# spike_rate_decoder

spike_rate_decoder/clocks.png
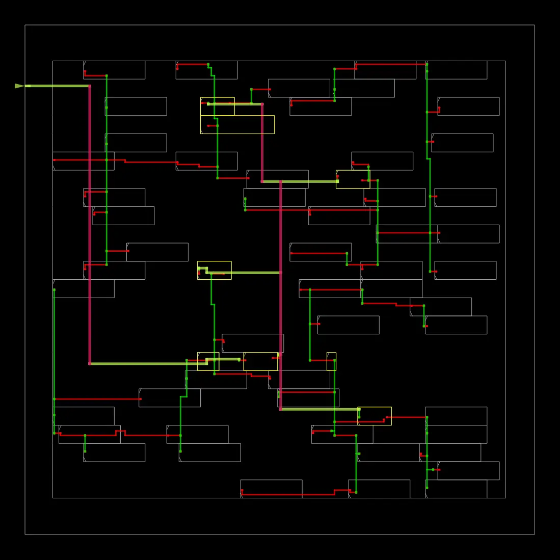

$ cat config.mk
export PLATFORM = sky130hd
export DESIGN_NAME = spike_rate_decoder
export DESIGN_NICKNAME = d
export VERILOG_FILES = /design/src/rtl/spike_rate_decoder.sv
export SDC_FILE = /design/constraint.sdc
export NUM_CORES = 1
export LEC_CHECK = 0
export CAP_MARGIN = 25
export CORE_MARGIN = 4
export CORE_UTILIZATION = 60
export CTS_CLUSTER_SIZE = 40
export DETAILED_ROUTE_END_ITERATION = 7
export GPL_TIMING_DRIVEN = 0
export PLACE_DENSITY = 0.82
export SYNTH_ARGS = -nofsm -noshare
export SYNTH_HDL_FRONTEND = slang
export SYNTH_SLANG_ARGS = --single-unit
export TNS_END_PERCENT = 10
$ cat constraint.sdc
create_clock -name clk -period 6.4 [get_ports clk]
set_clock_uncertainty 0.1 [all_clocks]
set_input_delay 1.92 -clock clk [delete_from_list [all_inputs] [get_ports clk]]
set_output_delay 1.92 -clock clk [all_outputs]
set_load 0.02 [all_outputs]
$ cat src/rtl/spike_rate_decoder.sv
// -----------------------------------------------------------------------------
// spike_rate_decoder
//
// Receives a 1-bit spike train from an LIF neuron and decodes it over a
// programmable window of N clock cycles into two numeric values: a rate code
// (spike count in the window) and a latency code (index of the first spiking
// cycle in the window).
//
// Ports:
//   clk      system clock, all state on rising edge
//   rst_n    asynchronous active-low reset
//   ena      global enable; low freezes all state and ignores inputs
//   spike    spike train, sampled on each enabled window edge E1..EN
//   win_len  window length N, latched when a window starts
//   start    begin a window (accepted only in IDLE)
//   stop     abort current window / end continuous mode
//   cont     re-arm automatically after each window (sampled at window end)
//   busy     high while a window is being counted
//   rate     spike count of the last completed window (saturating)
//   ttfs     first spiking index (1..N) of the last completed window, 0 = none
//   sat      last completed window's count saturated
//   valid    one-enabled-cycle pulse: rate/ttfs/sat just updated
// -----------------------------------------------------------------------------
module spike_rate_decoder #(
    parameter int CNT_W = 8,
    parameter int WIN_W = 8
) (
    input  logic             clk,
    input  logic             rst_n,
    input  logic             ena,
    input  logic             spike,
    input  logic [WIN_W-1:0] win_len,
    input  logic             start,
    input  logic             stop,
    input  logic             cont,
    output logic             busy,
    output logic [CNT_W-1:0] rate,
    output logic [WIN_W-1:0] ttfs,
    output logic             sat,
    output logic             valid
);

    typedef enum logic {IDLE, COUNT} state_t;

    localparam logic [CNT_W-1:0] CNT_MAX = '1;
    localparam logic [CNT_W-1:0] CNT_ONE = 1;
    localparam logic [WIN_W-1:0] IDX_ONE = 1;

    state_t           state;
    logic [WIN_W-1:0] n_len;    // latched window length
    logic [WIN_W-1:0] idx;      // window edges sampled so far
    logic [WIN_W-1:0] first;    // first spiking index, 0 = none yet
    logic [CNT_W-1:0] cnt;
    logic             sat_int;

    logic [WIN_W-1:0] idx_nx;
    logic [WIN_W-1:0] first_nx;
    logic [CNT_W-1:0] cnt_nx;
    logic             sat_nx;
    logic             last;
    logic             launch;
    logic             rearm;

    // Next values of the window internals including this edge's sample.
    // idx never exceeds N-1 before this increment, so it cannot wrap.
    always_comb begin
        idx_nx   = idx + IDX_ONE;
        cnt_nx   = cnt;
        sat_nx   = sat_int;
        first_nx = first;
        if (spike) begin
            if (cnt == CNT_MAX) sat_nx = 1'b1;
            else                cnt_nx = cnt + CNT_ONE;
            // Indices start at 1, so 0 safely means "no spike yet".
            if (first == '0) first_nx = idx_nx;
        end
        last   = (idx_nx == n_len);
        launch = start & ~stop & (win_len != '0);
        rearm  = cont  & ~stop & (win_len != '0);
    end

    always_ff @(posedge clk or negedge rst_n) begin
        if (!rst_n) begin
            state   <= IDLE;
            n_len   <= '0;
            idx     <= '0;
            first   <= '0;
            cnt     <= '0;
            sat_int <= 1'b0;
            busy    <= 1'b0;
            rate    <= '0;
            ttfs    <= '0;
            sat     <= 1'b0;
            valid   <= 1'b0;
        end else if (ena) begin
            valid <= 1'b0;
            case (state)
                IDLE: begin
                    // Spike on the launch edge (E0) is deliberately not counted.
                    if (launch) begin
                        state   <= COUNT;
                        busy    <= 1'b1;
                        n_len   <= win_len;
                        idx     <= '0;
                        first   <= '0;
                        cnt     <= '0;
                        sat_int <= 1'b0;
                    end
                end
                COUNT: begin
                    if (last) begin
                        // Result is published even if stop arrives on EN.
                        rate  <= cnt_nx;
                        ttfs  <= first_nx;
                        sat   <= sat_nx;
                        valid <= 1'b1;
                        if (rearm) begin
                            // EN doubles as E0 of the next window.
                            n_len   <= win_len;
                            idx     <= '0;
                            first   <= '0;
                            cnt     <= '0;
                            sat_int <= 1'b0;
                        end else begin
                            state <= IDLE;
                            busy  <= 1'b0;
                        end
                    end else if (stop) begin
                        state <= IDLE;
                        busy  <= 1'b0;
                    end else begin
                        idx     <= idx_nx;
                        cnt     <= cnt_nx;
                        first   <= first_nx;
                        sat_int <= sat_nx;
                    end
                end
                default: begin
                    state <= IDLE;
                    busy  <= 1'b0;
                end
            endcase
        end
    end

endmodule

# display_scan_ctrl

$ cat src/rtl/disp_pkg.sv
// Shared types and constants for the multiplexed two-digit display controller:
// FSM state encoding, 7-segment codes (gfedcba, active-low) and the input clamp value.
package disp_pkg;

  typedef enum logic [1:0] {
    ST_IDLE    = 2'd0,
    ST_CONVERT = 2'd1,
    ST_UPDATE  = 2'd2
  } state_t;

  localparam logic [6:0] MAX_VAL   = 7'd99;
  localparam logic [6:0] SEG_BLANK = 7'b1111111;

  // Entry [d] is the active-low gfedcba pattern for decimal digit d.
  localparam logic [9:0][6:0] SEG_CODE = {
    7'b0010000,  // 9
    7'b0000000,  // 8
    7'b1111000,  // 7
    7'b0000010,  // 6
    7'b0010010,  // 5
    7'b0011001,  // 4
    7'b0110000,  // 3
    7'b0100100,  // 2
    7'b1111001,  // 1
    7'b1000000   // 0
  };

  function automatic logic [6:0] seg_encode(input logic [3:0] digit);
    if (digit <= 4'd9) begin
      return SEG_CODE[digit];
    end
    return SEG_BLANK;
  endfunction

endpackage

$ cat src/rtl/bin2bcd_seq.sv
// Sequential double-dabble converter: 7-bit binary to two BCD digits, one bit per cycle,
// MSB first; done rises with the seventh shift and holds until the next start.
module bin2bcd_seq
  import disp_pkg::*;
(
  input  logic       clk,
  input  logic       rst_n,
  input  logic       start,
  input  logic [6:0] bin,
  output logic [7:0] bcd,
  output logic       done
);

  // Upper byte accumulates BCD, lower 7 bits hold the remaining binary operand.
  logic [14:0] work;
  logic [7:0]  adj;
  logic [2:0]  cnt;
  logic        active;

  always_comb begin
    adj = work[14:7];
    if (adj[3:0] >= 4'd5) adj[3:0] = adj[3:0] + 4'd3;
    if (adj[7:4] >= 4'd5) adj[7:4] = adj[7:4] + 4'd3;
  end

  always_ff @(posedge clk or negedge rst_n) begin
    if (!rst_n) begin
      work   <= '0;
      cnt    <= '0;
      active <= 1'b0;
      done   <= 1'b0;
    end else if (start) begin
      work   <= {8'd0, bin};
      cnt    <= '0;
      active <= 1'b1;
      done   <= 1'b0;
    end else if (active) begin
      work <= {adj, work[6:0]} << 1;
      cnt  <= cnt + 3'd1;
      if (cnt == 3'd6) begin
        active <= 1'b0;
        done   <= 1'b1;
      end
    end
  end

  assign bcd = work[14:7];

endmodule

$ cat src/rtl/display_scan_ctrl.sv
// Captures a 0-99 value, converts it to BCD and scans it onto a 4-digit common-anode display.
// Build option: DISP_LEADING_ZERO_BLANK_EN blanks the tens digit when it is zero.
module display_scan_ctrl
  import disp_pkg::*;
#(
  parameter int unsigned REFRESH_DIV = 12500
) (
  input  logic       clk,
  input  logic       rst_n,
  input  logic [6:0] bin_in,
  input  logic       load,
  output logic       busy,
  output logic       valid,
  output logic       ovf,
  output logic [6:0] seg_out,
  output logic [3:0] sel
);

  localparam int unsigned PW = (REFRESH_DIV > 1) ? $clog2(REFRESH_DIV) : 1;

  state_t      state, state_nxt;
  logic [2:0]  conv_cnt, conv_cnt_nxt;
  logic        start;
  logic [6:0]  bin_clamped;
  logic [7:0]  bcd;
  logic        bcd_done;
  logic [3:0]  units, tens;

  logic [PW-1:0] presc;
  logic [1:0]    idx;
  logic          terminal;
  logic [6:0]    tens_seg;
  logic [6:0]    slot_seg;

  assign bin_clamped = (bin_in > MAX_VAL) ? MAX_VAL : bin_in;

  bin2bcd_seq u_bin2bcd (
    .clk   (clk),
    .rst_n (rst_n),
    .start (start),
    .bin   (bin_clamped),
    .bcd   (bcd),
    .done  (bcd_done)
  );

  // The converter shifts on the same edges as CONVERT cycles 2..7 plus the exit edge,
  // so its result is ready during UPDATE.
  always_comb begin
    state_nxt    = state;
    conv_cnt_nxt = conv_cnt;
    start        = 1'b0;
    case (state)
      ST_IDLE: begin
        if (load) begin
          start        = 1'b1;
          conv_cnt_nxt = '0;
          state_nxt    = ST_CONVERT;
        end
      end
      ST_CONVERT: begin
        conv_cnt_nxt = conv_cnt + 3'd1;
        if (conv_cnt == 3'd6) state_nxt = ST_UPDATE;
      end
      ST_UPDATE: state_nxt = ST_IDLE;
      default:   state_nxt = ST_IDLE;
    endcase
  end

  always_ff @(posedge clk or negedge rst_n) begin
    if (!rst_n) begin
      state    <= ST_IDLE;
      conv_cnt <= '0;
      busy     <= 1'b0;
      valid    <= 1'b0;
      ovf      <= 1'b0;
      units    <= '0;
      tens     <= '0;
    end else begin
      state    <= state_nxt;
      conv_cnt <= conv_cnt_nxt;
      busy     <= (state_nxt != ST_IDLE);
      valid    <= (state == ST_UPDATE);
      if (start) ovf <= (bin_in > MAX_VAL);
      if (state == ST_UPDATE && bcd_done) begin
        tens  <= bcd[7:4];
        units <= bcd[3:0];
      end
    end
  end

`ifdef DISP_LEADING_ZERO_BLANK_EN
  assign tens_seg = (tens == 4'd0) ? SEG_BLANK : seg_encode(tens);
`else
  assign tens_seg = seg_encode(tens);
`endif

  always_comb begin
    slot_seg = SEG_BLANK;
    case (idx)
      2'd0:    slot_seg = seg_encode(units);
      2'd1:    slot_seg = tens_seg;
      default: slot_seg = SEG_BLANK;
    endcase
  end

  assign terminal = (presc == PW'(REFRESH_DIV - 1));

  // sel and seg_out load together from the same index, then the index moves on;
  // this keeps the display dark until the first terminal count after reset.
  always_ff @(posedge clk or negedge rst_n) begin
    if (!rst_n) begin
      presc   <= '0;
      idx     <= '0;
      sel     <= 4'b1111;
      seg_out <= SEG_BLANK;
    end else if (terminal) begin
      presc   <= '0;
      idx     <= idx + 2'd1;
      sel     <= ~(4'b0001 << idx);
      seg_out <= slot_seg;
    end else begin
      presc <= presc + PW'(1);
    end
  end

endmodule

$ cat config.mk
export PLATFORM = sky130hd
export DESIGN_NAME = display_scan_ctrl
export DESIGN_NICKNAME = d
export VERILOG_FILES = /design/src/rtl/disp_pkg.sv /design/src/rtl/bin2bcd_seq.sv /design/src/rtl/display_scan_ctrl.sv
export SDC_FILE = /design/constraint.sdc
export NUM_CORES = 1
export LEC_CHECK = 0
export CAP_MARGIN = 40
export CORE_ASPECT_RATIO = 2
export CORE_MARGIN = 3
export CORE_UTILIZATION = 55
export CTS_CLUSTER_DIAMETER = 80
export DETAILED_ROUTE_END_ITERATION = 6
export GPL_TIMING_DRIVEN = 0
export PLACE_DENSITY = 0.75
export SYNTH_ARGS = -nofsm -noshare
export SYNTH_HDL_FRONTEND = slang
export SYNTH_SLANG_ARGS = --single-unit
$ cat constraint.sdc
create_clock -name clk -period 2.4 [get_ports clk]
set_input_delay 0.24 -clock clk [delete_from_list [all_inputs] [get_ports clk]]
set_output_delay 0.24 -clock clk [all_outputs]
set_load 0.02 [all_outputs]
# matmul_sequencer

<file path="src/rtl/matmul_pkg.sv">
// matmul_pkg: shared types and default sizing for the UART matrix-multiply
// sequencer and its transmit serializer.
//   - seq_state_e : top-level sequencer states
//   - ser_state_e : serializer states
//   - N_DEF / DW_DEF / RW_DEF : default matrix dimension and element widths
//   - AW_DEF, BYTES_PER_RES   : derived address width and bytes per result word
package matmul_pkg;

   localparam int unsigned N_DEF         = 2;
   localparam int unsigned DW_DEF        = 8;
   localparam int unsigned RW_DEF        = 16;
   localparam int unsigned AW_DEF        = $clog2(N_DEF * N_DEF);
   localparam int unsigned BYTES_PER_RES = RW_DEF / 8;

   // TX_BYTE/TX_WAIT are folded into StSend; the serializer owns the byte loop.
   typedef enum logic [2:0] {
      StIdle,
      StLoadA,
      StLoadB,
      StStart,
      StWaitMul,
      StRdRes,
      StSend
   } seq_state_e;

   typedef enum logic [1:0] {
      SerIdle,
      SerByte,
      SerWait
   } ser_state_e;

   function automatic int unsigned bytes_per_word(input int unsigned rw);
      return rw / 8;
   endfunction

endpackage

</file>
<file path="src/rtl/matmul_tx_serializer.sv">
// matmul_tx_serializer: takes one RW-bit result word and sends it to uart_tx
// as RW/8 bytes, most significant byte first.
// Ports:
//   clk, rst      : clock, synchronous active-high reset
//   load          : one-cycle strobe, latch word and start sending
//   word          : result word to send
//   tx_busy       : uart_tx busy
//   tx_start      : one-cycle transmit request (registered)
//   tx_data       : byte to transmit (registered)
//   done          : one-cycle pulse after the last byte has been accepted
//   waiting       : high while waiting for uart_tx to finish a byte
module matmul_tx_serializer
   import matmul_pkg::*;
#(
   parameter int unsigned RW = RW_DEF
) (
   input  logic          clk,
   input  logic          rst,
   input  logic          load,
   input  logic [RW-1:0] word,
   input  logic          tx_busy,
   output logic          tx_start,
   output logic [7:0]    tx_data,
   output logic          done,
   output logic          waiting
);

   localparam int unsigned Bytes = bytes_per_word(RW);
   localparam int unsigned CntW  = (Bytes > 1) ? $clog2(Bytes) : 1;

   ser_state_e      state_q;
   logic [RW-1:0]   shreg_q;
   logic [CntW-1:0] cnt_q;
   logic            first_q;
   logic            tx_start_q;
   logic [7:0]      tx_data_q;
   logic            done_q;

   always_ff @(posedge clk) begin
      if (rst) begin
         state_q    <= SerIdle;
         shreg_q    <= '0;
         cnt_q      <= '0;
         first_q    <= 1'b0;
         tx_start_q <= 1'b0;
         tx_data_q  <= '0;
         done_q     <= 1'b0;
      end else begin
         tx_start_q <= 1'b0;
         done_q     <= 1'b0;
         unique case (state_q)
            SerIdle: begin
               if (load) begin
                  shreg_q <= word;
                  cnt_q   <= CntW'(Bytes - 1);
                  state_q <= SerByte;
               end
            end
            SerByte: begin
               if (!tx_busy) begin
                  tx_start_q <= 1'b1;
                  tx_data_q  <= shreg_q[RW-1 -: 8];
                  shreg_q    <= shreg_q << 8;
                  first_q    <= 1'b1;
                  state_q    <= SerWait;
               end
            end
            SerWait: begin
               // uart_tx only raises busy after it has seen tx_start, so the
               // first cycle here says nothing about the new byte.
               if (first_q) begin
                  first_q <= 1'b0;
               end else if (!tx_busy) begin
                  if (cnt_q == '0) begin
                     done_q  <= 1'b1;
                     state_q <= SerIdle;
                  end else begin
                     cnt_q   <= cnt_q - 1'b1;
                     state_q <= SerByte;
                  end
               end
            end
            default: state_q <= SerIdle;
         endcase
      end
   end

   assign tx_start = tx_start_q;
   assign tx_data  = tx_data_q;
   assign done     = done_q;
   assign waiting  = (state_q == SerWait);

endmodule

</file>
<file path="src/rtl/matmul_sequencer.sv">
// matmul_sequencer: central controller for the UART matrix-multiply datapath.
// Loads N*N bytes into matrix A memory and the next N*N into matrix B memory,
// pulses the multiplier, then streams the N*N results MSB-byte first to uart_tx.
// Optional watchdog: define MATMUL_SEQ_TIMEOUT_EN to abort to IDLE with an err
// pulse when mult_done or the end of tx_busy is not seen within TIMEOUT_CYC.
// Ports:
//   clk, rst              : clock, synchronous active-high reset
//   rx_data, rx_valid     : received byte and its one-cycle strobe
//   tx_busy               : uart_tx busy
//   tx_start, tx_data     : one-cycle transmit request and byte
//   mem_wdata             : write data shared by A and B memories
//   a_we, a_addr          : A memory write enable and address
//   b_we, b_addr          : B memory write enable and address
//   mult_start, mult_done : multiplier start pulse and completion strobe
//   res_addr, res_data    : result buffer read address, data one cycle later
//   busy                  : high in every state except IDLE
//   err                   : one-cycle watchdog error pulse
module matmul_sequencer
   import matmul_pkg::*;
#(
   parameter int unsigned N           = N_DEF,
   parameter int unsigned DW          = DW_DEF,
   parameter int unsigned RW          = RW_DEF,
   parameter int unsigned AW          = $clog2(N * N),
   parameter int unsigned TIMEOUT_CYC = 4096
) (
   input  logic          clk,
   input  logic          rst,
   input  logic [7:0]    rx_data,
   input  logic          rx_valid,
   input  logic          tx_busy,
   output logic          tx_start,
   output logic [7:0]    tx_data,
   output logic [DW-1:0] mem_wdata,
   output logic          a_we,
   output logic [AW-1:0] a_addr,
   output logic          b_we,
   output logic [AW-1:0] b_addr,
   output logic          mult_start,
   input  logic          mult_done,
   output logic [AW-1:0] res_addr,
   input  logic [RW-1:0] res_data,
   output logic          busy,
   output logic          err
);

   localparam logic [AW-1:0] LastIdx = AW'(N * N - 1);

   seq_state_e    state_q;
   logic [AW-1:0] idx_q;
   logic [AW-1:0] r_q;
   logic [AW-1:0] a_addr_q;
   logic [AW-1:0] b_addr_q;
   logic [DW-1:0] mem_wdata_q;
   logic          a_we_q;
   logic          b_we_q;
   logic          mult_start_q;
   logic          ser_load_q;
   logic          ser_rst;
   logic          ser_done;
   logic          ser_wait;
   logic          wd_fire;

`ifdef MATMUL_SEQ_TIMEOUT_EN
   localparam int unsigned WdW = $clog2(TIMEOUT_CYC + 1);

   logic [WdW-1:0] wd_cnt_q;
   logic           err_q;
   logic           wd_run;

   // Count only while the awaited event is still missing.
   assign wd_run  = ((state_q == StWaitMul) && !mult_done) ||
                    ((state_q == StSend) && ser_wait && tx_busy);
   assign wd_fire = wd_run && (wd_cnt_q == WdW'(TIMEOUT_CYC - 1));
   assign err     = err_q;
`else
   logic unused_wd;

   assign wd_fire   = 1'b0;
   assign err       = 1'b0;
   assign unused_wd = ^{TIMEOUT_CYC, ser_wait};
`endif

   always_ff @(posedge clk) begin
      if (rst) begin
         state_q      <= StIdle;
         idx_q        <= '0;
         r_q          <= '0;
         a_addr_q     <= '0;
         b_addr_q     <= '0;
         mem_wdata_q  <= '0;
         a_we_q       <= 1'b0;
         b_we_q       <= 1'b0;
         mult_start_q <= 1'b0;
         ser_load_q   <= 1'b0;
`ifdef MATMUL_SEQ_TIMEOUT_EN
         wd_cnt_q     <= '0;
         err_q        <= 1'b0;
`endif
      end else begin
         a_we_q       <= 1'b0;
         b_we_q       <= 1'b0;
         mult_start_q <= 1'b0;
         ser_load_q   <= 1'b0;
         unique case (state_q)
            StIdle: begin
               // The byte that wakes us up is A[0].
               if (rx_valid) begin
                  a_we_q      <= 1'b1;
                  a_addr_q    <= '0;
                  mem_wdata_q <= DW'(rx_data);
                  idx_q       <= AW'(1);
                  state_q     <= StLoadA;
               end
            end
            StLoadA: begin
               if (rx_valid) begin
                  a_we_q      <= 1'b1;
                  a_addr_q    <= idx_q;
                  mem_wdata_q <= DW'(rx_data);
                  if (idx_q == LastIdx) begin
                     idx_q   <= '0;
                     state_q <= StLoadB;
                  end else begin
                     idx_q <= idx_q + 1'b1;
                  end
               end
            end
            StLoadB: begin
               if (rx_valid) begin
                  b_we_q      <= 1'b1;
                  b_addr_q    <= idx_q;
                  mem_wdata_q <= DW'(rx_data);
                  if (idx_q == LastIdx) begin
                     idx_q   <= '0;
                     state_q <= StStart;
                  end else begin
                     idx_q <= idx_q + 1'b1;
                  end
               end
            end
            StStart: begin
               mult_start_q <= 1'b1;
               state_q      <= StWaitMul;
            end
            StWaitMul: begin
               if (mult_done) begin
                  r_q     <= '0;
                  state_q <= StRdRes;
               end
            end
            StRdRes: begin
               // res_addr already shows r; the serializer latches res_data
               // on the following cycle when it is valid.
               ser_load_q <= 1'b1;
               state_q    <= StSend;
            end
            StSend: begin
               if (ser_done) begin
                  if (r_q == LastIdx) begin
                     r_q     <= '0;
                     state_q <= StIdle;
                  end else begin
                     r_q     <= r_q + 1'b1;
                     state_q <= StRdRes;
                  end
               end
            end
            default: state_q <= StIdle;
         endcase

`ifdef MATMUL_SEQ_TIMEOUT_EN
         err_q <= 1'b0;
         if (!wd_run) begin
            wd_cnt_q <= '0;
         end else if (wd_fire) begin
            wd_cnt_q <= '0;
            err_q    <= 1'b1;
            state_q  <= StIdle;
            idx_q    <= '0;
            r_q      <= '0;
         end else begin
            wd_cnt_q <= wd_cnt_q + 1'b1;
         end
`endif
      end
   end

   // A watchdog abort also clears any half-sent word.
   assign ser_rst = rst | wd_fire;

   matmul_tx_serializer #(
      .RW (RW)
   ) u_ser (
      .clk      (clk),
      .rst      (ser_rst),
      .load     (ser_load_q),
      .word     (res_data),
      .tx_busy  (tx_busy),
      .tx_start (tx_start),
      .tx_data  (tx_data),
      .done     (ser_done),
      .waiting  (ser_wait)
   );

   assign mem_wdata  = mem_wdata_q;
   assign a_we       = a_we_q;
   assign a_addr     = a_addr_q;
   assign b_we       = b_we_q;
   assign b_addr     = b_addr_q;
   assign mult_start = mult_start_q;
   assign res_addr   = r_q;
   assign busy       = (state_q != StIdle);

endmodule

</file>
<file path="config.mk">
export PLATFORM = sky130hd
export DESIGN_NAME = matmul_sequencer
export DESIGN_NICKNAME = d
export VERILOG_FILES = /design/src/rtl/matmul_pkg.sv /design/src/rtl/matmul_tx_serializer.sv /design/src/rtl/matmul_sequencer.sv
export SDC_FILE = /design/constraint.sdc
export NUM_CORES = 1
export LEC_CHECK = 0
export ABC_CLOCK_PERIOD_IN_PS = 3700
export CORE_ASPECT_RATIO = 2
export CORE_MARGIN = 1.5
export CORE_UTILIZATION = 28
export DETAILED_ROUTE_END_ITERATION = 8
export GPL_TIMING_DRIVEN = 0
export SKIP_CTS_REPAIR_TIMING = 1
export SYNTH_ARGS = -nofsm -noshare
export SYNTH_HDL_FRONTEND = slang
export SYNTH_SLANG_ARGS = --single-unit
</file>
<file path="constraint.sdc">
create_clock -name clk -period 3.7 [get_ports clk]
set_clock_uncertainty 0.2 [all_clocks]
set_input_delay 0.37 -clock clk [delete_from_list [all_inputs] [get_ports clk]]
set_output_delay 0.37 -clock clk [all_outputs]
set_load 0.005 [all_outputs]
</file>
display_scan_ctrl/io_fan.png
Drawn at 4 px/µm.
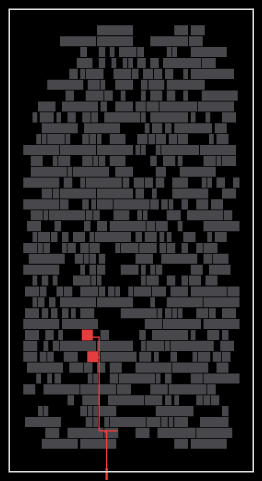
[`load`] red | bits: 1 | direction: input | end cells: 2 | buffers: 1 | wire: 41.9 µm

==> out/notes.md, display_scan_ctrl <==
* **status** complete, no violations
* **most frequent logic cells in the routed design** sky130_fd_sc_hd__dfrtp_1, sky130_fd_sc_hd__nor2_1, sky130_fd_sc_hd__nand2_1
* **tool warning count** 41
* **switching power** 1360 µW
* **Reg clk slew, reported paths** 0.05 ns
* **total clock buffers created by CTS** 9
* **count of different cell masters after synthesis** 50
* **number of placed I/O pins** 24
* **chip area estimate from yosys synthesis** 3280 µm²
* **Floorplan Core Area** 5760 µm²
* **CP Capture Point** seg_out[1]$_DFFE_PN1N_
* **buffers added on ports** 23
* **sequential group share of total power** 0.370
* **cell area after technology mapping** 3280 µm²
* **standard-cell row count** 39
* **CTS Root Cell** sky130_fd_sc_hd__clkbuf_16
* **largest register by flop count** u_bin2bcd.work
* **critical path cell sequence** inv_1 -> ha_1 -> clkbuf_1 -> nor2_1 -> a211oi_1 -> a41oi_1
* **global-route usage over all layers** 0.228
* **TritonCTS clock tree** built
* **Clock Path Buffers** 2
* **simple-gate portion of the synthesized area** 0.175
* **initial antenna violation count** 0
* **FF/Latch Area** 1590 µm²
* **non-clock inverter instance count of the final layout** 18
* **Largest stage delay, worst path** 0.40 ns
* **flop share of the area** 0.406
* **post-route worst setup slack** 0.572 ns
-- display_scan_ctrl: critical path, delay by kind of cell, from the launching register on --
| kind | cells | cell delay (ns) |
|---|---|---|
| AND-OR/OR-AND | 2 | 0.58 |
| adder cells (fa/ha/maj) | 1 | 0.18 |
| buffers and inverters | 2 | 0.44 |
| flip-flops | 1 | 0.40 |
| AND/OR/NAND/NOR | 1 | 0.13 |
-- display_scan_ctrl: metrics by stage --
step	utilization	area, µm²	total power [µW]
floorplan	-	3280	2480
detailed placement	0.626	3600	2830
finish	0.680	3920	4160
global placement	0.623	3590	2770
global route	0.680	3920	4500
CTS	0.680	3920	4210
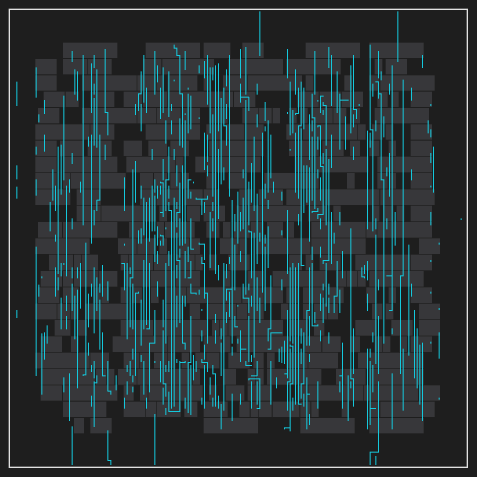
spike_rate_decoder/layer_met2.png
Drawn at 6 px/µm. Cells faint in the background.
longest straight run: 40.8 µm
nets with wire on the layer: 275
main direction: vertical
share of all routed wire: 45%

About spike_rate_decoder/clocks.png:
clock latency reported for the late side of the worst-skew pair: 0.31 ns
layout clock buffer count: 6
total clock buffers created by CTS: 5
clock distribution power: 231 µW

==> out/notes.md, spike_rate_decoder <==
* **status** complete, no violations
* **power attributed to sequential cells** 436 µW
* **smallest hold slack** 0.384 ns
* **Routed met3 length** 318 µm
* **maximum number of pins on one net before global-route repair** 37
* **number of placed I/O pins** 34
* **Top FF cell, synth** sky130_fd_sc_hd__dfrtp_1
* **drc violations** 0
* **average wire length per cell after detail routing** 16.7 µm
* **count of instances resized after the clock tree is built** 0
* **instance count on the critical path** 6
* **met3 Resource Use GR** 0.0461
* **areal power density over the cells** 281 nW/µm²
* **overall chip area** 5790 µm²
* **CTS sink cnt** 53
* **tool warning count** 26
* **GPL Wtd Cong** 0.845
* **type of origin of the critical path** input pin
* **standard-cell row count** 24
* **Setup violations, final** 0
* **end of the worst hold path** ttfs[5]$_DFFE_PN0P_
* **transition time of the tightest slew-check pin** 0.638 ns
* **CTS Root Cell** sky130_fd_sc_hd__clkbuf_8
* **count of library flops with an enable pin** 0
* **Max H-tree Level** 2
* **total via count after detailed routing** 2186
* **number of global-route vias before repair** 2066
* **clk tree area frac** 0.0337
* **Max rail drop VDD** 159 µV
* **warning count from the yosys run** 0
-- spike_rate_decoder: worst reg2reg max path, stage by stage (launching register included) --
cell,delay [ns]
sky130_fd_sc_hd__dfrtp_1,0.47
sky130_fd_sc_hd__ha_1,0.29
sky130_fd_sc_hd__and3_2,0.24
sky130_fd_sc_hd__xor3_1,0.22
sky130_fd_sc_hd__or4_4,0.58
sky130_fd_sc_hd__a2111o_1,0.53
sky130_fd_sc_hd__clkbuf_1,0.32
sky130_fd_sc_hd__nand2_1,0.14
sky130_fd_sc_hd__o21ai_0,0.10
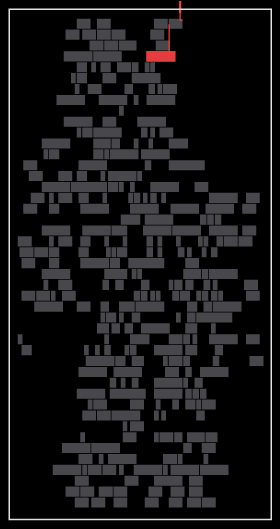
matmul_sequencer/io_fan.png
Drawn at 4 px/µm.
[`tx_start`] red | bits: 1 | direction: output | end cells: 1 | buffers: 1 | wire: 11.2 µm

==> out/notes.md, matmul_sequencer <==
* **final non-filler cell area** 2970 µm²
* **relative contribution of combinational cells to total power** 0.083
* **count of library flops with an enable pin** 0
* **top layer in use** met4
* **number of signal-net buffers in the layout** 70
* **combinational cell power** 95.6 µW
* **power consumption** 1150 µW
* **global-route usage over all layers** 0.127
* **pre-CTS setup slack** 1.61 ns
* **Critical-path top delay cell** sky130_fd_sc_hd__clkdlybuf4s50_1
* **end of the worst hold path** a_addr[0]$_SDFFE_PP0P_
* **reg-to-reg startpoint** idx_q[0]$_SDFFE_PP0P_
* **comb_multi_in** 162
* **fill cell count** 804
* **residual overflow from global routing** 0
* **layout clock buffer count** 6
* **most frequent logic cells in the routed design** sky130_fd_sc_hd__clkdlybuf4s50_1, sky130_fd_sc_hd__dfxtp_1, sky130_fd_sc_hd__nor2_1
* **status** complete, no violations
* **switching portion of total power** 0.216
* **multi-input gate share of the layout cell area** 0.337
* **chip area estimate from yosys synthesis** 2160 µm²
* **Clock Path Buffers** 2
* **leading cell type in the layout, fill and taps excluded** sky130_fd_sc_hd__clkdlybuf4s50_1
* **die extent in y** 127 µm
* **TritonCTS clock tree** built
* **transition time of the tightest slew-check pin** 0.535 ns
* **pins over their slew limit** 0
* **maximum number of pins on one net before global-route repair** 17
* **hold path startpoint** a_addr[0]$_SDFFE_PP0P_
matmul_sequencer: sequential cells by signal, indices dropped and copies added, names as in the netlist, 2 cells and up:
| register | count |
|---|---|
| idx_q | 2 |
| u_ser.state_q | 2 |
| state_q | 3 |
| b_addr | 2 |
| a_addr | 2 |
| mem_wdata | 8 |
| u_ser.tx_data | 8 |
| res_addr | 2 |
| u_ser.shreg_q | 16 |

# sram_controller_flat

`src/rtl/sram_controller_pkg.sv`:
```
// Shared types and sizing for the 32-bit-over-16-bit SRAM controller.
package sram_ctrl_pkg;
   localparam int SRAM_ADDR_W    = 18;
   localparam int SRAM_DQ_W      = 16;
   localparam int WORD_ADDR_W    = SRAM_ADDR_W - 1;
   localparam int ACCESS_CYC_DEF = 2;

   typedef enum logic [1:0] {
      IDLE = 2'd0,
      LOW  = 2'd1,
      HIGH = 2'd2,
      DONE = 2'd3
   } state_e;
endpackage

```
`src/rtl/sram_controller_if.sv`:
```
// MEM-stage request/response plus SRAM pin bundle for sram_controller.
interface sram_controller_if;
   import sram_ctrl_pkg::*;

   logic                   MEM_R_EN;
   logic                   MEM_W_EN;
   logic [31:0]            Address;
   logic [31:0]            Write_data;
   logic [31:0]            read_data;
   logic                   ready;
   logic [SRAM_ADDR_W-1:0] SRAM_ADDR;
   logic                   SRAM_WE_N;
   logic [SRAM_DQ_W-1:0]   SRAM_DQ_OUT;
   logic                   SRAM_DQ_OE;
   logic [SRAM_DQ_W-1:0]   SRAM_DQ_IN;

   modport master (
      output MEM_R_EN, MEM_W_EN, Address, Write_data, SRAM_DQ_IN,
      input  read_data, ready, SRAM_ADDR, SRAM_WE_N, SRAM_DQ_OUT, SRAM_DQ_OE
   );

   modport slave (
      input  MEM_R_EN, MEM_W_EN, Address, Write_data, SRAM_DQ_IN,
      output read_data, ready, SRAM_ADDR, SRAM_WE_N, SRAM_DQ_OUT, SRAM_DQ_OE
   );
endinterface

```
`src/rtl/sram_controller_read_buffer.sv`:
```
// One-entry last-read buffer: word address, 32-bit data, valid bit.
module sram_read_buffer
   import sram_ctrl_pkg::*;
(
   input  logic                   clk,
   input  logic                   rst_n,
   input  logic [WORD_ADDR_W-1:0] lookup_addr_i,
   output logic                   hit_o,
   output logic [31:0]            data_o,
   input  logic                   fill_i,
   input  logic [WORD_ADDR_W-1:0] fill_addr_i,
   input  logic [31:0]            fill_data_i,
   input  logic                   inval_i
);
   logic                   valid_q;
   logic [WORD_ADDR_W-1:0] addr_q;
   logic [31:0]            data_q;

   // Refill on every completed SRAM read; drop the entry when it is overwritten.
   always_ff @(posedge clk or negedge rst_n) begin
      if (!rst_n) begin
         valid_q <= 1'b0;
         addr_q  <= '0;
         data_q  <= '0;
      end else if (fill_i) begin
         valid_q <= 1'b1;
         addr_q  <= fill_addr_i;
         data_q  <= fill_data_i;
      end else if (inval_i) begin
         valid_q <= 1'b0;
      end
   end

   assign hit_o  = valid_q && (addr_q == lookup_addr_i);
   assign data_o = data_q;
endmodule

```
`src/rtl/sram_controller.sv`:
```
// 32-bit MEM-stage access split into two 16-bit SRAM half-accesses.
// Optional last-read buffer enabled by macro SRAM_READ_BUFFER_EN.
module sram_controller
   import sram_ctrl_pkg::*;
#(
   parameter int ACCESS_CYC = ACCESS_CYC_DEF
) (
   input  logic           clk,
   input  logic           rst,
   sram_controller_if.slave bus
);
   localparam logic [3:0] LAST_CNT = 4'(ACCESS_CYC - 1);

   state_e                 state_q;
   logic [3:0]             cnt_q;
   logic                   is_wr_q;
   logic [31:0]            rdata_q;
   logic [15:0]            wdata_hi_q;
   logic [SRAM_ADDR_W-1:0] addr_q;
   logic                   we_n_q;
   logic [SRAM_DQ_W-1:0]   dq_out_q;
   logic                   oe_q;

   logic                   wr_req, rd_req, req, last;
   logic [14:0]            unused_addr_hi;

   // A simultaneous read+write request is treated as a write.
   assign wr_req         = bus.MEM_W_EN;
   assign rd_req         = bus.MEM_R_EN & ~bus.MEM_W_EN;
   assign req            = bus.MEM_R_EN | bus.MEM_W_EN;
   assign last           = (cnt_q == LAST_CNT);
   assign unused_addr_hi = bus.Address[31:17];

`ifdef SRAM_READ_BUFFER_EN
   logic        buf_hit;
   logic [31:0] buf_data;
   logic        buf_fill, buf_inval;

   assign buf_fill  = (state_q == HIGH) && last && !is_wr_q;
   assign buf_inval = (state_q == IDLE) && wr_req && buf_hit;

   sram_read_buffer u_rbuf (
      .clk           (clk),
      .rst_n         (rst),
      .lookup_addr_i (bus.Address[WORD_ADDR_W-1:0]),
      .hit_o         (buf_hit),
      .data_o        (buf_data),
      .fill_i        (buf_fill),
      .fill_addr_i   (addr_q[SRAM_ADDR_W-1:1]),
      .fill_data_i   ({bus.SRAM_DQ_IN, rdata_q[15:0]}),
      .inval_i       (buf_inval)
   );
`else
   logic        buf_hit;
   logic [31:0] buf_data;

   assign buf_hit  = 1'b0;
   assign buf_data = '0;
`endif

   // Access sequencer; request fields are latched at start so a dropped request still completes.
   always_ff @(posedge clk or negedge rst) begin
      if (!rst) begin
         state_q    <= IDLE;
         cnt_q      <= '0;
         is_wr_q    <= 1'b0;
         rdata_q    <= '0;
         wdata_hi_q <= '0;
         addr_q     <= '0;
         we_n_q     <= 1'b1;
         dq_out_q   <= '0;
         oe_q       <= 1'b0;
      end else begin
         case (state_q)
            IDLE: if (req) begin
               cnt_q   <= '0;
               is_wr_q <= wr_req;
               if (rd_req && buf_hit) begin
                  state_q <= DONE;
                  rdata_q <= buf_data;
               end else begin
                  state_q    <= LOW;
                  addr_q     <= {bus.Address[WORD_ADDR_W-1:0], 1'b0};
                  we_n_q     <= ~wr_req;
                  oe_q       <= wr_req;
                  wdata_hi_q <= bus.Write_data[31:16];
                  if (wr_req) dq_out_q <= bus.Write_data[15:0];
               end
            end
            LOW: if (last) begin
               cnt_q     <= '0;
               state_q   <= HIGH;
               addr_q[0] <= 1'b1;
               if (is_wr_q) dq_out_q      <= wdata_hi_q;
               else         rdata_q[15:0] <= bus.SRAM_DQ_IN;
            end else begin
               cnt_q <= cnt_q + 4'd1;
            end
            HIGH: if (last) begin
               cnt_q   <= '0;
               state_q <= DONE;
               we_n_q  <= 1'b1;
               oe_q    <= 1'b0;
               if (!is_wr_q) rdata_q[31:16] <= bus.SRAM_DQ_IN;
            end else begin
               cnt_q <= cnt_q + 4'd1;
            end
            default: state_q <= IDLE;
         endcase
      end
   end

   assign bus.ready       = ~req | (state_q == DONE);
   assign bus.read_data   = rd_req ? rdata_q : 32'h0;
   assign bus.SRAM_ADDR   = addr_q;
   assign bus.SRAM_WE_N   = we_n_q;
   assign bus.SRAM_DQ_OUT = dq_out_q;
   assign bus.SRAM_DQ_OE  = oe_q;
endmodule

```
`src/flat_wrapper.sv`:
```
// flat-port wrapper written by rule: the top's interface ports become plain ports
module sram_controller_flat import sram_ctrl_pkg::*;
#(
   parameter int ACCESS_CYC = ACCESS_CYC_DEF
)
  (clk, rst, bus_MEM_R_EN, bus_MEM_W_EN, bus_Address, bus_Write_data, bus_SRAM_DQ_IN, bus_read_data, bus_ready, bus_SRAM_ADDR, bus_SRAM_WE_N, bus_SRAM_DQ_OUT, bus_SRAM_DQ_OE);
  sram_controller_if bus_i ();
  input  logic clk;
  input  logic rst;
  input wire logic [$bits(bus_i.MEM_R_EN)-1:0] bus_MEM_R_EN;
  input wire logic [$bits(bus_i.MEM_W_EN)-1:0] bus_MEM_W_EN;
  input wire logic [$bits(bus_i.Address)-1:0] bus_Address;
  input wire logic [$bits(bus_i.Write_data)-1:0] bus_Write_data;
  input wire logic [$bits(bus_i.SRAM_DQ_IN)-1:0] bus_SRAM_DQ_IN;
  output wire logic [$bits(bus_i.read_data)-1:0] bus_read_data;
  output wire logic [$bits(bus_i.ready)-1:0] bus_ready;
  output wire logic [$bits(bus_i.SRAM_ADDR)-1:0] bus_SRAM_ADDR;
  output wire logic [$bits(bus_i.SRAM_WE_N)-1:0] bus_SRAM_WE_N;
  output wire logic [$bits(bus_i.SRAM_DQ_OUT)-1:0] bus_SRAM_DQ_OUT;
  output wire logic [$bits(bus_i.SRAM_DQ_OE)-1:0] bus_SRAM_DQ_OE;
  assign bus_i.MEM_R_EN = bus_MEM_R_EN;
  assign bus_i.MEM_W_EN = bus_MEM_W_EN;
  assign bus_i.Address = bus_Address;
  assign bus_i.Write_data = bus_Write_data;
  assign bus_i.SRAM_DQ_IN = bus_SRAM_DQ_IN;
  assign bus_read_data = bus_i.read_data;
  assign bus_ready = bus_i.ready;
  assign bus_SRAM_ADDR = bus_i.SRAM_ADDR;
  assign bus_SRAM_WE_N = bus_i.SRAM_WE_N;
  assign bus_SRAM_DQ_OUT = bus_i.SRAM_DQ_OUT;
  assign bus_SRAM_DQ_OE = bus_i.SRAM_DQ_OE;
  sram_controller #(.ACCESS_CYC(ACCESS_CYC)) u_core (.clk(clk), .rst(rst), .bus(bus_i));
endmodule
```
`config.mk`:
```
export PLATFORM = sky130hd
export DESIGN_NAME = sram_controller_flat
export DESIGN_NICKNAME = d
export VERILOG_FILES = /design/src/rtl/sram_controller_pkg.sv /design/src/rtl/sram_controller_if.sv /design/src/rtl/sram_controller_read_buffer.sv /design/src/rtl/sram_controller.sv /design/src/flat_wrapper.sv
export SDC_FILE = /design/constraint.sdc
export NUM_CORES = 1
export LEC_CHECK = 0
export CORE_MARGIN = 2
export CORE_UTILIZATION = 48
export CTS_CLUSTER_SIZE = 40
export DETAILED_ROUTE_END_ITERATION = 6
export PLACE_DENSITY = 0.91
export SYNTH_ARGS = -nofsm -noshare
export SYNTH_HDL_FRONTEND = slang
export SYNTH_SLANG_ARGS = --single-unit
```
`constraint.sdc`:
```
create_clock -name clk -period 6.1 [get_ports clk]
set_clock_uncertainty 0.1 [all_clocks]
set_input_delay 1.22 -clock clk [delete_from_list [all_inputs] [get_ports clk]]
set_output_delay 1.22 -clock clk [all_outputs]
set_load 0.05 [all_outputs]
```
# uart_byte_receiver

$ cat config.mk
export PLATFORM = sky130hd
export DESIGN_NAME = uart_byte_receiver
export DESIGN_NICKNAME = d
export VERILOG_FILES = /design/src/rtl/uart_byte_receiver.sv
export SDC_FILE = /design/constraint.sdc
export NUM_CORES = 1
export LEC_CHECK = 0
export ABC_AREA = 1
export CAP_MARGIN = 15
export CORE_MARGIN = 2
export CORE_UTILIZATION = 53
export CTS_BUF_LIST = sky130_fd_sc_hd__clkbuf_8
export DETAILED_ROUTE_END_ITERATION = 8
export PLACE_DENSITY = 0.77
export SYNTH_ARGS = -nofsm -noshare
export SYNTH_HDL_FRONTEND = slang
export SYNTH_SLANG_ARGS = --single-unit
export TNS_END_PERCENT = 100
$ cat constraint.sdc
create_clock -name clk -period 1.6 [get_ports clk]
set_clock_uncertainty 0.15 [all_clocks]
set_input_delay 0.32 -clock clk [delete_from_list [all_inputs] [get_ports clk]]
set_output_delay 0.32 -clock clk [all_outputs]
set_load 0.05 [all_outputs]
$ cat src/rtl/uart_byte_receiver.sv
// -----------------------------------------------------------------------------
// uart_byte_receiver
//
// Purpose:
//   8N1 UART receiver (LSB first) for the board IO header. The asynchronous rx
//   pin is synchronised, oversampled OVERSAMPLE times per bit, and each byte is
//   delivered to a bus-side consumer over a valid/ready handshake.
//
// Parameters:
//   CLK_HZ      system clock frequency in Hz
//   BAUD        line bit rate
//   OVERSAMPLE  sample ticks per bit (even, >= 8)
//   Tick divider DIV = CLK_HZ / (BAUD * OVERSAMPLE), truncated, >= 1
//
// Ports:
//   clk        in   system clock
//   reset_n    in   asynchronous active-low reset
//   rx         in   serial line, asynchronous to clk, idles high
//   rx_data    out  received byte, stable while rx_valid is high
//   rx_valid   out  byte available
//   rx_ready   in   consumer takes the byte on a clk edge with rx_valid&&rx_ready
//   frame_err  out  one-cycle pulse when the stop bit is sampled low
//   overrun    out  one-cycle pulse when a byte completes while one is still held
//   busy       out  high whenever the receiver is not idle
// -----------------------------------------------------------------------------
module uart_byte_receiver #(
    parameter int CLK_HZ     = 10_000_000,
    parameter int BAUD       = 9600,
    parameter int OVERSAMPLE = 16
) (
    input  logic       clk,
    input  logic       reset_n,
    input  logic       rx,
    output logic [7:0] rx_data,
    output logic       rx_valid,
    input  logic       rx_ready,
    output logic       frame_err,
    output logic       overrun,
    output logic       busy
);

    localparam int DIV   = CLK_HZ / (BAUD * OVERSAMPLE);
    localparam int DIV_W = (DIV > 1) ? $clog2(DIV) : 1;
    localparam int SMP_W = $clog2(OVERSAMPLE);

    localparam logic [DIV_W-1:0] DIV_LAST = DIV_W'(DIV - 1);
    localparam logic [SMP_W-1:0] SMP_LAST = SMP_W'(OVERSAMPLE - 1);
    localparam logic [SMP_W-1:0] SMP_MID  = SMP_W'(OVERSAMPLE / 2 - 1);

    typedef enum logic [2:0] {
        S_IDLE,
        S_START,
        S_DATA,
        S_STOP,
        S_BREAK
    } state_t;

    state_t           r_state;
    state_t           w_next_state;

    logic             r_rx_meta;
    logic             r_rx_s;
    logic             r_rx_prev;

    logic [DIV_W-1:0] r_div_cnt;
    logic [SMP_W-1:0] r_smp_cnt;
    logic [2:0]       r_bit_idx;
    logic [7:0]       r_shift;

    logic [7:0]       r_rx_data;
    logic             r_rx_valid;
    logic             r_frame_err;
    logic             r_overrun;

    logic             w_tick;
    logic             w_mid;
    logic             w_restart;
    logic             w_shift;
    logic             w_complete;
    logic             w_stop_bad;
    logic             w_accept;

    // Two-flop synchroniser; r_rx_prev only keeps history for edge detection.
    always_ff @(posedge clk or negedge reset_n) begin
        if (!reset_n) begin
            r_rx_meta <= 1'b1;
            r_rx_s    <= 1'b1;
            r_rx_prev <= 1'b1;
        end else begin
            r_rx_meta <= rx;
            r_rx_s    <= r_rx_meta;
            r_rx_prev <= r_rx_s;
        end
    end

    assign w_tick   = (r_div_cnt == DIV_LAST);
    assign w_mid    = w_tick && (r_smp_cnt == SMP_MID);
    assign w_accept = r_rx_valid && rx_ready;

    // Both counters restart on the falling edge of the start bit so the first
    // mid-bit sample lands half a bit later. The sample counter then keeps
    // wrapping every OVERSAMPLE ticks, which puts every later sample one full
    // bit further on, at the centre of each data and stop bit.
    always_ff @(posedge clk or negedge reset_n) begin
        if (!reset_n) begin
            r_div_cnt <= '0;
            r_smp_cnt <= '0;
        end else if (w_restart) begin
            r_div_cnt <= '0;
            r_smp_cnt <= '0;
        end else if (w_tick) begin
            r_div_cnt <= '0;
            if (r_smp_cnt == SMP_LAST) begin
                r_smp_cnt <= '0;
            end else begin
                r_smp_cnt <= r_smp_cnt + SMP_W'(1);
            end
        end else begin
            r_div_cnt <= r_div_cnt + DIV_W'(1);
        end
    end

    always_ff @(posedge clk or negedge reset_n) begin
        if (!reset_n) begin
            r_state <= S_IDLE;
        end else begin
            r_state <= w_next_state;
        end
    end

    always_comb begin
        w_next_state = r_state;
        w_restart    = 1'b0;
        w_shift      = 1'b0;
        w_complete   = 1'b0;
        w_stop_bad   = 1'b0;
        case (r_state)
            S_IDLE: begin
                if (!r_rx_s && r_rx_prev) begin
                    w_next_state = S_START;
                    w_restart    = 1'b1;
                end
            end
            S_START: begin
                // A start bit that is high again at its centre was a glitch.
                if (w_mid) begin
                    w_next_state = r_rx_s ? S_IDLE : S_DATA;
                end
            end
            S_DATA: begin
                if (w_mid) begin
                    w_shift = 1'b1;
                    if (r_bit_idx == 3'd7) begin
                        w_next_state = S_STOP;
                    end
                end
            end
            S_STOP: begin
                if (w_mid) begin
                    if (r_rx_s) begin
                        w_complete   = 1'b1;
                        w_next_state = S_IDLE;
                    end else begin
                        w_stop_bad   = 1'b1;
                        w_next_state = S_BREAK;
                    end
                end
            end
            S_BREAK: begin
                // Stay here until the line idles so a held-low line never
                // produces a run of 0x00 frames.
                if (r_rx_s) begin
                    w_next_state = S_IDLE;
                end
            end
            default: begin
                w_next_state = S_IDLE;
            end
        endcase
    end

    always_ff @(posedge clk or negedge reset_n) begin
        if (!reset_n) begin
            r_bit_idx <= 3'd0;
            r_shift   <= 8'h00;
        end else if (w_restart) begin
            r_bit_idx <= 3'd0;
        end else if (w_shift) begin
            r_shift[r_bit_idx] <= r_rx_s;
            r_bit_idx          <= r_bit_idx + 3'd1;
        end
    end

    // A completion on the same edge as an acceptance replaces the outgoing
    // byte directly, so rx_valid never drops and no overrun is flagged.
    always_ff @(posedge clk or negedge reset_n) begin
        if (!reset_n) begin
            r_rx_data   <= 8'h00;
            r_rx_valid  <= 1'b0;
            r_frame_err <= 1'b0;
            r_overrun   <= 1'b0;
        end else begin
            r_frame_err <= w_stop_bad;
            r_overrun   <= w_complete && r_rx_valid && !w_accept;
            if (w_complete && (!r_rx_valid || w_accept)) begin
                r_rx_data  <= r_shift;
                r_rx_valid <= 1'b1;
            end else if (w_accept) begin
                r_rx_valid <= 1'b0;
            end
        end
    end

    assign rx_data   = r_rx_data;
    assign rx_valid  = r_rx_valid;
    assign frame_err = r_frame_err;
    assign overrun   = r_overrun;
    assign busy      = (r_state != S_IDLE);

endmodule

# bit_serial_alu

File: src/rtl/alu_pkg.sv
// Shared ALU control encodings ({ainvert, bnegate, op[1:0]}) and the
// serial ALU sequencer states.
package alu_pkg;

    localparam logic [3:0] ALU_AND = 4'b0000;
    localparam logic [3:0] ALU_OR  = 4'b0001;
    localparam logic [3:0] ALU_ADD = 4'b0010;
    localparam logic [3:0] ALU_SUB = 4'b0110;
    localparam logic [3:0] ALU_SLT = 4'b0111;
    localparam logic [3:0] ALU_NOR = 4'b1100;

    typedef enum logic [1:0] {
        IDLE = 2'd0,
        RUN  = 2'd1,
        DONE = 2'd2
    } state_e;

endpackage

File: src/rtl/serial_alu_slice.sv
// Combinational 1-bit ALU slice: optional operand inversion, AND/OR/full-add.
module serial_alu_slice (
    input  logic a_i,
    input  logic b_i,
    input  logic cin_i,
    input  logic ainvert_i,
    input  logic bnegate_i,
    output logic and_o,
    output logic or_o,
    output logic sum_o,
    output logic cout_o
);

    logic a_g;
    logic b_g;

    assign a_g    = a_i ^ ainvert_i;
    assign b_g    = b_i ^ bnegate_i;
    assign and_o  = a_g & b_g;
    assign or_o   = a_g | b_g;
    assign sum_o  = a_g ^ b_g ^ cin_i;
    assign cout_o = (a_g & b_g) | (cin_i & (a_g ^ b_g));

endmodule

File: src/rtl/bit_serial_alu.sv
// Bit-serial ALU: one operand bit per clock, LSB first, through one slice.
// Optional BIT_SERIAL_ALU_OVF_EN adds the overflow_o result port.
module bit_serial_alu
    import alu_pkg::*;
#(
    parameter int WIDTH = 32,
    parameter int CNT_W = $clog2(WIDTH)
) (
    input  logic             clk,
    input  logic             rst_n,
    input  logic             cmd_valid_i,
    output logic             cmd_ready_o,
    input  logic [3:0]       alu_ctl_i,
    input  logic [WIDTH-1:0] a_i,
    input  logic [WIDTH-1:0] b_i,
    output logic             res_valid_o,
    input  logic             res_ready_i,
    output logic [WIDTH-1:0] result_o,
`ifdef BIT_SERIAL_ALU_OVF_EN
    output logic             overflow_o,
`endif
    output logic             zero_o
);

    state_e           state_q, state_d;
    logic [CNT_W-1:0] cnt_q, cnt_d;
    logic [WIDTH-1:0] a_q, a_d, b_q, b_d, res_q, res_d;
    logic [3:0]       ctl_q, ctl_d;
    logic             carry_q, carry_d;
    logic             zero_q, zero_d;
    logic             s_and, s_or, s_sum, s_cout;
    logic             res_bit, ovf, set, last;
`ifdef BIT_SERIAL_ALU_OVF_EN
    logic             ovf_q, ovf_d;
`endif

    serial_alu_slice u_slice (
        .a_i       (a_q[0]),
        .b_i       (b_q[0]),
        .cin_i     (carry_q),
        .ainvert_i (ctl_q[3]),
        .bnegate_i (ctl_q[2]),
        .and_o     (s_and),
        .or_o      (s_or),
        .sum_o     (s_sum),
        .cout_o    (s_cout)
    );

    assign last = (cnt_q == CNT_W'(WIDTH - 1));
    // Only meaningful on the MSB cycle, where carry_q is the carry into the MSB.
    assign ovf  = carry_q ^ s_cout;
    assign set  = s_sum ^ ovf;

    always_comb begin
        res_bit = 1'b0;
        unique case (ctl_q)
            ALU_AND, ALU_NOR: res_bit = s_and;
            ALU_OR:           res_bit = s_or;
            ALU_ADD, ALU_SUB: res_bit = s_sum;
            default:          res_bit = 1'b0;
        endcase
    end

    always_comb begin
        state_d = state_q;
        cnt_d   = cnt_q;
        a_d     = a_q;
        b_d     = b_q;
        res_d   = res_q;
        ctl_d   = ctl_q;
        carry_d = carry_q;
        zero_d  = zero_q;
`ifdef BIT_SERIAL_ALU_OVF_EN
        ovf_d   = ovf_q;
`endif
        unique case (state_q)
            IDLE: begin
                if (cmd_valid_i) begin
                    a_d     = a_i;
                    b_d     = b_i;
                    ctl_d   = alu_ctl_i;
                    carry_d = alu_ctl_i[2];
                    cnt_d   = '0;
                    state_d = RUN;
                end
            end
            RUN: begin
                a_d     = a_q >> 1;
                b_d     = b_q >> 1;
                res_d   = {res_bit, res_q[WIDTH-1:1]};
                carry_d = s_cout;
                if (last) begin
                    if (ctl_q == ALU_SLT) res_d = {{(WIDTH-1){1'b0}}, set};
                    zero_d  = (res_d == '0);
`ifdef BIT_SERIAL_ALU_OVF_EN
                    ovf_d   = ovf && (ctl_q == ALU_ADD || ctl_q == ALU_SUB || ctl_q == ALU_SLT);
`endif
                    state_d = DONE;
                end else begin
                    cnt_d   = cnt_q + CNT_W'(1);
                end
            end
            DONE: begin
                if (res_ready_i) state_d = IDLE;
            end
            default: state_d = IDLE;
        endcase
    end

    always_ff @(posedge clk or negedge rst_n) begin
        if (!rst_n) begin
            state_q <= IDLE;
            cnt_q   <= '0;
            a_q     <= '0;
            b_q     <= '0;
            res_q   <= '0;
            ctl_q   <= '0;
            carry_q <= 1'b0;
            zero_q  <= 1'b0;
`ifdef BIT_SERIAL_ALU_OVF_EN
            ovf_q   <= 1'b0;
`endif
        end else begin
            state_q <= state_d;
            cnt_q   <= cnt_d;
            a_q     <= a_d;
            b_q     <= b_d;
            res_q   <= res_d;
            ctl_q   <= ctl_d;
            carry_q <= carry_d;
            zero_q  <= zero_d;
`ifdef BIT_SERIAL_ALU_OVF_EN
            ovf_q   <= ovf_d;
`endif
        end
    end

    assign cmd_ready_o = (state_q == IDLE);
    assign res_valid_o = (state_q == DONE);
    assign result_o    = res_q;
    assign zero_o      = zero_q;
`ifdef BIT_SERIAL_ALU_OVF_EN
    assign overflow_o  = ovf_q;
`endif

endmodule
File: config.mk
export PLATFORM = sky130hd
export DESIGN_NAME = bit_serial_alu
export DESIGN_NICKNAME = d
export VERILOG_FILES = /design/src/rtl/alu_pkg.sv /design/src/rtl/serial_alu_slice.sv /design/src/rtl/bit_serial_alu.sv
export SDC_FILE = /design/constraint.sdc
export NUM_CORES = 1
export LEC_CHECK = 0
export CAP_MARGIN = 20
export CORE_MARGIN = 2
export CORE_UTILIZATION = 50
export DETAILED_ROUTE_END_ITERATION = 12
export GPL_ROUTABILITY_DRIVEN = 0
export PLACE_DENSITY_LB_ADDON = 0.2
export SYNTH_ARGS = -nofsm -noshare
export SYNTH_HDL_FRONTEND = slang
export SYNTH_SLANG_ARGS = --single-unit
File: constraint.sdc
create_clock -name clk -period 2.2 [get_ports clk]
set_input_delay 0.22 -clock clk [delete_from_list [all_inputs] [get_ports clk]]
set_output_delay 0.22 -clock clk [all_outputs]
set_load 0.01 [all_outputs]
bit_serial_alu/layer_met2.png
Drawn at 4 px/µm. Cells faint in the background.
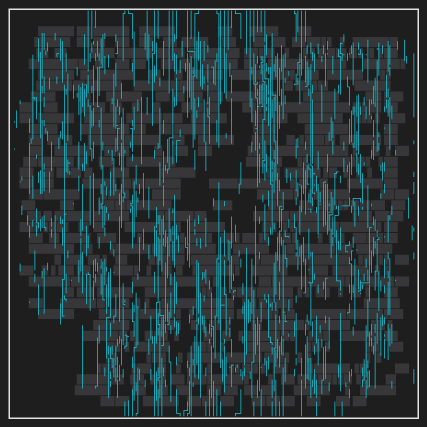
longest straight run: 48.6 µm
main direction: vertical
wire length on this layer: 4880 µm

==> out/notes.md, bit_serial_alu <==
* **reg-to-reg startpoint** cnt_q[0]$_DFFE_PN0P_
* **number of buffers and inverters on the critical path** 0
* **NumNets Final** 673
* **most frequent logic cells in the routed design** sky130_fd_sc_hd__nand2_1, sky130_fd_sc_hd__dfrtp_1, sky130_fd_sc_hd__clkdlybuf4s50_1
* **xor/xnor share** 0.00732
* **final WL** 10.5 mm
* **Static Leakage** 0.00272 µW
* **die extent in y** 102 µm
* **pins over their slew limit** 0
* **Post-CTS Setup Bufs** 0
* **areal power density over the cells** 1320 nW/µm²
* **status** complete, no violations
* **transition time of the tightest slew-check pin** 0.513 ns
* **dominant cell type by count on the critical path** sky130_fd_sc_hd__ha_1
* **Top FF cell, synth** sky130_fd_sc_hd__dfrtp_1
* **Max H-tree Level** 3
* **post-place instance area** 5940 µm²
* **Floorplan Core Area** 9280 µm²
* **simple-gate portion of the synthesized area** 0.203
* **TritonCTS clock tree** built
* **average wire length per cell after detail routing** 14.5 µm
* **area growth from synthesis to final layout** 28.3%
* **buffers added on ports** 106
* **Register-to-Register Setup Slack** 0.18 ns
* **number of nets at floorplan** 585
* **Initial DRC Count** 265
* **maximum clock frequency** 0.496 GHz
* **setup total negative slack** 0 ns
* **sequential group share of total power** 0.434
* **most used standard cells in the synthesized netlist** sky130_fd_sc_hd__nand2_1, sky130_fd_sc_hd__dfrtp_1, sky130_fd_sc_hd__nor2_1, sky130_fd_sc_hd__a31oi_1, sky130_fd_sc_hd__a22o_1
## bit_serial_alu: final cells by class
class,instances,area [µm²],area share
clock buffers,9,124,0.0202
repair buffers,114,1170,0.191
inverters,7,26.3,0.00428
multi-input cells,354,1860,0.303
flip-flops and latches,109,2730,0.444
clock inverters,6,73.8,0.0120
well taps,129,161,0.0263
## bit_serial_alu: flip-flops by register name, summed over array words and instances (netlist names)
| register | count |
|---|---|
| a_q | 32 |
| b_q | 32 |
| result_o | 32 |
| cnt_q | 5 |
| ctl_q | 4 |
| state_q | 2 |
| carry_q | 1 |
| zero_o | 1 |
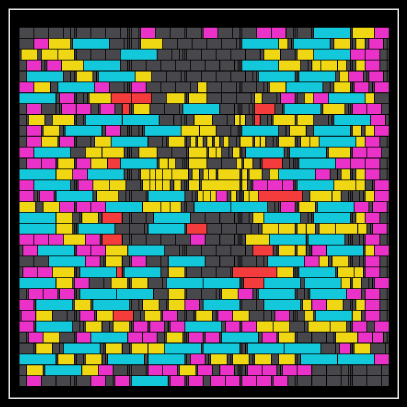
sram_controller_flat/placement_by_type.png
Drawn at 4 px/µm. Fill, decap, tap and diode cells in gray.
[flops] cyan | cells: 91 | share of their area: 40%
[clock drivers and dummy loads] red | cells: 16 | share of their area: 3.9%
[combinational and other logic] yellow | cells: 188 | share of their area: 31%
[other buffers and delay cells] magenta | cells: 140 | share of their area: 25%

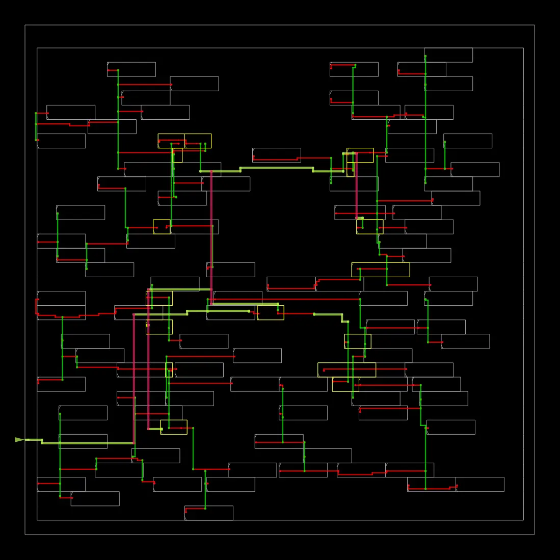
sram_controller_flat/clocks.png
total clock buffers created by CTS: 9
clock distribution power: 450 µW
clock latency reported for the late side of the worst-skew pair: 0.35 ns
count of sequential standard cells: 91

==> out/notes.md, sram_controller_flat <==
* **status** complete, no violations
* **kind of path behind the tightest hold check** flip-flop to flip-flop
* **average wire length per cell after detail routing** 17.1 µm
* **CTS sink cnt** 91
* **post-route worst setup slack** 1.49 ns
* **number of signal-net buffers in the layout** 140
* **top-count cell post-synth** sky130_fd_sc_hd__dfrtp_1
* **hold path startpoint** u_core.rdata_q[10]$_DFFE_PN0P_
* **endpoint of the worst register-to-register path** u_core.rdata_q[15]$_DFFE_PN0P_
* **CP Capture Point** bus_ready
* **Cells after DPL** 524
* **clk tree area frac** 0.0377
* **largest register by flop count** u_core.rdata_q
* **Floorplan Core Area** 8300 µm²
* **transition time of the tightest slew-check pin** 1.10 ns
* **number of global-route vias before repair** 3094
* **final WL** 9.23 mm
* **drc violations** 0
* **final hold violation count** 0
* **Static Leakage** 0.00250 µW
* **Floorplan Utilization** 0.499
* **combinational cell power** 1800 µW
* **Req. time, crit path** 4.78 ns
* **count of library flops with an enable pin** 0
* **average footprint of a synthesized cell** 14.1 µm²
* **global-route wire length before repair** 15.5 mm
* **Critical path origin** bus_MEM_W_EN
* **Max H-tree Level** 3
* **flop share of the area** 0.393
* **maximum number of pins on one net before global-route repair** 91
==> sram_controller_flat: per-layer routing <==
layer / track usage / vias up / wire length (µm)
li1: - / 1287 / -
met5: 0 / - / 0
met4: 0.0596 / 0 / 169
met3: 0.0650 / 15 / 649
met1: 0.251 / 1388 / 3920
met2: 0.350 / 117 / 4490
==> sram_controller_flat: critical path, stage by stage <==
cell                              delay (ns)
sky130_fd_sc_hd__clkdlybuf4s50_1        0.56
sky130_fd_sc_hd__nor2_1                 0.50
sky130_fd_sc_hd__or2_2                  0.21
sky130_fd_sc_hd__clkdlybuf4s50_1        0.80
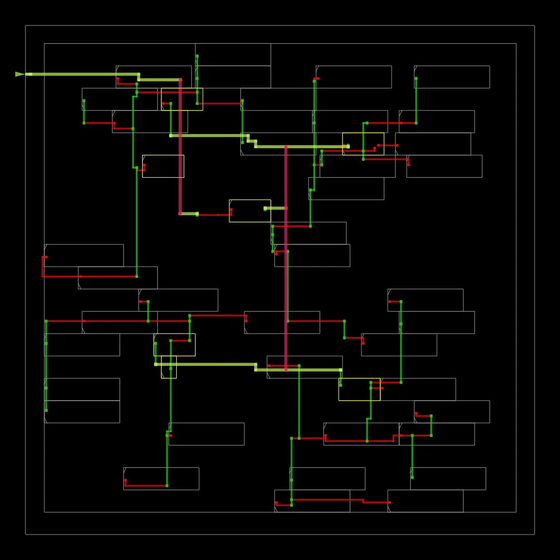
uart_byte_receiver/clocks.png
total clock buffers created by CTS: 5
layout clock buffer count: 6
clock distribution power: 665 µW
CTS sink cnt: 39

==> out/notes.md, uart_byte_receiver <==
* **number of standard cells reported by yosys** 201
* **average wire length per cell after detail routing** 14.9 µm
* **non-clock inverter instance count of the final layout** 21
* **power consumption** 2750 µW
* **buffers added on ports** 15
* **share of final-layout standard cells stronger than drive strength 1** 0.339
* **warning count from the yosys run** 0
* **crit path time final** 1.77 ns
* **most frequent logic cells in the routed design** sky130_fd_sc_hd__nand2_1, sky130_fd_sc_hd__dfrtp_1, sky130_fd_sc_hd__buf_4
* **post-route worst setup slack** -0.168 ns
* **top layer in use** met4
* **Routed met1 length** 1.82 mm
* **CP Capture Point** rx_data[5]$_DFFE_PN0P_
* **Setup violations, final** 23
* **pins over their slew limit** 0
* **endpoint of the worst register-to-register path** rx_data[5]$_DFFE_PN0P_
* **flop share of the area** 0.392
* **maximum number of pins on one net before global-route repair** 23
* **Seq share, synth** 0.549
* **sequential group share of total power** 0.448
* **clk tree area frac** 0.0350
* **failing checks** setup timing
* **final clock period utilization by the worst path** 1.11
* **drt first pass iters** 4
* **status** finished with violations
* **standard-cell row count** 21
* **worst hold path cell count** 0
-- uart_byte_receiver: worst max-delay path: stages (launching register included) --
cell	delay, ns
sky130_fd_sc_hd__dfrtp_1	0.37
sky130_fd_sc_hd__ha_2	0.21
sky130_fd_sc_hd__nand2_2	0.09
sky130_fd_sc_hd__nor2_4	0.14
sky130_fd_sc_hd__nand3_4	0.17
sky130_fd_sc_hd__inv_4	0.13
sky130_fd_sc_hd__nand2_4	0.06
sky130_fd_sc_hd__nor2_4	0.18
sky130_fd_sc_hd__nand2_1	0.11
sky130_fd_sc_hd__nand2_1	0.09

## Gallery

Port wiring.
panel A
Drawn at 6 px/µm.
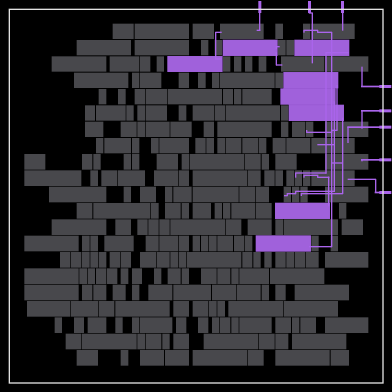
panel B
Drawn at 4 px/µm.
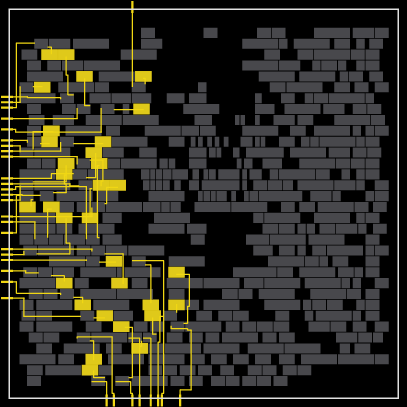
panel C
Drawn at 4 px/µm.
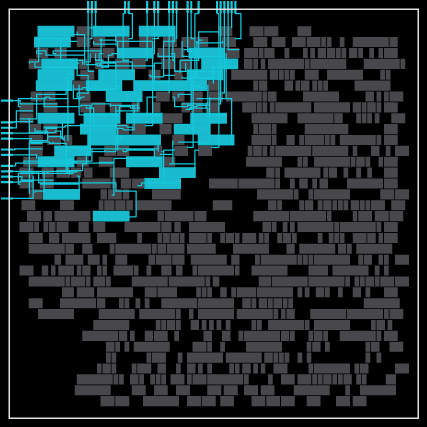
Panel C is bit_serial_alu.
Panel A is uart_byte_receiver.
Panel B is sram_controller_flat.
- smallest die: panel A
- fewest cells: panel A


# jk_ubus_arbiter_flat

jk_ubus_arbiter_flat/io_fan.png
Drawn at 6 px/µm.
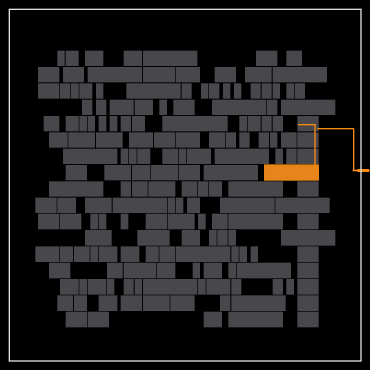

==> config.mk <==
export PLATFORM = sky130hd
export DESIGN_NAME = jk_ubus_arbiter_flat
export DESIGN_NICKNAME = d
export VERILOG_FILES = /design/src/rtl/jk_ubus_arb_pkg.sv /design/src/rtl/jk_ubus_arbiter_if.sv /design/src/rtl/jk_ubus_rr_picker.sv /design/src/rtl/jk_ubus_arbiter.sv /design/src/flat_wrapper.sv
export SDC_FILE = /design/constraint.sdc
export NUM_CORES = 1
export LEC_CHECK = 0
export CORE_MARGIN = 4
export CORE_UTILIZATION = 55
export CTS_BUF_LIST = sky130_fd_sc_hd__clkbuf_4 sky130_fd_sc_hd__clkbuf_8
export CTS_CLUSTER_SIZE = 20
export DETAILED_ROUTE_END_ITERATION = 16
export GPL_TIMING_DRIVEN = 0
export PLACE_DENSITY_LB_ADDON = 0.05
export SLEW_MARGIN = 5
export SYNTH_ARGS = -nofsm -noshare
export SYNTH_HDL_FRONTEND = slang
export SYNTH_HIERARCHICAL = 1
export SYNTH_SLANG_ARGS = --single-unit
==> constraint.sdc <==
create_clock -name clk -period 3.9 [get_ports clk]
set_clock_uncertainty 0.05 [all_clocks]
set_input_delay 0.78 -clock clk [delete_from_list [all_inputs] [get_ports clk]]
set_output_delay 0.78 -clock clk [all_outputs]
set_load 0.02 [all_outputs]
==> src/rtl/jk_ubus_arb_pkg.sv <==
// Shared types and helpers for the UBUS arbiter: FSM state encoding and
// burst-size decoding used by the transfer tracker.
package jk_ubus_arb_pkg;

  localparam int BEAT_CNT_W = 4;

  typedef enum logic [1:0] {
    ARB,
    ADDR,
    DATA
  } arb_state_e;

  // size encodes log2 of the beat count, so 3 gives an 8-beat burst
  function automatic logic [BEAT_CNT_W-1:0] size_to_beats(input logic [1:0] size);
    return BEAT_CNT_W'(1) << size;
  endfunction

endpackage

==> src/rtl/jk_ubus_arbiter_if.sv <==
// UBUS control-plane bundle between the bus controller and the requesters/slave side.
// The master modport is the controller's view and the slave modport is the bus agents' view.
interface jk_ubus_arbiter_if #(
  parameter int NUM_MASTERS = 4
);

  localparam int ID_W = $clog2(NUM_MASTERS);

  logic [NUM_MASTERS-1:0] req;
  logic [NUM_MASTERS-1:0] gnt;
  logic                   read;
  logic                   write;
  logic [1:0]             size;
  logic                   bip;
  logic                   wait_state;
  logic                   error;
  logic                   addr_phase;
  logic                   data_phase;
  logic [ID_W-1:0]        owner_id;
  logic                   timeout;
  logic                   protocol_err;

  modport master (
    input  req, read, write, size, bip, wait_state, error,
    output gnt, addr_phase, data_phase, owner_id, timeout, protocol_err
  );

  modport slave (
    output req, read, write, size, bip, wait_state, error,
    input  gnt, addr_phase, data_phase, owner_id, timeout, protocol_err
  );

endinterface

==> src/rtl/jk_ubus_rr_picker.sv <==
// Combinational round-robin selector: picks the first asserted request at or
// after ptr (wrapping) and reports the pointer value that follows the winner.
module jk_ubus_rr_picker #(
  parameter int NUM_MASTERS = 4
) (
  input  logic [NUM_MASTERS-1:0]         req,
  input  logic [$clog2(NUM_MASTERS)-1:0] ptr,
  output logic                           valid,
  output logic [$clog2(NUM_MASTERS)-1:0] sel,
  output logic [$clog2(NUM_MASTERS)-1:0] next_ptr
);

  localparam int              ID_W = $clog2(NUM_MASTERS);
  localparam logic [ID_W:0]   N_W  = (ID_W + 1)'(NUM_MASTERS);

  logic [2*NUM_MASTERS-1:0] req_dbl;
  logic [NUM_MASTERS-1:0]   req_rot;
  logic [NUM_MASTERS-1:0]   first_oh;
  logic [ID_W-1:0]          idx_terms [NUM_MASTERS];
  logic [ID_W-1:0]          offset;
  logic [ID_W:0]            sum;
  logic [ID_W:0]            nxt;

  // Rotating a doubled copy puts the ptr-th request at bit 0
  assign req_dbl  = {req, req};
  assign req_rot  = NUM_MASTERS'(req_dbl >> ptr);
  assign first_oh = req_rot & (~req_rot + NUM_MASTERS'(1));

  generate
    for (genvar gi = 0; gi < NUM_MASTERS; gi++) begin : g_idx
      assign idx_terms[gi] = first_oh[gi] ? ID_W'(gi) : '0;
    end
  endgenerate

  always_comb begin
    offset = '0;
    for (int i = 0; i < NUM_MASTERS; i++) begin
      offset = offset | idx_terms[i];
    end
  end

  // Undo the rotation modulo NUM_MASTERS, which need not be a power of two
  always_comb begin
    sum = {1'b0, ptr} + {1'b0, offset};
    sel = (sum >= N_W) ? ID_W'(sum - N_W) : sum[ID_W-1:0];
    nxt = {1'b0, sel} + (ID_W + 1)'(1);
    next_ptr = (nxt >= N_W) ? '0 : nxt[ID_W-1:0];
    valid = |req;
  end

endmodule

==> src/rtl/jk_ubus_arbiter.sv <==
// Central UBUS controller: round-robin grant, address/data phase tracking,
// bip/size framing checks and a per-beat wait-state watchdog.
module jk_ubus_arbiter
  import jk_ubus_arb_pkg::*;
#(
  parameter int NUM_MASTERS    = 4,
  parameter int TIMEOUT_CYCLES = 16
) (
  input logic               clk,
  input logic               reset,
  jk_ubus_arbiter_if.master bus
);

  localparam int                ID_W      = $clog2(NUM_MASTERS);
  localparam int                WAIT_W    = $clog2(TIMEOUT_CYCLES);
  localparam logic [WAIT_W-1:0] WAIT_LAST = WAIT_W'(TIMEOUT_CYCLES - 1);

  arb_state_e             state_reg;
  logic [ID_W-1:0]        ptr_reg;
  logic [BEAT_CNT_W-1:0]  beat_cnt_reg;
  logic [WAIT_W-1:0]      wait_cnt_reg;
  logic [NUM_MASTERS-1:0] gnt_reg;
  logic                   addr_phase_reg;
  logic                   data_phase_reg;
  logic [ID_W-1:0]        owner_id_reg;
  logic                   timeout_reg;
  logic                   protocol_err_reg;

  logic                   pick_valid;
  logic [ID_W-1:0]        pick_sel;
  logic [ID_W-1:0]        pick_next_ptr;

  jk_ubus_rr_picker #(
    .NUM_MASTERS (NUM_MASTERS)
  ) u_picker (
    .req      (bus.req),
    .ptr      (ptr_reg),
    .valid    (pick_valid),
    .sel      (pick_sel),
    .next_ptr (pick_next_ptr)
  );

  assign bus.gnt          = gnt_reg;
  assign bus.addr_phase   = addr_phase_reg;
  assign bus.data_phase   = data_phase_reg;
  assign bus.owner_id     = owner_id_reg;
  assign bus.timeout      = timeout_reg;
  assign bus.protocol_err = protocol_err_reg;

  always_ff @(posedge clk or negedge reset) begin
    if (!reset) begin
      state_reg        <= ARB;
      ptr_reg          <= '0;
      beat_cnt_reg     <= '0;
      wait_cnt_reg     <= '0;
      gnt_reg          <= '0;
      addr_phase_reg   <= 1'b0;
      data_phase_reg   <= 1'b0;
      owner_id_reg     <= '0;
      timeout_reg      <= 1'b0;
      protocol_err_reg <= 1'b0;
    end else begin
      gnt_reg          <= '0;
      timeout_reg      <= 1'b0;
      protocol_err_reg <= 1'b0;
      case (state_reg)
        ARB: begin
          if (pick_valid) begin
            gnt_reg      <= NUM_MASTERS'(1) << pick_sel;
            owner_id_reg <= pick_sel;
            ptr_reg      <= pick_next_ptr;
            state_reg    <= ADDR;
          end
        end
        ADDR: begin
          // First ADDR cycle carries the grant pulse; the second is the address phase
          if (!addr_phase_reg) begin
            addr_phase_reg <= 1'b1;
          end else begin
            addr_phase_reg <= 1'b0;
            if (bus.read && bus.write) begin
              protocol_err_reg <= 1'b1;
              state_reg        <= ARB;
            end else if (!bus.read && !bus.write) begin
              state_reg <= ARB;
            end else begin
              beat_cnt_reg   <= size_to_beats(bus.size);
              wait_cnt_reg   <= '0;
              data_phase_reg <= 1'b1;
              state_reg      <= DATA;
            end
          end
        end
        DATA: begin
          if (bus.wait_state) begin
            if (wait_cnt_reg == WAIT_LAST) begin
              timeout_reg    <= 1'b1;
              wait_cnt_reg   <= '0;
              data_phase_reg <= 1'b0;
              state_reg      <= ARB;
            end else begin
              wait_cnt_reg <= wait_cnt_reg + WAIT_W'(1);
            end
          end else begin
            wait_cnt_reg <= '0;
            // A slave error aborts the burst outright, so bip framing is moot on that beat
            if (bus.error) begin
              data_phase_reg <= 1'b0;
              state_reg      <= ARB;
            end else if (beat_cnt_reg > BEAT_CNT_W'(1)) begin
              protocol_err_reg <= !bus.bip;
              beat_cnt_reg     <= beat_cnt_reg - BEAT_CNT_W'(1);
            end else begin
              protocol_err_reg <= bus.bip;
              data_phase_reg   <= 1'b0;
              state_reg        <= ARB;
            end
          end
        end
        default: state_reg <= ARB;
      endcase
    end
  end

endmodule

==> src/flat_wrapper.sv <==
// flat-port wrapper written by rule: the top's interface ports become plain ports
module jk_ubus_arbiter_flat import jk_ubus_arb_pkg::*;
#(
  parameter int NUM_MASTERS    = 4,
  parameter int TIMEOUT_CYCLES = 16
)
  (clk, reset, bus_req, bus_read, bus_write, bus_size, bus_bip, bus_wait_state, bus_error, bus_gnt, bus_addr_phase, bus_data_phase, bus_owner_id, bus_timeout, bus_protocol_err);
  jk_ubus_arbiter_if #(.NUM_MASTERS(NUM_MASTERS)) bus_i ();
  input logic clk;
  input logic reset;
  input wire logic [$bits(bus_i.req)-1:0] bus_req;
  input wire logic [$bits(bus_i.read)-1:0] bus_read;
  input wire logic [$bits(bus_i.write)-1:0] bus_write;
  input wire logic [$bits(bus_i.size)-1:0] bus_size;
  input wire logic [$bits(bus_i.bip)-1:0] bus_bip;
  input wire logic [$bits(bus_i.wait_state)-1:0] bus_wait_state;
  input wire logic [$bits(bus_i.error)-1:0] bus_error;
  output wire logic [$bits(bus_i.gnt)-1:0] bus_gnt;
  output wire logic [$bits(bus_i.addr_phase)-1:0] bus_addr_phase;
  output wire logic [$bits(bus_i.data_phase)-1:0] bus_data_phase;
  output wire logic [$bits(bus_i.owner_id)-1:0] bus_owner_id;
  output wire logic [$bits(bus_i.timeout)-1:0] bus_timeout;
  output wire logic [$bits(bus_i.protocol_err)-1:0] bus_protocol_err;
  assign bus_i.req = bus_req;
  assign bus_i.read = bus_read;
  assign bus_i.write = bus_write;
  assign bus_i.size = bus_size;
  assign bus_i.bip = bus_bip;
  assign bus_i.wait_state = bus_wait_state;
  assign bus_i.error = bus_error;
  assign bus_gnt = bus_i.gnt;
  assign bus_addr_phase = bus_i.addr_phase;
  assign bus_data_phase = bus_i.data_phase;
  assign bus_owner_id = bus_i.owner_id;
  assign bus_timeout = bus_i.timeout;
  assign bus_protocol_err = bus_i.protocol_err;
  jk_ubus_arbiter #(.NUM_MASTERS(NUM_MASTERS), .TIMEOUT_CYCLES(TIMEOUT_CYCLES)) u_core (.clk(clk), .reset(reset), .bus(bus_i));
endmodule
# seg_display_decoder

`src/rtl/seg_display_decoder.sv`:
```
// seg_display_decoder: two-beat active-low 7-seg stream (tens then ones) to a validated binary value on a valid/ready port, with error strobe/code
module seg_display_decoder #(
    parameter int MAX_VALUE = 99,
    parameter int TIMEOUT   = 255
) (
    input  logic       clk,
    input  logic       reset,
    input  logic [6:0] seg_in,
    input  logic       seg_valid,
    input  logic       digit_sel,
    output logic [6:0] temp,
    output logic       temp_blank,
    output logic       temp_valid,
    input  logic       temp_ready,
    output logic       err_pulse,
    output logic [2:0] err_code
);
    typedef enum logic {WAIT_TENS, WAIT_ONES} state_t;
    localparam logic [2:0] E_NONE = 3'd0, E_BAD = 3'd1, E_SEQ = 3'd2, E_TMO = 3'd3, E_RNG = 3'd4, E_OVR = 3'd5;
    state_t state_q, state_d;
    logic [3:0] tens_q, tens_d, dig;
    logic blank_q, blank_d, dig_ok, blank, load;
    logic [15:0] timer_q, timer_d;
    logic [6:0] value;
    logic [2:0] err;
    always_comb begin
        dig_ok = 1'b1;
        dig = 4'd0;
        case (seg_in)
            7'b1000000: dig = 4'd0;
            7'b1111001: dig = 4'd1;
            7'b0100100: dig = 4'd2;
            7'b0110000: dig = 4'd3;
            7'b0011001: dig = 4'd4;
            7'b0010010: dig = 4'd5;
            7'b0000010: dig = 4'd6;
            7'b1111000: dig = 4'd7;
            7'b0000000: dig = 4'd8;
            7'b0010000: dig = 4'd9;
            default:    dig_ok = 1'b0;
        endcase
    end
    assign blank = seg_in == 7'b1111111;
    assign value = 7'(tens_q) * 7'd10 + 7'(dig);
    always_comb begin
        state_d = state_q;
        tens_d = tens_q;
        blank_d = blank_q;
        timer_d = timer_q;
        load = 1'b0;
        err = E_NONE;
        if (seg_valid && digit_sel) begin
            if (dig_ok || blank) begin
                tens_d = blank ? 4'd0 : dig;
                blank_d = blank;
                timer_d = 16'd0;
                state_d = WAIT_ONES;
                err = state_q == WAIT_ONES ? E_SEQ : E_NONE;
            end else begin
                err = E_BAD;
                state_d = WAIT_TENS;
            end
        end else if (seg_valid) begin
            state_d = WAIT_TENS;
            if (state_q == WAIT_TENS) err = E_SEQ;
            else if (!dig_ok) err = E_BAD;
            else if (32'(value) > MAX_VALUE) err = E_RNG;
            else if (!temp_valid || temp_ready) load = 1'b1;
            else err = E_OVR;
        end else if (state_q == WAIT_ONES) begin
            timer_d = timer_q + 16'd1;
            if (timer_q == 16'(TIMEOUT - 1)) begin
                err = E_TMO;
                state_d = WAIT_TENS;
            end
        end
    end
    always_ff @(posedge clk or posedge reset) begin
        if (reset) begin
            state_q <= WAIT_TENS;
            tens_q <= 4'd0;
            blank_q <= 1'b0;
            timer_q <= 16'd0;
            temp <= 7'd0;
            temp_blank <= 1'b0;
            temp_valid <= 1'b0;
            err_pulse <= 1'b0;
            err_code <= E_NONE;
        end else begin
            state_q <= state_d;
            tens_q <= tens_d;
            blank_q <= blank_d;
            timer_q <= timer_d;
            temp <= load ? value : temp;
            temp_blank <= load ? blank_q : temp_blank;
            temp_valid <= load || (temp_valid && !temp_ready);
            err_pulse <= err != E_NONE;
            err_code <= err != E_NONE ? err : err_code;
        end
    end
endmodule
```
`config.mk`:
```
export PLATFORM = sky130hd
export DESIGN_NAME = seg_display_decoder
export DESIGN_NICKNAME = d
export VERILOG_FILES = /design/src/rtl/seg_display_decoder.sv
export SDC_FILE = /design/constraint.sdc
export NUM_CORES = 1
export LEC_CHECK = 0
export ABC_CLOCK_PERIOD_IN_PS = 4300
export CORE_MARGIN = 2
export CORE_UTILIZATION = 30
export DETAILED_ROUTE_END_ITERATION = 8
export HOLD_SLACK_MARGIN = 0.08
export PLACE_DENSITY = 0.45
export SLEW_MARGIN = 20
export SYNTH_ARGS = -nofsm -noshare
export SYNTH_HDL_FRONTEND = slang
export SYNTH_SLANG_ARGS = --single-unit
```
`constraint.sdc`:
```
create_clock -name clk -period 4.3 [get_ports clk]
set_input_delay 1.075 -clock clk [delete_from_list [all_inputs] [get_ports clk]]
set_output_delay 1.075 -clock clk [all_outputs]
set_load 0.02 [all_outputs]
```
# nibble_serial_adder_ctrl

<file path="src/rtl/nibble_serial_adder_ctrl.sv">
// -----------------------------------------------------------------------------
// nibble_serial_adder_ctrl
//
// Wide (4*NIBBLES-bit) adder/subtractor built by time-multiplexing a single
// 4-bit adder, one nibble per clock, LSB nibble first. The carry between
// nibbles is held in a register. A start/busy/done handshake allows one
// operation in flight at a time.
//
// Optional feature macro: NIBBLE_SEQ_SUB_EN
//   defined   : 'sub' selects A-B (B inverted, carry-in forced to 1)
//   undefined : subtract logic removed, 'sub' ignored, always A+B
//
// Ports:
//   clk    in   1  system clock, all state changes on the rising edge
//   rst    in   1  synchronous active-high reset, wins over start
//   start  in   1  operation request, sampled only while idle
//   a      in   W  operand A, captured on the accepting edge
//   b      in   W  operand B, captured on the accepting edge
//   sub    in   1  1 = A-B (only with NIBBLE_SEQ_SUB_EN), captured on accept
//   busy   out  1  high while an operation runs and during the done cycle
//   done   out  1  one-cycle pulse, result outputs valid
//   sum    out  W  registered result, held until the next result
//   cout   out  1  carry out of the MSB nibble (subtract: 1 = no borrow)
//   ovf    out  1  two's-complement signed overflow
//
// W = 4*NIBBLES, NIBBLES legal range 2..8.
// -----------------------------------------------------------------------------

// -----------------------------------------------------------------------------
// adder_4bit
//
// Plain 4-bit ripple adder with carry in/out; the only arithmetic element
// the sequencer uses.
//
// Ports:
//   a_i     in   4  addend
//   b_i     in   4  addend
//   cin_i   in   1  carry in
//   sum_o   out  4  sum bits
//   cout_o  out  1  carry out
// -----------------------------------------------------------------------------
module adder_4bit (
    input  logic [3:0] a_i,
    input  logic [3:0] b_i,
    input  logic       cin_i,
    output logic [3:0] sum_o,
    output logic       cout_o
);

    assign {cout_o, sum_o} = {1'b0, a_i} + {1'b0, b_i} + {4'b0000, cin_i};

endmodule

module nibble_serial_adder_ctrl #(
    parameter int NIBBLES = 4
) (
    input  logic                   clk,
    input  logic                   rst,
    input  logic                   start,
    input  logic [4*NIBBLES-1:0]   a,
    input  logic [4*NIBBLES-1:0]   b,
    input  logic                   sub,
    output logic                   busy,
    output logic                   done,
    output logic [4*NIBBLES-1:0]   sum,
    output logic                   cout,
    output logic                   ovf
);

    localparam int W     = 4 * NIBBLES;
    localparam int IDX_W = $clog2(NIBBLES);

    localparam logic [IDX_W-1:0] IDX_LAST = IDX_W'(NIBBLES - 1);
    localparam logic [IDX_W-1:0] IDX_ONE  = IDX_W'(1);

    // Sequencer states.
    localparam logic [1:0] S_IDLE = 2'd0;
    localparam logic [1:0] S_RUN  = 2'd1;
    localparam logic [1:0] S_DONE = 2'd2;

    // -------------------------------------------------------------------------
    // State
    // -------------------------------------------------------------------------
    logic [1:0]       state_q, state_d;
    logic [IDX_W-1:0] idx_q,   idx_d;
    logic [W-1:0]     a_q,     a_d;      // operand A, shifted right per nibble
    logic [W-1:0]     b_q,     b_d;      // effective operand B (maybe inverted)
    logic             carry_q, carry_d;  // inter-nibble carry
    logic [W-1:0]     acc_q,   acc_d;    // partial result, filled from the top
    logic [W-1:0]     sum_q,   sum_d;
    logic             cout_q,  cout_d;
    logic             ovf_q,   ovf_d;

    // -------------------------------------------------------------------------
    // Operand load values (add vs. subtract)
    // -------------------------------------------------------------------------
    logic [W-1:0] b_load;
    logic         cin_load;

`ifdef NIBBLE_SEQ_SUB_EN
    // A-B is formed as A + ~B + 1: invert B once at load time and seed the
    // carry register with 1 so the first nibble supplies the +1.
    assign b_load   = sub ? ~b : b;
    assign cin_load = sub;
`else
    logic unused_sub;

    assign b_load     = b;
    assign cin_load   = 1'b0;
    assign unused_sub = sub;
`endif

    // -------------------------------------------------------------------------
    // Shared 4-bit adder: always works on the low nibble of the operand
    // shift registers, so the current nibble never needs a mux on idx.
    // -------------------------------------------------------------------------
    logic [3:0] add_sum;
    logic       add_cout;

    adder_4bit u_adder (
        .a_i    (a_q[3:0]),
        .b_i    (b_q[3:0]),
        .cin_i  (carry_q),
        .sum_o  (add_sum),
        .cout_o (add_cout)
    );

    // Result shift register with this cycle's nibble inserted at the top;
    // after NIBBLES shifts the LSB nibble has reached bits [3:0].
    logic [W-1:0] acc_shift;
    assign acc_shift = {add_sum, acc_q[W-1:4]};

    // On the final nibble the adder inputs are the operand MSB nibbles, so
    // bit 3 of each is the sign bit. Overflow: operands agree in sign but
    // the result sign differs.
    logic ovf_last;
    assign ovf_last = (a_q[3] == b_q[3]) && (add_sum[3] != a_q[3]);

    // -------------------------------------------------------------------------
    // Next-state logic
    // -------------------------------------------------------------------------
    always_comb begin
        // NOTE: every signal driven here gets a default first, so no path
        // through the case leaves it unassigned and no latch is inferred.
        state_d = state_q;
        idx_d   = idx_q;
        a_d     = a_q;
        b_d     = b_q;
        carry_d = carry_q;
        acc_d   = acc_q;
        sum_d   = sum_q;
        cout_d  = cout_q;
        ovf_d   = ovf_q;

        case (state_q)
            S_IDLE: begin
                if (start) begin
                    a_d     = a;
                    b_d     = b_load;
                    carry_d = cin_load;
                    idx_d   = '0;
                    state_d = S_RUN;
                end
            end

            S_RUN: begin
                a_d     = a_q >> 4;
                b_d     = b_q >> 4;
                acc_d   = acc_shift;
                carry_d = add_cout;
                idx_d   = idx_q + IDX_ONE;

                if (idx_q == IDX_LAST) begin
                    sum_d   = acc_shift;
                    cout_d  = add_cout;
                    ovf_d   = ovf_last;
                    state_d = S_DONE;
                end
            end

            S_DONE: begin
                // 'start' is deliberately not looked at here: requests made
                // during an operation are dropped, not queued.
                state_d = S_IDLE;
            end

            default: begin
                state_d = S_IDLE;
            end
        endcase
    end

    // -------------------------------------------------------------------------
    // Registers
    // -------------------------------------------------------------------------
    always_ff @(posedge clk) begin
        // NOTE: the datapath shift registers are ordinary flops, not a
        // memory array, so clearing them on reset is cheap and keeps a
        // reset mid-operation from leaving stale operands behind.
        if (rst) begin
            state_q <= S_IDLE;
            idx_q   <= '0;
            a_q     <= '0;
            b_q     <= '0;
            carry_q <= 1'b0;
            acc_q   <= '0;
            sum_q   <= '0;
            cout_q  <= 1'b0;
            ovf_q   <= 1'b0;
        end else begin
            // NOTE: non-blocking assignments make every register update
            // from the pre-edge values, independent of statement order.
            state_q <= state_d;
            idx_q   <= idx_d;
            a_q     <= a_d;
            b_q     <= b_d;
            carry_q <= carry_d;
            acc_q   <= acc_d;
            sum_q   <= sum_d;
            cout_q  <= cout_d;
            ovf_q   <= ovf_d;
        end
    end

    // -------------------------------------------------------------------------
    // Outputs
    // -------------------------------------------------------------------------
    assign busy = (state_q != S_IDLE);
    assign done = (state_q == S_DONE);
    assign sum  = sum_q;
    assign cout = cout_q;
    assign ovf  = ovf_q;

endmodule

</file>
<file path="config.mk">
export PLATFORM = sky130hd
export DESIGN_NAME = nibble_serial_adder_ctrl
export DESIGN_NICKNAME = d
export VERILOG_FILES = /design/src/rtl/nibble_serial_adder_ctrl.sv
export SDC_FILE = /design/constraint.sdc
export NUM_CORES = 1
export LEC_CHECK = 0
export CORE_MARGIN = 2
export CORE_UTILIZATION = 67
export CTS_CLUSTER_SIZE = 20
export DETAILED_ROUTE_END_ITERATION = 16
export DONT_BUFFER_PORTS = 1
export MAX_ROUTING_LAYER = met4
export PLACE_DENSITY_LB_ADDON = 0.15
export SYNTH_ARGS = -nofsm -noshare
export SYNTH_HDL_FRONTEND = slang
export SYNTH_HIERARCHICAL = 1
export SYNTH_SLANG_ARGS = --single-unit
</file>
<file path="constraint.sdc">
create_clock -name clk -period 4.3 [get_ports clk]
set_input_delay 1.075 -clock clk [delete_from_list [all_inputs] [get_ports clk]]
set_output_delay 1.075 -clock clk [all_outputs]
set_load 0.05 [all_outputs]
</file>
# serial_add_sched

`src/rtl/serial_add_sched.sv`:
```
// serial_add_sched: bit-serial add scheduler sharing one full_adder_v cell
// between two requesters with round-robin arbitration.
//
// Optional feature macro: SADD_CIN_EN. When it is defined, the per-requester
// carry-in ports req0_cin/req1_cin exist. When it is undefined, the ports are
// absent and every add starts with carry 0.
//
// Ports:
//   clk, rst_n                   clock, synchronous active-low reset
//   req0_valid/ready/a/b[/cin]   requester 0 operand channel
//   req1_valid/ready/a/b[/cin]   requester 1 operand channel
//   res_valid/ready              result handshake
//   res_sum[WIDTH], res_cout     WIDTH-bit sum and final carry
//   res_id                       requester that owns the result
//   busy                         operation in progress (CALC or DONE)

// 1-bit full adder cell shared by both requesters.
module full_adder_v (
    input  logic a,
    input  logic b,
    input  logic c_in,
    output logic sum,
    output logic c_out
);
    assign sum   = a ^ b ^ c_in;
    assign c_out = (a & b) | (c_in & (a ^ b));
endmodule

module serial_add_sched #(
    parameter int unsigned WIDTH = 8
) (
    input  logic             clk,
    input  logic             rst_n,
    input  logic             req0_valid,
    output logic             req0_ready,
    input  logic [WIDTH-1:0] req0_a,
    input  logic [WIDTH-1:0] req0_b,
`ifdef SADD_CIN_EN
    input  logic             req0_cin,
`endif
    input  logic             req1_valid,
    output logic             req1_ready,
    input  logic [WIDTH-1:0] req1_a,
    input  logic [WIDTH-1:0] req1_b,
`ifdef SADD_CIN_EN
    input  logic             req1_cin,
`endif
    output logic             res_valid,
    input  logic             res_ready,
    output logic [WIDTH-1:0] res_sum,
    output logic             res_cout,
    output logic             res_id,
    output logic             busy
);
    localparam int unsigned CNT_W = (WIDTH > 1) ? $clog2(WIDTH) : 1;

    typedef enum logic [1:0] {
        S_IDLE = 2'd0,
        S_CALC = 2'd1,
        S_DONE = 2'd2
    } state_t;

    state_t           state;
    logic             prio;
    logic [WIDTH-1:0] a_sh;
    logic [WIDTH-1:0] b_sh;
    logic             carry;
    logic [CNT_W-1:0] cnt;

    logic             grant_vld;
    logic             grant_id;
    logic             fa_sum;
    logic             fa_cout;

    // Round-robin grant: the preferred requester wins when valid, else the other.
    always_comb begin
        grant_vld = 1'b0;
        grant_id  = 1'b0;
        if (prio == 1'b0) begin
            if (req0_valid) begin
                grant_vld = 1'b1;
                grant_id  = 1'b0;
            end else if (req1_valid) begin
                grant_vld = 1'b1;
                grant_id  = 1'b1;
            end
        end else begin
            if (req1_valid) begin
                grant_vld = 1'b1;
                grant_id  = 1'b1;
            end else if (req0_valid) begin
                grant_vld = 1'b1;
                grant_id  = 1'b0;
            end
        end
    end

    // Readys are gated by rst_n so neither requester is accepted during reset.
    assign req0_ready = rst_n && (state == S_IDLE) && grant_vld && !grant_id;
    assign req1_ready = rst_n && (state == S_IDLE) && grant_vld &&  grant_id;

    full_adder_v u_fa (
        .a     (a_sh[0]),
        .b     (b_sh[0]),
        .c_in  (carry),
        .sum   (fa_sum),
        .c_out (fa_cout)
    );

    // Control FSM and datapath registers.
    always_ff @(posedge clk) begin
        if (!rst_n) begin
            state     <= S_IDLE;
            prio      <= 1'b0;
            a_sh      <= '0;
            b_sh      <= '0;
            carry     <= 1'b0;
            cnt       <= '0;
            res_valid <= 1'b0;
            res_sum   <= '0;
            res_cout  <= 1'b0;
            res_id    <= 1'b0;
            busy      <= 1'b0;
        end else begin
            case (state)
                S_IDLE: begin
                    if (grant_vld) begin
                        a_sh   <= grant_id ? req1_a : req0_a;
                        b_sh   <= grant_id ? req1_b : req0_b;
`ifdef SADD_CIN_EN
                        carry  <= grant_id ? req1_cin : req0_cin;
`else
                        carry  <= 1'b0;
`endif
                        cnt    <= '0;
                        res_id <= grant_id;
                        prio   <= ~grant_id;
                        busy   <= 1'b1;
                        state  <= S_CALC;
                    end
                end
                S_CALC: begin
                    // Sum bits enter at the MSB so the LSB lands at bit 0 after WIDTH shifts.
                    res_sum <= {fa_sum, res_sum[WIDTH-1:1]};
                    carry   <= fa_cout;
                    a_sh    <= {1'b0, a_sh[WIDTH-1:1]};
                    b_sh    <= {1'b0, b_sh[WIDTH-1:1]};
                    cnt     <= cnt + CNT_W'(1);
                    if (cnt == CNT_W'(WIDTH - 1)) begin
                        res_cout  <= fa_cout;
                        res_valid <= 1'b1;
                        state     <= S_DONE;
                    end
                end
                S_DONE: begin
                    if (res_ready) begin
                        res_valid <= 1'b0;
                        busy      <= 1'b0;
                        state     <= S_IDLE;
                    end
                end
                default: begin
                    res_valid <= 1'b0;
                    busy      <= 1'b0;
                    state     <= S_IDLE;
                end
            endcase
        end
    end

endmodule

```
`config.mk`:
```
export PLATFORM = sky130hd
export DESIGN_NAME = serial_add_sched
export DESIGN_NICKNAME = d
export VERILOG_FILES = /design/src/rtl/serial_add_sched.sv
export SDC_FILE = /design/constraint.sdc
export NUM_CORES = 1
export LEC_CHECK = 0
export ABC_AREA = 1
export CAP_MARGIN = 20
export CORE_MARGIN = 2
export CORE_UTILIZATION = 51
export DETAILED_ROUTE_END_ITERATION = 16
export MAX_ROUTING_LAYER = met4
export PLACE_DENSITY = 0.84
export SETUP_SLACK_MARGIN = 0.4
export SLEW_MARGIN = 20
export SYNTH_ARGS = -nofsm -noshare
export SYNTH_HDL_FRONTEND = slang
export SYNTH_SLANG_ARGS = --single-unit
```
`constraint.sdc`:
```
create_clock -name clk -period 4.43 [get_ports clk]
set_input_delay 1.329 -clock clk [delete_from_list [all_inputs] [get_ports clk]]
set_output_delay 1.329 -clock clk [all_outputs]
set_load 0.1 [all_outputs]
```

==> gallery <==
Routed clock nets over the placement.
shot_01.png
Drawn at 8 px/µm.
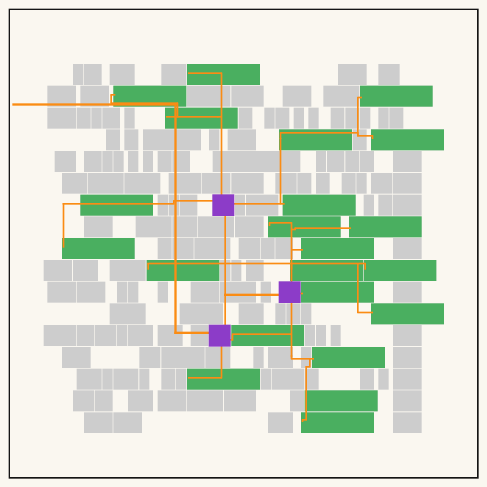
shot_02.png
Drawn at 8 px/µm.
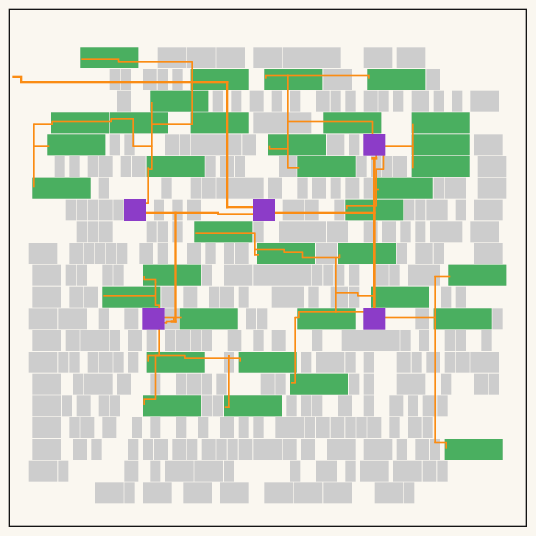
shot_03.png
Drawn at 6 px/µm.
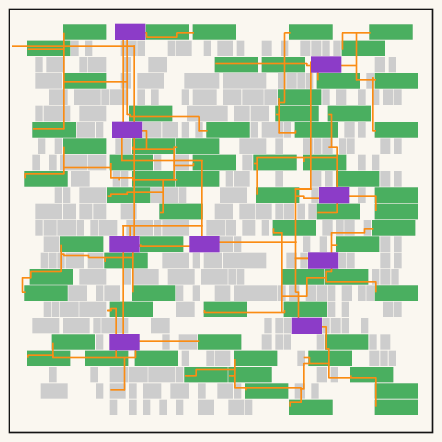
shot_04.png
Drawn at 4 px/µm.
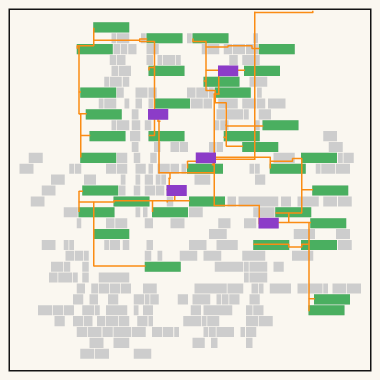
shot_01.png is jk_ubus_arbiter_flat.
shot_02.png is serial_add_sched.
shot_03.png is nibble_serial_adder_ctrl.
shot_04.png is seg_display_decoder.

jk_ubus_arbiter_flat/clocks.png
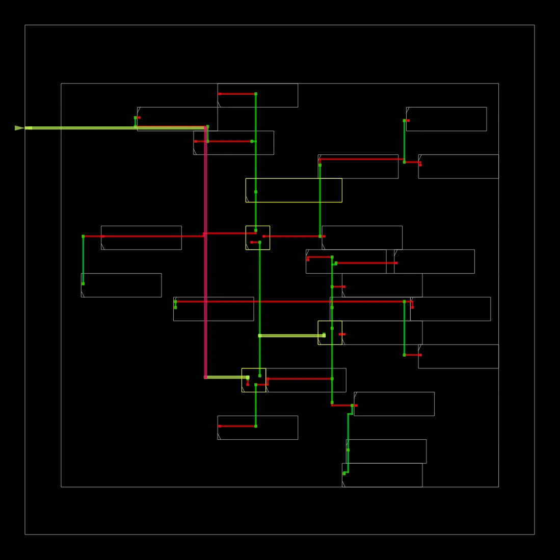
layout clock buffer count: 3
CTS sink cnt: 22
total clock buffers created by CTS: 3
clock distribution power: 174 µW

Notes on jk_ubus_arbiter_flat/io_fan.png above:
[`bus_timeout`] orange | bits: 1 | direction: output | end cells: 1 | buffers: 1 | wire: 24.0 µm

==> out/notes.md, jk_ubus_arbiter_flat <==
* **dominant cell type by count on the critical path** sky130_fd_sc_hd__xnor2_1
* **CTS Root Cell** sky130_fd_sc_hd__clkbuf_4
* **Max power group** combinational cells
* **area of combinational cells with multiple inputs** 738 µm²
* **residual overflow from global routing** 0
* **met2 global-route usage** 0.284
* **top layer in use** met4
* **count of nets left with antenna violations after detail routing** 0
* **global-route usage over all layers** 0.175
* **post-synthesis cell type with the largest combined area** sky130_fd_sc_hd__dfrtp_1
* **hold path startpoint** u_core/bus.owner_id[1]$_DFFE_PN0P_
* **areal power density over the cells** 811 nW/µm²
* **GPL Wtd Cong** 0.784
* **status** complete, no violations
* **Max H-tree Level** 1
* **width of the die** 58.4 µm
* **Static Leakage** 0.000749 µW
* **drc violations** 0
* **Clock Path Buffers** 2
* **total via count after detailed routing** 1154
* **pre-CTS setup slack** 0.832 ns
-- jk_ubus_arbiter_flat: cells by family (layout without fill, tap and decap cells) --
family / Yosys count / count (layout) / synth area share
XOR/XNOR: 5 / 5 / 0.0314
AND-OR/OR-AND: 35 / 35 / 0.201
AND/OR/NAND/NOR: 47 / 47 / 0.178
buffers and inverters: 22 / 47 / 0.0771
adder cells (fa/ha/maj): 9 / 9 / 0.0806
flip-flops: 22 / 22 / 0.394
multiplexers: 5 / 5 / 0.0376
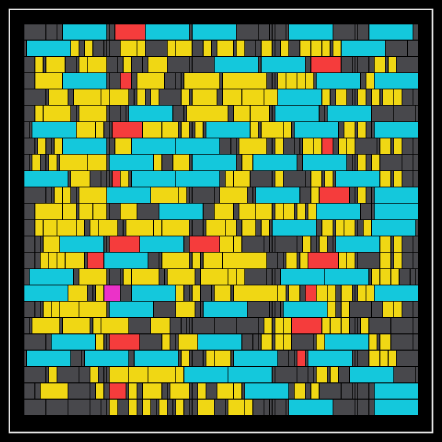
nibble_serial_adder_ctrl/placement_by_type.png
Drawn at 6 px/µm. Fill, decap, tap and diode cells in gray.
[flops] cyan | cells: 67 | share of their area: 45%
[combinational and other logic] yellow | cells: 238 | share of their area: 49%
[other buffers and delay cells] magenta | cells: 1 | share of their area: 0.25%
[clock drivers and dummy loads] red | cells: 16 | share of their area: 5.5%

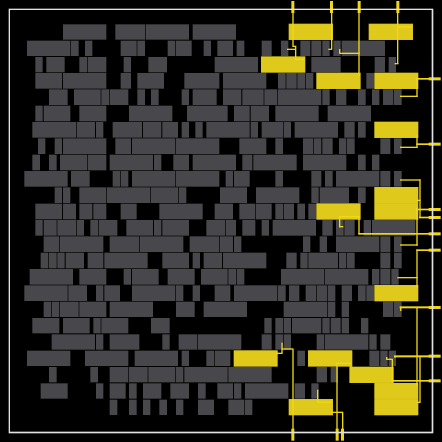
nibble_serial_adder_ctrl/io_fan.png
Drawn at 6 px/µm.
[`sum`] yellow | bits: 16 | direction: output | end cells: 16 | buffers: 0 | wire: 197 µm

==> out/notes.md, nibble_serial_adder_ctrl <==
* **status** complete, no violations
* **aoi/oai-family share of the synthesized area** 0.260
* **Reg clk slew, reported paths** 0.07 ns
* **GPL Wtd Cong** 0.758
* **pre-CTS setup slack** 1.67 ns
* **post-synthesis share of cell area spent on full adders, half adders and majority gates** 0.0306
* **final non-filler cell area** 3030 µm²
* **fraction of cell area in non-clock buffers** 0.00248
* **die extent in y** 70.3 µm
* **number of nets at floorplan** 371
* **post-synthesis cell type with the largest combined area** sky130_fd_sc_hd__dfxtp_1
* **switching portion of total power** 0.261
* **area of combinational cells with multiple inputs** 1430 µm²
* **count of sequential standard cells** 67
* **multiplexer share of the synthesized area** 0.00340
* **CTS Root Cell** sky130_fd_sc_hd__clkbuf_8
* **number of maximum-capacitance violations** 0
* **cells on worst reg2reg path** 7
* **Req. time, crit path** 3.22 ns
* **average footprint of a synthesized cell** 8.95 µm²
* **multi-input gate share of the layout cell area** 0.472
* **width of the die** 70.3 µm
* **drc violations** 0
* **endpoint of the worst register-to-register path** ovf$_SDFFE_PP0P_
[nibble_serial_adder_ctrl: how the worst max path moves through the flow]
stage	startpoint	to	cells after the start
floorplan	state_q[1]$_SDFFE_PP0P_	done	3
global placement	state_q[1]$_SDFFE_PP0P_	done	2
detailed placement	state_q[1]$_SDFFE_PP0P_	done	2
CTS	state_q[1]$_SDFFE_PP0P_	done	2
global route	state_q[0]$_SDFFE_PP0P_	busy	2
finish	state_q[1]$_SDFFE_PP0P_	done	2
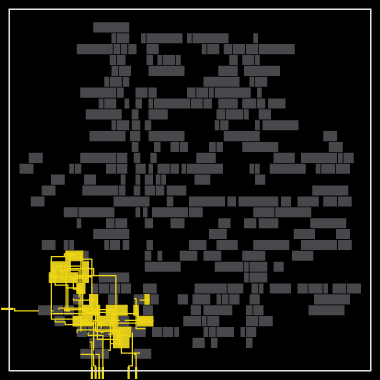
seg_display_decoder/io_fan.png
Drawn at 4 px/µm.
[`seg_in`] yellow | bits: 7 | direction: input | end cells: 24 | buffers: 15 | wire: 441 µm

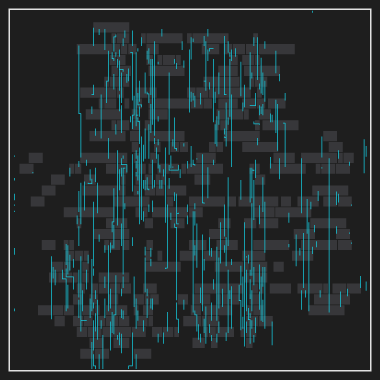
seg_display_decoder/layer_met2.png
Drawn at 4 px/µm. Cells faint in the background.
longest straight run: 38.4 µm
share of all routed wire: 38%

==> out/notes.md, seg_display_decoder <==
* **cell class contributing the biggest share of worst-path delay** simple AND/OR/NAND/NOR gates
* **drc violations** 0
* **reg-to-reg startpoint** tens_q[1]$_DFFE_PP0P_
* **initial antenna violation count** 0
* **standard-cell row count** 31
* **cells on worst reg2reg path** 10
* **areal power density over the cells** 271 nW/µm²
* **met2 global-route usage** 0.179
* **clock distribution power** 239 µW
* **count of library flops with an enable pin** 0
* **total clock buffers created by CTS** 5
* **CTS Root Cell** sky130_fd_sc_hd__clkbuf_8
* **comb_multi_in** 173
* **number of nets at floorplan** 249
* **Top FF cell, synth** sky130_fd_sc_hd__dfrtp_1
* **switching portion of total power** 0.285
* **n_taps** 99
* **endpoint of the worst register-to-register path** temp[4]$_DFFE_PP0P_
* **cell area after technology mapping** 2220 µm²
* **most used standard cells in the synthesized netlist** sky130_fd_sc_hd__dfrtp_1, sky130_fd_sc_hd__nor2_1, sky130_fd_sc_hd__nand2_1, sky130_fd_sc_hd__xor2_1, sky130_fd_sc_hd__nand3_1
* **layout clock buffer count** 6
* **Req. time, crit path** 4.48 ns
* **Floorplan Core Area** 7210 µm²
* **status** complete, no violations
seg_display_decoder: placed cells by master (no fill, tap or decap), drive strengths merged, types with 4 or more instances in the layout:
cell,instances
nor3,4
and4,5
ha,8
mux2,7
nor4,5
nand4,5
nand2b,5
o21ai,10
clkbuf,6
clkdlybuf4s50,23
nor2,26
xor2,14
a21oi,8
dfrtp,35
inv,9
nand3,13
nand2,18
buf,27
seg_display_decoder: state kept, by name, summed over array words and instances, names as in the netlist:
register	cells
temp_valid	1
temp	7
timer_q	16
tens_q	4
err_code	3
blank_q	1
temp_blank	1
err_pulse	1
state_q	1
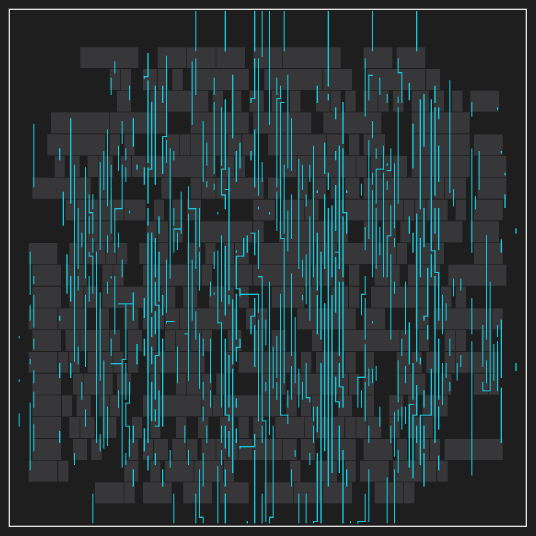
serial_add_sched/layer_met2.png
Drawn at 8 px/µm. Cells faint in the background.
share of all routed wire: 51%
nets with wire on the layer: 276
longest straight run: 34.7 µm
main direction: vertical

==> out/notes.md, serial_add_sched <==
* **Post-CTS Setup Bufs** 0
* **share of final-layout standard cells stronger than drive strength 1** 0.0811
* **Cells after DPL** 371
* **Reg clk slew, reported paths** 0.09 ns
* **drt first pass iters** 4
* **comb_multi_in** 208
* **GR peak layer** met2
* **die extent in y** 64.4 µm
* **number of nets at floorplan** 327
* **average footprint of a synthesized cell** 6.49 µm²
* **TritonCTS clock tree** built
* **cell class contributing the biggest share of worst-path delay** buffers and inverters
* **non-clock inverter instance count of the final layout** 27
* **asr flop ratio synth** 0
* **status** complete, no violations
* **FF/Latch Area** 701 µm²
* **clk tree area frac** 0.0205
* **worst hold path cell count** 2
* **drc violations** 0
* **most used standard cells in the synthesized netlist** sky130_fd_sc_hd__nand2_1, sky130_fd_sc_hd__nor2_1, sky130_fd_sc_hd__dfxtp_1, sky130_fd_sc_hd__nand3_1, sky130_fd_sc_hd__a21oi_1
* **Floorplan Utilization** 0.545
* **endpoint kind of the worst setup timing path** primary output
* **count of different cell masters after synthesis** 24
* **areal power density over the cells** 320 nW/µm²
* **count of sequential standard cells** 35
* **number of standard cells reported by yosys** 287
* **count of library flops with an enable pin** 0
## serial_add_sched: state kept, by name, summed over array words and instances (netlist names)
register and count:
busy 1, b_sh 8, state 2, a_sh 8
prio 1, cnt 3, res_valid 1, res_sum 8
res_cout 1, carry 1, res_id 1
## serial_add_sched: power by group through the flow
stage | combinational [µW] | clock (µW) | sequential (µW)
final | 260 | 162 | 357
after global placement | 257 | 0 | 363
after CTS | 262 | 165 | 357
after detailed placement | 261 | 0 | 364
after floorplan | 130 | 0 | 422
after global routing | 284 | 179 | 360

# uart_bus_sched

uart_bus_sched/placement_by_type.png
Drawn at 4 px/µm. Fill, decap, tap and diode cells in gray.
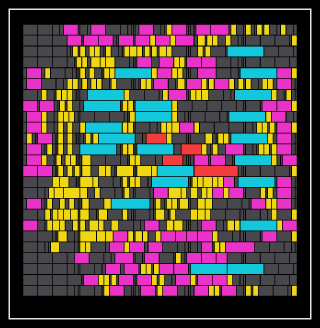

**src/rtl/uart_bus_sched.sv**
```systemverilog
// Register-port master for one uart: programs divider/control after reset, then
// round-robin shares the port between two byte senders and one RX reader.
module uart_bus_sched (
   input  logic        clk,
   input  logic        rst,
   input  logic [15:0] div_in,
   input  logic [7:0]  cr_in,
   input  logic        reinit,
   output logic        init_done,
   input  logic        tx0_valid,
   input  logic [7:0]  tx0_data,
   output logic        tx0_ready,
   input  logic        tx1_valid,
   input  logic [7:0]  tx1_data,
   output logic        tx1_ready,
   input  logic        rx_req,
   output logic [7:0]  rx_data,
   output logic        rx_valid,
   output logic [4:0]  addr,
   output logic        re,
   output logic        we,
   output logic [31:0] wd,
   input  logic [31:0] rd
);

   localparam logic [4:0] ADDR_CR    = 5'h00;
   localparam logic [4:0] ADDR_TX_RX = 5'h04;
   localparam logic [4:0] ADDR_DR    = 5'h08;

   typedef enum logic [2:0] {S_DIV, S_CR, S_IDLE, S_POLL, S_WR, S_RX} state_t;

   state_t      state, state_nxt;
   logic [1:0]  last, last_nxt;
   logic [7:0]  hold, hold_nxt;
   logic [3:0]  req;
   logic [1:0]  c1, c2, c3, win;
   logic        win_vld;
   logic        unused_rd;

   assign unused_rd = ^rd[31:8];

   function automatic logic [1:0] rr_next(input logic [1:0] p);
      return (p == 2'd2) ? 2'd0 : p + 2'd1;
   endfunction

   // Search order begins one past the last winner so nobody starves.
   assign req = {1'b0, rx_req, tx1_valid, tx0_valid};
   assign c1  = rr_next(last);
   assign c2  = rr_next(c1);
   assign c3  = rr_next(c2);

   always_comb begin
      win     = 2'd0;
      win_vld = 1'b0;
      if (req[c1]) begin
         win     = c1;
         win_vld = 1'b1;
      end else if (req[c2]) begin
         win     = c2;
         win_vld = 1'b1;
      end else if (req[c3]) begin
         win     = c3;
         win_vld = 1'b1;
      end
   end

   always_comb begin
      state_nxt = state;
      last_nxt  = last;
      hold_nxt  = hold;
      addr      = 5'h00;
      re        = 1'b0;
      we        = 1'b0;
      wd        = 32'h0;
      init_done = 1'b0;
      tx0_ready = 1'b0;
      tx1_ready = 1'b0;
      case (state)
         S_DIV: begin
            we        = 1'b1;
            addr      = ADDR_DR;
            wd        = {16'h0, div_in};
            state_nxt = S_CR;
         end
         S_CR: begin
            we        = 1'b1;
            addr      = ADDR_CR;
            wd        = {24'h0, cr_in};
            state_nxt = S_IDLE;
         end
         S_IDLE: begin
            init_done = 1'b1;
            if (reinit) begin
               state_nxt = S_DIV;
            end else if (win_vld) begin
               last_nxt = win;
               if (win == 2'd0) hold_nxt = tx0_data;
               else if (win == 2'd1) hold_nxt = tx1_data;
               state_nxt = (win == 2'd2) ? S_RX : S_POLL;
            end
         end
         S_POLL: begin
            re        = 1'b1;
            addr      = ADDR_CR;
            state_nxt = rd[2] ? S_IDLE : S_WR;
         end
         S_WR: begin
            we        = 1'b1;
            addr      = ADDR_TX_RX;
            wd        = {24'h0, hold};
            tx0_ready = (last == 2'd0);
            tx1_ready = (last == 2'd1);
            state_nxt = S_IDLE;
         end
         S_RX: begin
            re        = 1'b1;
            addr      = ADDR_TX_RX;
            state_nxt = S_IDLE;
         end
         default: state_nxt = S_DIV;
      endcase
      // Reset state is S_DIV, so strobes must be forced quiet while rst is held.
      if (rst) begin
         addr      = 5'h00;
         re        = 1'b0;
         we        = 1'b0;
         wd        = 32'h0;
         init_done = 1'b0;
         tx0_ready = 1'b0;
         tx1_ready = 1'b0;
      end
   end

   always_ff @(posedge clk or posedge rst) begin
      if (rst) begin
         state    <= S_DIV;
         last     <= 2'd2;
         hold     <= 8'h00;
         rx_data  <= 8'h00;
         rx_valid <= 1'b0;
      end else begin
         state    <= state_nxt;
         last     <= last_nxt;
         hold     <= hold_nxt;
         rx_valid <= (state == S_RX);
         if (state == S_RX) rx_data <= rd[7:0];
      end
   end

endmodule

```
**config.mk**
```make
export PLATFORM = sky130hd
export DESIGN_NAME = uart_bus_sched
export DESIGN_NICKNAME = d
export VERILOG_FILES = /design/src/rtl/uart_bus_sched.sv
export SDC_FILE = /design/constraint.sdc
export NUM_CORES = 1
export LEC_CHECK = 0
export ABC_AREA = 1
export CAP_MARGIN = 30
export CORE_AREA = 3 3 72 74
export DETAILED_ROUTE_END_ITERATION = 8
export DIE_AREA = 0 0 75 77
export HOLD_SLACK_MARGIN = 0.1
export PLACE_DENSITY_LB_ADDON = 0.25
export SYNTH_ARGS = -nofsm -noshare
export SYNTH_HDL_FRONTEND = slang
export SYNTH_SLANG_ARGS = --single-unit
export TNS_END_PERCENT = 100
```
**constraint.sdc**
```tcl
create_clock -name clk -period 2.75 [get_ports clk]
set_input_delay 0.55 -clock clk [delete_from_list [all_inputs] [get_ports clk]]
set_output_delay 0.55 -clock clk [all_outputs]
set_load 0.02 [all_outputs]
```
# cache_request_arbiter_flat

===== src/rtl/cache_request_arbiter_if.sv =====
// -----------------------------------------------------------------------------
// cache_request_arbiter_if
//
// Purpose:
//   Bundles every signal between two cache requesters, the arbiter and the
//   cache into one interface. Clock and reset are not part of the bundle.
//
// Signal summary:
//   REQx_ADDR, REQx_WR, REQx_RD, REQx_OUT_DATA, REQx_BVAL  requester -> arbiter
//   REQx_IN_DATA, REQx_ACK, REQx_ERR                       arbiter -> requester
//   CACHE_ADDR, CACHE_WR, CACHE_RD, CACHE_IN_DATA,
//   CACHE_BVAL                                             arbiter -> cache
//   CACHE_OUT_DATA, CACHE_ACK                              cache -> arbiter
//   BUSY                                                   arbiter status
//
// Modports:
//   slave  : the arbiter (serves requests, drives the cache command)
//   master : the environment (requesters plus cache model)
// -----------------------------------------------------------------------------
interface cache_request_arbiter_if #(
  parameter int ADDR_SIZE = 32,
  parameter int DATA_SIZE = 32,
  parameter int BVAL_SIZE = 4
);

  // requester 0
  logic [ADDR_SIZE-1:0] REQ0_ADDR;
  logic                 REQ0_WR;
  logic                 REQ0_RD;
  logic [DATA_SIZE-1:0] REQ0_OUT_DATA;
  logic [BVAL_SIZE-1:0] REQ0_BVAL;
  logic [DATA_SIZE-1:0] REQ0_IN_DATA;
  logic                 REQ0_ACK;
  logic                 REQ0_ERR;

  // requester 1
  logic [ADDR_SIZE-1:0] REQ1_ADDR;
  logic                 REQ1_WR;
  logic                 REQ1_RD;
  logic [DATA_SIZE-1:0] REQ1_OUT_DATA;
  logic [BVAL_SIZE-1:0] REQ1_BVAL;
  logic [DATA_SIZE-1:0] REQ1_IN_DATA;
  logic                 REQ1_ACK;
  logic                 REQ1_ERR;

  // cache side
  logic [ADDR_SIZE-1:0] CACHE_ADDR;
  logic                 CACHE_WR;
  logic                 CACHE_RD;
  logic [DATA_SIZE-1:0] CACHE_IN_DATA;
  logic [BVAL_SIZE-1:0] CACHE_BVAL;
  logic [DATA_SIZE-1:0] CACHE_OUT_DATA;
  logic                 CACHE_ACK;

  // status
  logic                 BUSY;

  modport slave (
    input  REQ0_ADDR, REQ0_WR, REQ0_RD, REQ0_OUT_DATA, REQ0_BVAL,
    output REQ0_IN_DATA, REQ0_ACK, REQ0_ERR,
    input  REQ1_ADDR, REQ1_WR, REQ1_RD, REQ1_OUT_DATA, REQ1_BVAL,
    output REQ1_IN_DATA, REQ1_ACK, REQ1_ERR,
    output CACHE_ADDR, CACHE_WR, CACHE_RD, CACHE_IN_DATA, CACHE_BVAL,
    input  CACHE_OUT_DATA, CACHE_ACK,
    output BUSY
  );

  modport master (
    output REQ0_ADDR, REQ0_WR, REQ0_RD, REQ0_OUT_DATA, REQ0_BVAL,
    input  REQ0_IN_DATA, REQ0_ACK, REQ0_ERR,
    output REQ1_ADDR, REQ1_WR, REQ1_RD, REQ1_OUT_DATA, REQ1_BVAL,
    input  REQ1_IN_DATA, REQ1_ACK, REQ1_ERR,
    input  CACHE_ADDR, CACHE_WR, CACHE_RD, CACHE_IN_DATA, CACHE_BVAL,
    output CACHE_OUT_DATA, CACHE_ACK,
    input  BUSY
  );

endinterface


===== src/rtl/cache_request_arbiter.sv =====
// -----------------------------------------------------------------------------
// cache_request_arbiter
//
// Purpose:
//   Two-requester arbiter in front of a single cache port. A pending
//   requester (RD or WR high) is granted from IDLE; on a tie the requester
//   that did not win the previous tie is chosen. The granted command is
//   registered onto the cache port and held in ISSUE until the cache acks,
//   then the requester gets a one-cycle ACK (with read data for reads) and
//   the arbiter spends one RESP cycle before returning to IDLE.
//   Every output is driven straight from a flop.
//
// Ports:
//   CACHE_CLK      in   clock, rising edge
//   CACHE_RESET_N  in   asynchronous active-low reset
//   bus            slave modport of cache_request_arbiter_if carrying the
//                  REQ0/REQ1 requester buses, the CACHE_* command/response
//                  and BUSY
//
// Configuration:
//   CACHE_ARB_TIMEOUT_EN  when defined, a watchdog counts ISSUE cycles and
//                         terminates the transaction after P_TIMEOUT cycles
//                         with ERR=1 and IN_DATA=0. When undefined, ISSUE
//                         waits forever and both ERR outputs are tied low.
// -----------------------------------------------------------------------------
module cache_request_arbiter #(
  parameter int ADDR_SIZE = 32,
  parameter int DATA_SIZE = 32,
  parameter int BVAL_SIZE = 4,
  parameter int P_TIMEOUT = 64
) (
  input  logic                    CACHE_CLK,
  input  logic                    CACHE_RESET_N,
  cache_request_arbiter_if.slave  bus
);

  typedef enum logic [1:0] {
    IDLE  = 2'd0,
    ISSUE = 2'd1,
    RESP  = 2'd2
  } state_t;

  state_t state_reg, state_next;

  // Requester index that won the most recent tie. Resets to 1 so that
  // requester 0 wins the first tie.
  logic last_grant_reg, last_grant_next;
  // Requester currently being served.
  logic grant_reg, grant_next;

  logic [ADDR_SIZE-1:0] cache_addr_reg, cache_addr_next;
  logic [DATA_SIZE-1:0] cache_in_data_reg, cache_in_data_next;
  logic [BVAL_SIZE-1:0] cache_bval_reg, cache_bval_next;
  logic                 cache_wr_reg, cache_wr_next;
  logic                 cache_rd_reg, cache_rd_next;

  logic [DATA_SIZE-1:0] in_data_reg  [2];
  logic [DATA_SIZE-1:0] in_data_next [2];
  logic [1:0]           ack_reg, ack_next;
  logic                 busy_reg;

  // Requester buses viewed as small arrays so the winner can be indexed.
  logic [ADDR_SIZE-1:0] req_addr  [2];
  logic [DATA_SIZE-1:0] req_wdata [2];
  logic [BVAL_SIZE-1:0] req_bval  [2];
  logic [1:0]           req_wr;
  logic [1:0]           req_rd;
  logic [1:0]           pending;
  logic                 winner;

  assign req_addr[0]  = bus.REQ0_ADDR;
  assign req_addr[1]  = bus.REQ1_ADDR;
  assign req_wdata[0] = bus.REQ0_OUT_DATA;
  assign req_wdata[1] = bus.REQ1_OUT_DATA;
  assign req_bval[0]  = bus.REQ0_BVAL;
  assign req_bval[1]  = bus.REQ1_BVAL;
  assign req_wr       = {bus.REQ1_WR, bus.REQ0_WR};
  assign req_rd       = {bus.REQ1_RD, bus.REQ0_RD};

  genvar gi;
  generate
    for (gi = 0; gi < 2; gi++) begin : g_pending
      assign pending[gi] = req_rd[gi] | req_wr[gi];
    end
  endgenerate

`ifdef CACHE_ARB_TIMEOUT_EN
  // Counts completed ISSUE cycles; the transaction is abandoned on the
  // P_TIMEOUT-th ISSUE edge that sees no CACHE_ACK.
  localparam int CNT_W = (P_TIMEOUT > 1) ? $clog2(P_TIMEOUT) : 1;

  logic [CNT_W-1:0] wd_cnt_reg, wd_cnt_next;
  logic             timeout;
  logic [1:0]       err_reg, err_next;

  assign timeout = (wd_cnt_reg == CNT_W'(P_TIMEOUT - 1));
`endif

  // ---------------------------------------------------------------------------
  // State register
  // ---------------------------------------------------------------------------
  always_ff @(posedge CACHE_CLK or negedge CACHE_RESET_N) begin
    if (!CACHE_RESET_N) begin
      state_reg <= IDLE;
    end else begin
      state_reg <= state_next;
    end
  end

  // ---------------------------------------------------------------------------
  // Next-state and next-output logic
  // ---------------------------------------------------------------------------
  always_comb begin
    state_next         = state_reg;
    last_grant_next    = last_grant_reg;
    grant_next         = grant_reg;
    cache_addr_next    = cache_addr_reg;
    cache_in_data_next = cache_in_data_reg;
    cache_bval_next    = cache_bval_reg;
    cache_wr_next      = cache_wr_reg;
    cache_rd_next      = cache_rd_reg;
    in_data_next       = in_data_reg;
    ack_next           = 2'b00;
    winner             = 1'b0;
`ifdef CACHE_ARB_TIMEOUT_EN
    wd_cnt_next        = wd_cnt_reg;
    err_next           = 2'b00;
`endif

    case (state_reg)
      IDLE: begin
        if (pending != 2'b00) begin
          // Round-robin memory only moves on a real tie; a lone requester
          // is granted without disturbing the tie order.
          if (pending == 2'b11) begin
            winner          = ~last_grant_reg;
            last_grant_next = ~last_grant_reg;
          end else begin
            winner = pending[1];
          end

          grant_next         = winner;
          cache_addr_next    = req_addr[winner];
          cache_in_data_next = req_wdata[winner];
          cache_bval_next    = req_bval[winner];
          // A request with both WR and RD is issued as a write only.
          cache_wr_next      = req_wr[winner];
          cache_rd_next      = req_rd[winner] & ~req_wr[winner];
`ifdef CACHE_ARB_TIMEOUT_EN
          wd_cnt_next        = '0;
`endif
          state_next         = ISSUE;
        end
      end

      ISSUE: begin
        // CACHE_ACK is checked first so that it wins over a simultaneous
        // timeout.
        if (bus.CACHE_ACK) begin
          cache_wr_next = 1'b0;
          cache_rd_next = 1'b0;
          if (cache_rd_reg) begin
            in_data_next[grant_reg] = bus.CACHE_OUT_DATA;
          end
          ack_next[grant_reg] = 1'b1;
          state_next          = RESP;
        end
`ifdef CACHE_ARB_TIMEOUT_EN
        else if (timeout) begin
          cache_wr_next           = 1'b0;
          cache_rd_next           = 1'b0;
          in_data_next[grant_reg] = '0;
          ack_next[grant_reg]     = 1'b1;
          err_next[grant_reg]     = 1'b1;
          state_next              = RESP;
        end else begin
          wd_cnt_next = wd_cnt_reg + 1'b1;
        end
`endif
      end

      RESP: begin
        // ACK drops here (ack_next defaults low); any CACHE_ACK is ignored.
        state_next = IDLE;
      end

      default: begin
        state_next = IDLE;
      end
    endcase
  end

  // ---------------------------------------------------------------------------
  // Control and cache-command registers
  // ---------------------------------------------------------------------------
  always_ff @(posedge CACHE_CLK or negedge CACHE_RESET_N) begin
    if (!CACHE_RESET_N) begin
      last_grant_reg    <= 1'b1;
      grant_reg         <= 1'b0;
      cache_addr_reg    <= '0;
      cache_in_data_reg <= '0;
      cache_bval_reg    <= '0;
      cache_wr_reg      <= 1'b0;
      cache_rd_reg      <= 1'b0;
      ack_reg           <= 2'b00;
      busy_reg          <= 1'b0;
    end else begin
      last_grant_reg    <= last_grant_next;
      grant_reg         <= grant_next;
      cache_addr_reg    <= cache_addr_next;
      cache_in_data_reg <= cache_in_data_next;
      cache_bval_reg    <= cache_bval_next;
      cache_wr_reg      <= cache_wr_next;
      cache_rd_reg      <= cache_rd_next;
      ack_reg           <= ack_next;
      // Registered copy of "state is not IDLE", aligned with state_reg.
      busy_reg          <= (state_next != IDLE);
    end
  end

  // Per-requester read-data holding registers.
  generate
    for (gi = 0; gi < 2; gi++) begin : g_in_data
      always_ff @(posedge CACHE_CLK or negedge CACHE_RESET_N) begin
        if (!CACHE_RESET_N) begin
          in_data_reg[gi] <= '0;
        end else begin
          in_data_reg[gi] <= in_data_next[gi];
        end
      end
    end
  endgenerate

`ifdef CACHE_ARB_TIMEOUT_EN
  always_ff @(posedge CACHE_CLK or negedge CACHE_RESET_N) begin
    if (!CACHE_RESET_N) begin
      wd_cnt_reg <= '0;
      err_reg    <= 2'b00;
    end else begin
      wd_cnt_reg <= wd_cnt_next;
      err_reg    <= err_next;
    end
  end

  assign bus.REQ0_ERR = err_reg[0];
  assign bus.REQ1_ERR = err_reg[1];
`else
  assign bus.REQ0_ERR = 1'b0;
  assign bus.REQ1_ERR = 1'b0;
`endif

  // ---------------------------------------------------------------------------
  // Outputs
  // ---------------------------------------------------------------------------
  assign bus.REQ0_IN_DATA  = in_data_reg[0];
  assign bus.REQ1_IN_DATA  = in_data_reg[1];
  assign bus.REQ0_ACK      = ack_reg[0];
  assign bus.REQ1_ACK      = ack_reg[1];

  assign bus.CACHE_ADDR    = cache_addr_reg;
  assign bus.CACHE_WR      = cache_wr_reg;
  assign bus.CACHE_RD      = cache_rd_reg;
  assign bus.CACHE_IN_DATA = cache_in_data_reg;
  assign bus.CACHE_BVAL    = cache_bval_reg;

  assign bus.BUSY          = busy_reg;

endmodule


===== src/flat_wrapper.sv =====
// flat-port wrapper written by rule: the top's interface ports become plain ports
module cache_request_arbiter_flat 
#(
  parameter int ADDR_SIZE = 32,
  parameter int DATA_SIZE = 32,
  parameter int BVAL_SIZE = 4,
  parameter int P_TIMEOUT = 64
)
  (CACHE_CLK, CACHE_RESET_N, bus_REQ0_ADDR, bus_REQ0_WR, bus_REQ0_RD, bus_REQ0_OUT_DATA, bus_REQ0_BVAL, bus_REQ0_IN_DATA, bus_REQ0_ACK, bus_REQ0_ERR, bus_REQ1_ADDR, bus_REQ1_WR, bus_REQ1_RD, bus_REQ1_OUT_DATA, bus_REQ1_BVAL, bus_REQ1_IN_DATA, bus_REQ1_ACK, bus_REQ1_ERR, bus_CACHE_ADDR, bus_CACHE_WR, bus_CACHE_RD, bus_CACHE_IN_DATA, bus_CACHE_BVAL, bus_CACHE_OUT_DATA, bus_CACHE_ACK, bus_BUSY);
  cache_request_arbiter_if #(.ADDR_SIZE(ADDR_SIZE), .DATA_SIZE(DATA_SIZE), .BVAL_SIZE(BVAL_SIZE)) bus_i ();
  input  logic CACHE_CLK;
  input  logic CACHE_RESET_N;
  input wire logic [$bits(bus_i.REQ0_ADDR)-1:0] bus_REQ0_ADDR;
  input wire logic [$bits(bus_i.REQ0_WR)-1:0] bus_REQ0_WR;
  input wire logic [$bits(bus_i.REQ0_RD)-1:0] bus_REQ0_RD;
  input wire logic [$bits(bus_i.REQ0_OUT_DATA)-1:0] bus_REQ0_OUT_DATA;
  input wire logic [$bits(bus_i.REQ0_BVAL)-1:0] bus_REQ0_BVAL;
  output wire logic [$bits(bus_i.REQ0_IN_DATA)-1:0] bus_REQ0_IN_DATA;
  output wire logic [$bits(bus_i.REQ0_ACK)-1:0] bus_REQ0_ACK;
  output wire logic [$bits(bus_i.REQ0_ERR)-1:0] bus_REQ0_ERR;
  input wire logic [$bits(bus_i.REQ1_ADDR)-1:0] bus_REQ1_ADDR;
  input wire logic [$bits(bus_i.REQ1_WR)-1:0] bus_REQ1_WR;
  input wire logic [$bits(bus_i.REQ1_RD)-1:0] bus_REQ1_RD;
  input wire logic [$bits(bus_i.REQ1_OUT_DATA)-1:0] bus_REQ1_OUT_DATA;
  input wire logic [$bits(bus_i.REQ1_BVAL)-1:0] bus_REQ1_BVAL;
  output wire logic [$bits(bus_i.REQ1_IN_DATA)-1:0] bus_REQ1_IN_DATA;
  output wire logic [$bits(bus_i.REQ1_ACK)-1:0] bus_REQ1_ACK;
  output wire logic [$bits(bus_i.REQ1_ERR)-1:0] bus_REQ1_ERR;
  output wire logic [$bits(bus_i.CACHE_ADDR)-1:0] bus_CACHE_ADDR;
  output wire logic [$bits(bus_i.CACHE_WR)-1:0] bus_CACHE_WR;
  output wire logic [$bits(bus_i.CACHE_RD)-1:0] bus_CACHE_RD;
  output wire logic [$bits(bus_i.CACHE_IN_DATA)-1:0] bus_CACHE_IN_DATA;
  output wire logic [$bits(bus_i.CACHE_BVAL)-1:0] bus_CACHE_BVAL;
  input wire logic [$bits(bus_i.CACHE_OUT_DATA)-1:0] bus_CACHE_OUT_DATA;
  input wire logic [$bits(bus_i.CACHE_ACK)-1:0] bus_CACHE_ACK;
  output wire logic [$bits(bus_i.BUSY)-1:0] bus_BUSY;
  assign bus_i.REQ0_ADDR = bus_REQ0_ADDR;
  assign bus_i.REQ0_WR = bus_REQ0_WR;
  assign bus_i.REQ0_RD = bus_REQ0_RD;
  assign bus_i.REQ0_OUT_DATA = bus_REQ0_OUT_DATA;
  assign bus_i.REQ0_BVAL = bus_REQ0_BVAL;
  assign bus_REQ0_IN_DATA = bus_i.REQ0_IN_DATA;
  assign bus_REQ0_ACK = bus_i.REQ0_ACK;
  assign bus_REQ0_ERR = bus_i.REQ0_ERR;
  assign bus_i.REQ1_ADDR = bus_REQ1_ADDR;
  assign bus_i.REQ1_WR = bus_REQ1_WR;
  assign bus_i.REQ1_RD = bus_REQ1_RD;
  assign bus_i.REQ1_OUT_DATA = bus_REQ1_OUT_DATA;
  assign bus_i.REQ1_BVAL = bus_REQ1_BVAL;
  assign bus_REQ1_IN_DATA = bus_i.REQ1_IN_DATA;
  assign bus_REQ1_ACK = bus_i.REQ1_ACK;
  assign bus_REQ1_ERR = bus_i.REQ1_ERR;
  assign bus_CACHE_ADDR = bus_i.CACHE_ADDR;
  assign bus_CACHE_WR = bus_i.CACHE_WR;
  assign bus_CACHE_RD = bus_i.CACHE_RD;
  assign bus_CACHE_IN_DATA = bus_i.CACHE_IN_DATA;
  assign bus_CACHE_BVAL = bus_i.CACHE_BVAL;
  assign bus_i.CACHE_OUT_DATA = bus_CACHE_OUT_DATA;
  assign bus_i.CACHE_ACK = bus_CACHE_ACK;
  assign bus_BUSY = bus_i.BUSY;
  cache_request_arbiter #(.ADDR_SIZE(ADDR_SIZE), .DATA_SIZE(DATA_SIZE), .BVAL_SIZE(BVAL_SIZE), .P_TIMEOUT(P_TIMEOUT)) u_core (.CACHE_CLK(CACHE_CLK), .CACHE_RESET_N(CACHE_RESET_N), .bus(bus_i));
endmodule

===== config.mk =====
export PLATFORM = sky130hd
export DESIGN_NAME = cache_request_arbiter_flat
export DESIGN_NICKNAME = d
export VERILOG_FILES = /design/src/rtl/cache_request_arbiter_if.sv /design/src/rtl/cache_request_arbiter.sv /design/src/flat_wrapper.sv
export SDC_FILE = /design/constraint.sdc
export NUM_CORES = 1
export LEC_CHECK = 0
export ABC_AREA = 1
export CORE_MARGIN = 1.5
export CORE_UTILIZATION = 46
export CTS_BUF_LIST = sky130_fd_sc_hd__clkbuf_4 sky130_fd_sc_hd__clkbuf_8
export DETAILED_ROUTE_END_ITERATION = 10
export GPL_TIMING_DRIVEN = 0
export PLACE_DENSITY = 0.85
export REMOVE_ABC_BUFFERS = 1
export SYNTH_ARGS = -nofsm -noshare
export SYNTH_HDL_FRONTEND = slang
export SYNTH_SLANG_ARGS = --single-unit

===== constraint.sdc =====
create_clock -name CACHE_CLK -period 1.9 [get_ports CACHE_CLK]
set_input_delay 0.38 -clock CACHE_CLK [delete_from_list [all_inputs] [get_ports CACHE_CLK]]
set_output_delay 0.38 -clock CACHE_CLK [all_outputs]
set_load 0.01 [all_outputs]

# gain_ramp_ctrl

$ cat config.mk
export PLATFORM = sky130hd
export DESIGN_NAME = gain_ramp_ctrl
export DESIGN_NICKNAME = d
export VERILOG_FILES = /design/src/rtl/audio_pkg.sv /design/src/rtl/attenuator.sv /design/src/rtl/gain_ramp_ctrl.sv
export SDC_FILE = /design/constraint.sdc
export NUM_CORES = 1
export LEC_CHECK = 0
export ABC_AREA = 1
export CAP_MARGIN = 20
export CORE_MARGIN = 2
export CORE_UTILIZATION = 35
export CTS_CLUSTER_SIZE = 20
export DETAILED_ROUTE_END_ITERATION = 12
export PLACE_DENSITY_LB_ADDON = 0.1
export SLEW_MARGIN = 30
export SYNTH_ARGS = -nofsm -noshare
export SYNTH_HDL_FRONTEND = slang
export SYNTH_HIERARCHICAL = 1
export SYNTH_SLANG_ARGS = --single-unit
$ cat constraint.sdc
create_clock -name clk_i -period 11 [get_ports clk_i]
set_input_delay 2.2 -clock clk_i [delete_from_list [all_inputs] [get_ports clk_i]]
set_output_delay 2.2 -clock clk_i [all_outputs]
set_load 0.01 [all_outputs]
$ cat src/rtl/audio_pkg.sv
// audio_pkg: shared audio constants and the gain-ramp state type.
package audio_pkg;

    typedef enum logic [1:0] {
        TRACK,
        FADE_OUT,
        MUTED
    } ramp_state_t;

    // Unity gain for a multiplier of the given width (MSB alone set).
    function automatic int unsigned unity(input int unsigned mult_w);
        return 32'd1 << (mult_w - 1);
    endfunction

endpackage

$ cat src/rtl/attenuator.sv
// attenuator: combinational sample scaler, out = in * mult / UNITY using ones'-complement magnitude for negatives.
module attenuator #(
    parameter int DWIDTH = 16,
    parameter int MULT_W = 9
) (
    input  logic [DWIDTH-1:0] i_data,
    input  logic [MULT_W-1:0] i_mult,
    output logic [DWIDTH-1:0] o_data
);

    localparam int PW = DWIDTH + MULT_W;

    logic              w_neg;
    logic [DWIDTH-1:0] w_mag;
    logic [PW-1:0]     w_prod;
    logic [DWIDTH-1:0] w_scaled;

    // Negative samples are scaled as their ones' complement and inverted back,
    // so a negative input at gain 0 comes out as all ones (-1 LSB).
    assign w_neg    = i_data[DWIDTH-1];
    assign w_mag    = w_neg ? ~i_data : i_data;
    assign w_prod   = PW'(w_mag) * PW'(i_mult);
    assign w_scaled = DWIDTH'(w_prod >> (MULT_W - 1));
    assign o_data   = w_neg ? ~w_scaled : w_scaled;

endmodule

$ cat src/rtl/gain_ramp_ctrl.sv
// gain_ramp_ctrl: anti-zipper gain slew and mute sequencing around the attenuator datapath.
module gain_ramp_ctrl
    import audio_pkg::*;
#(
    parameter int DWIDTH = 16,
    parameter int MULT_W = 9
) (
    input  logic              clk_i,
    input  logic              rst_n_i,
    input  logic [DWIDTH-1:0] data_i,
    input  logic              data_valid_i,
    input  logic [MULT_W-1:0] target_i,
    input  logic              target_valid_i,
    input  logic [MULT_W-1:0] step_i,
    input  logic              mute_i,
    output logic [DWIDTH-1:0] data_o,
    output logic              data_valid_o,
    output logic [MULT_W-1:0] mult_o,
    output logic              ramping_o,
    output logic              muted_o
);

    localparam logic [MULT_W-1:0] UNITY = MULT_W'(unity(MULT_W));

    ramp_state_t       r_state;
    ramp_state_t       w_state_next;
    logic [MULT_W-1:0] r_cur;
    logic [MULT_W-1:0] r_tgt;
    logic [MULT_W-1:0] w_goal;
    logic [MULT_W-1:0] w_up_gap;
    logic [MULT_W-1:0] w_dn_gap;
    logic [MULT_W-1:0] w_cur_next;
    logic [MULT_W-1:0] w_tgt_clamped;
    logic [DWIDTH-1:0] r_data;
    logic [DWIDTH-1:0] w_att;
    logic              r_dv;

    attenuator #(
        .DWIDTH(DWIDTH),
        .MULT_W(MULT_W)
    ) u_att (
        .i_data(data_i),
        .i_mult(r_cur),
        .o_data(w_att)
    );

    assign w_goal        = (r_state == TRACK) ? r_tgt : '0;
    assign w_tgt_clamped = (target_i > UNITY) ? UNITY : target_i;
    assign w_up_gap      = w_goal - r_cur;
    assign w_dn_gap      = r_cur - w_goal;

    // Next gain: step toward the goal, landing exactly on it once within one step.
    always_comb begin
        w_cur_next = (step_i == '0)    ? w_goal :
                     (r_cur < w_goal)  ? ((w_up_gap > step_i) ? r_cur + step_i : w_goal) :
                     (r_cur > w_goal)  ? ((w_dn_gap > step_i) ? r_cur - step_i : w_goal) :
                                         r_cur;
    end

    // Mute sequencing: fade to zero before declaring muted; unmute resumes tracking.
    always_comb begin
        w_state_next = r_state;
        case (r_state)
            TRACK:    w_state_next = mute_i ? FADE_OUT : TRACK;
            FADE_OUT: w_state_next = !mute_i ? TRACK : (r_cur == '0) ? MUTED : FADE_OUT;
            MUTED:    w_state_next = mute_i ? MUTED : TRACK;
            default:  w_state_next = TRACK;
        endcase
    end

    // State register.
    always_ff @(posedge clk_i or negedge rst_n_i) begin
        if (!rst_n_i) begin
            r_state <= TRACK;
        end else begin
            r_state <= w_state_next;
        end
    end

    // Gain advances only on sample ticks; target loads whenever strobed.
    always_ff @(posedge clk_i or negedge rst_n_i) begin
        if (!rst_n_i) begin
            r_cur <= '0;
            r_tgt <= '0;
        end else begin
            if (data_valid_i) r_cur <= w_cur_next;
            if (target_valid_i) r_tgt <= w_tgt_clamped;
        end
    end

    // Output sample register, scaled with the gain in force before this tick.
    always_ff @(posedge clk_i or negedge rst_n_i) begin
        if (!rst_n_i) begin
            r_data <= '0;
            r_dv   <= 1'b0;
        end else begin
            r_dv <= data_valid_i;
            if (data_valid_i) r_data <= w_att;
        end
    end

    assign data_o       = r_data;
    assign data_valid_o = r_dv;
    assign mult_o       = r_cur;
    assign ramping_o    = (r_cur != w_goal);
    assign muted_o      = (r_state == MUTED);

endmodule


==> layout pictures side by side <==
Port wiring.
Plate I
Drawn at 3 px/µm.
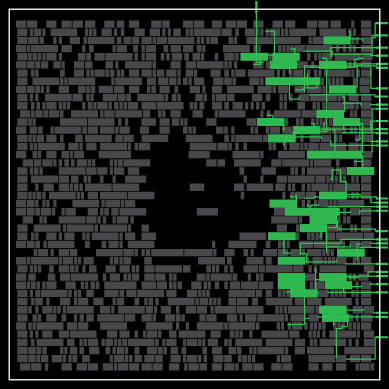
Plate II
Drawn at 4 px/µm.
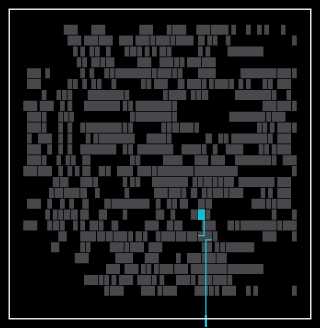
Plate III
Drawn at 2 px/µm.
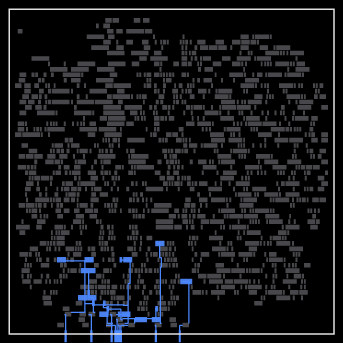
The one with the smallest die is Plate II.
- cache_request_arbiter_flat = Plate I
- uart_bus_sched = Plate II
- gain_ramp_ctrl = Plate III

uart_bus_sched/layer_met2.png
Drawn at 6 px/µm. Cells faint in the background.
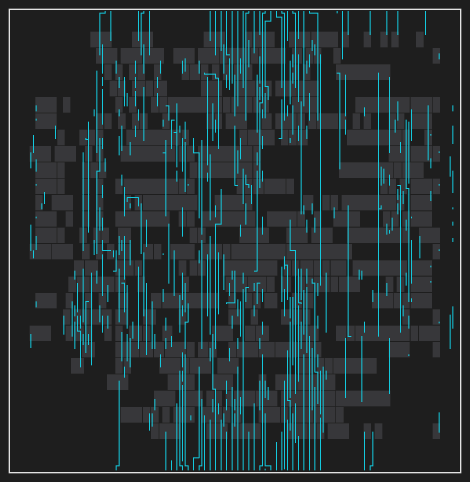
longest straight run: 43.9 µm
nets with wire on the layer: 297
share of all routed wire: 51%
main direction: vertical
wire length on this layer: 2180 µm

About uart_bus_sched/placement_by_type.png:
[flops] cyan | cells: 22 | share of their area: 22%
[other buffers and delay cells] magenta | cells: 92 | share of their area: 37%
[combinational and other logic] yellow | cells: 236 | share of their area: 39%
[clock drivers and dummy loads] red | cells: 4 | share of their area: 2.8%

==> out/notes.md, uart_bus_sched <==
* **hold path startpoint** rx_data[1]$_DFFE_PP0N_
* **count of sequential standard cells** 22
* **ratio of routed vias to standard cells** 4.18
* **GR peak layer** met2
* **average footprint of a synthesized cell** 6.26 µm²
* **total clock buffers created by CTS** 3
* **leading cell type in the layout, fill and taps excluded** sky130_fd_sc_hd__nand2_1
* **asr flop ratio synth** 1.00
* **Hold Buf Count CTS** 0
* **Worst Skew** 0.00145 ns
* **smallest hold slack** 0.477 ns
* **status** complete, no violations
* **dominant non-sequential cell family after synthesis** simple AND/OR/NAND/NOR gates
* **aoi/oai-family share of the synthesized area** 0.0319
* **Setup violations, final** 0
* **number of placed I/O pins** 129
* **count of instances resized after the clock tree is built** 0
* **dominant cell type by count on the critical path** sky130_fd_sc_hd__clkdlybuf4s50_1
* **Req. time, crit path** 2.20 ns
* **multiplexer share of the synthesized area** 0.00608
* **leading registers by flop count** hold (8), rx_data (8), state (3)
==> uart_bus_sched: how the worst max path moves through the flow <==
stage / from / endpoint / slack (ns) / cells after the start
after floorplan: rst / we / 0.67 / 3
after global placement: rst / we / 0.14 / 6
after detailed placement: rst / we / 0.13 / 6
after CTS: state[1]$_DFFE_PP0P_ / wd[4] / 0.09 / 8
after global routing: state[1]$_DFFE_PP0P_ / wd[3] / 0.002 / 9
final: rst / we / 0.15 / 6
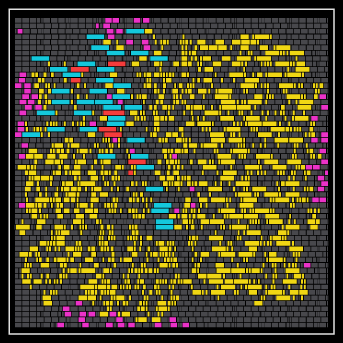
gain_ramp_ctrl/placement_by_type.png
Drawn at 2 px/µm. Fill, decap, tap and diode cells in gray.
[flops] cyan | cells: 37 | share of their area: 9.8%
[other buffers and delay cells] magenta | cells: 74 | share of their area: 7.5%
[combinational and other logic] yellow | cells: 1171 | share of their area: 81%
[clock drivers and dummy loads] red | cells: 8 | share of their area: 1.9%

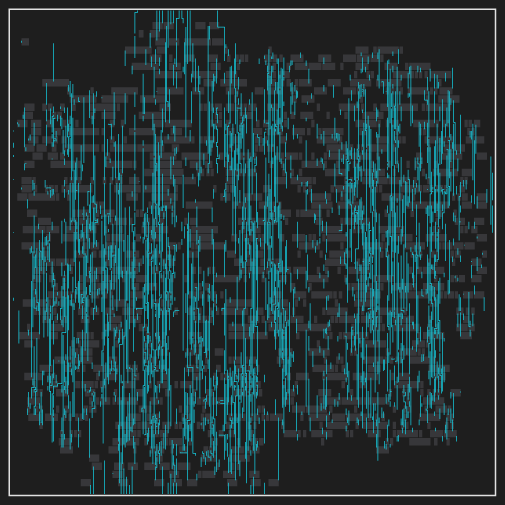
gain_ramp_ctrl/layer_met2.png
Drawn at 3 px/µm. Cells faint in the background.
longest straight run: 68.3 µm
share of all routed wire: 48%
nets with wire on the layer: 1177
main direction: vertical

==> out/notes.md, gain_ramp_ctrl <==
* **number of standard cells reported by yosys** 1233
* **clock latency reported for the late side of the worst-skew pair** 0.28 ns
* **CP Capture Point** data_o[15]$_DFFE_PN0P_
* **pre-CTS setup slack** 3.38 ns
* **CTS Root Cell** sky130_fd_sc_hd__clkbuf_16
* **GRT met1 Usage** 0.273
* **top-count cell post-synth** sky130_fd_sc_hd__nand2_1
* **critical path cell sequence** buf_2 -> inv_2 -> nand2_2 -> nand2_4 -> inv_1 -> nand2_1 -> fa_1 -> fa_1 -> inv_1 -> fa_1 -> inv_1 -> fa_1 -> inv_1 -> ha_1 -> a21oi_1 -> o21ai_0 -> a21oi_1 -> nand2_2 -> a21oi_1 -> inv_1 -> nand2_1 -> nand2_1 -> mux2_2
* **setup total negative slack** 0 ns
* **number of nets at floorplan** 1459
* **status** complete, no violations
* **NumNets Final** 1515
* **Hold Buf Count CTS** 0
* **Setup violations, final** 0
* **pins over their slew limit** 0
* **transition time of the tightest slew-check pin** 0.940 ns
* **most used standard cells in the synthesized netlist** sky130_fd_sc_hd__nand2_1, sky130_fd_sc_hd__inv_1, sky130_fd_sc_hd__nor2_1, sky130_fd_sc_hd__fa_1, sky130_fd_sc_hd__ha_1
* **Post-CTS Setup Bufs** 0
* **Clock Path Buffers** 2
* **relative slew slack** 0.374
* **drc violations** 0
* **cells on worst reg2reg path** 18
## gain_ramp_ctrl: layout make-up
class | instances | area [µm²]
flip-flops and latches | 37 | 926
clock buffers | 6 | 139
inverters | 268 | 1010
repair buffers | 74 | 708
well taps | 324 | 405
fillers | 2583 | 14500
clock inverters | 2 | 37.5
multi-input cells | 903 | 6600
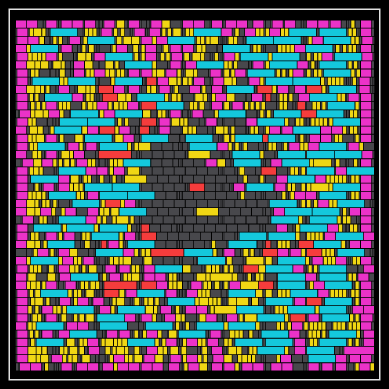
cache_request_arbiter_flat/placement_by_type.png
Drawn at 3 px/µm. Fill, decap, tap and diode cells in gray.
[combinational and other logic] yellow | cells: 652 | share of their area: 30%
[other buffers and delay cells] magenta | cells: 313 | share of their area: 31%
[clock drivers and dummy loads] red | cells: 32 | share of their area: 4.3%
[flops] cyan | cells: 141 | share of their area: 35%

==> out/notes.md, cache_request_arbiter_flat <==
* **status** complete, no violations
* **simple-gate portion of the synthesized area** 0.376
* **Register-to-Register Setup Slack** 0.16 ns
* **Cells after DPL** 1279
* **residual overflow from global routing** 0
* **leading cell type in the layout, fill and taps excluded** sky130_fd_sc_hd__nand2_1
* **peak fanout along the critical path** 71
* **initial antenna violation count** 0
* **clk tree area frac** 0.0418
* **endpoint of the worst register-to-register path** u_core.bus.CACHE_IN_DATA[1]$_DFFE_PN0P_
* **chip area estimate from yosys synthesis** 6630 µm²
* **area of combinational cells with multiple inputs** 2670 µm²
* **Worst Skew** 0.0113 ns
* **ratio of routed vias to standard cells** 5.01
* **NumNets Final** 1300
* **total clock buffers created by CTS** 17
* **Clock Path Buffers** 2
* **final WL** 21.9 mm
* **count of different cell masters after synthesis** 20
* **startpoint-to-endpoint class of the critical path** input pin to flip-flop
* **final clock period utilization by the worst path** 0.975
* **top layer in use** met4
* **number of signal-net buffers in the layout** 313
* **number of global-route vias before repair** 6209
* **met2 global-route usage** 0.462
* **fill cell count** 1043
* **count of nets left with antenna violations after detail routing** 0
* **number of maximum-capacitance violations** 0
## cache_request_arbiter_flat: synth_stat cells (all sizes together)
cell and instances:
nand2 411, dfrtp 140, inv 80, nand3 70, nand3b 68, buf 37, clkbuf 13, nor2 9
nor3 2, o21ai 2, a21oi 1, conb 1, dfstp 1, xor2 1
## cache_request_arbiter_flat: metrics by stage
| step | hold slack, ns | utilization |
|---|---|---|
| floorplan | 0.0844 | - |
| global placement | 0.460 | 0.693 |
| detailed placement | 0.434 | 0.695 |
| CTS | 0.482 | 0.732 |
| global route | 0.501 | 0.738 |
| finish | 0.479 | 0.738 |


## Gallery

Routed clock nets over the placement.
picture 1
Drawn at 3 px/µm.
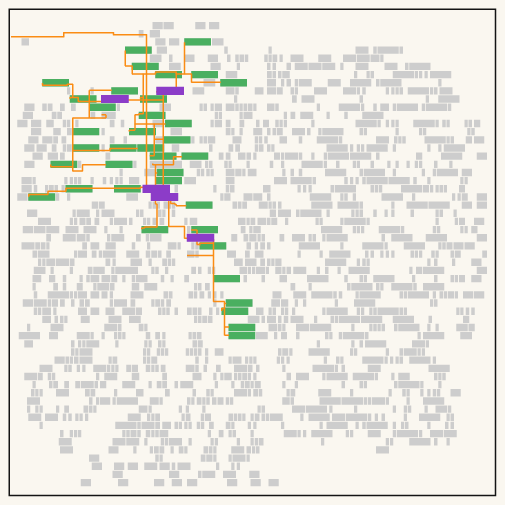
picture 2
Drawn at 4 px/µm.
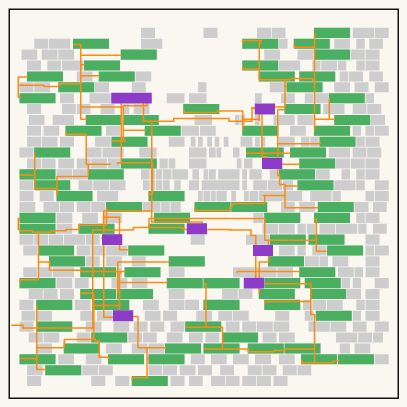
picture 3
Drawn at 6 px/µm.
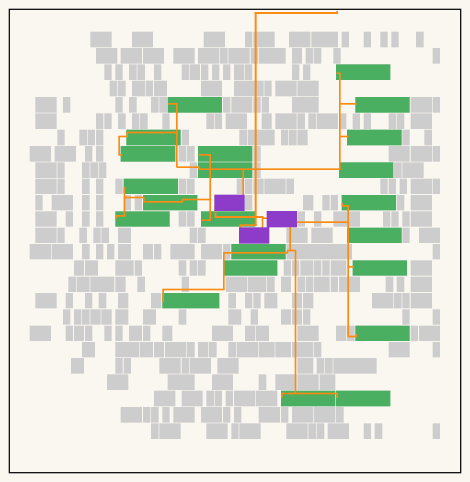
picture 4
Drawn at 4 px/µm.
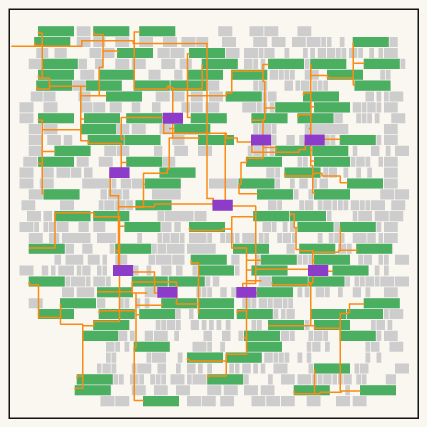
picture 5
Drawn at 4 px/µm.
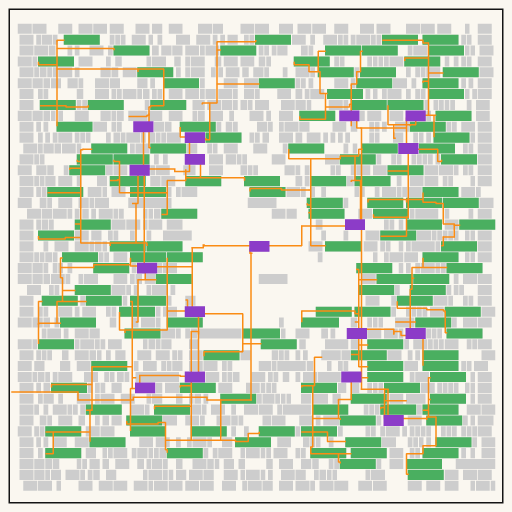
picture 6
Drawn at 6 px/µm.
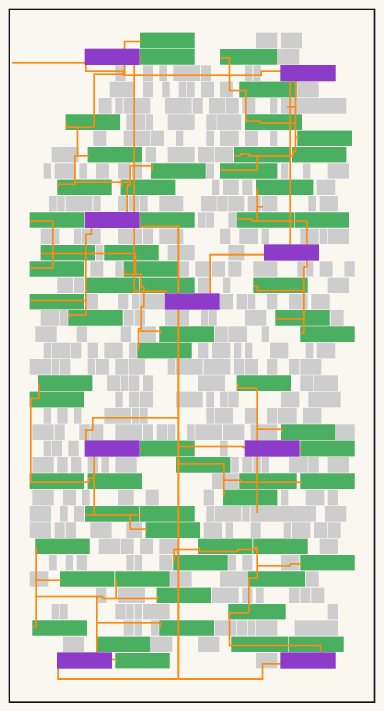
The one with the largest die is picture 1.
The one with the smallest die is picture 3.
- picture 3 = uart_bus_sched
- picture 6 = display_scan_ctrl
- picture 4 = bit_serial_alu
- picture 1 = gain_ramp_ctrl
- picture 2 = sram_controller_flat
- picture 5 = cache_request_arbiter_flat

Key to picture 5:
[flip-flops] green | count: 141
[clock wires] orange | length: 1700 µm
[clock drivers] purple | count: 17
flops lie: all over the die


## Gallery

Clock routing.
image #1
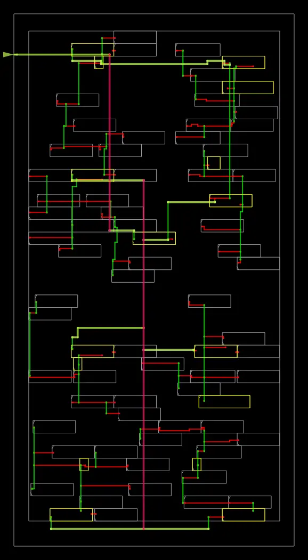
image #2
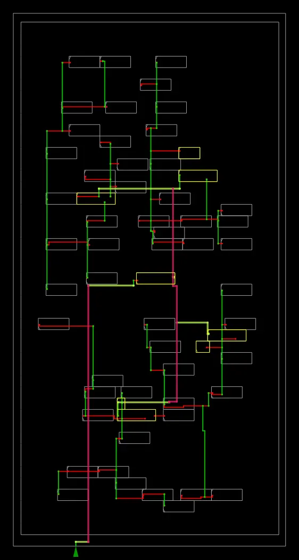
image #3
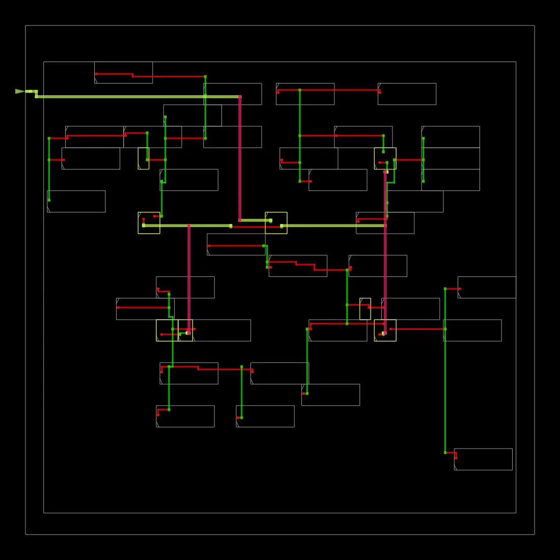
image #4
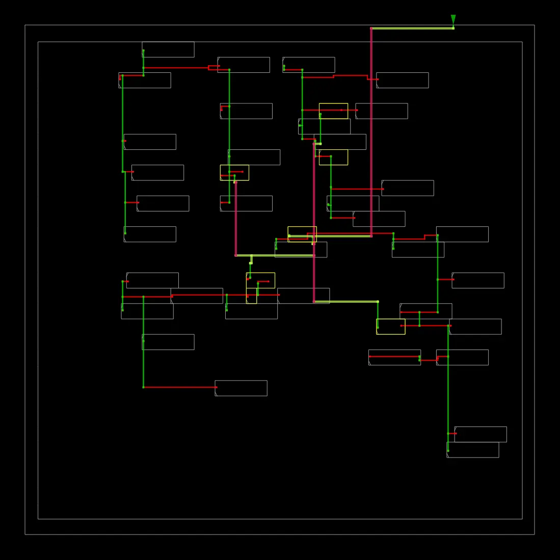
image #5
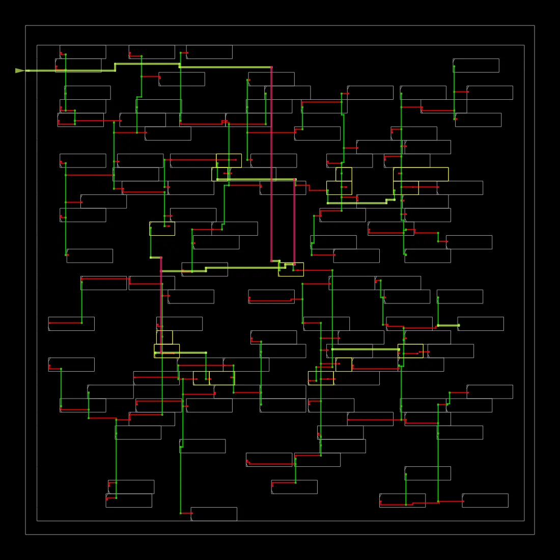
image #6
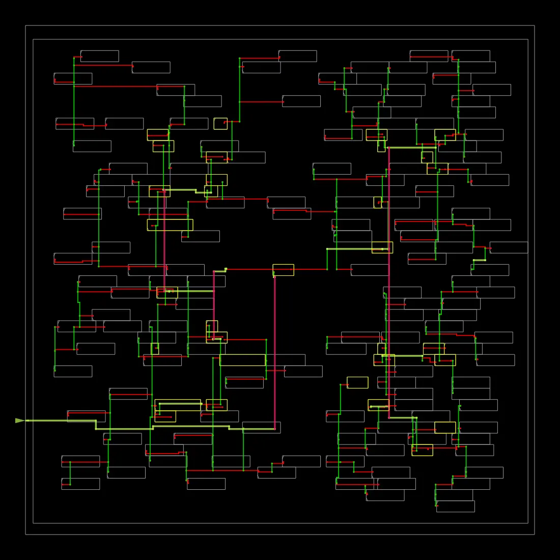
image #1 -> display_scan_ctrl
image #4 -> seg_display_decoder
image #3 -> serial_add_sched
image #2 -> matmul_sequencer
image #5 -> bit_serial_alu
image #6 -> cache_request_arbiter_flat
- most sequential cells: image #6
- most clock buffers: image #6

Power figures rest on the tool's default switching activity, not on a simulated workload.
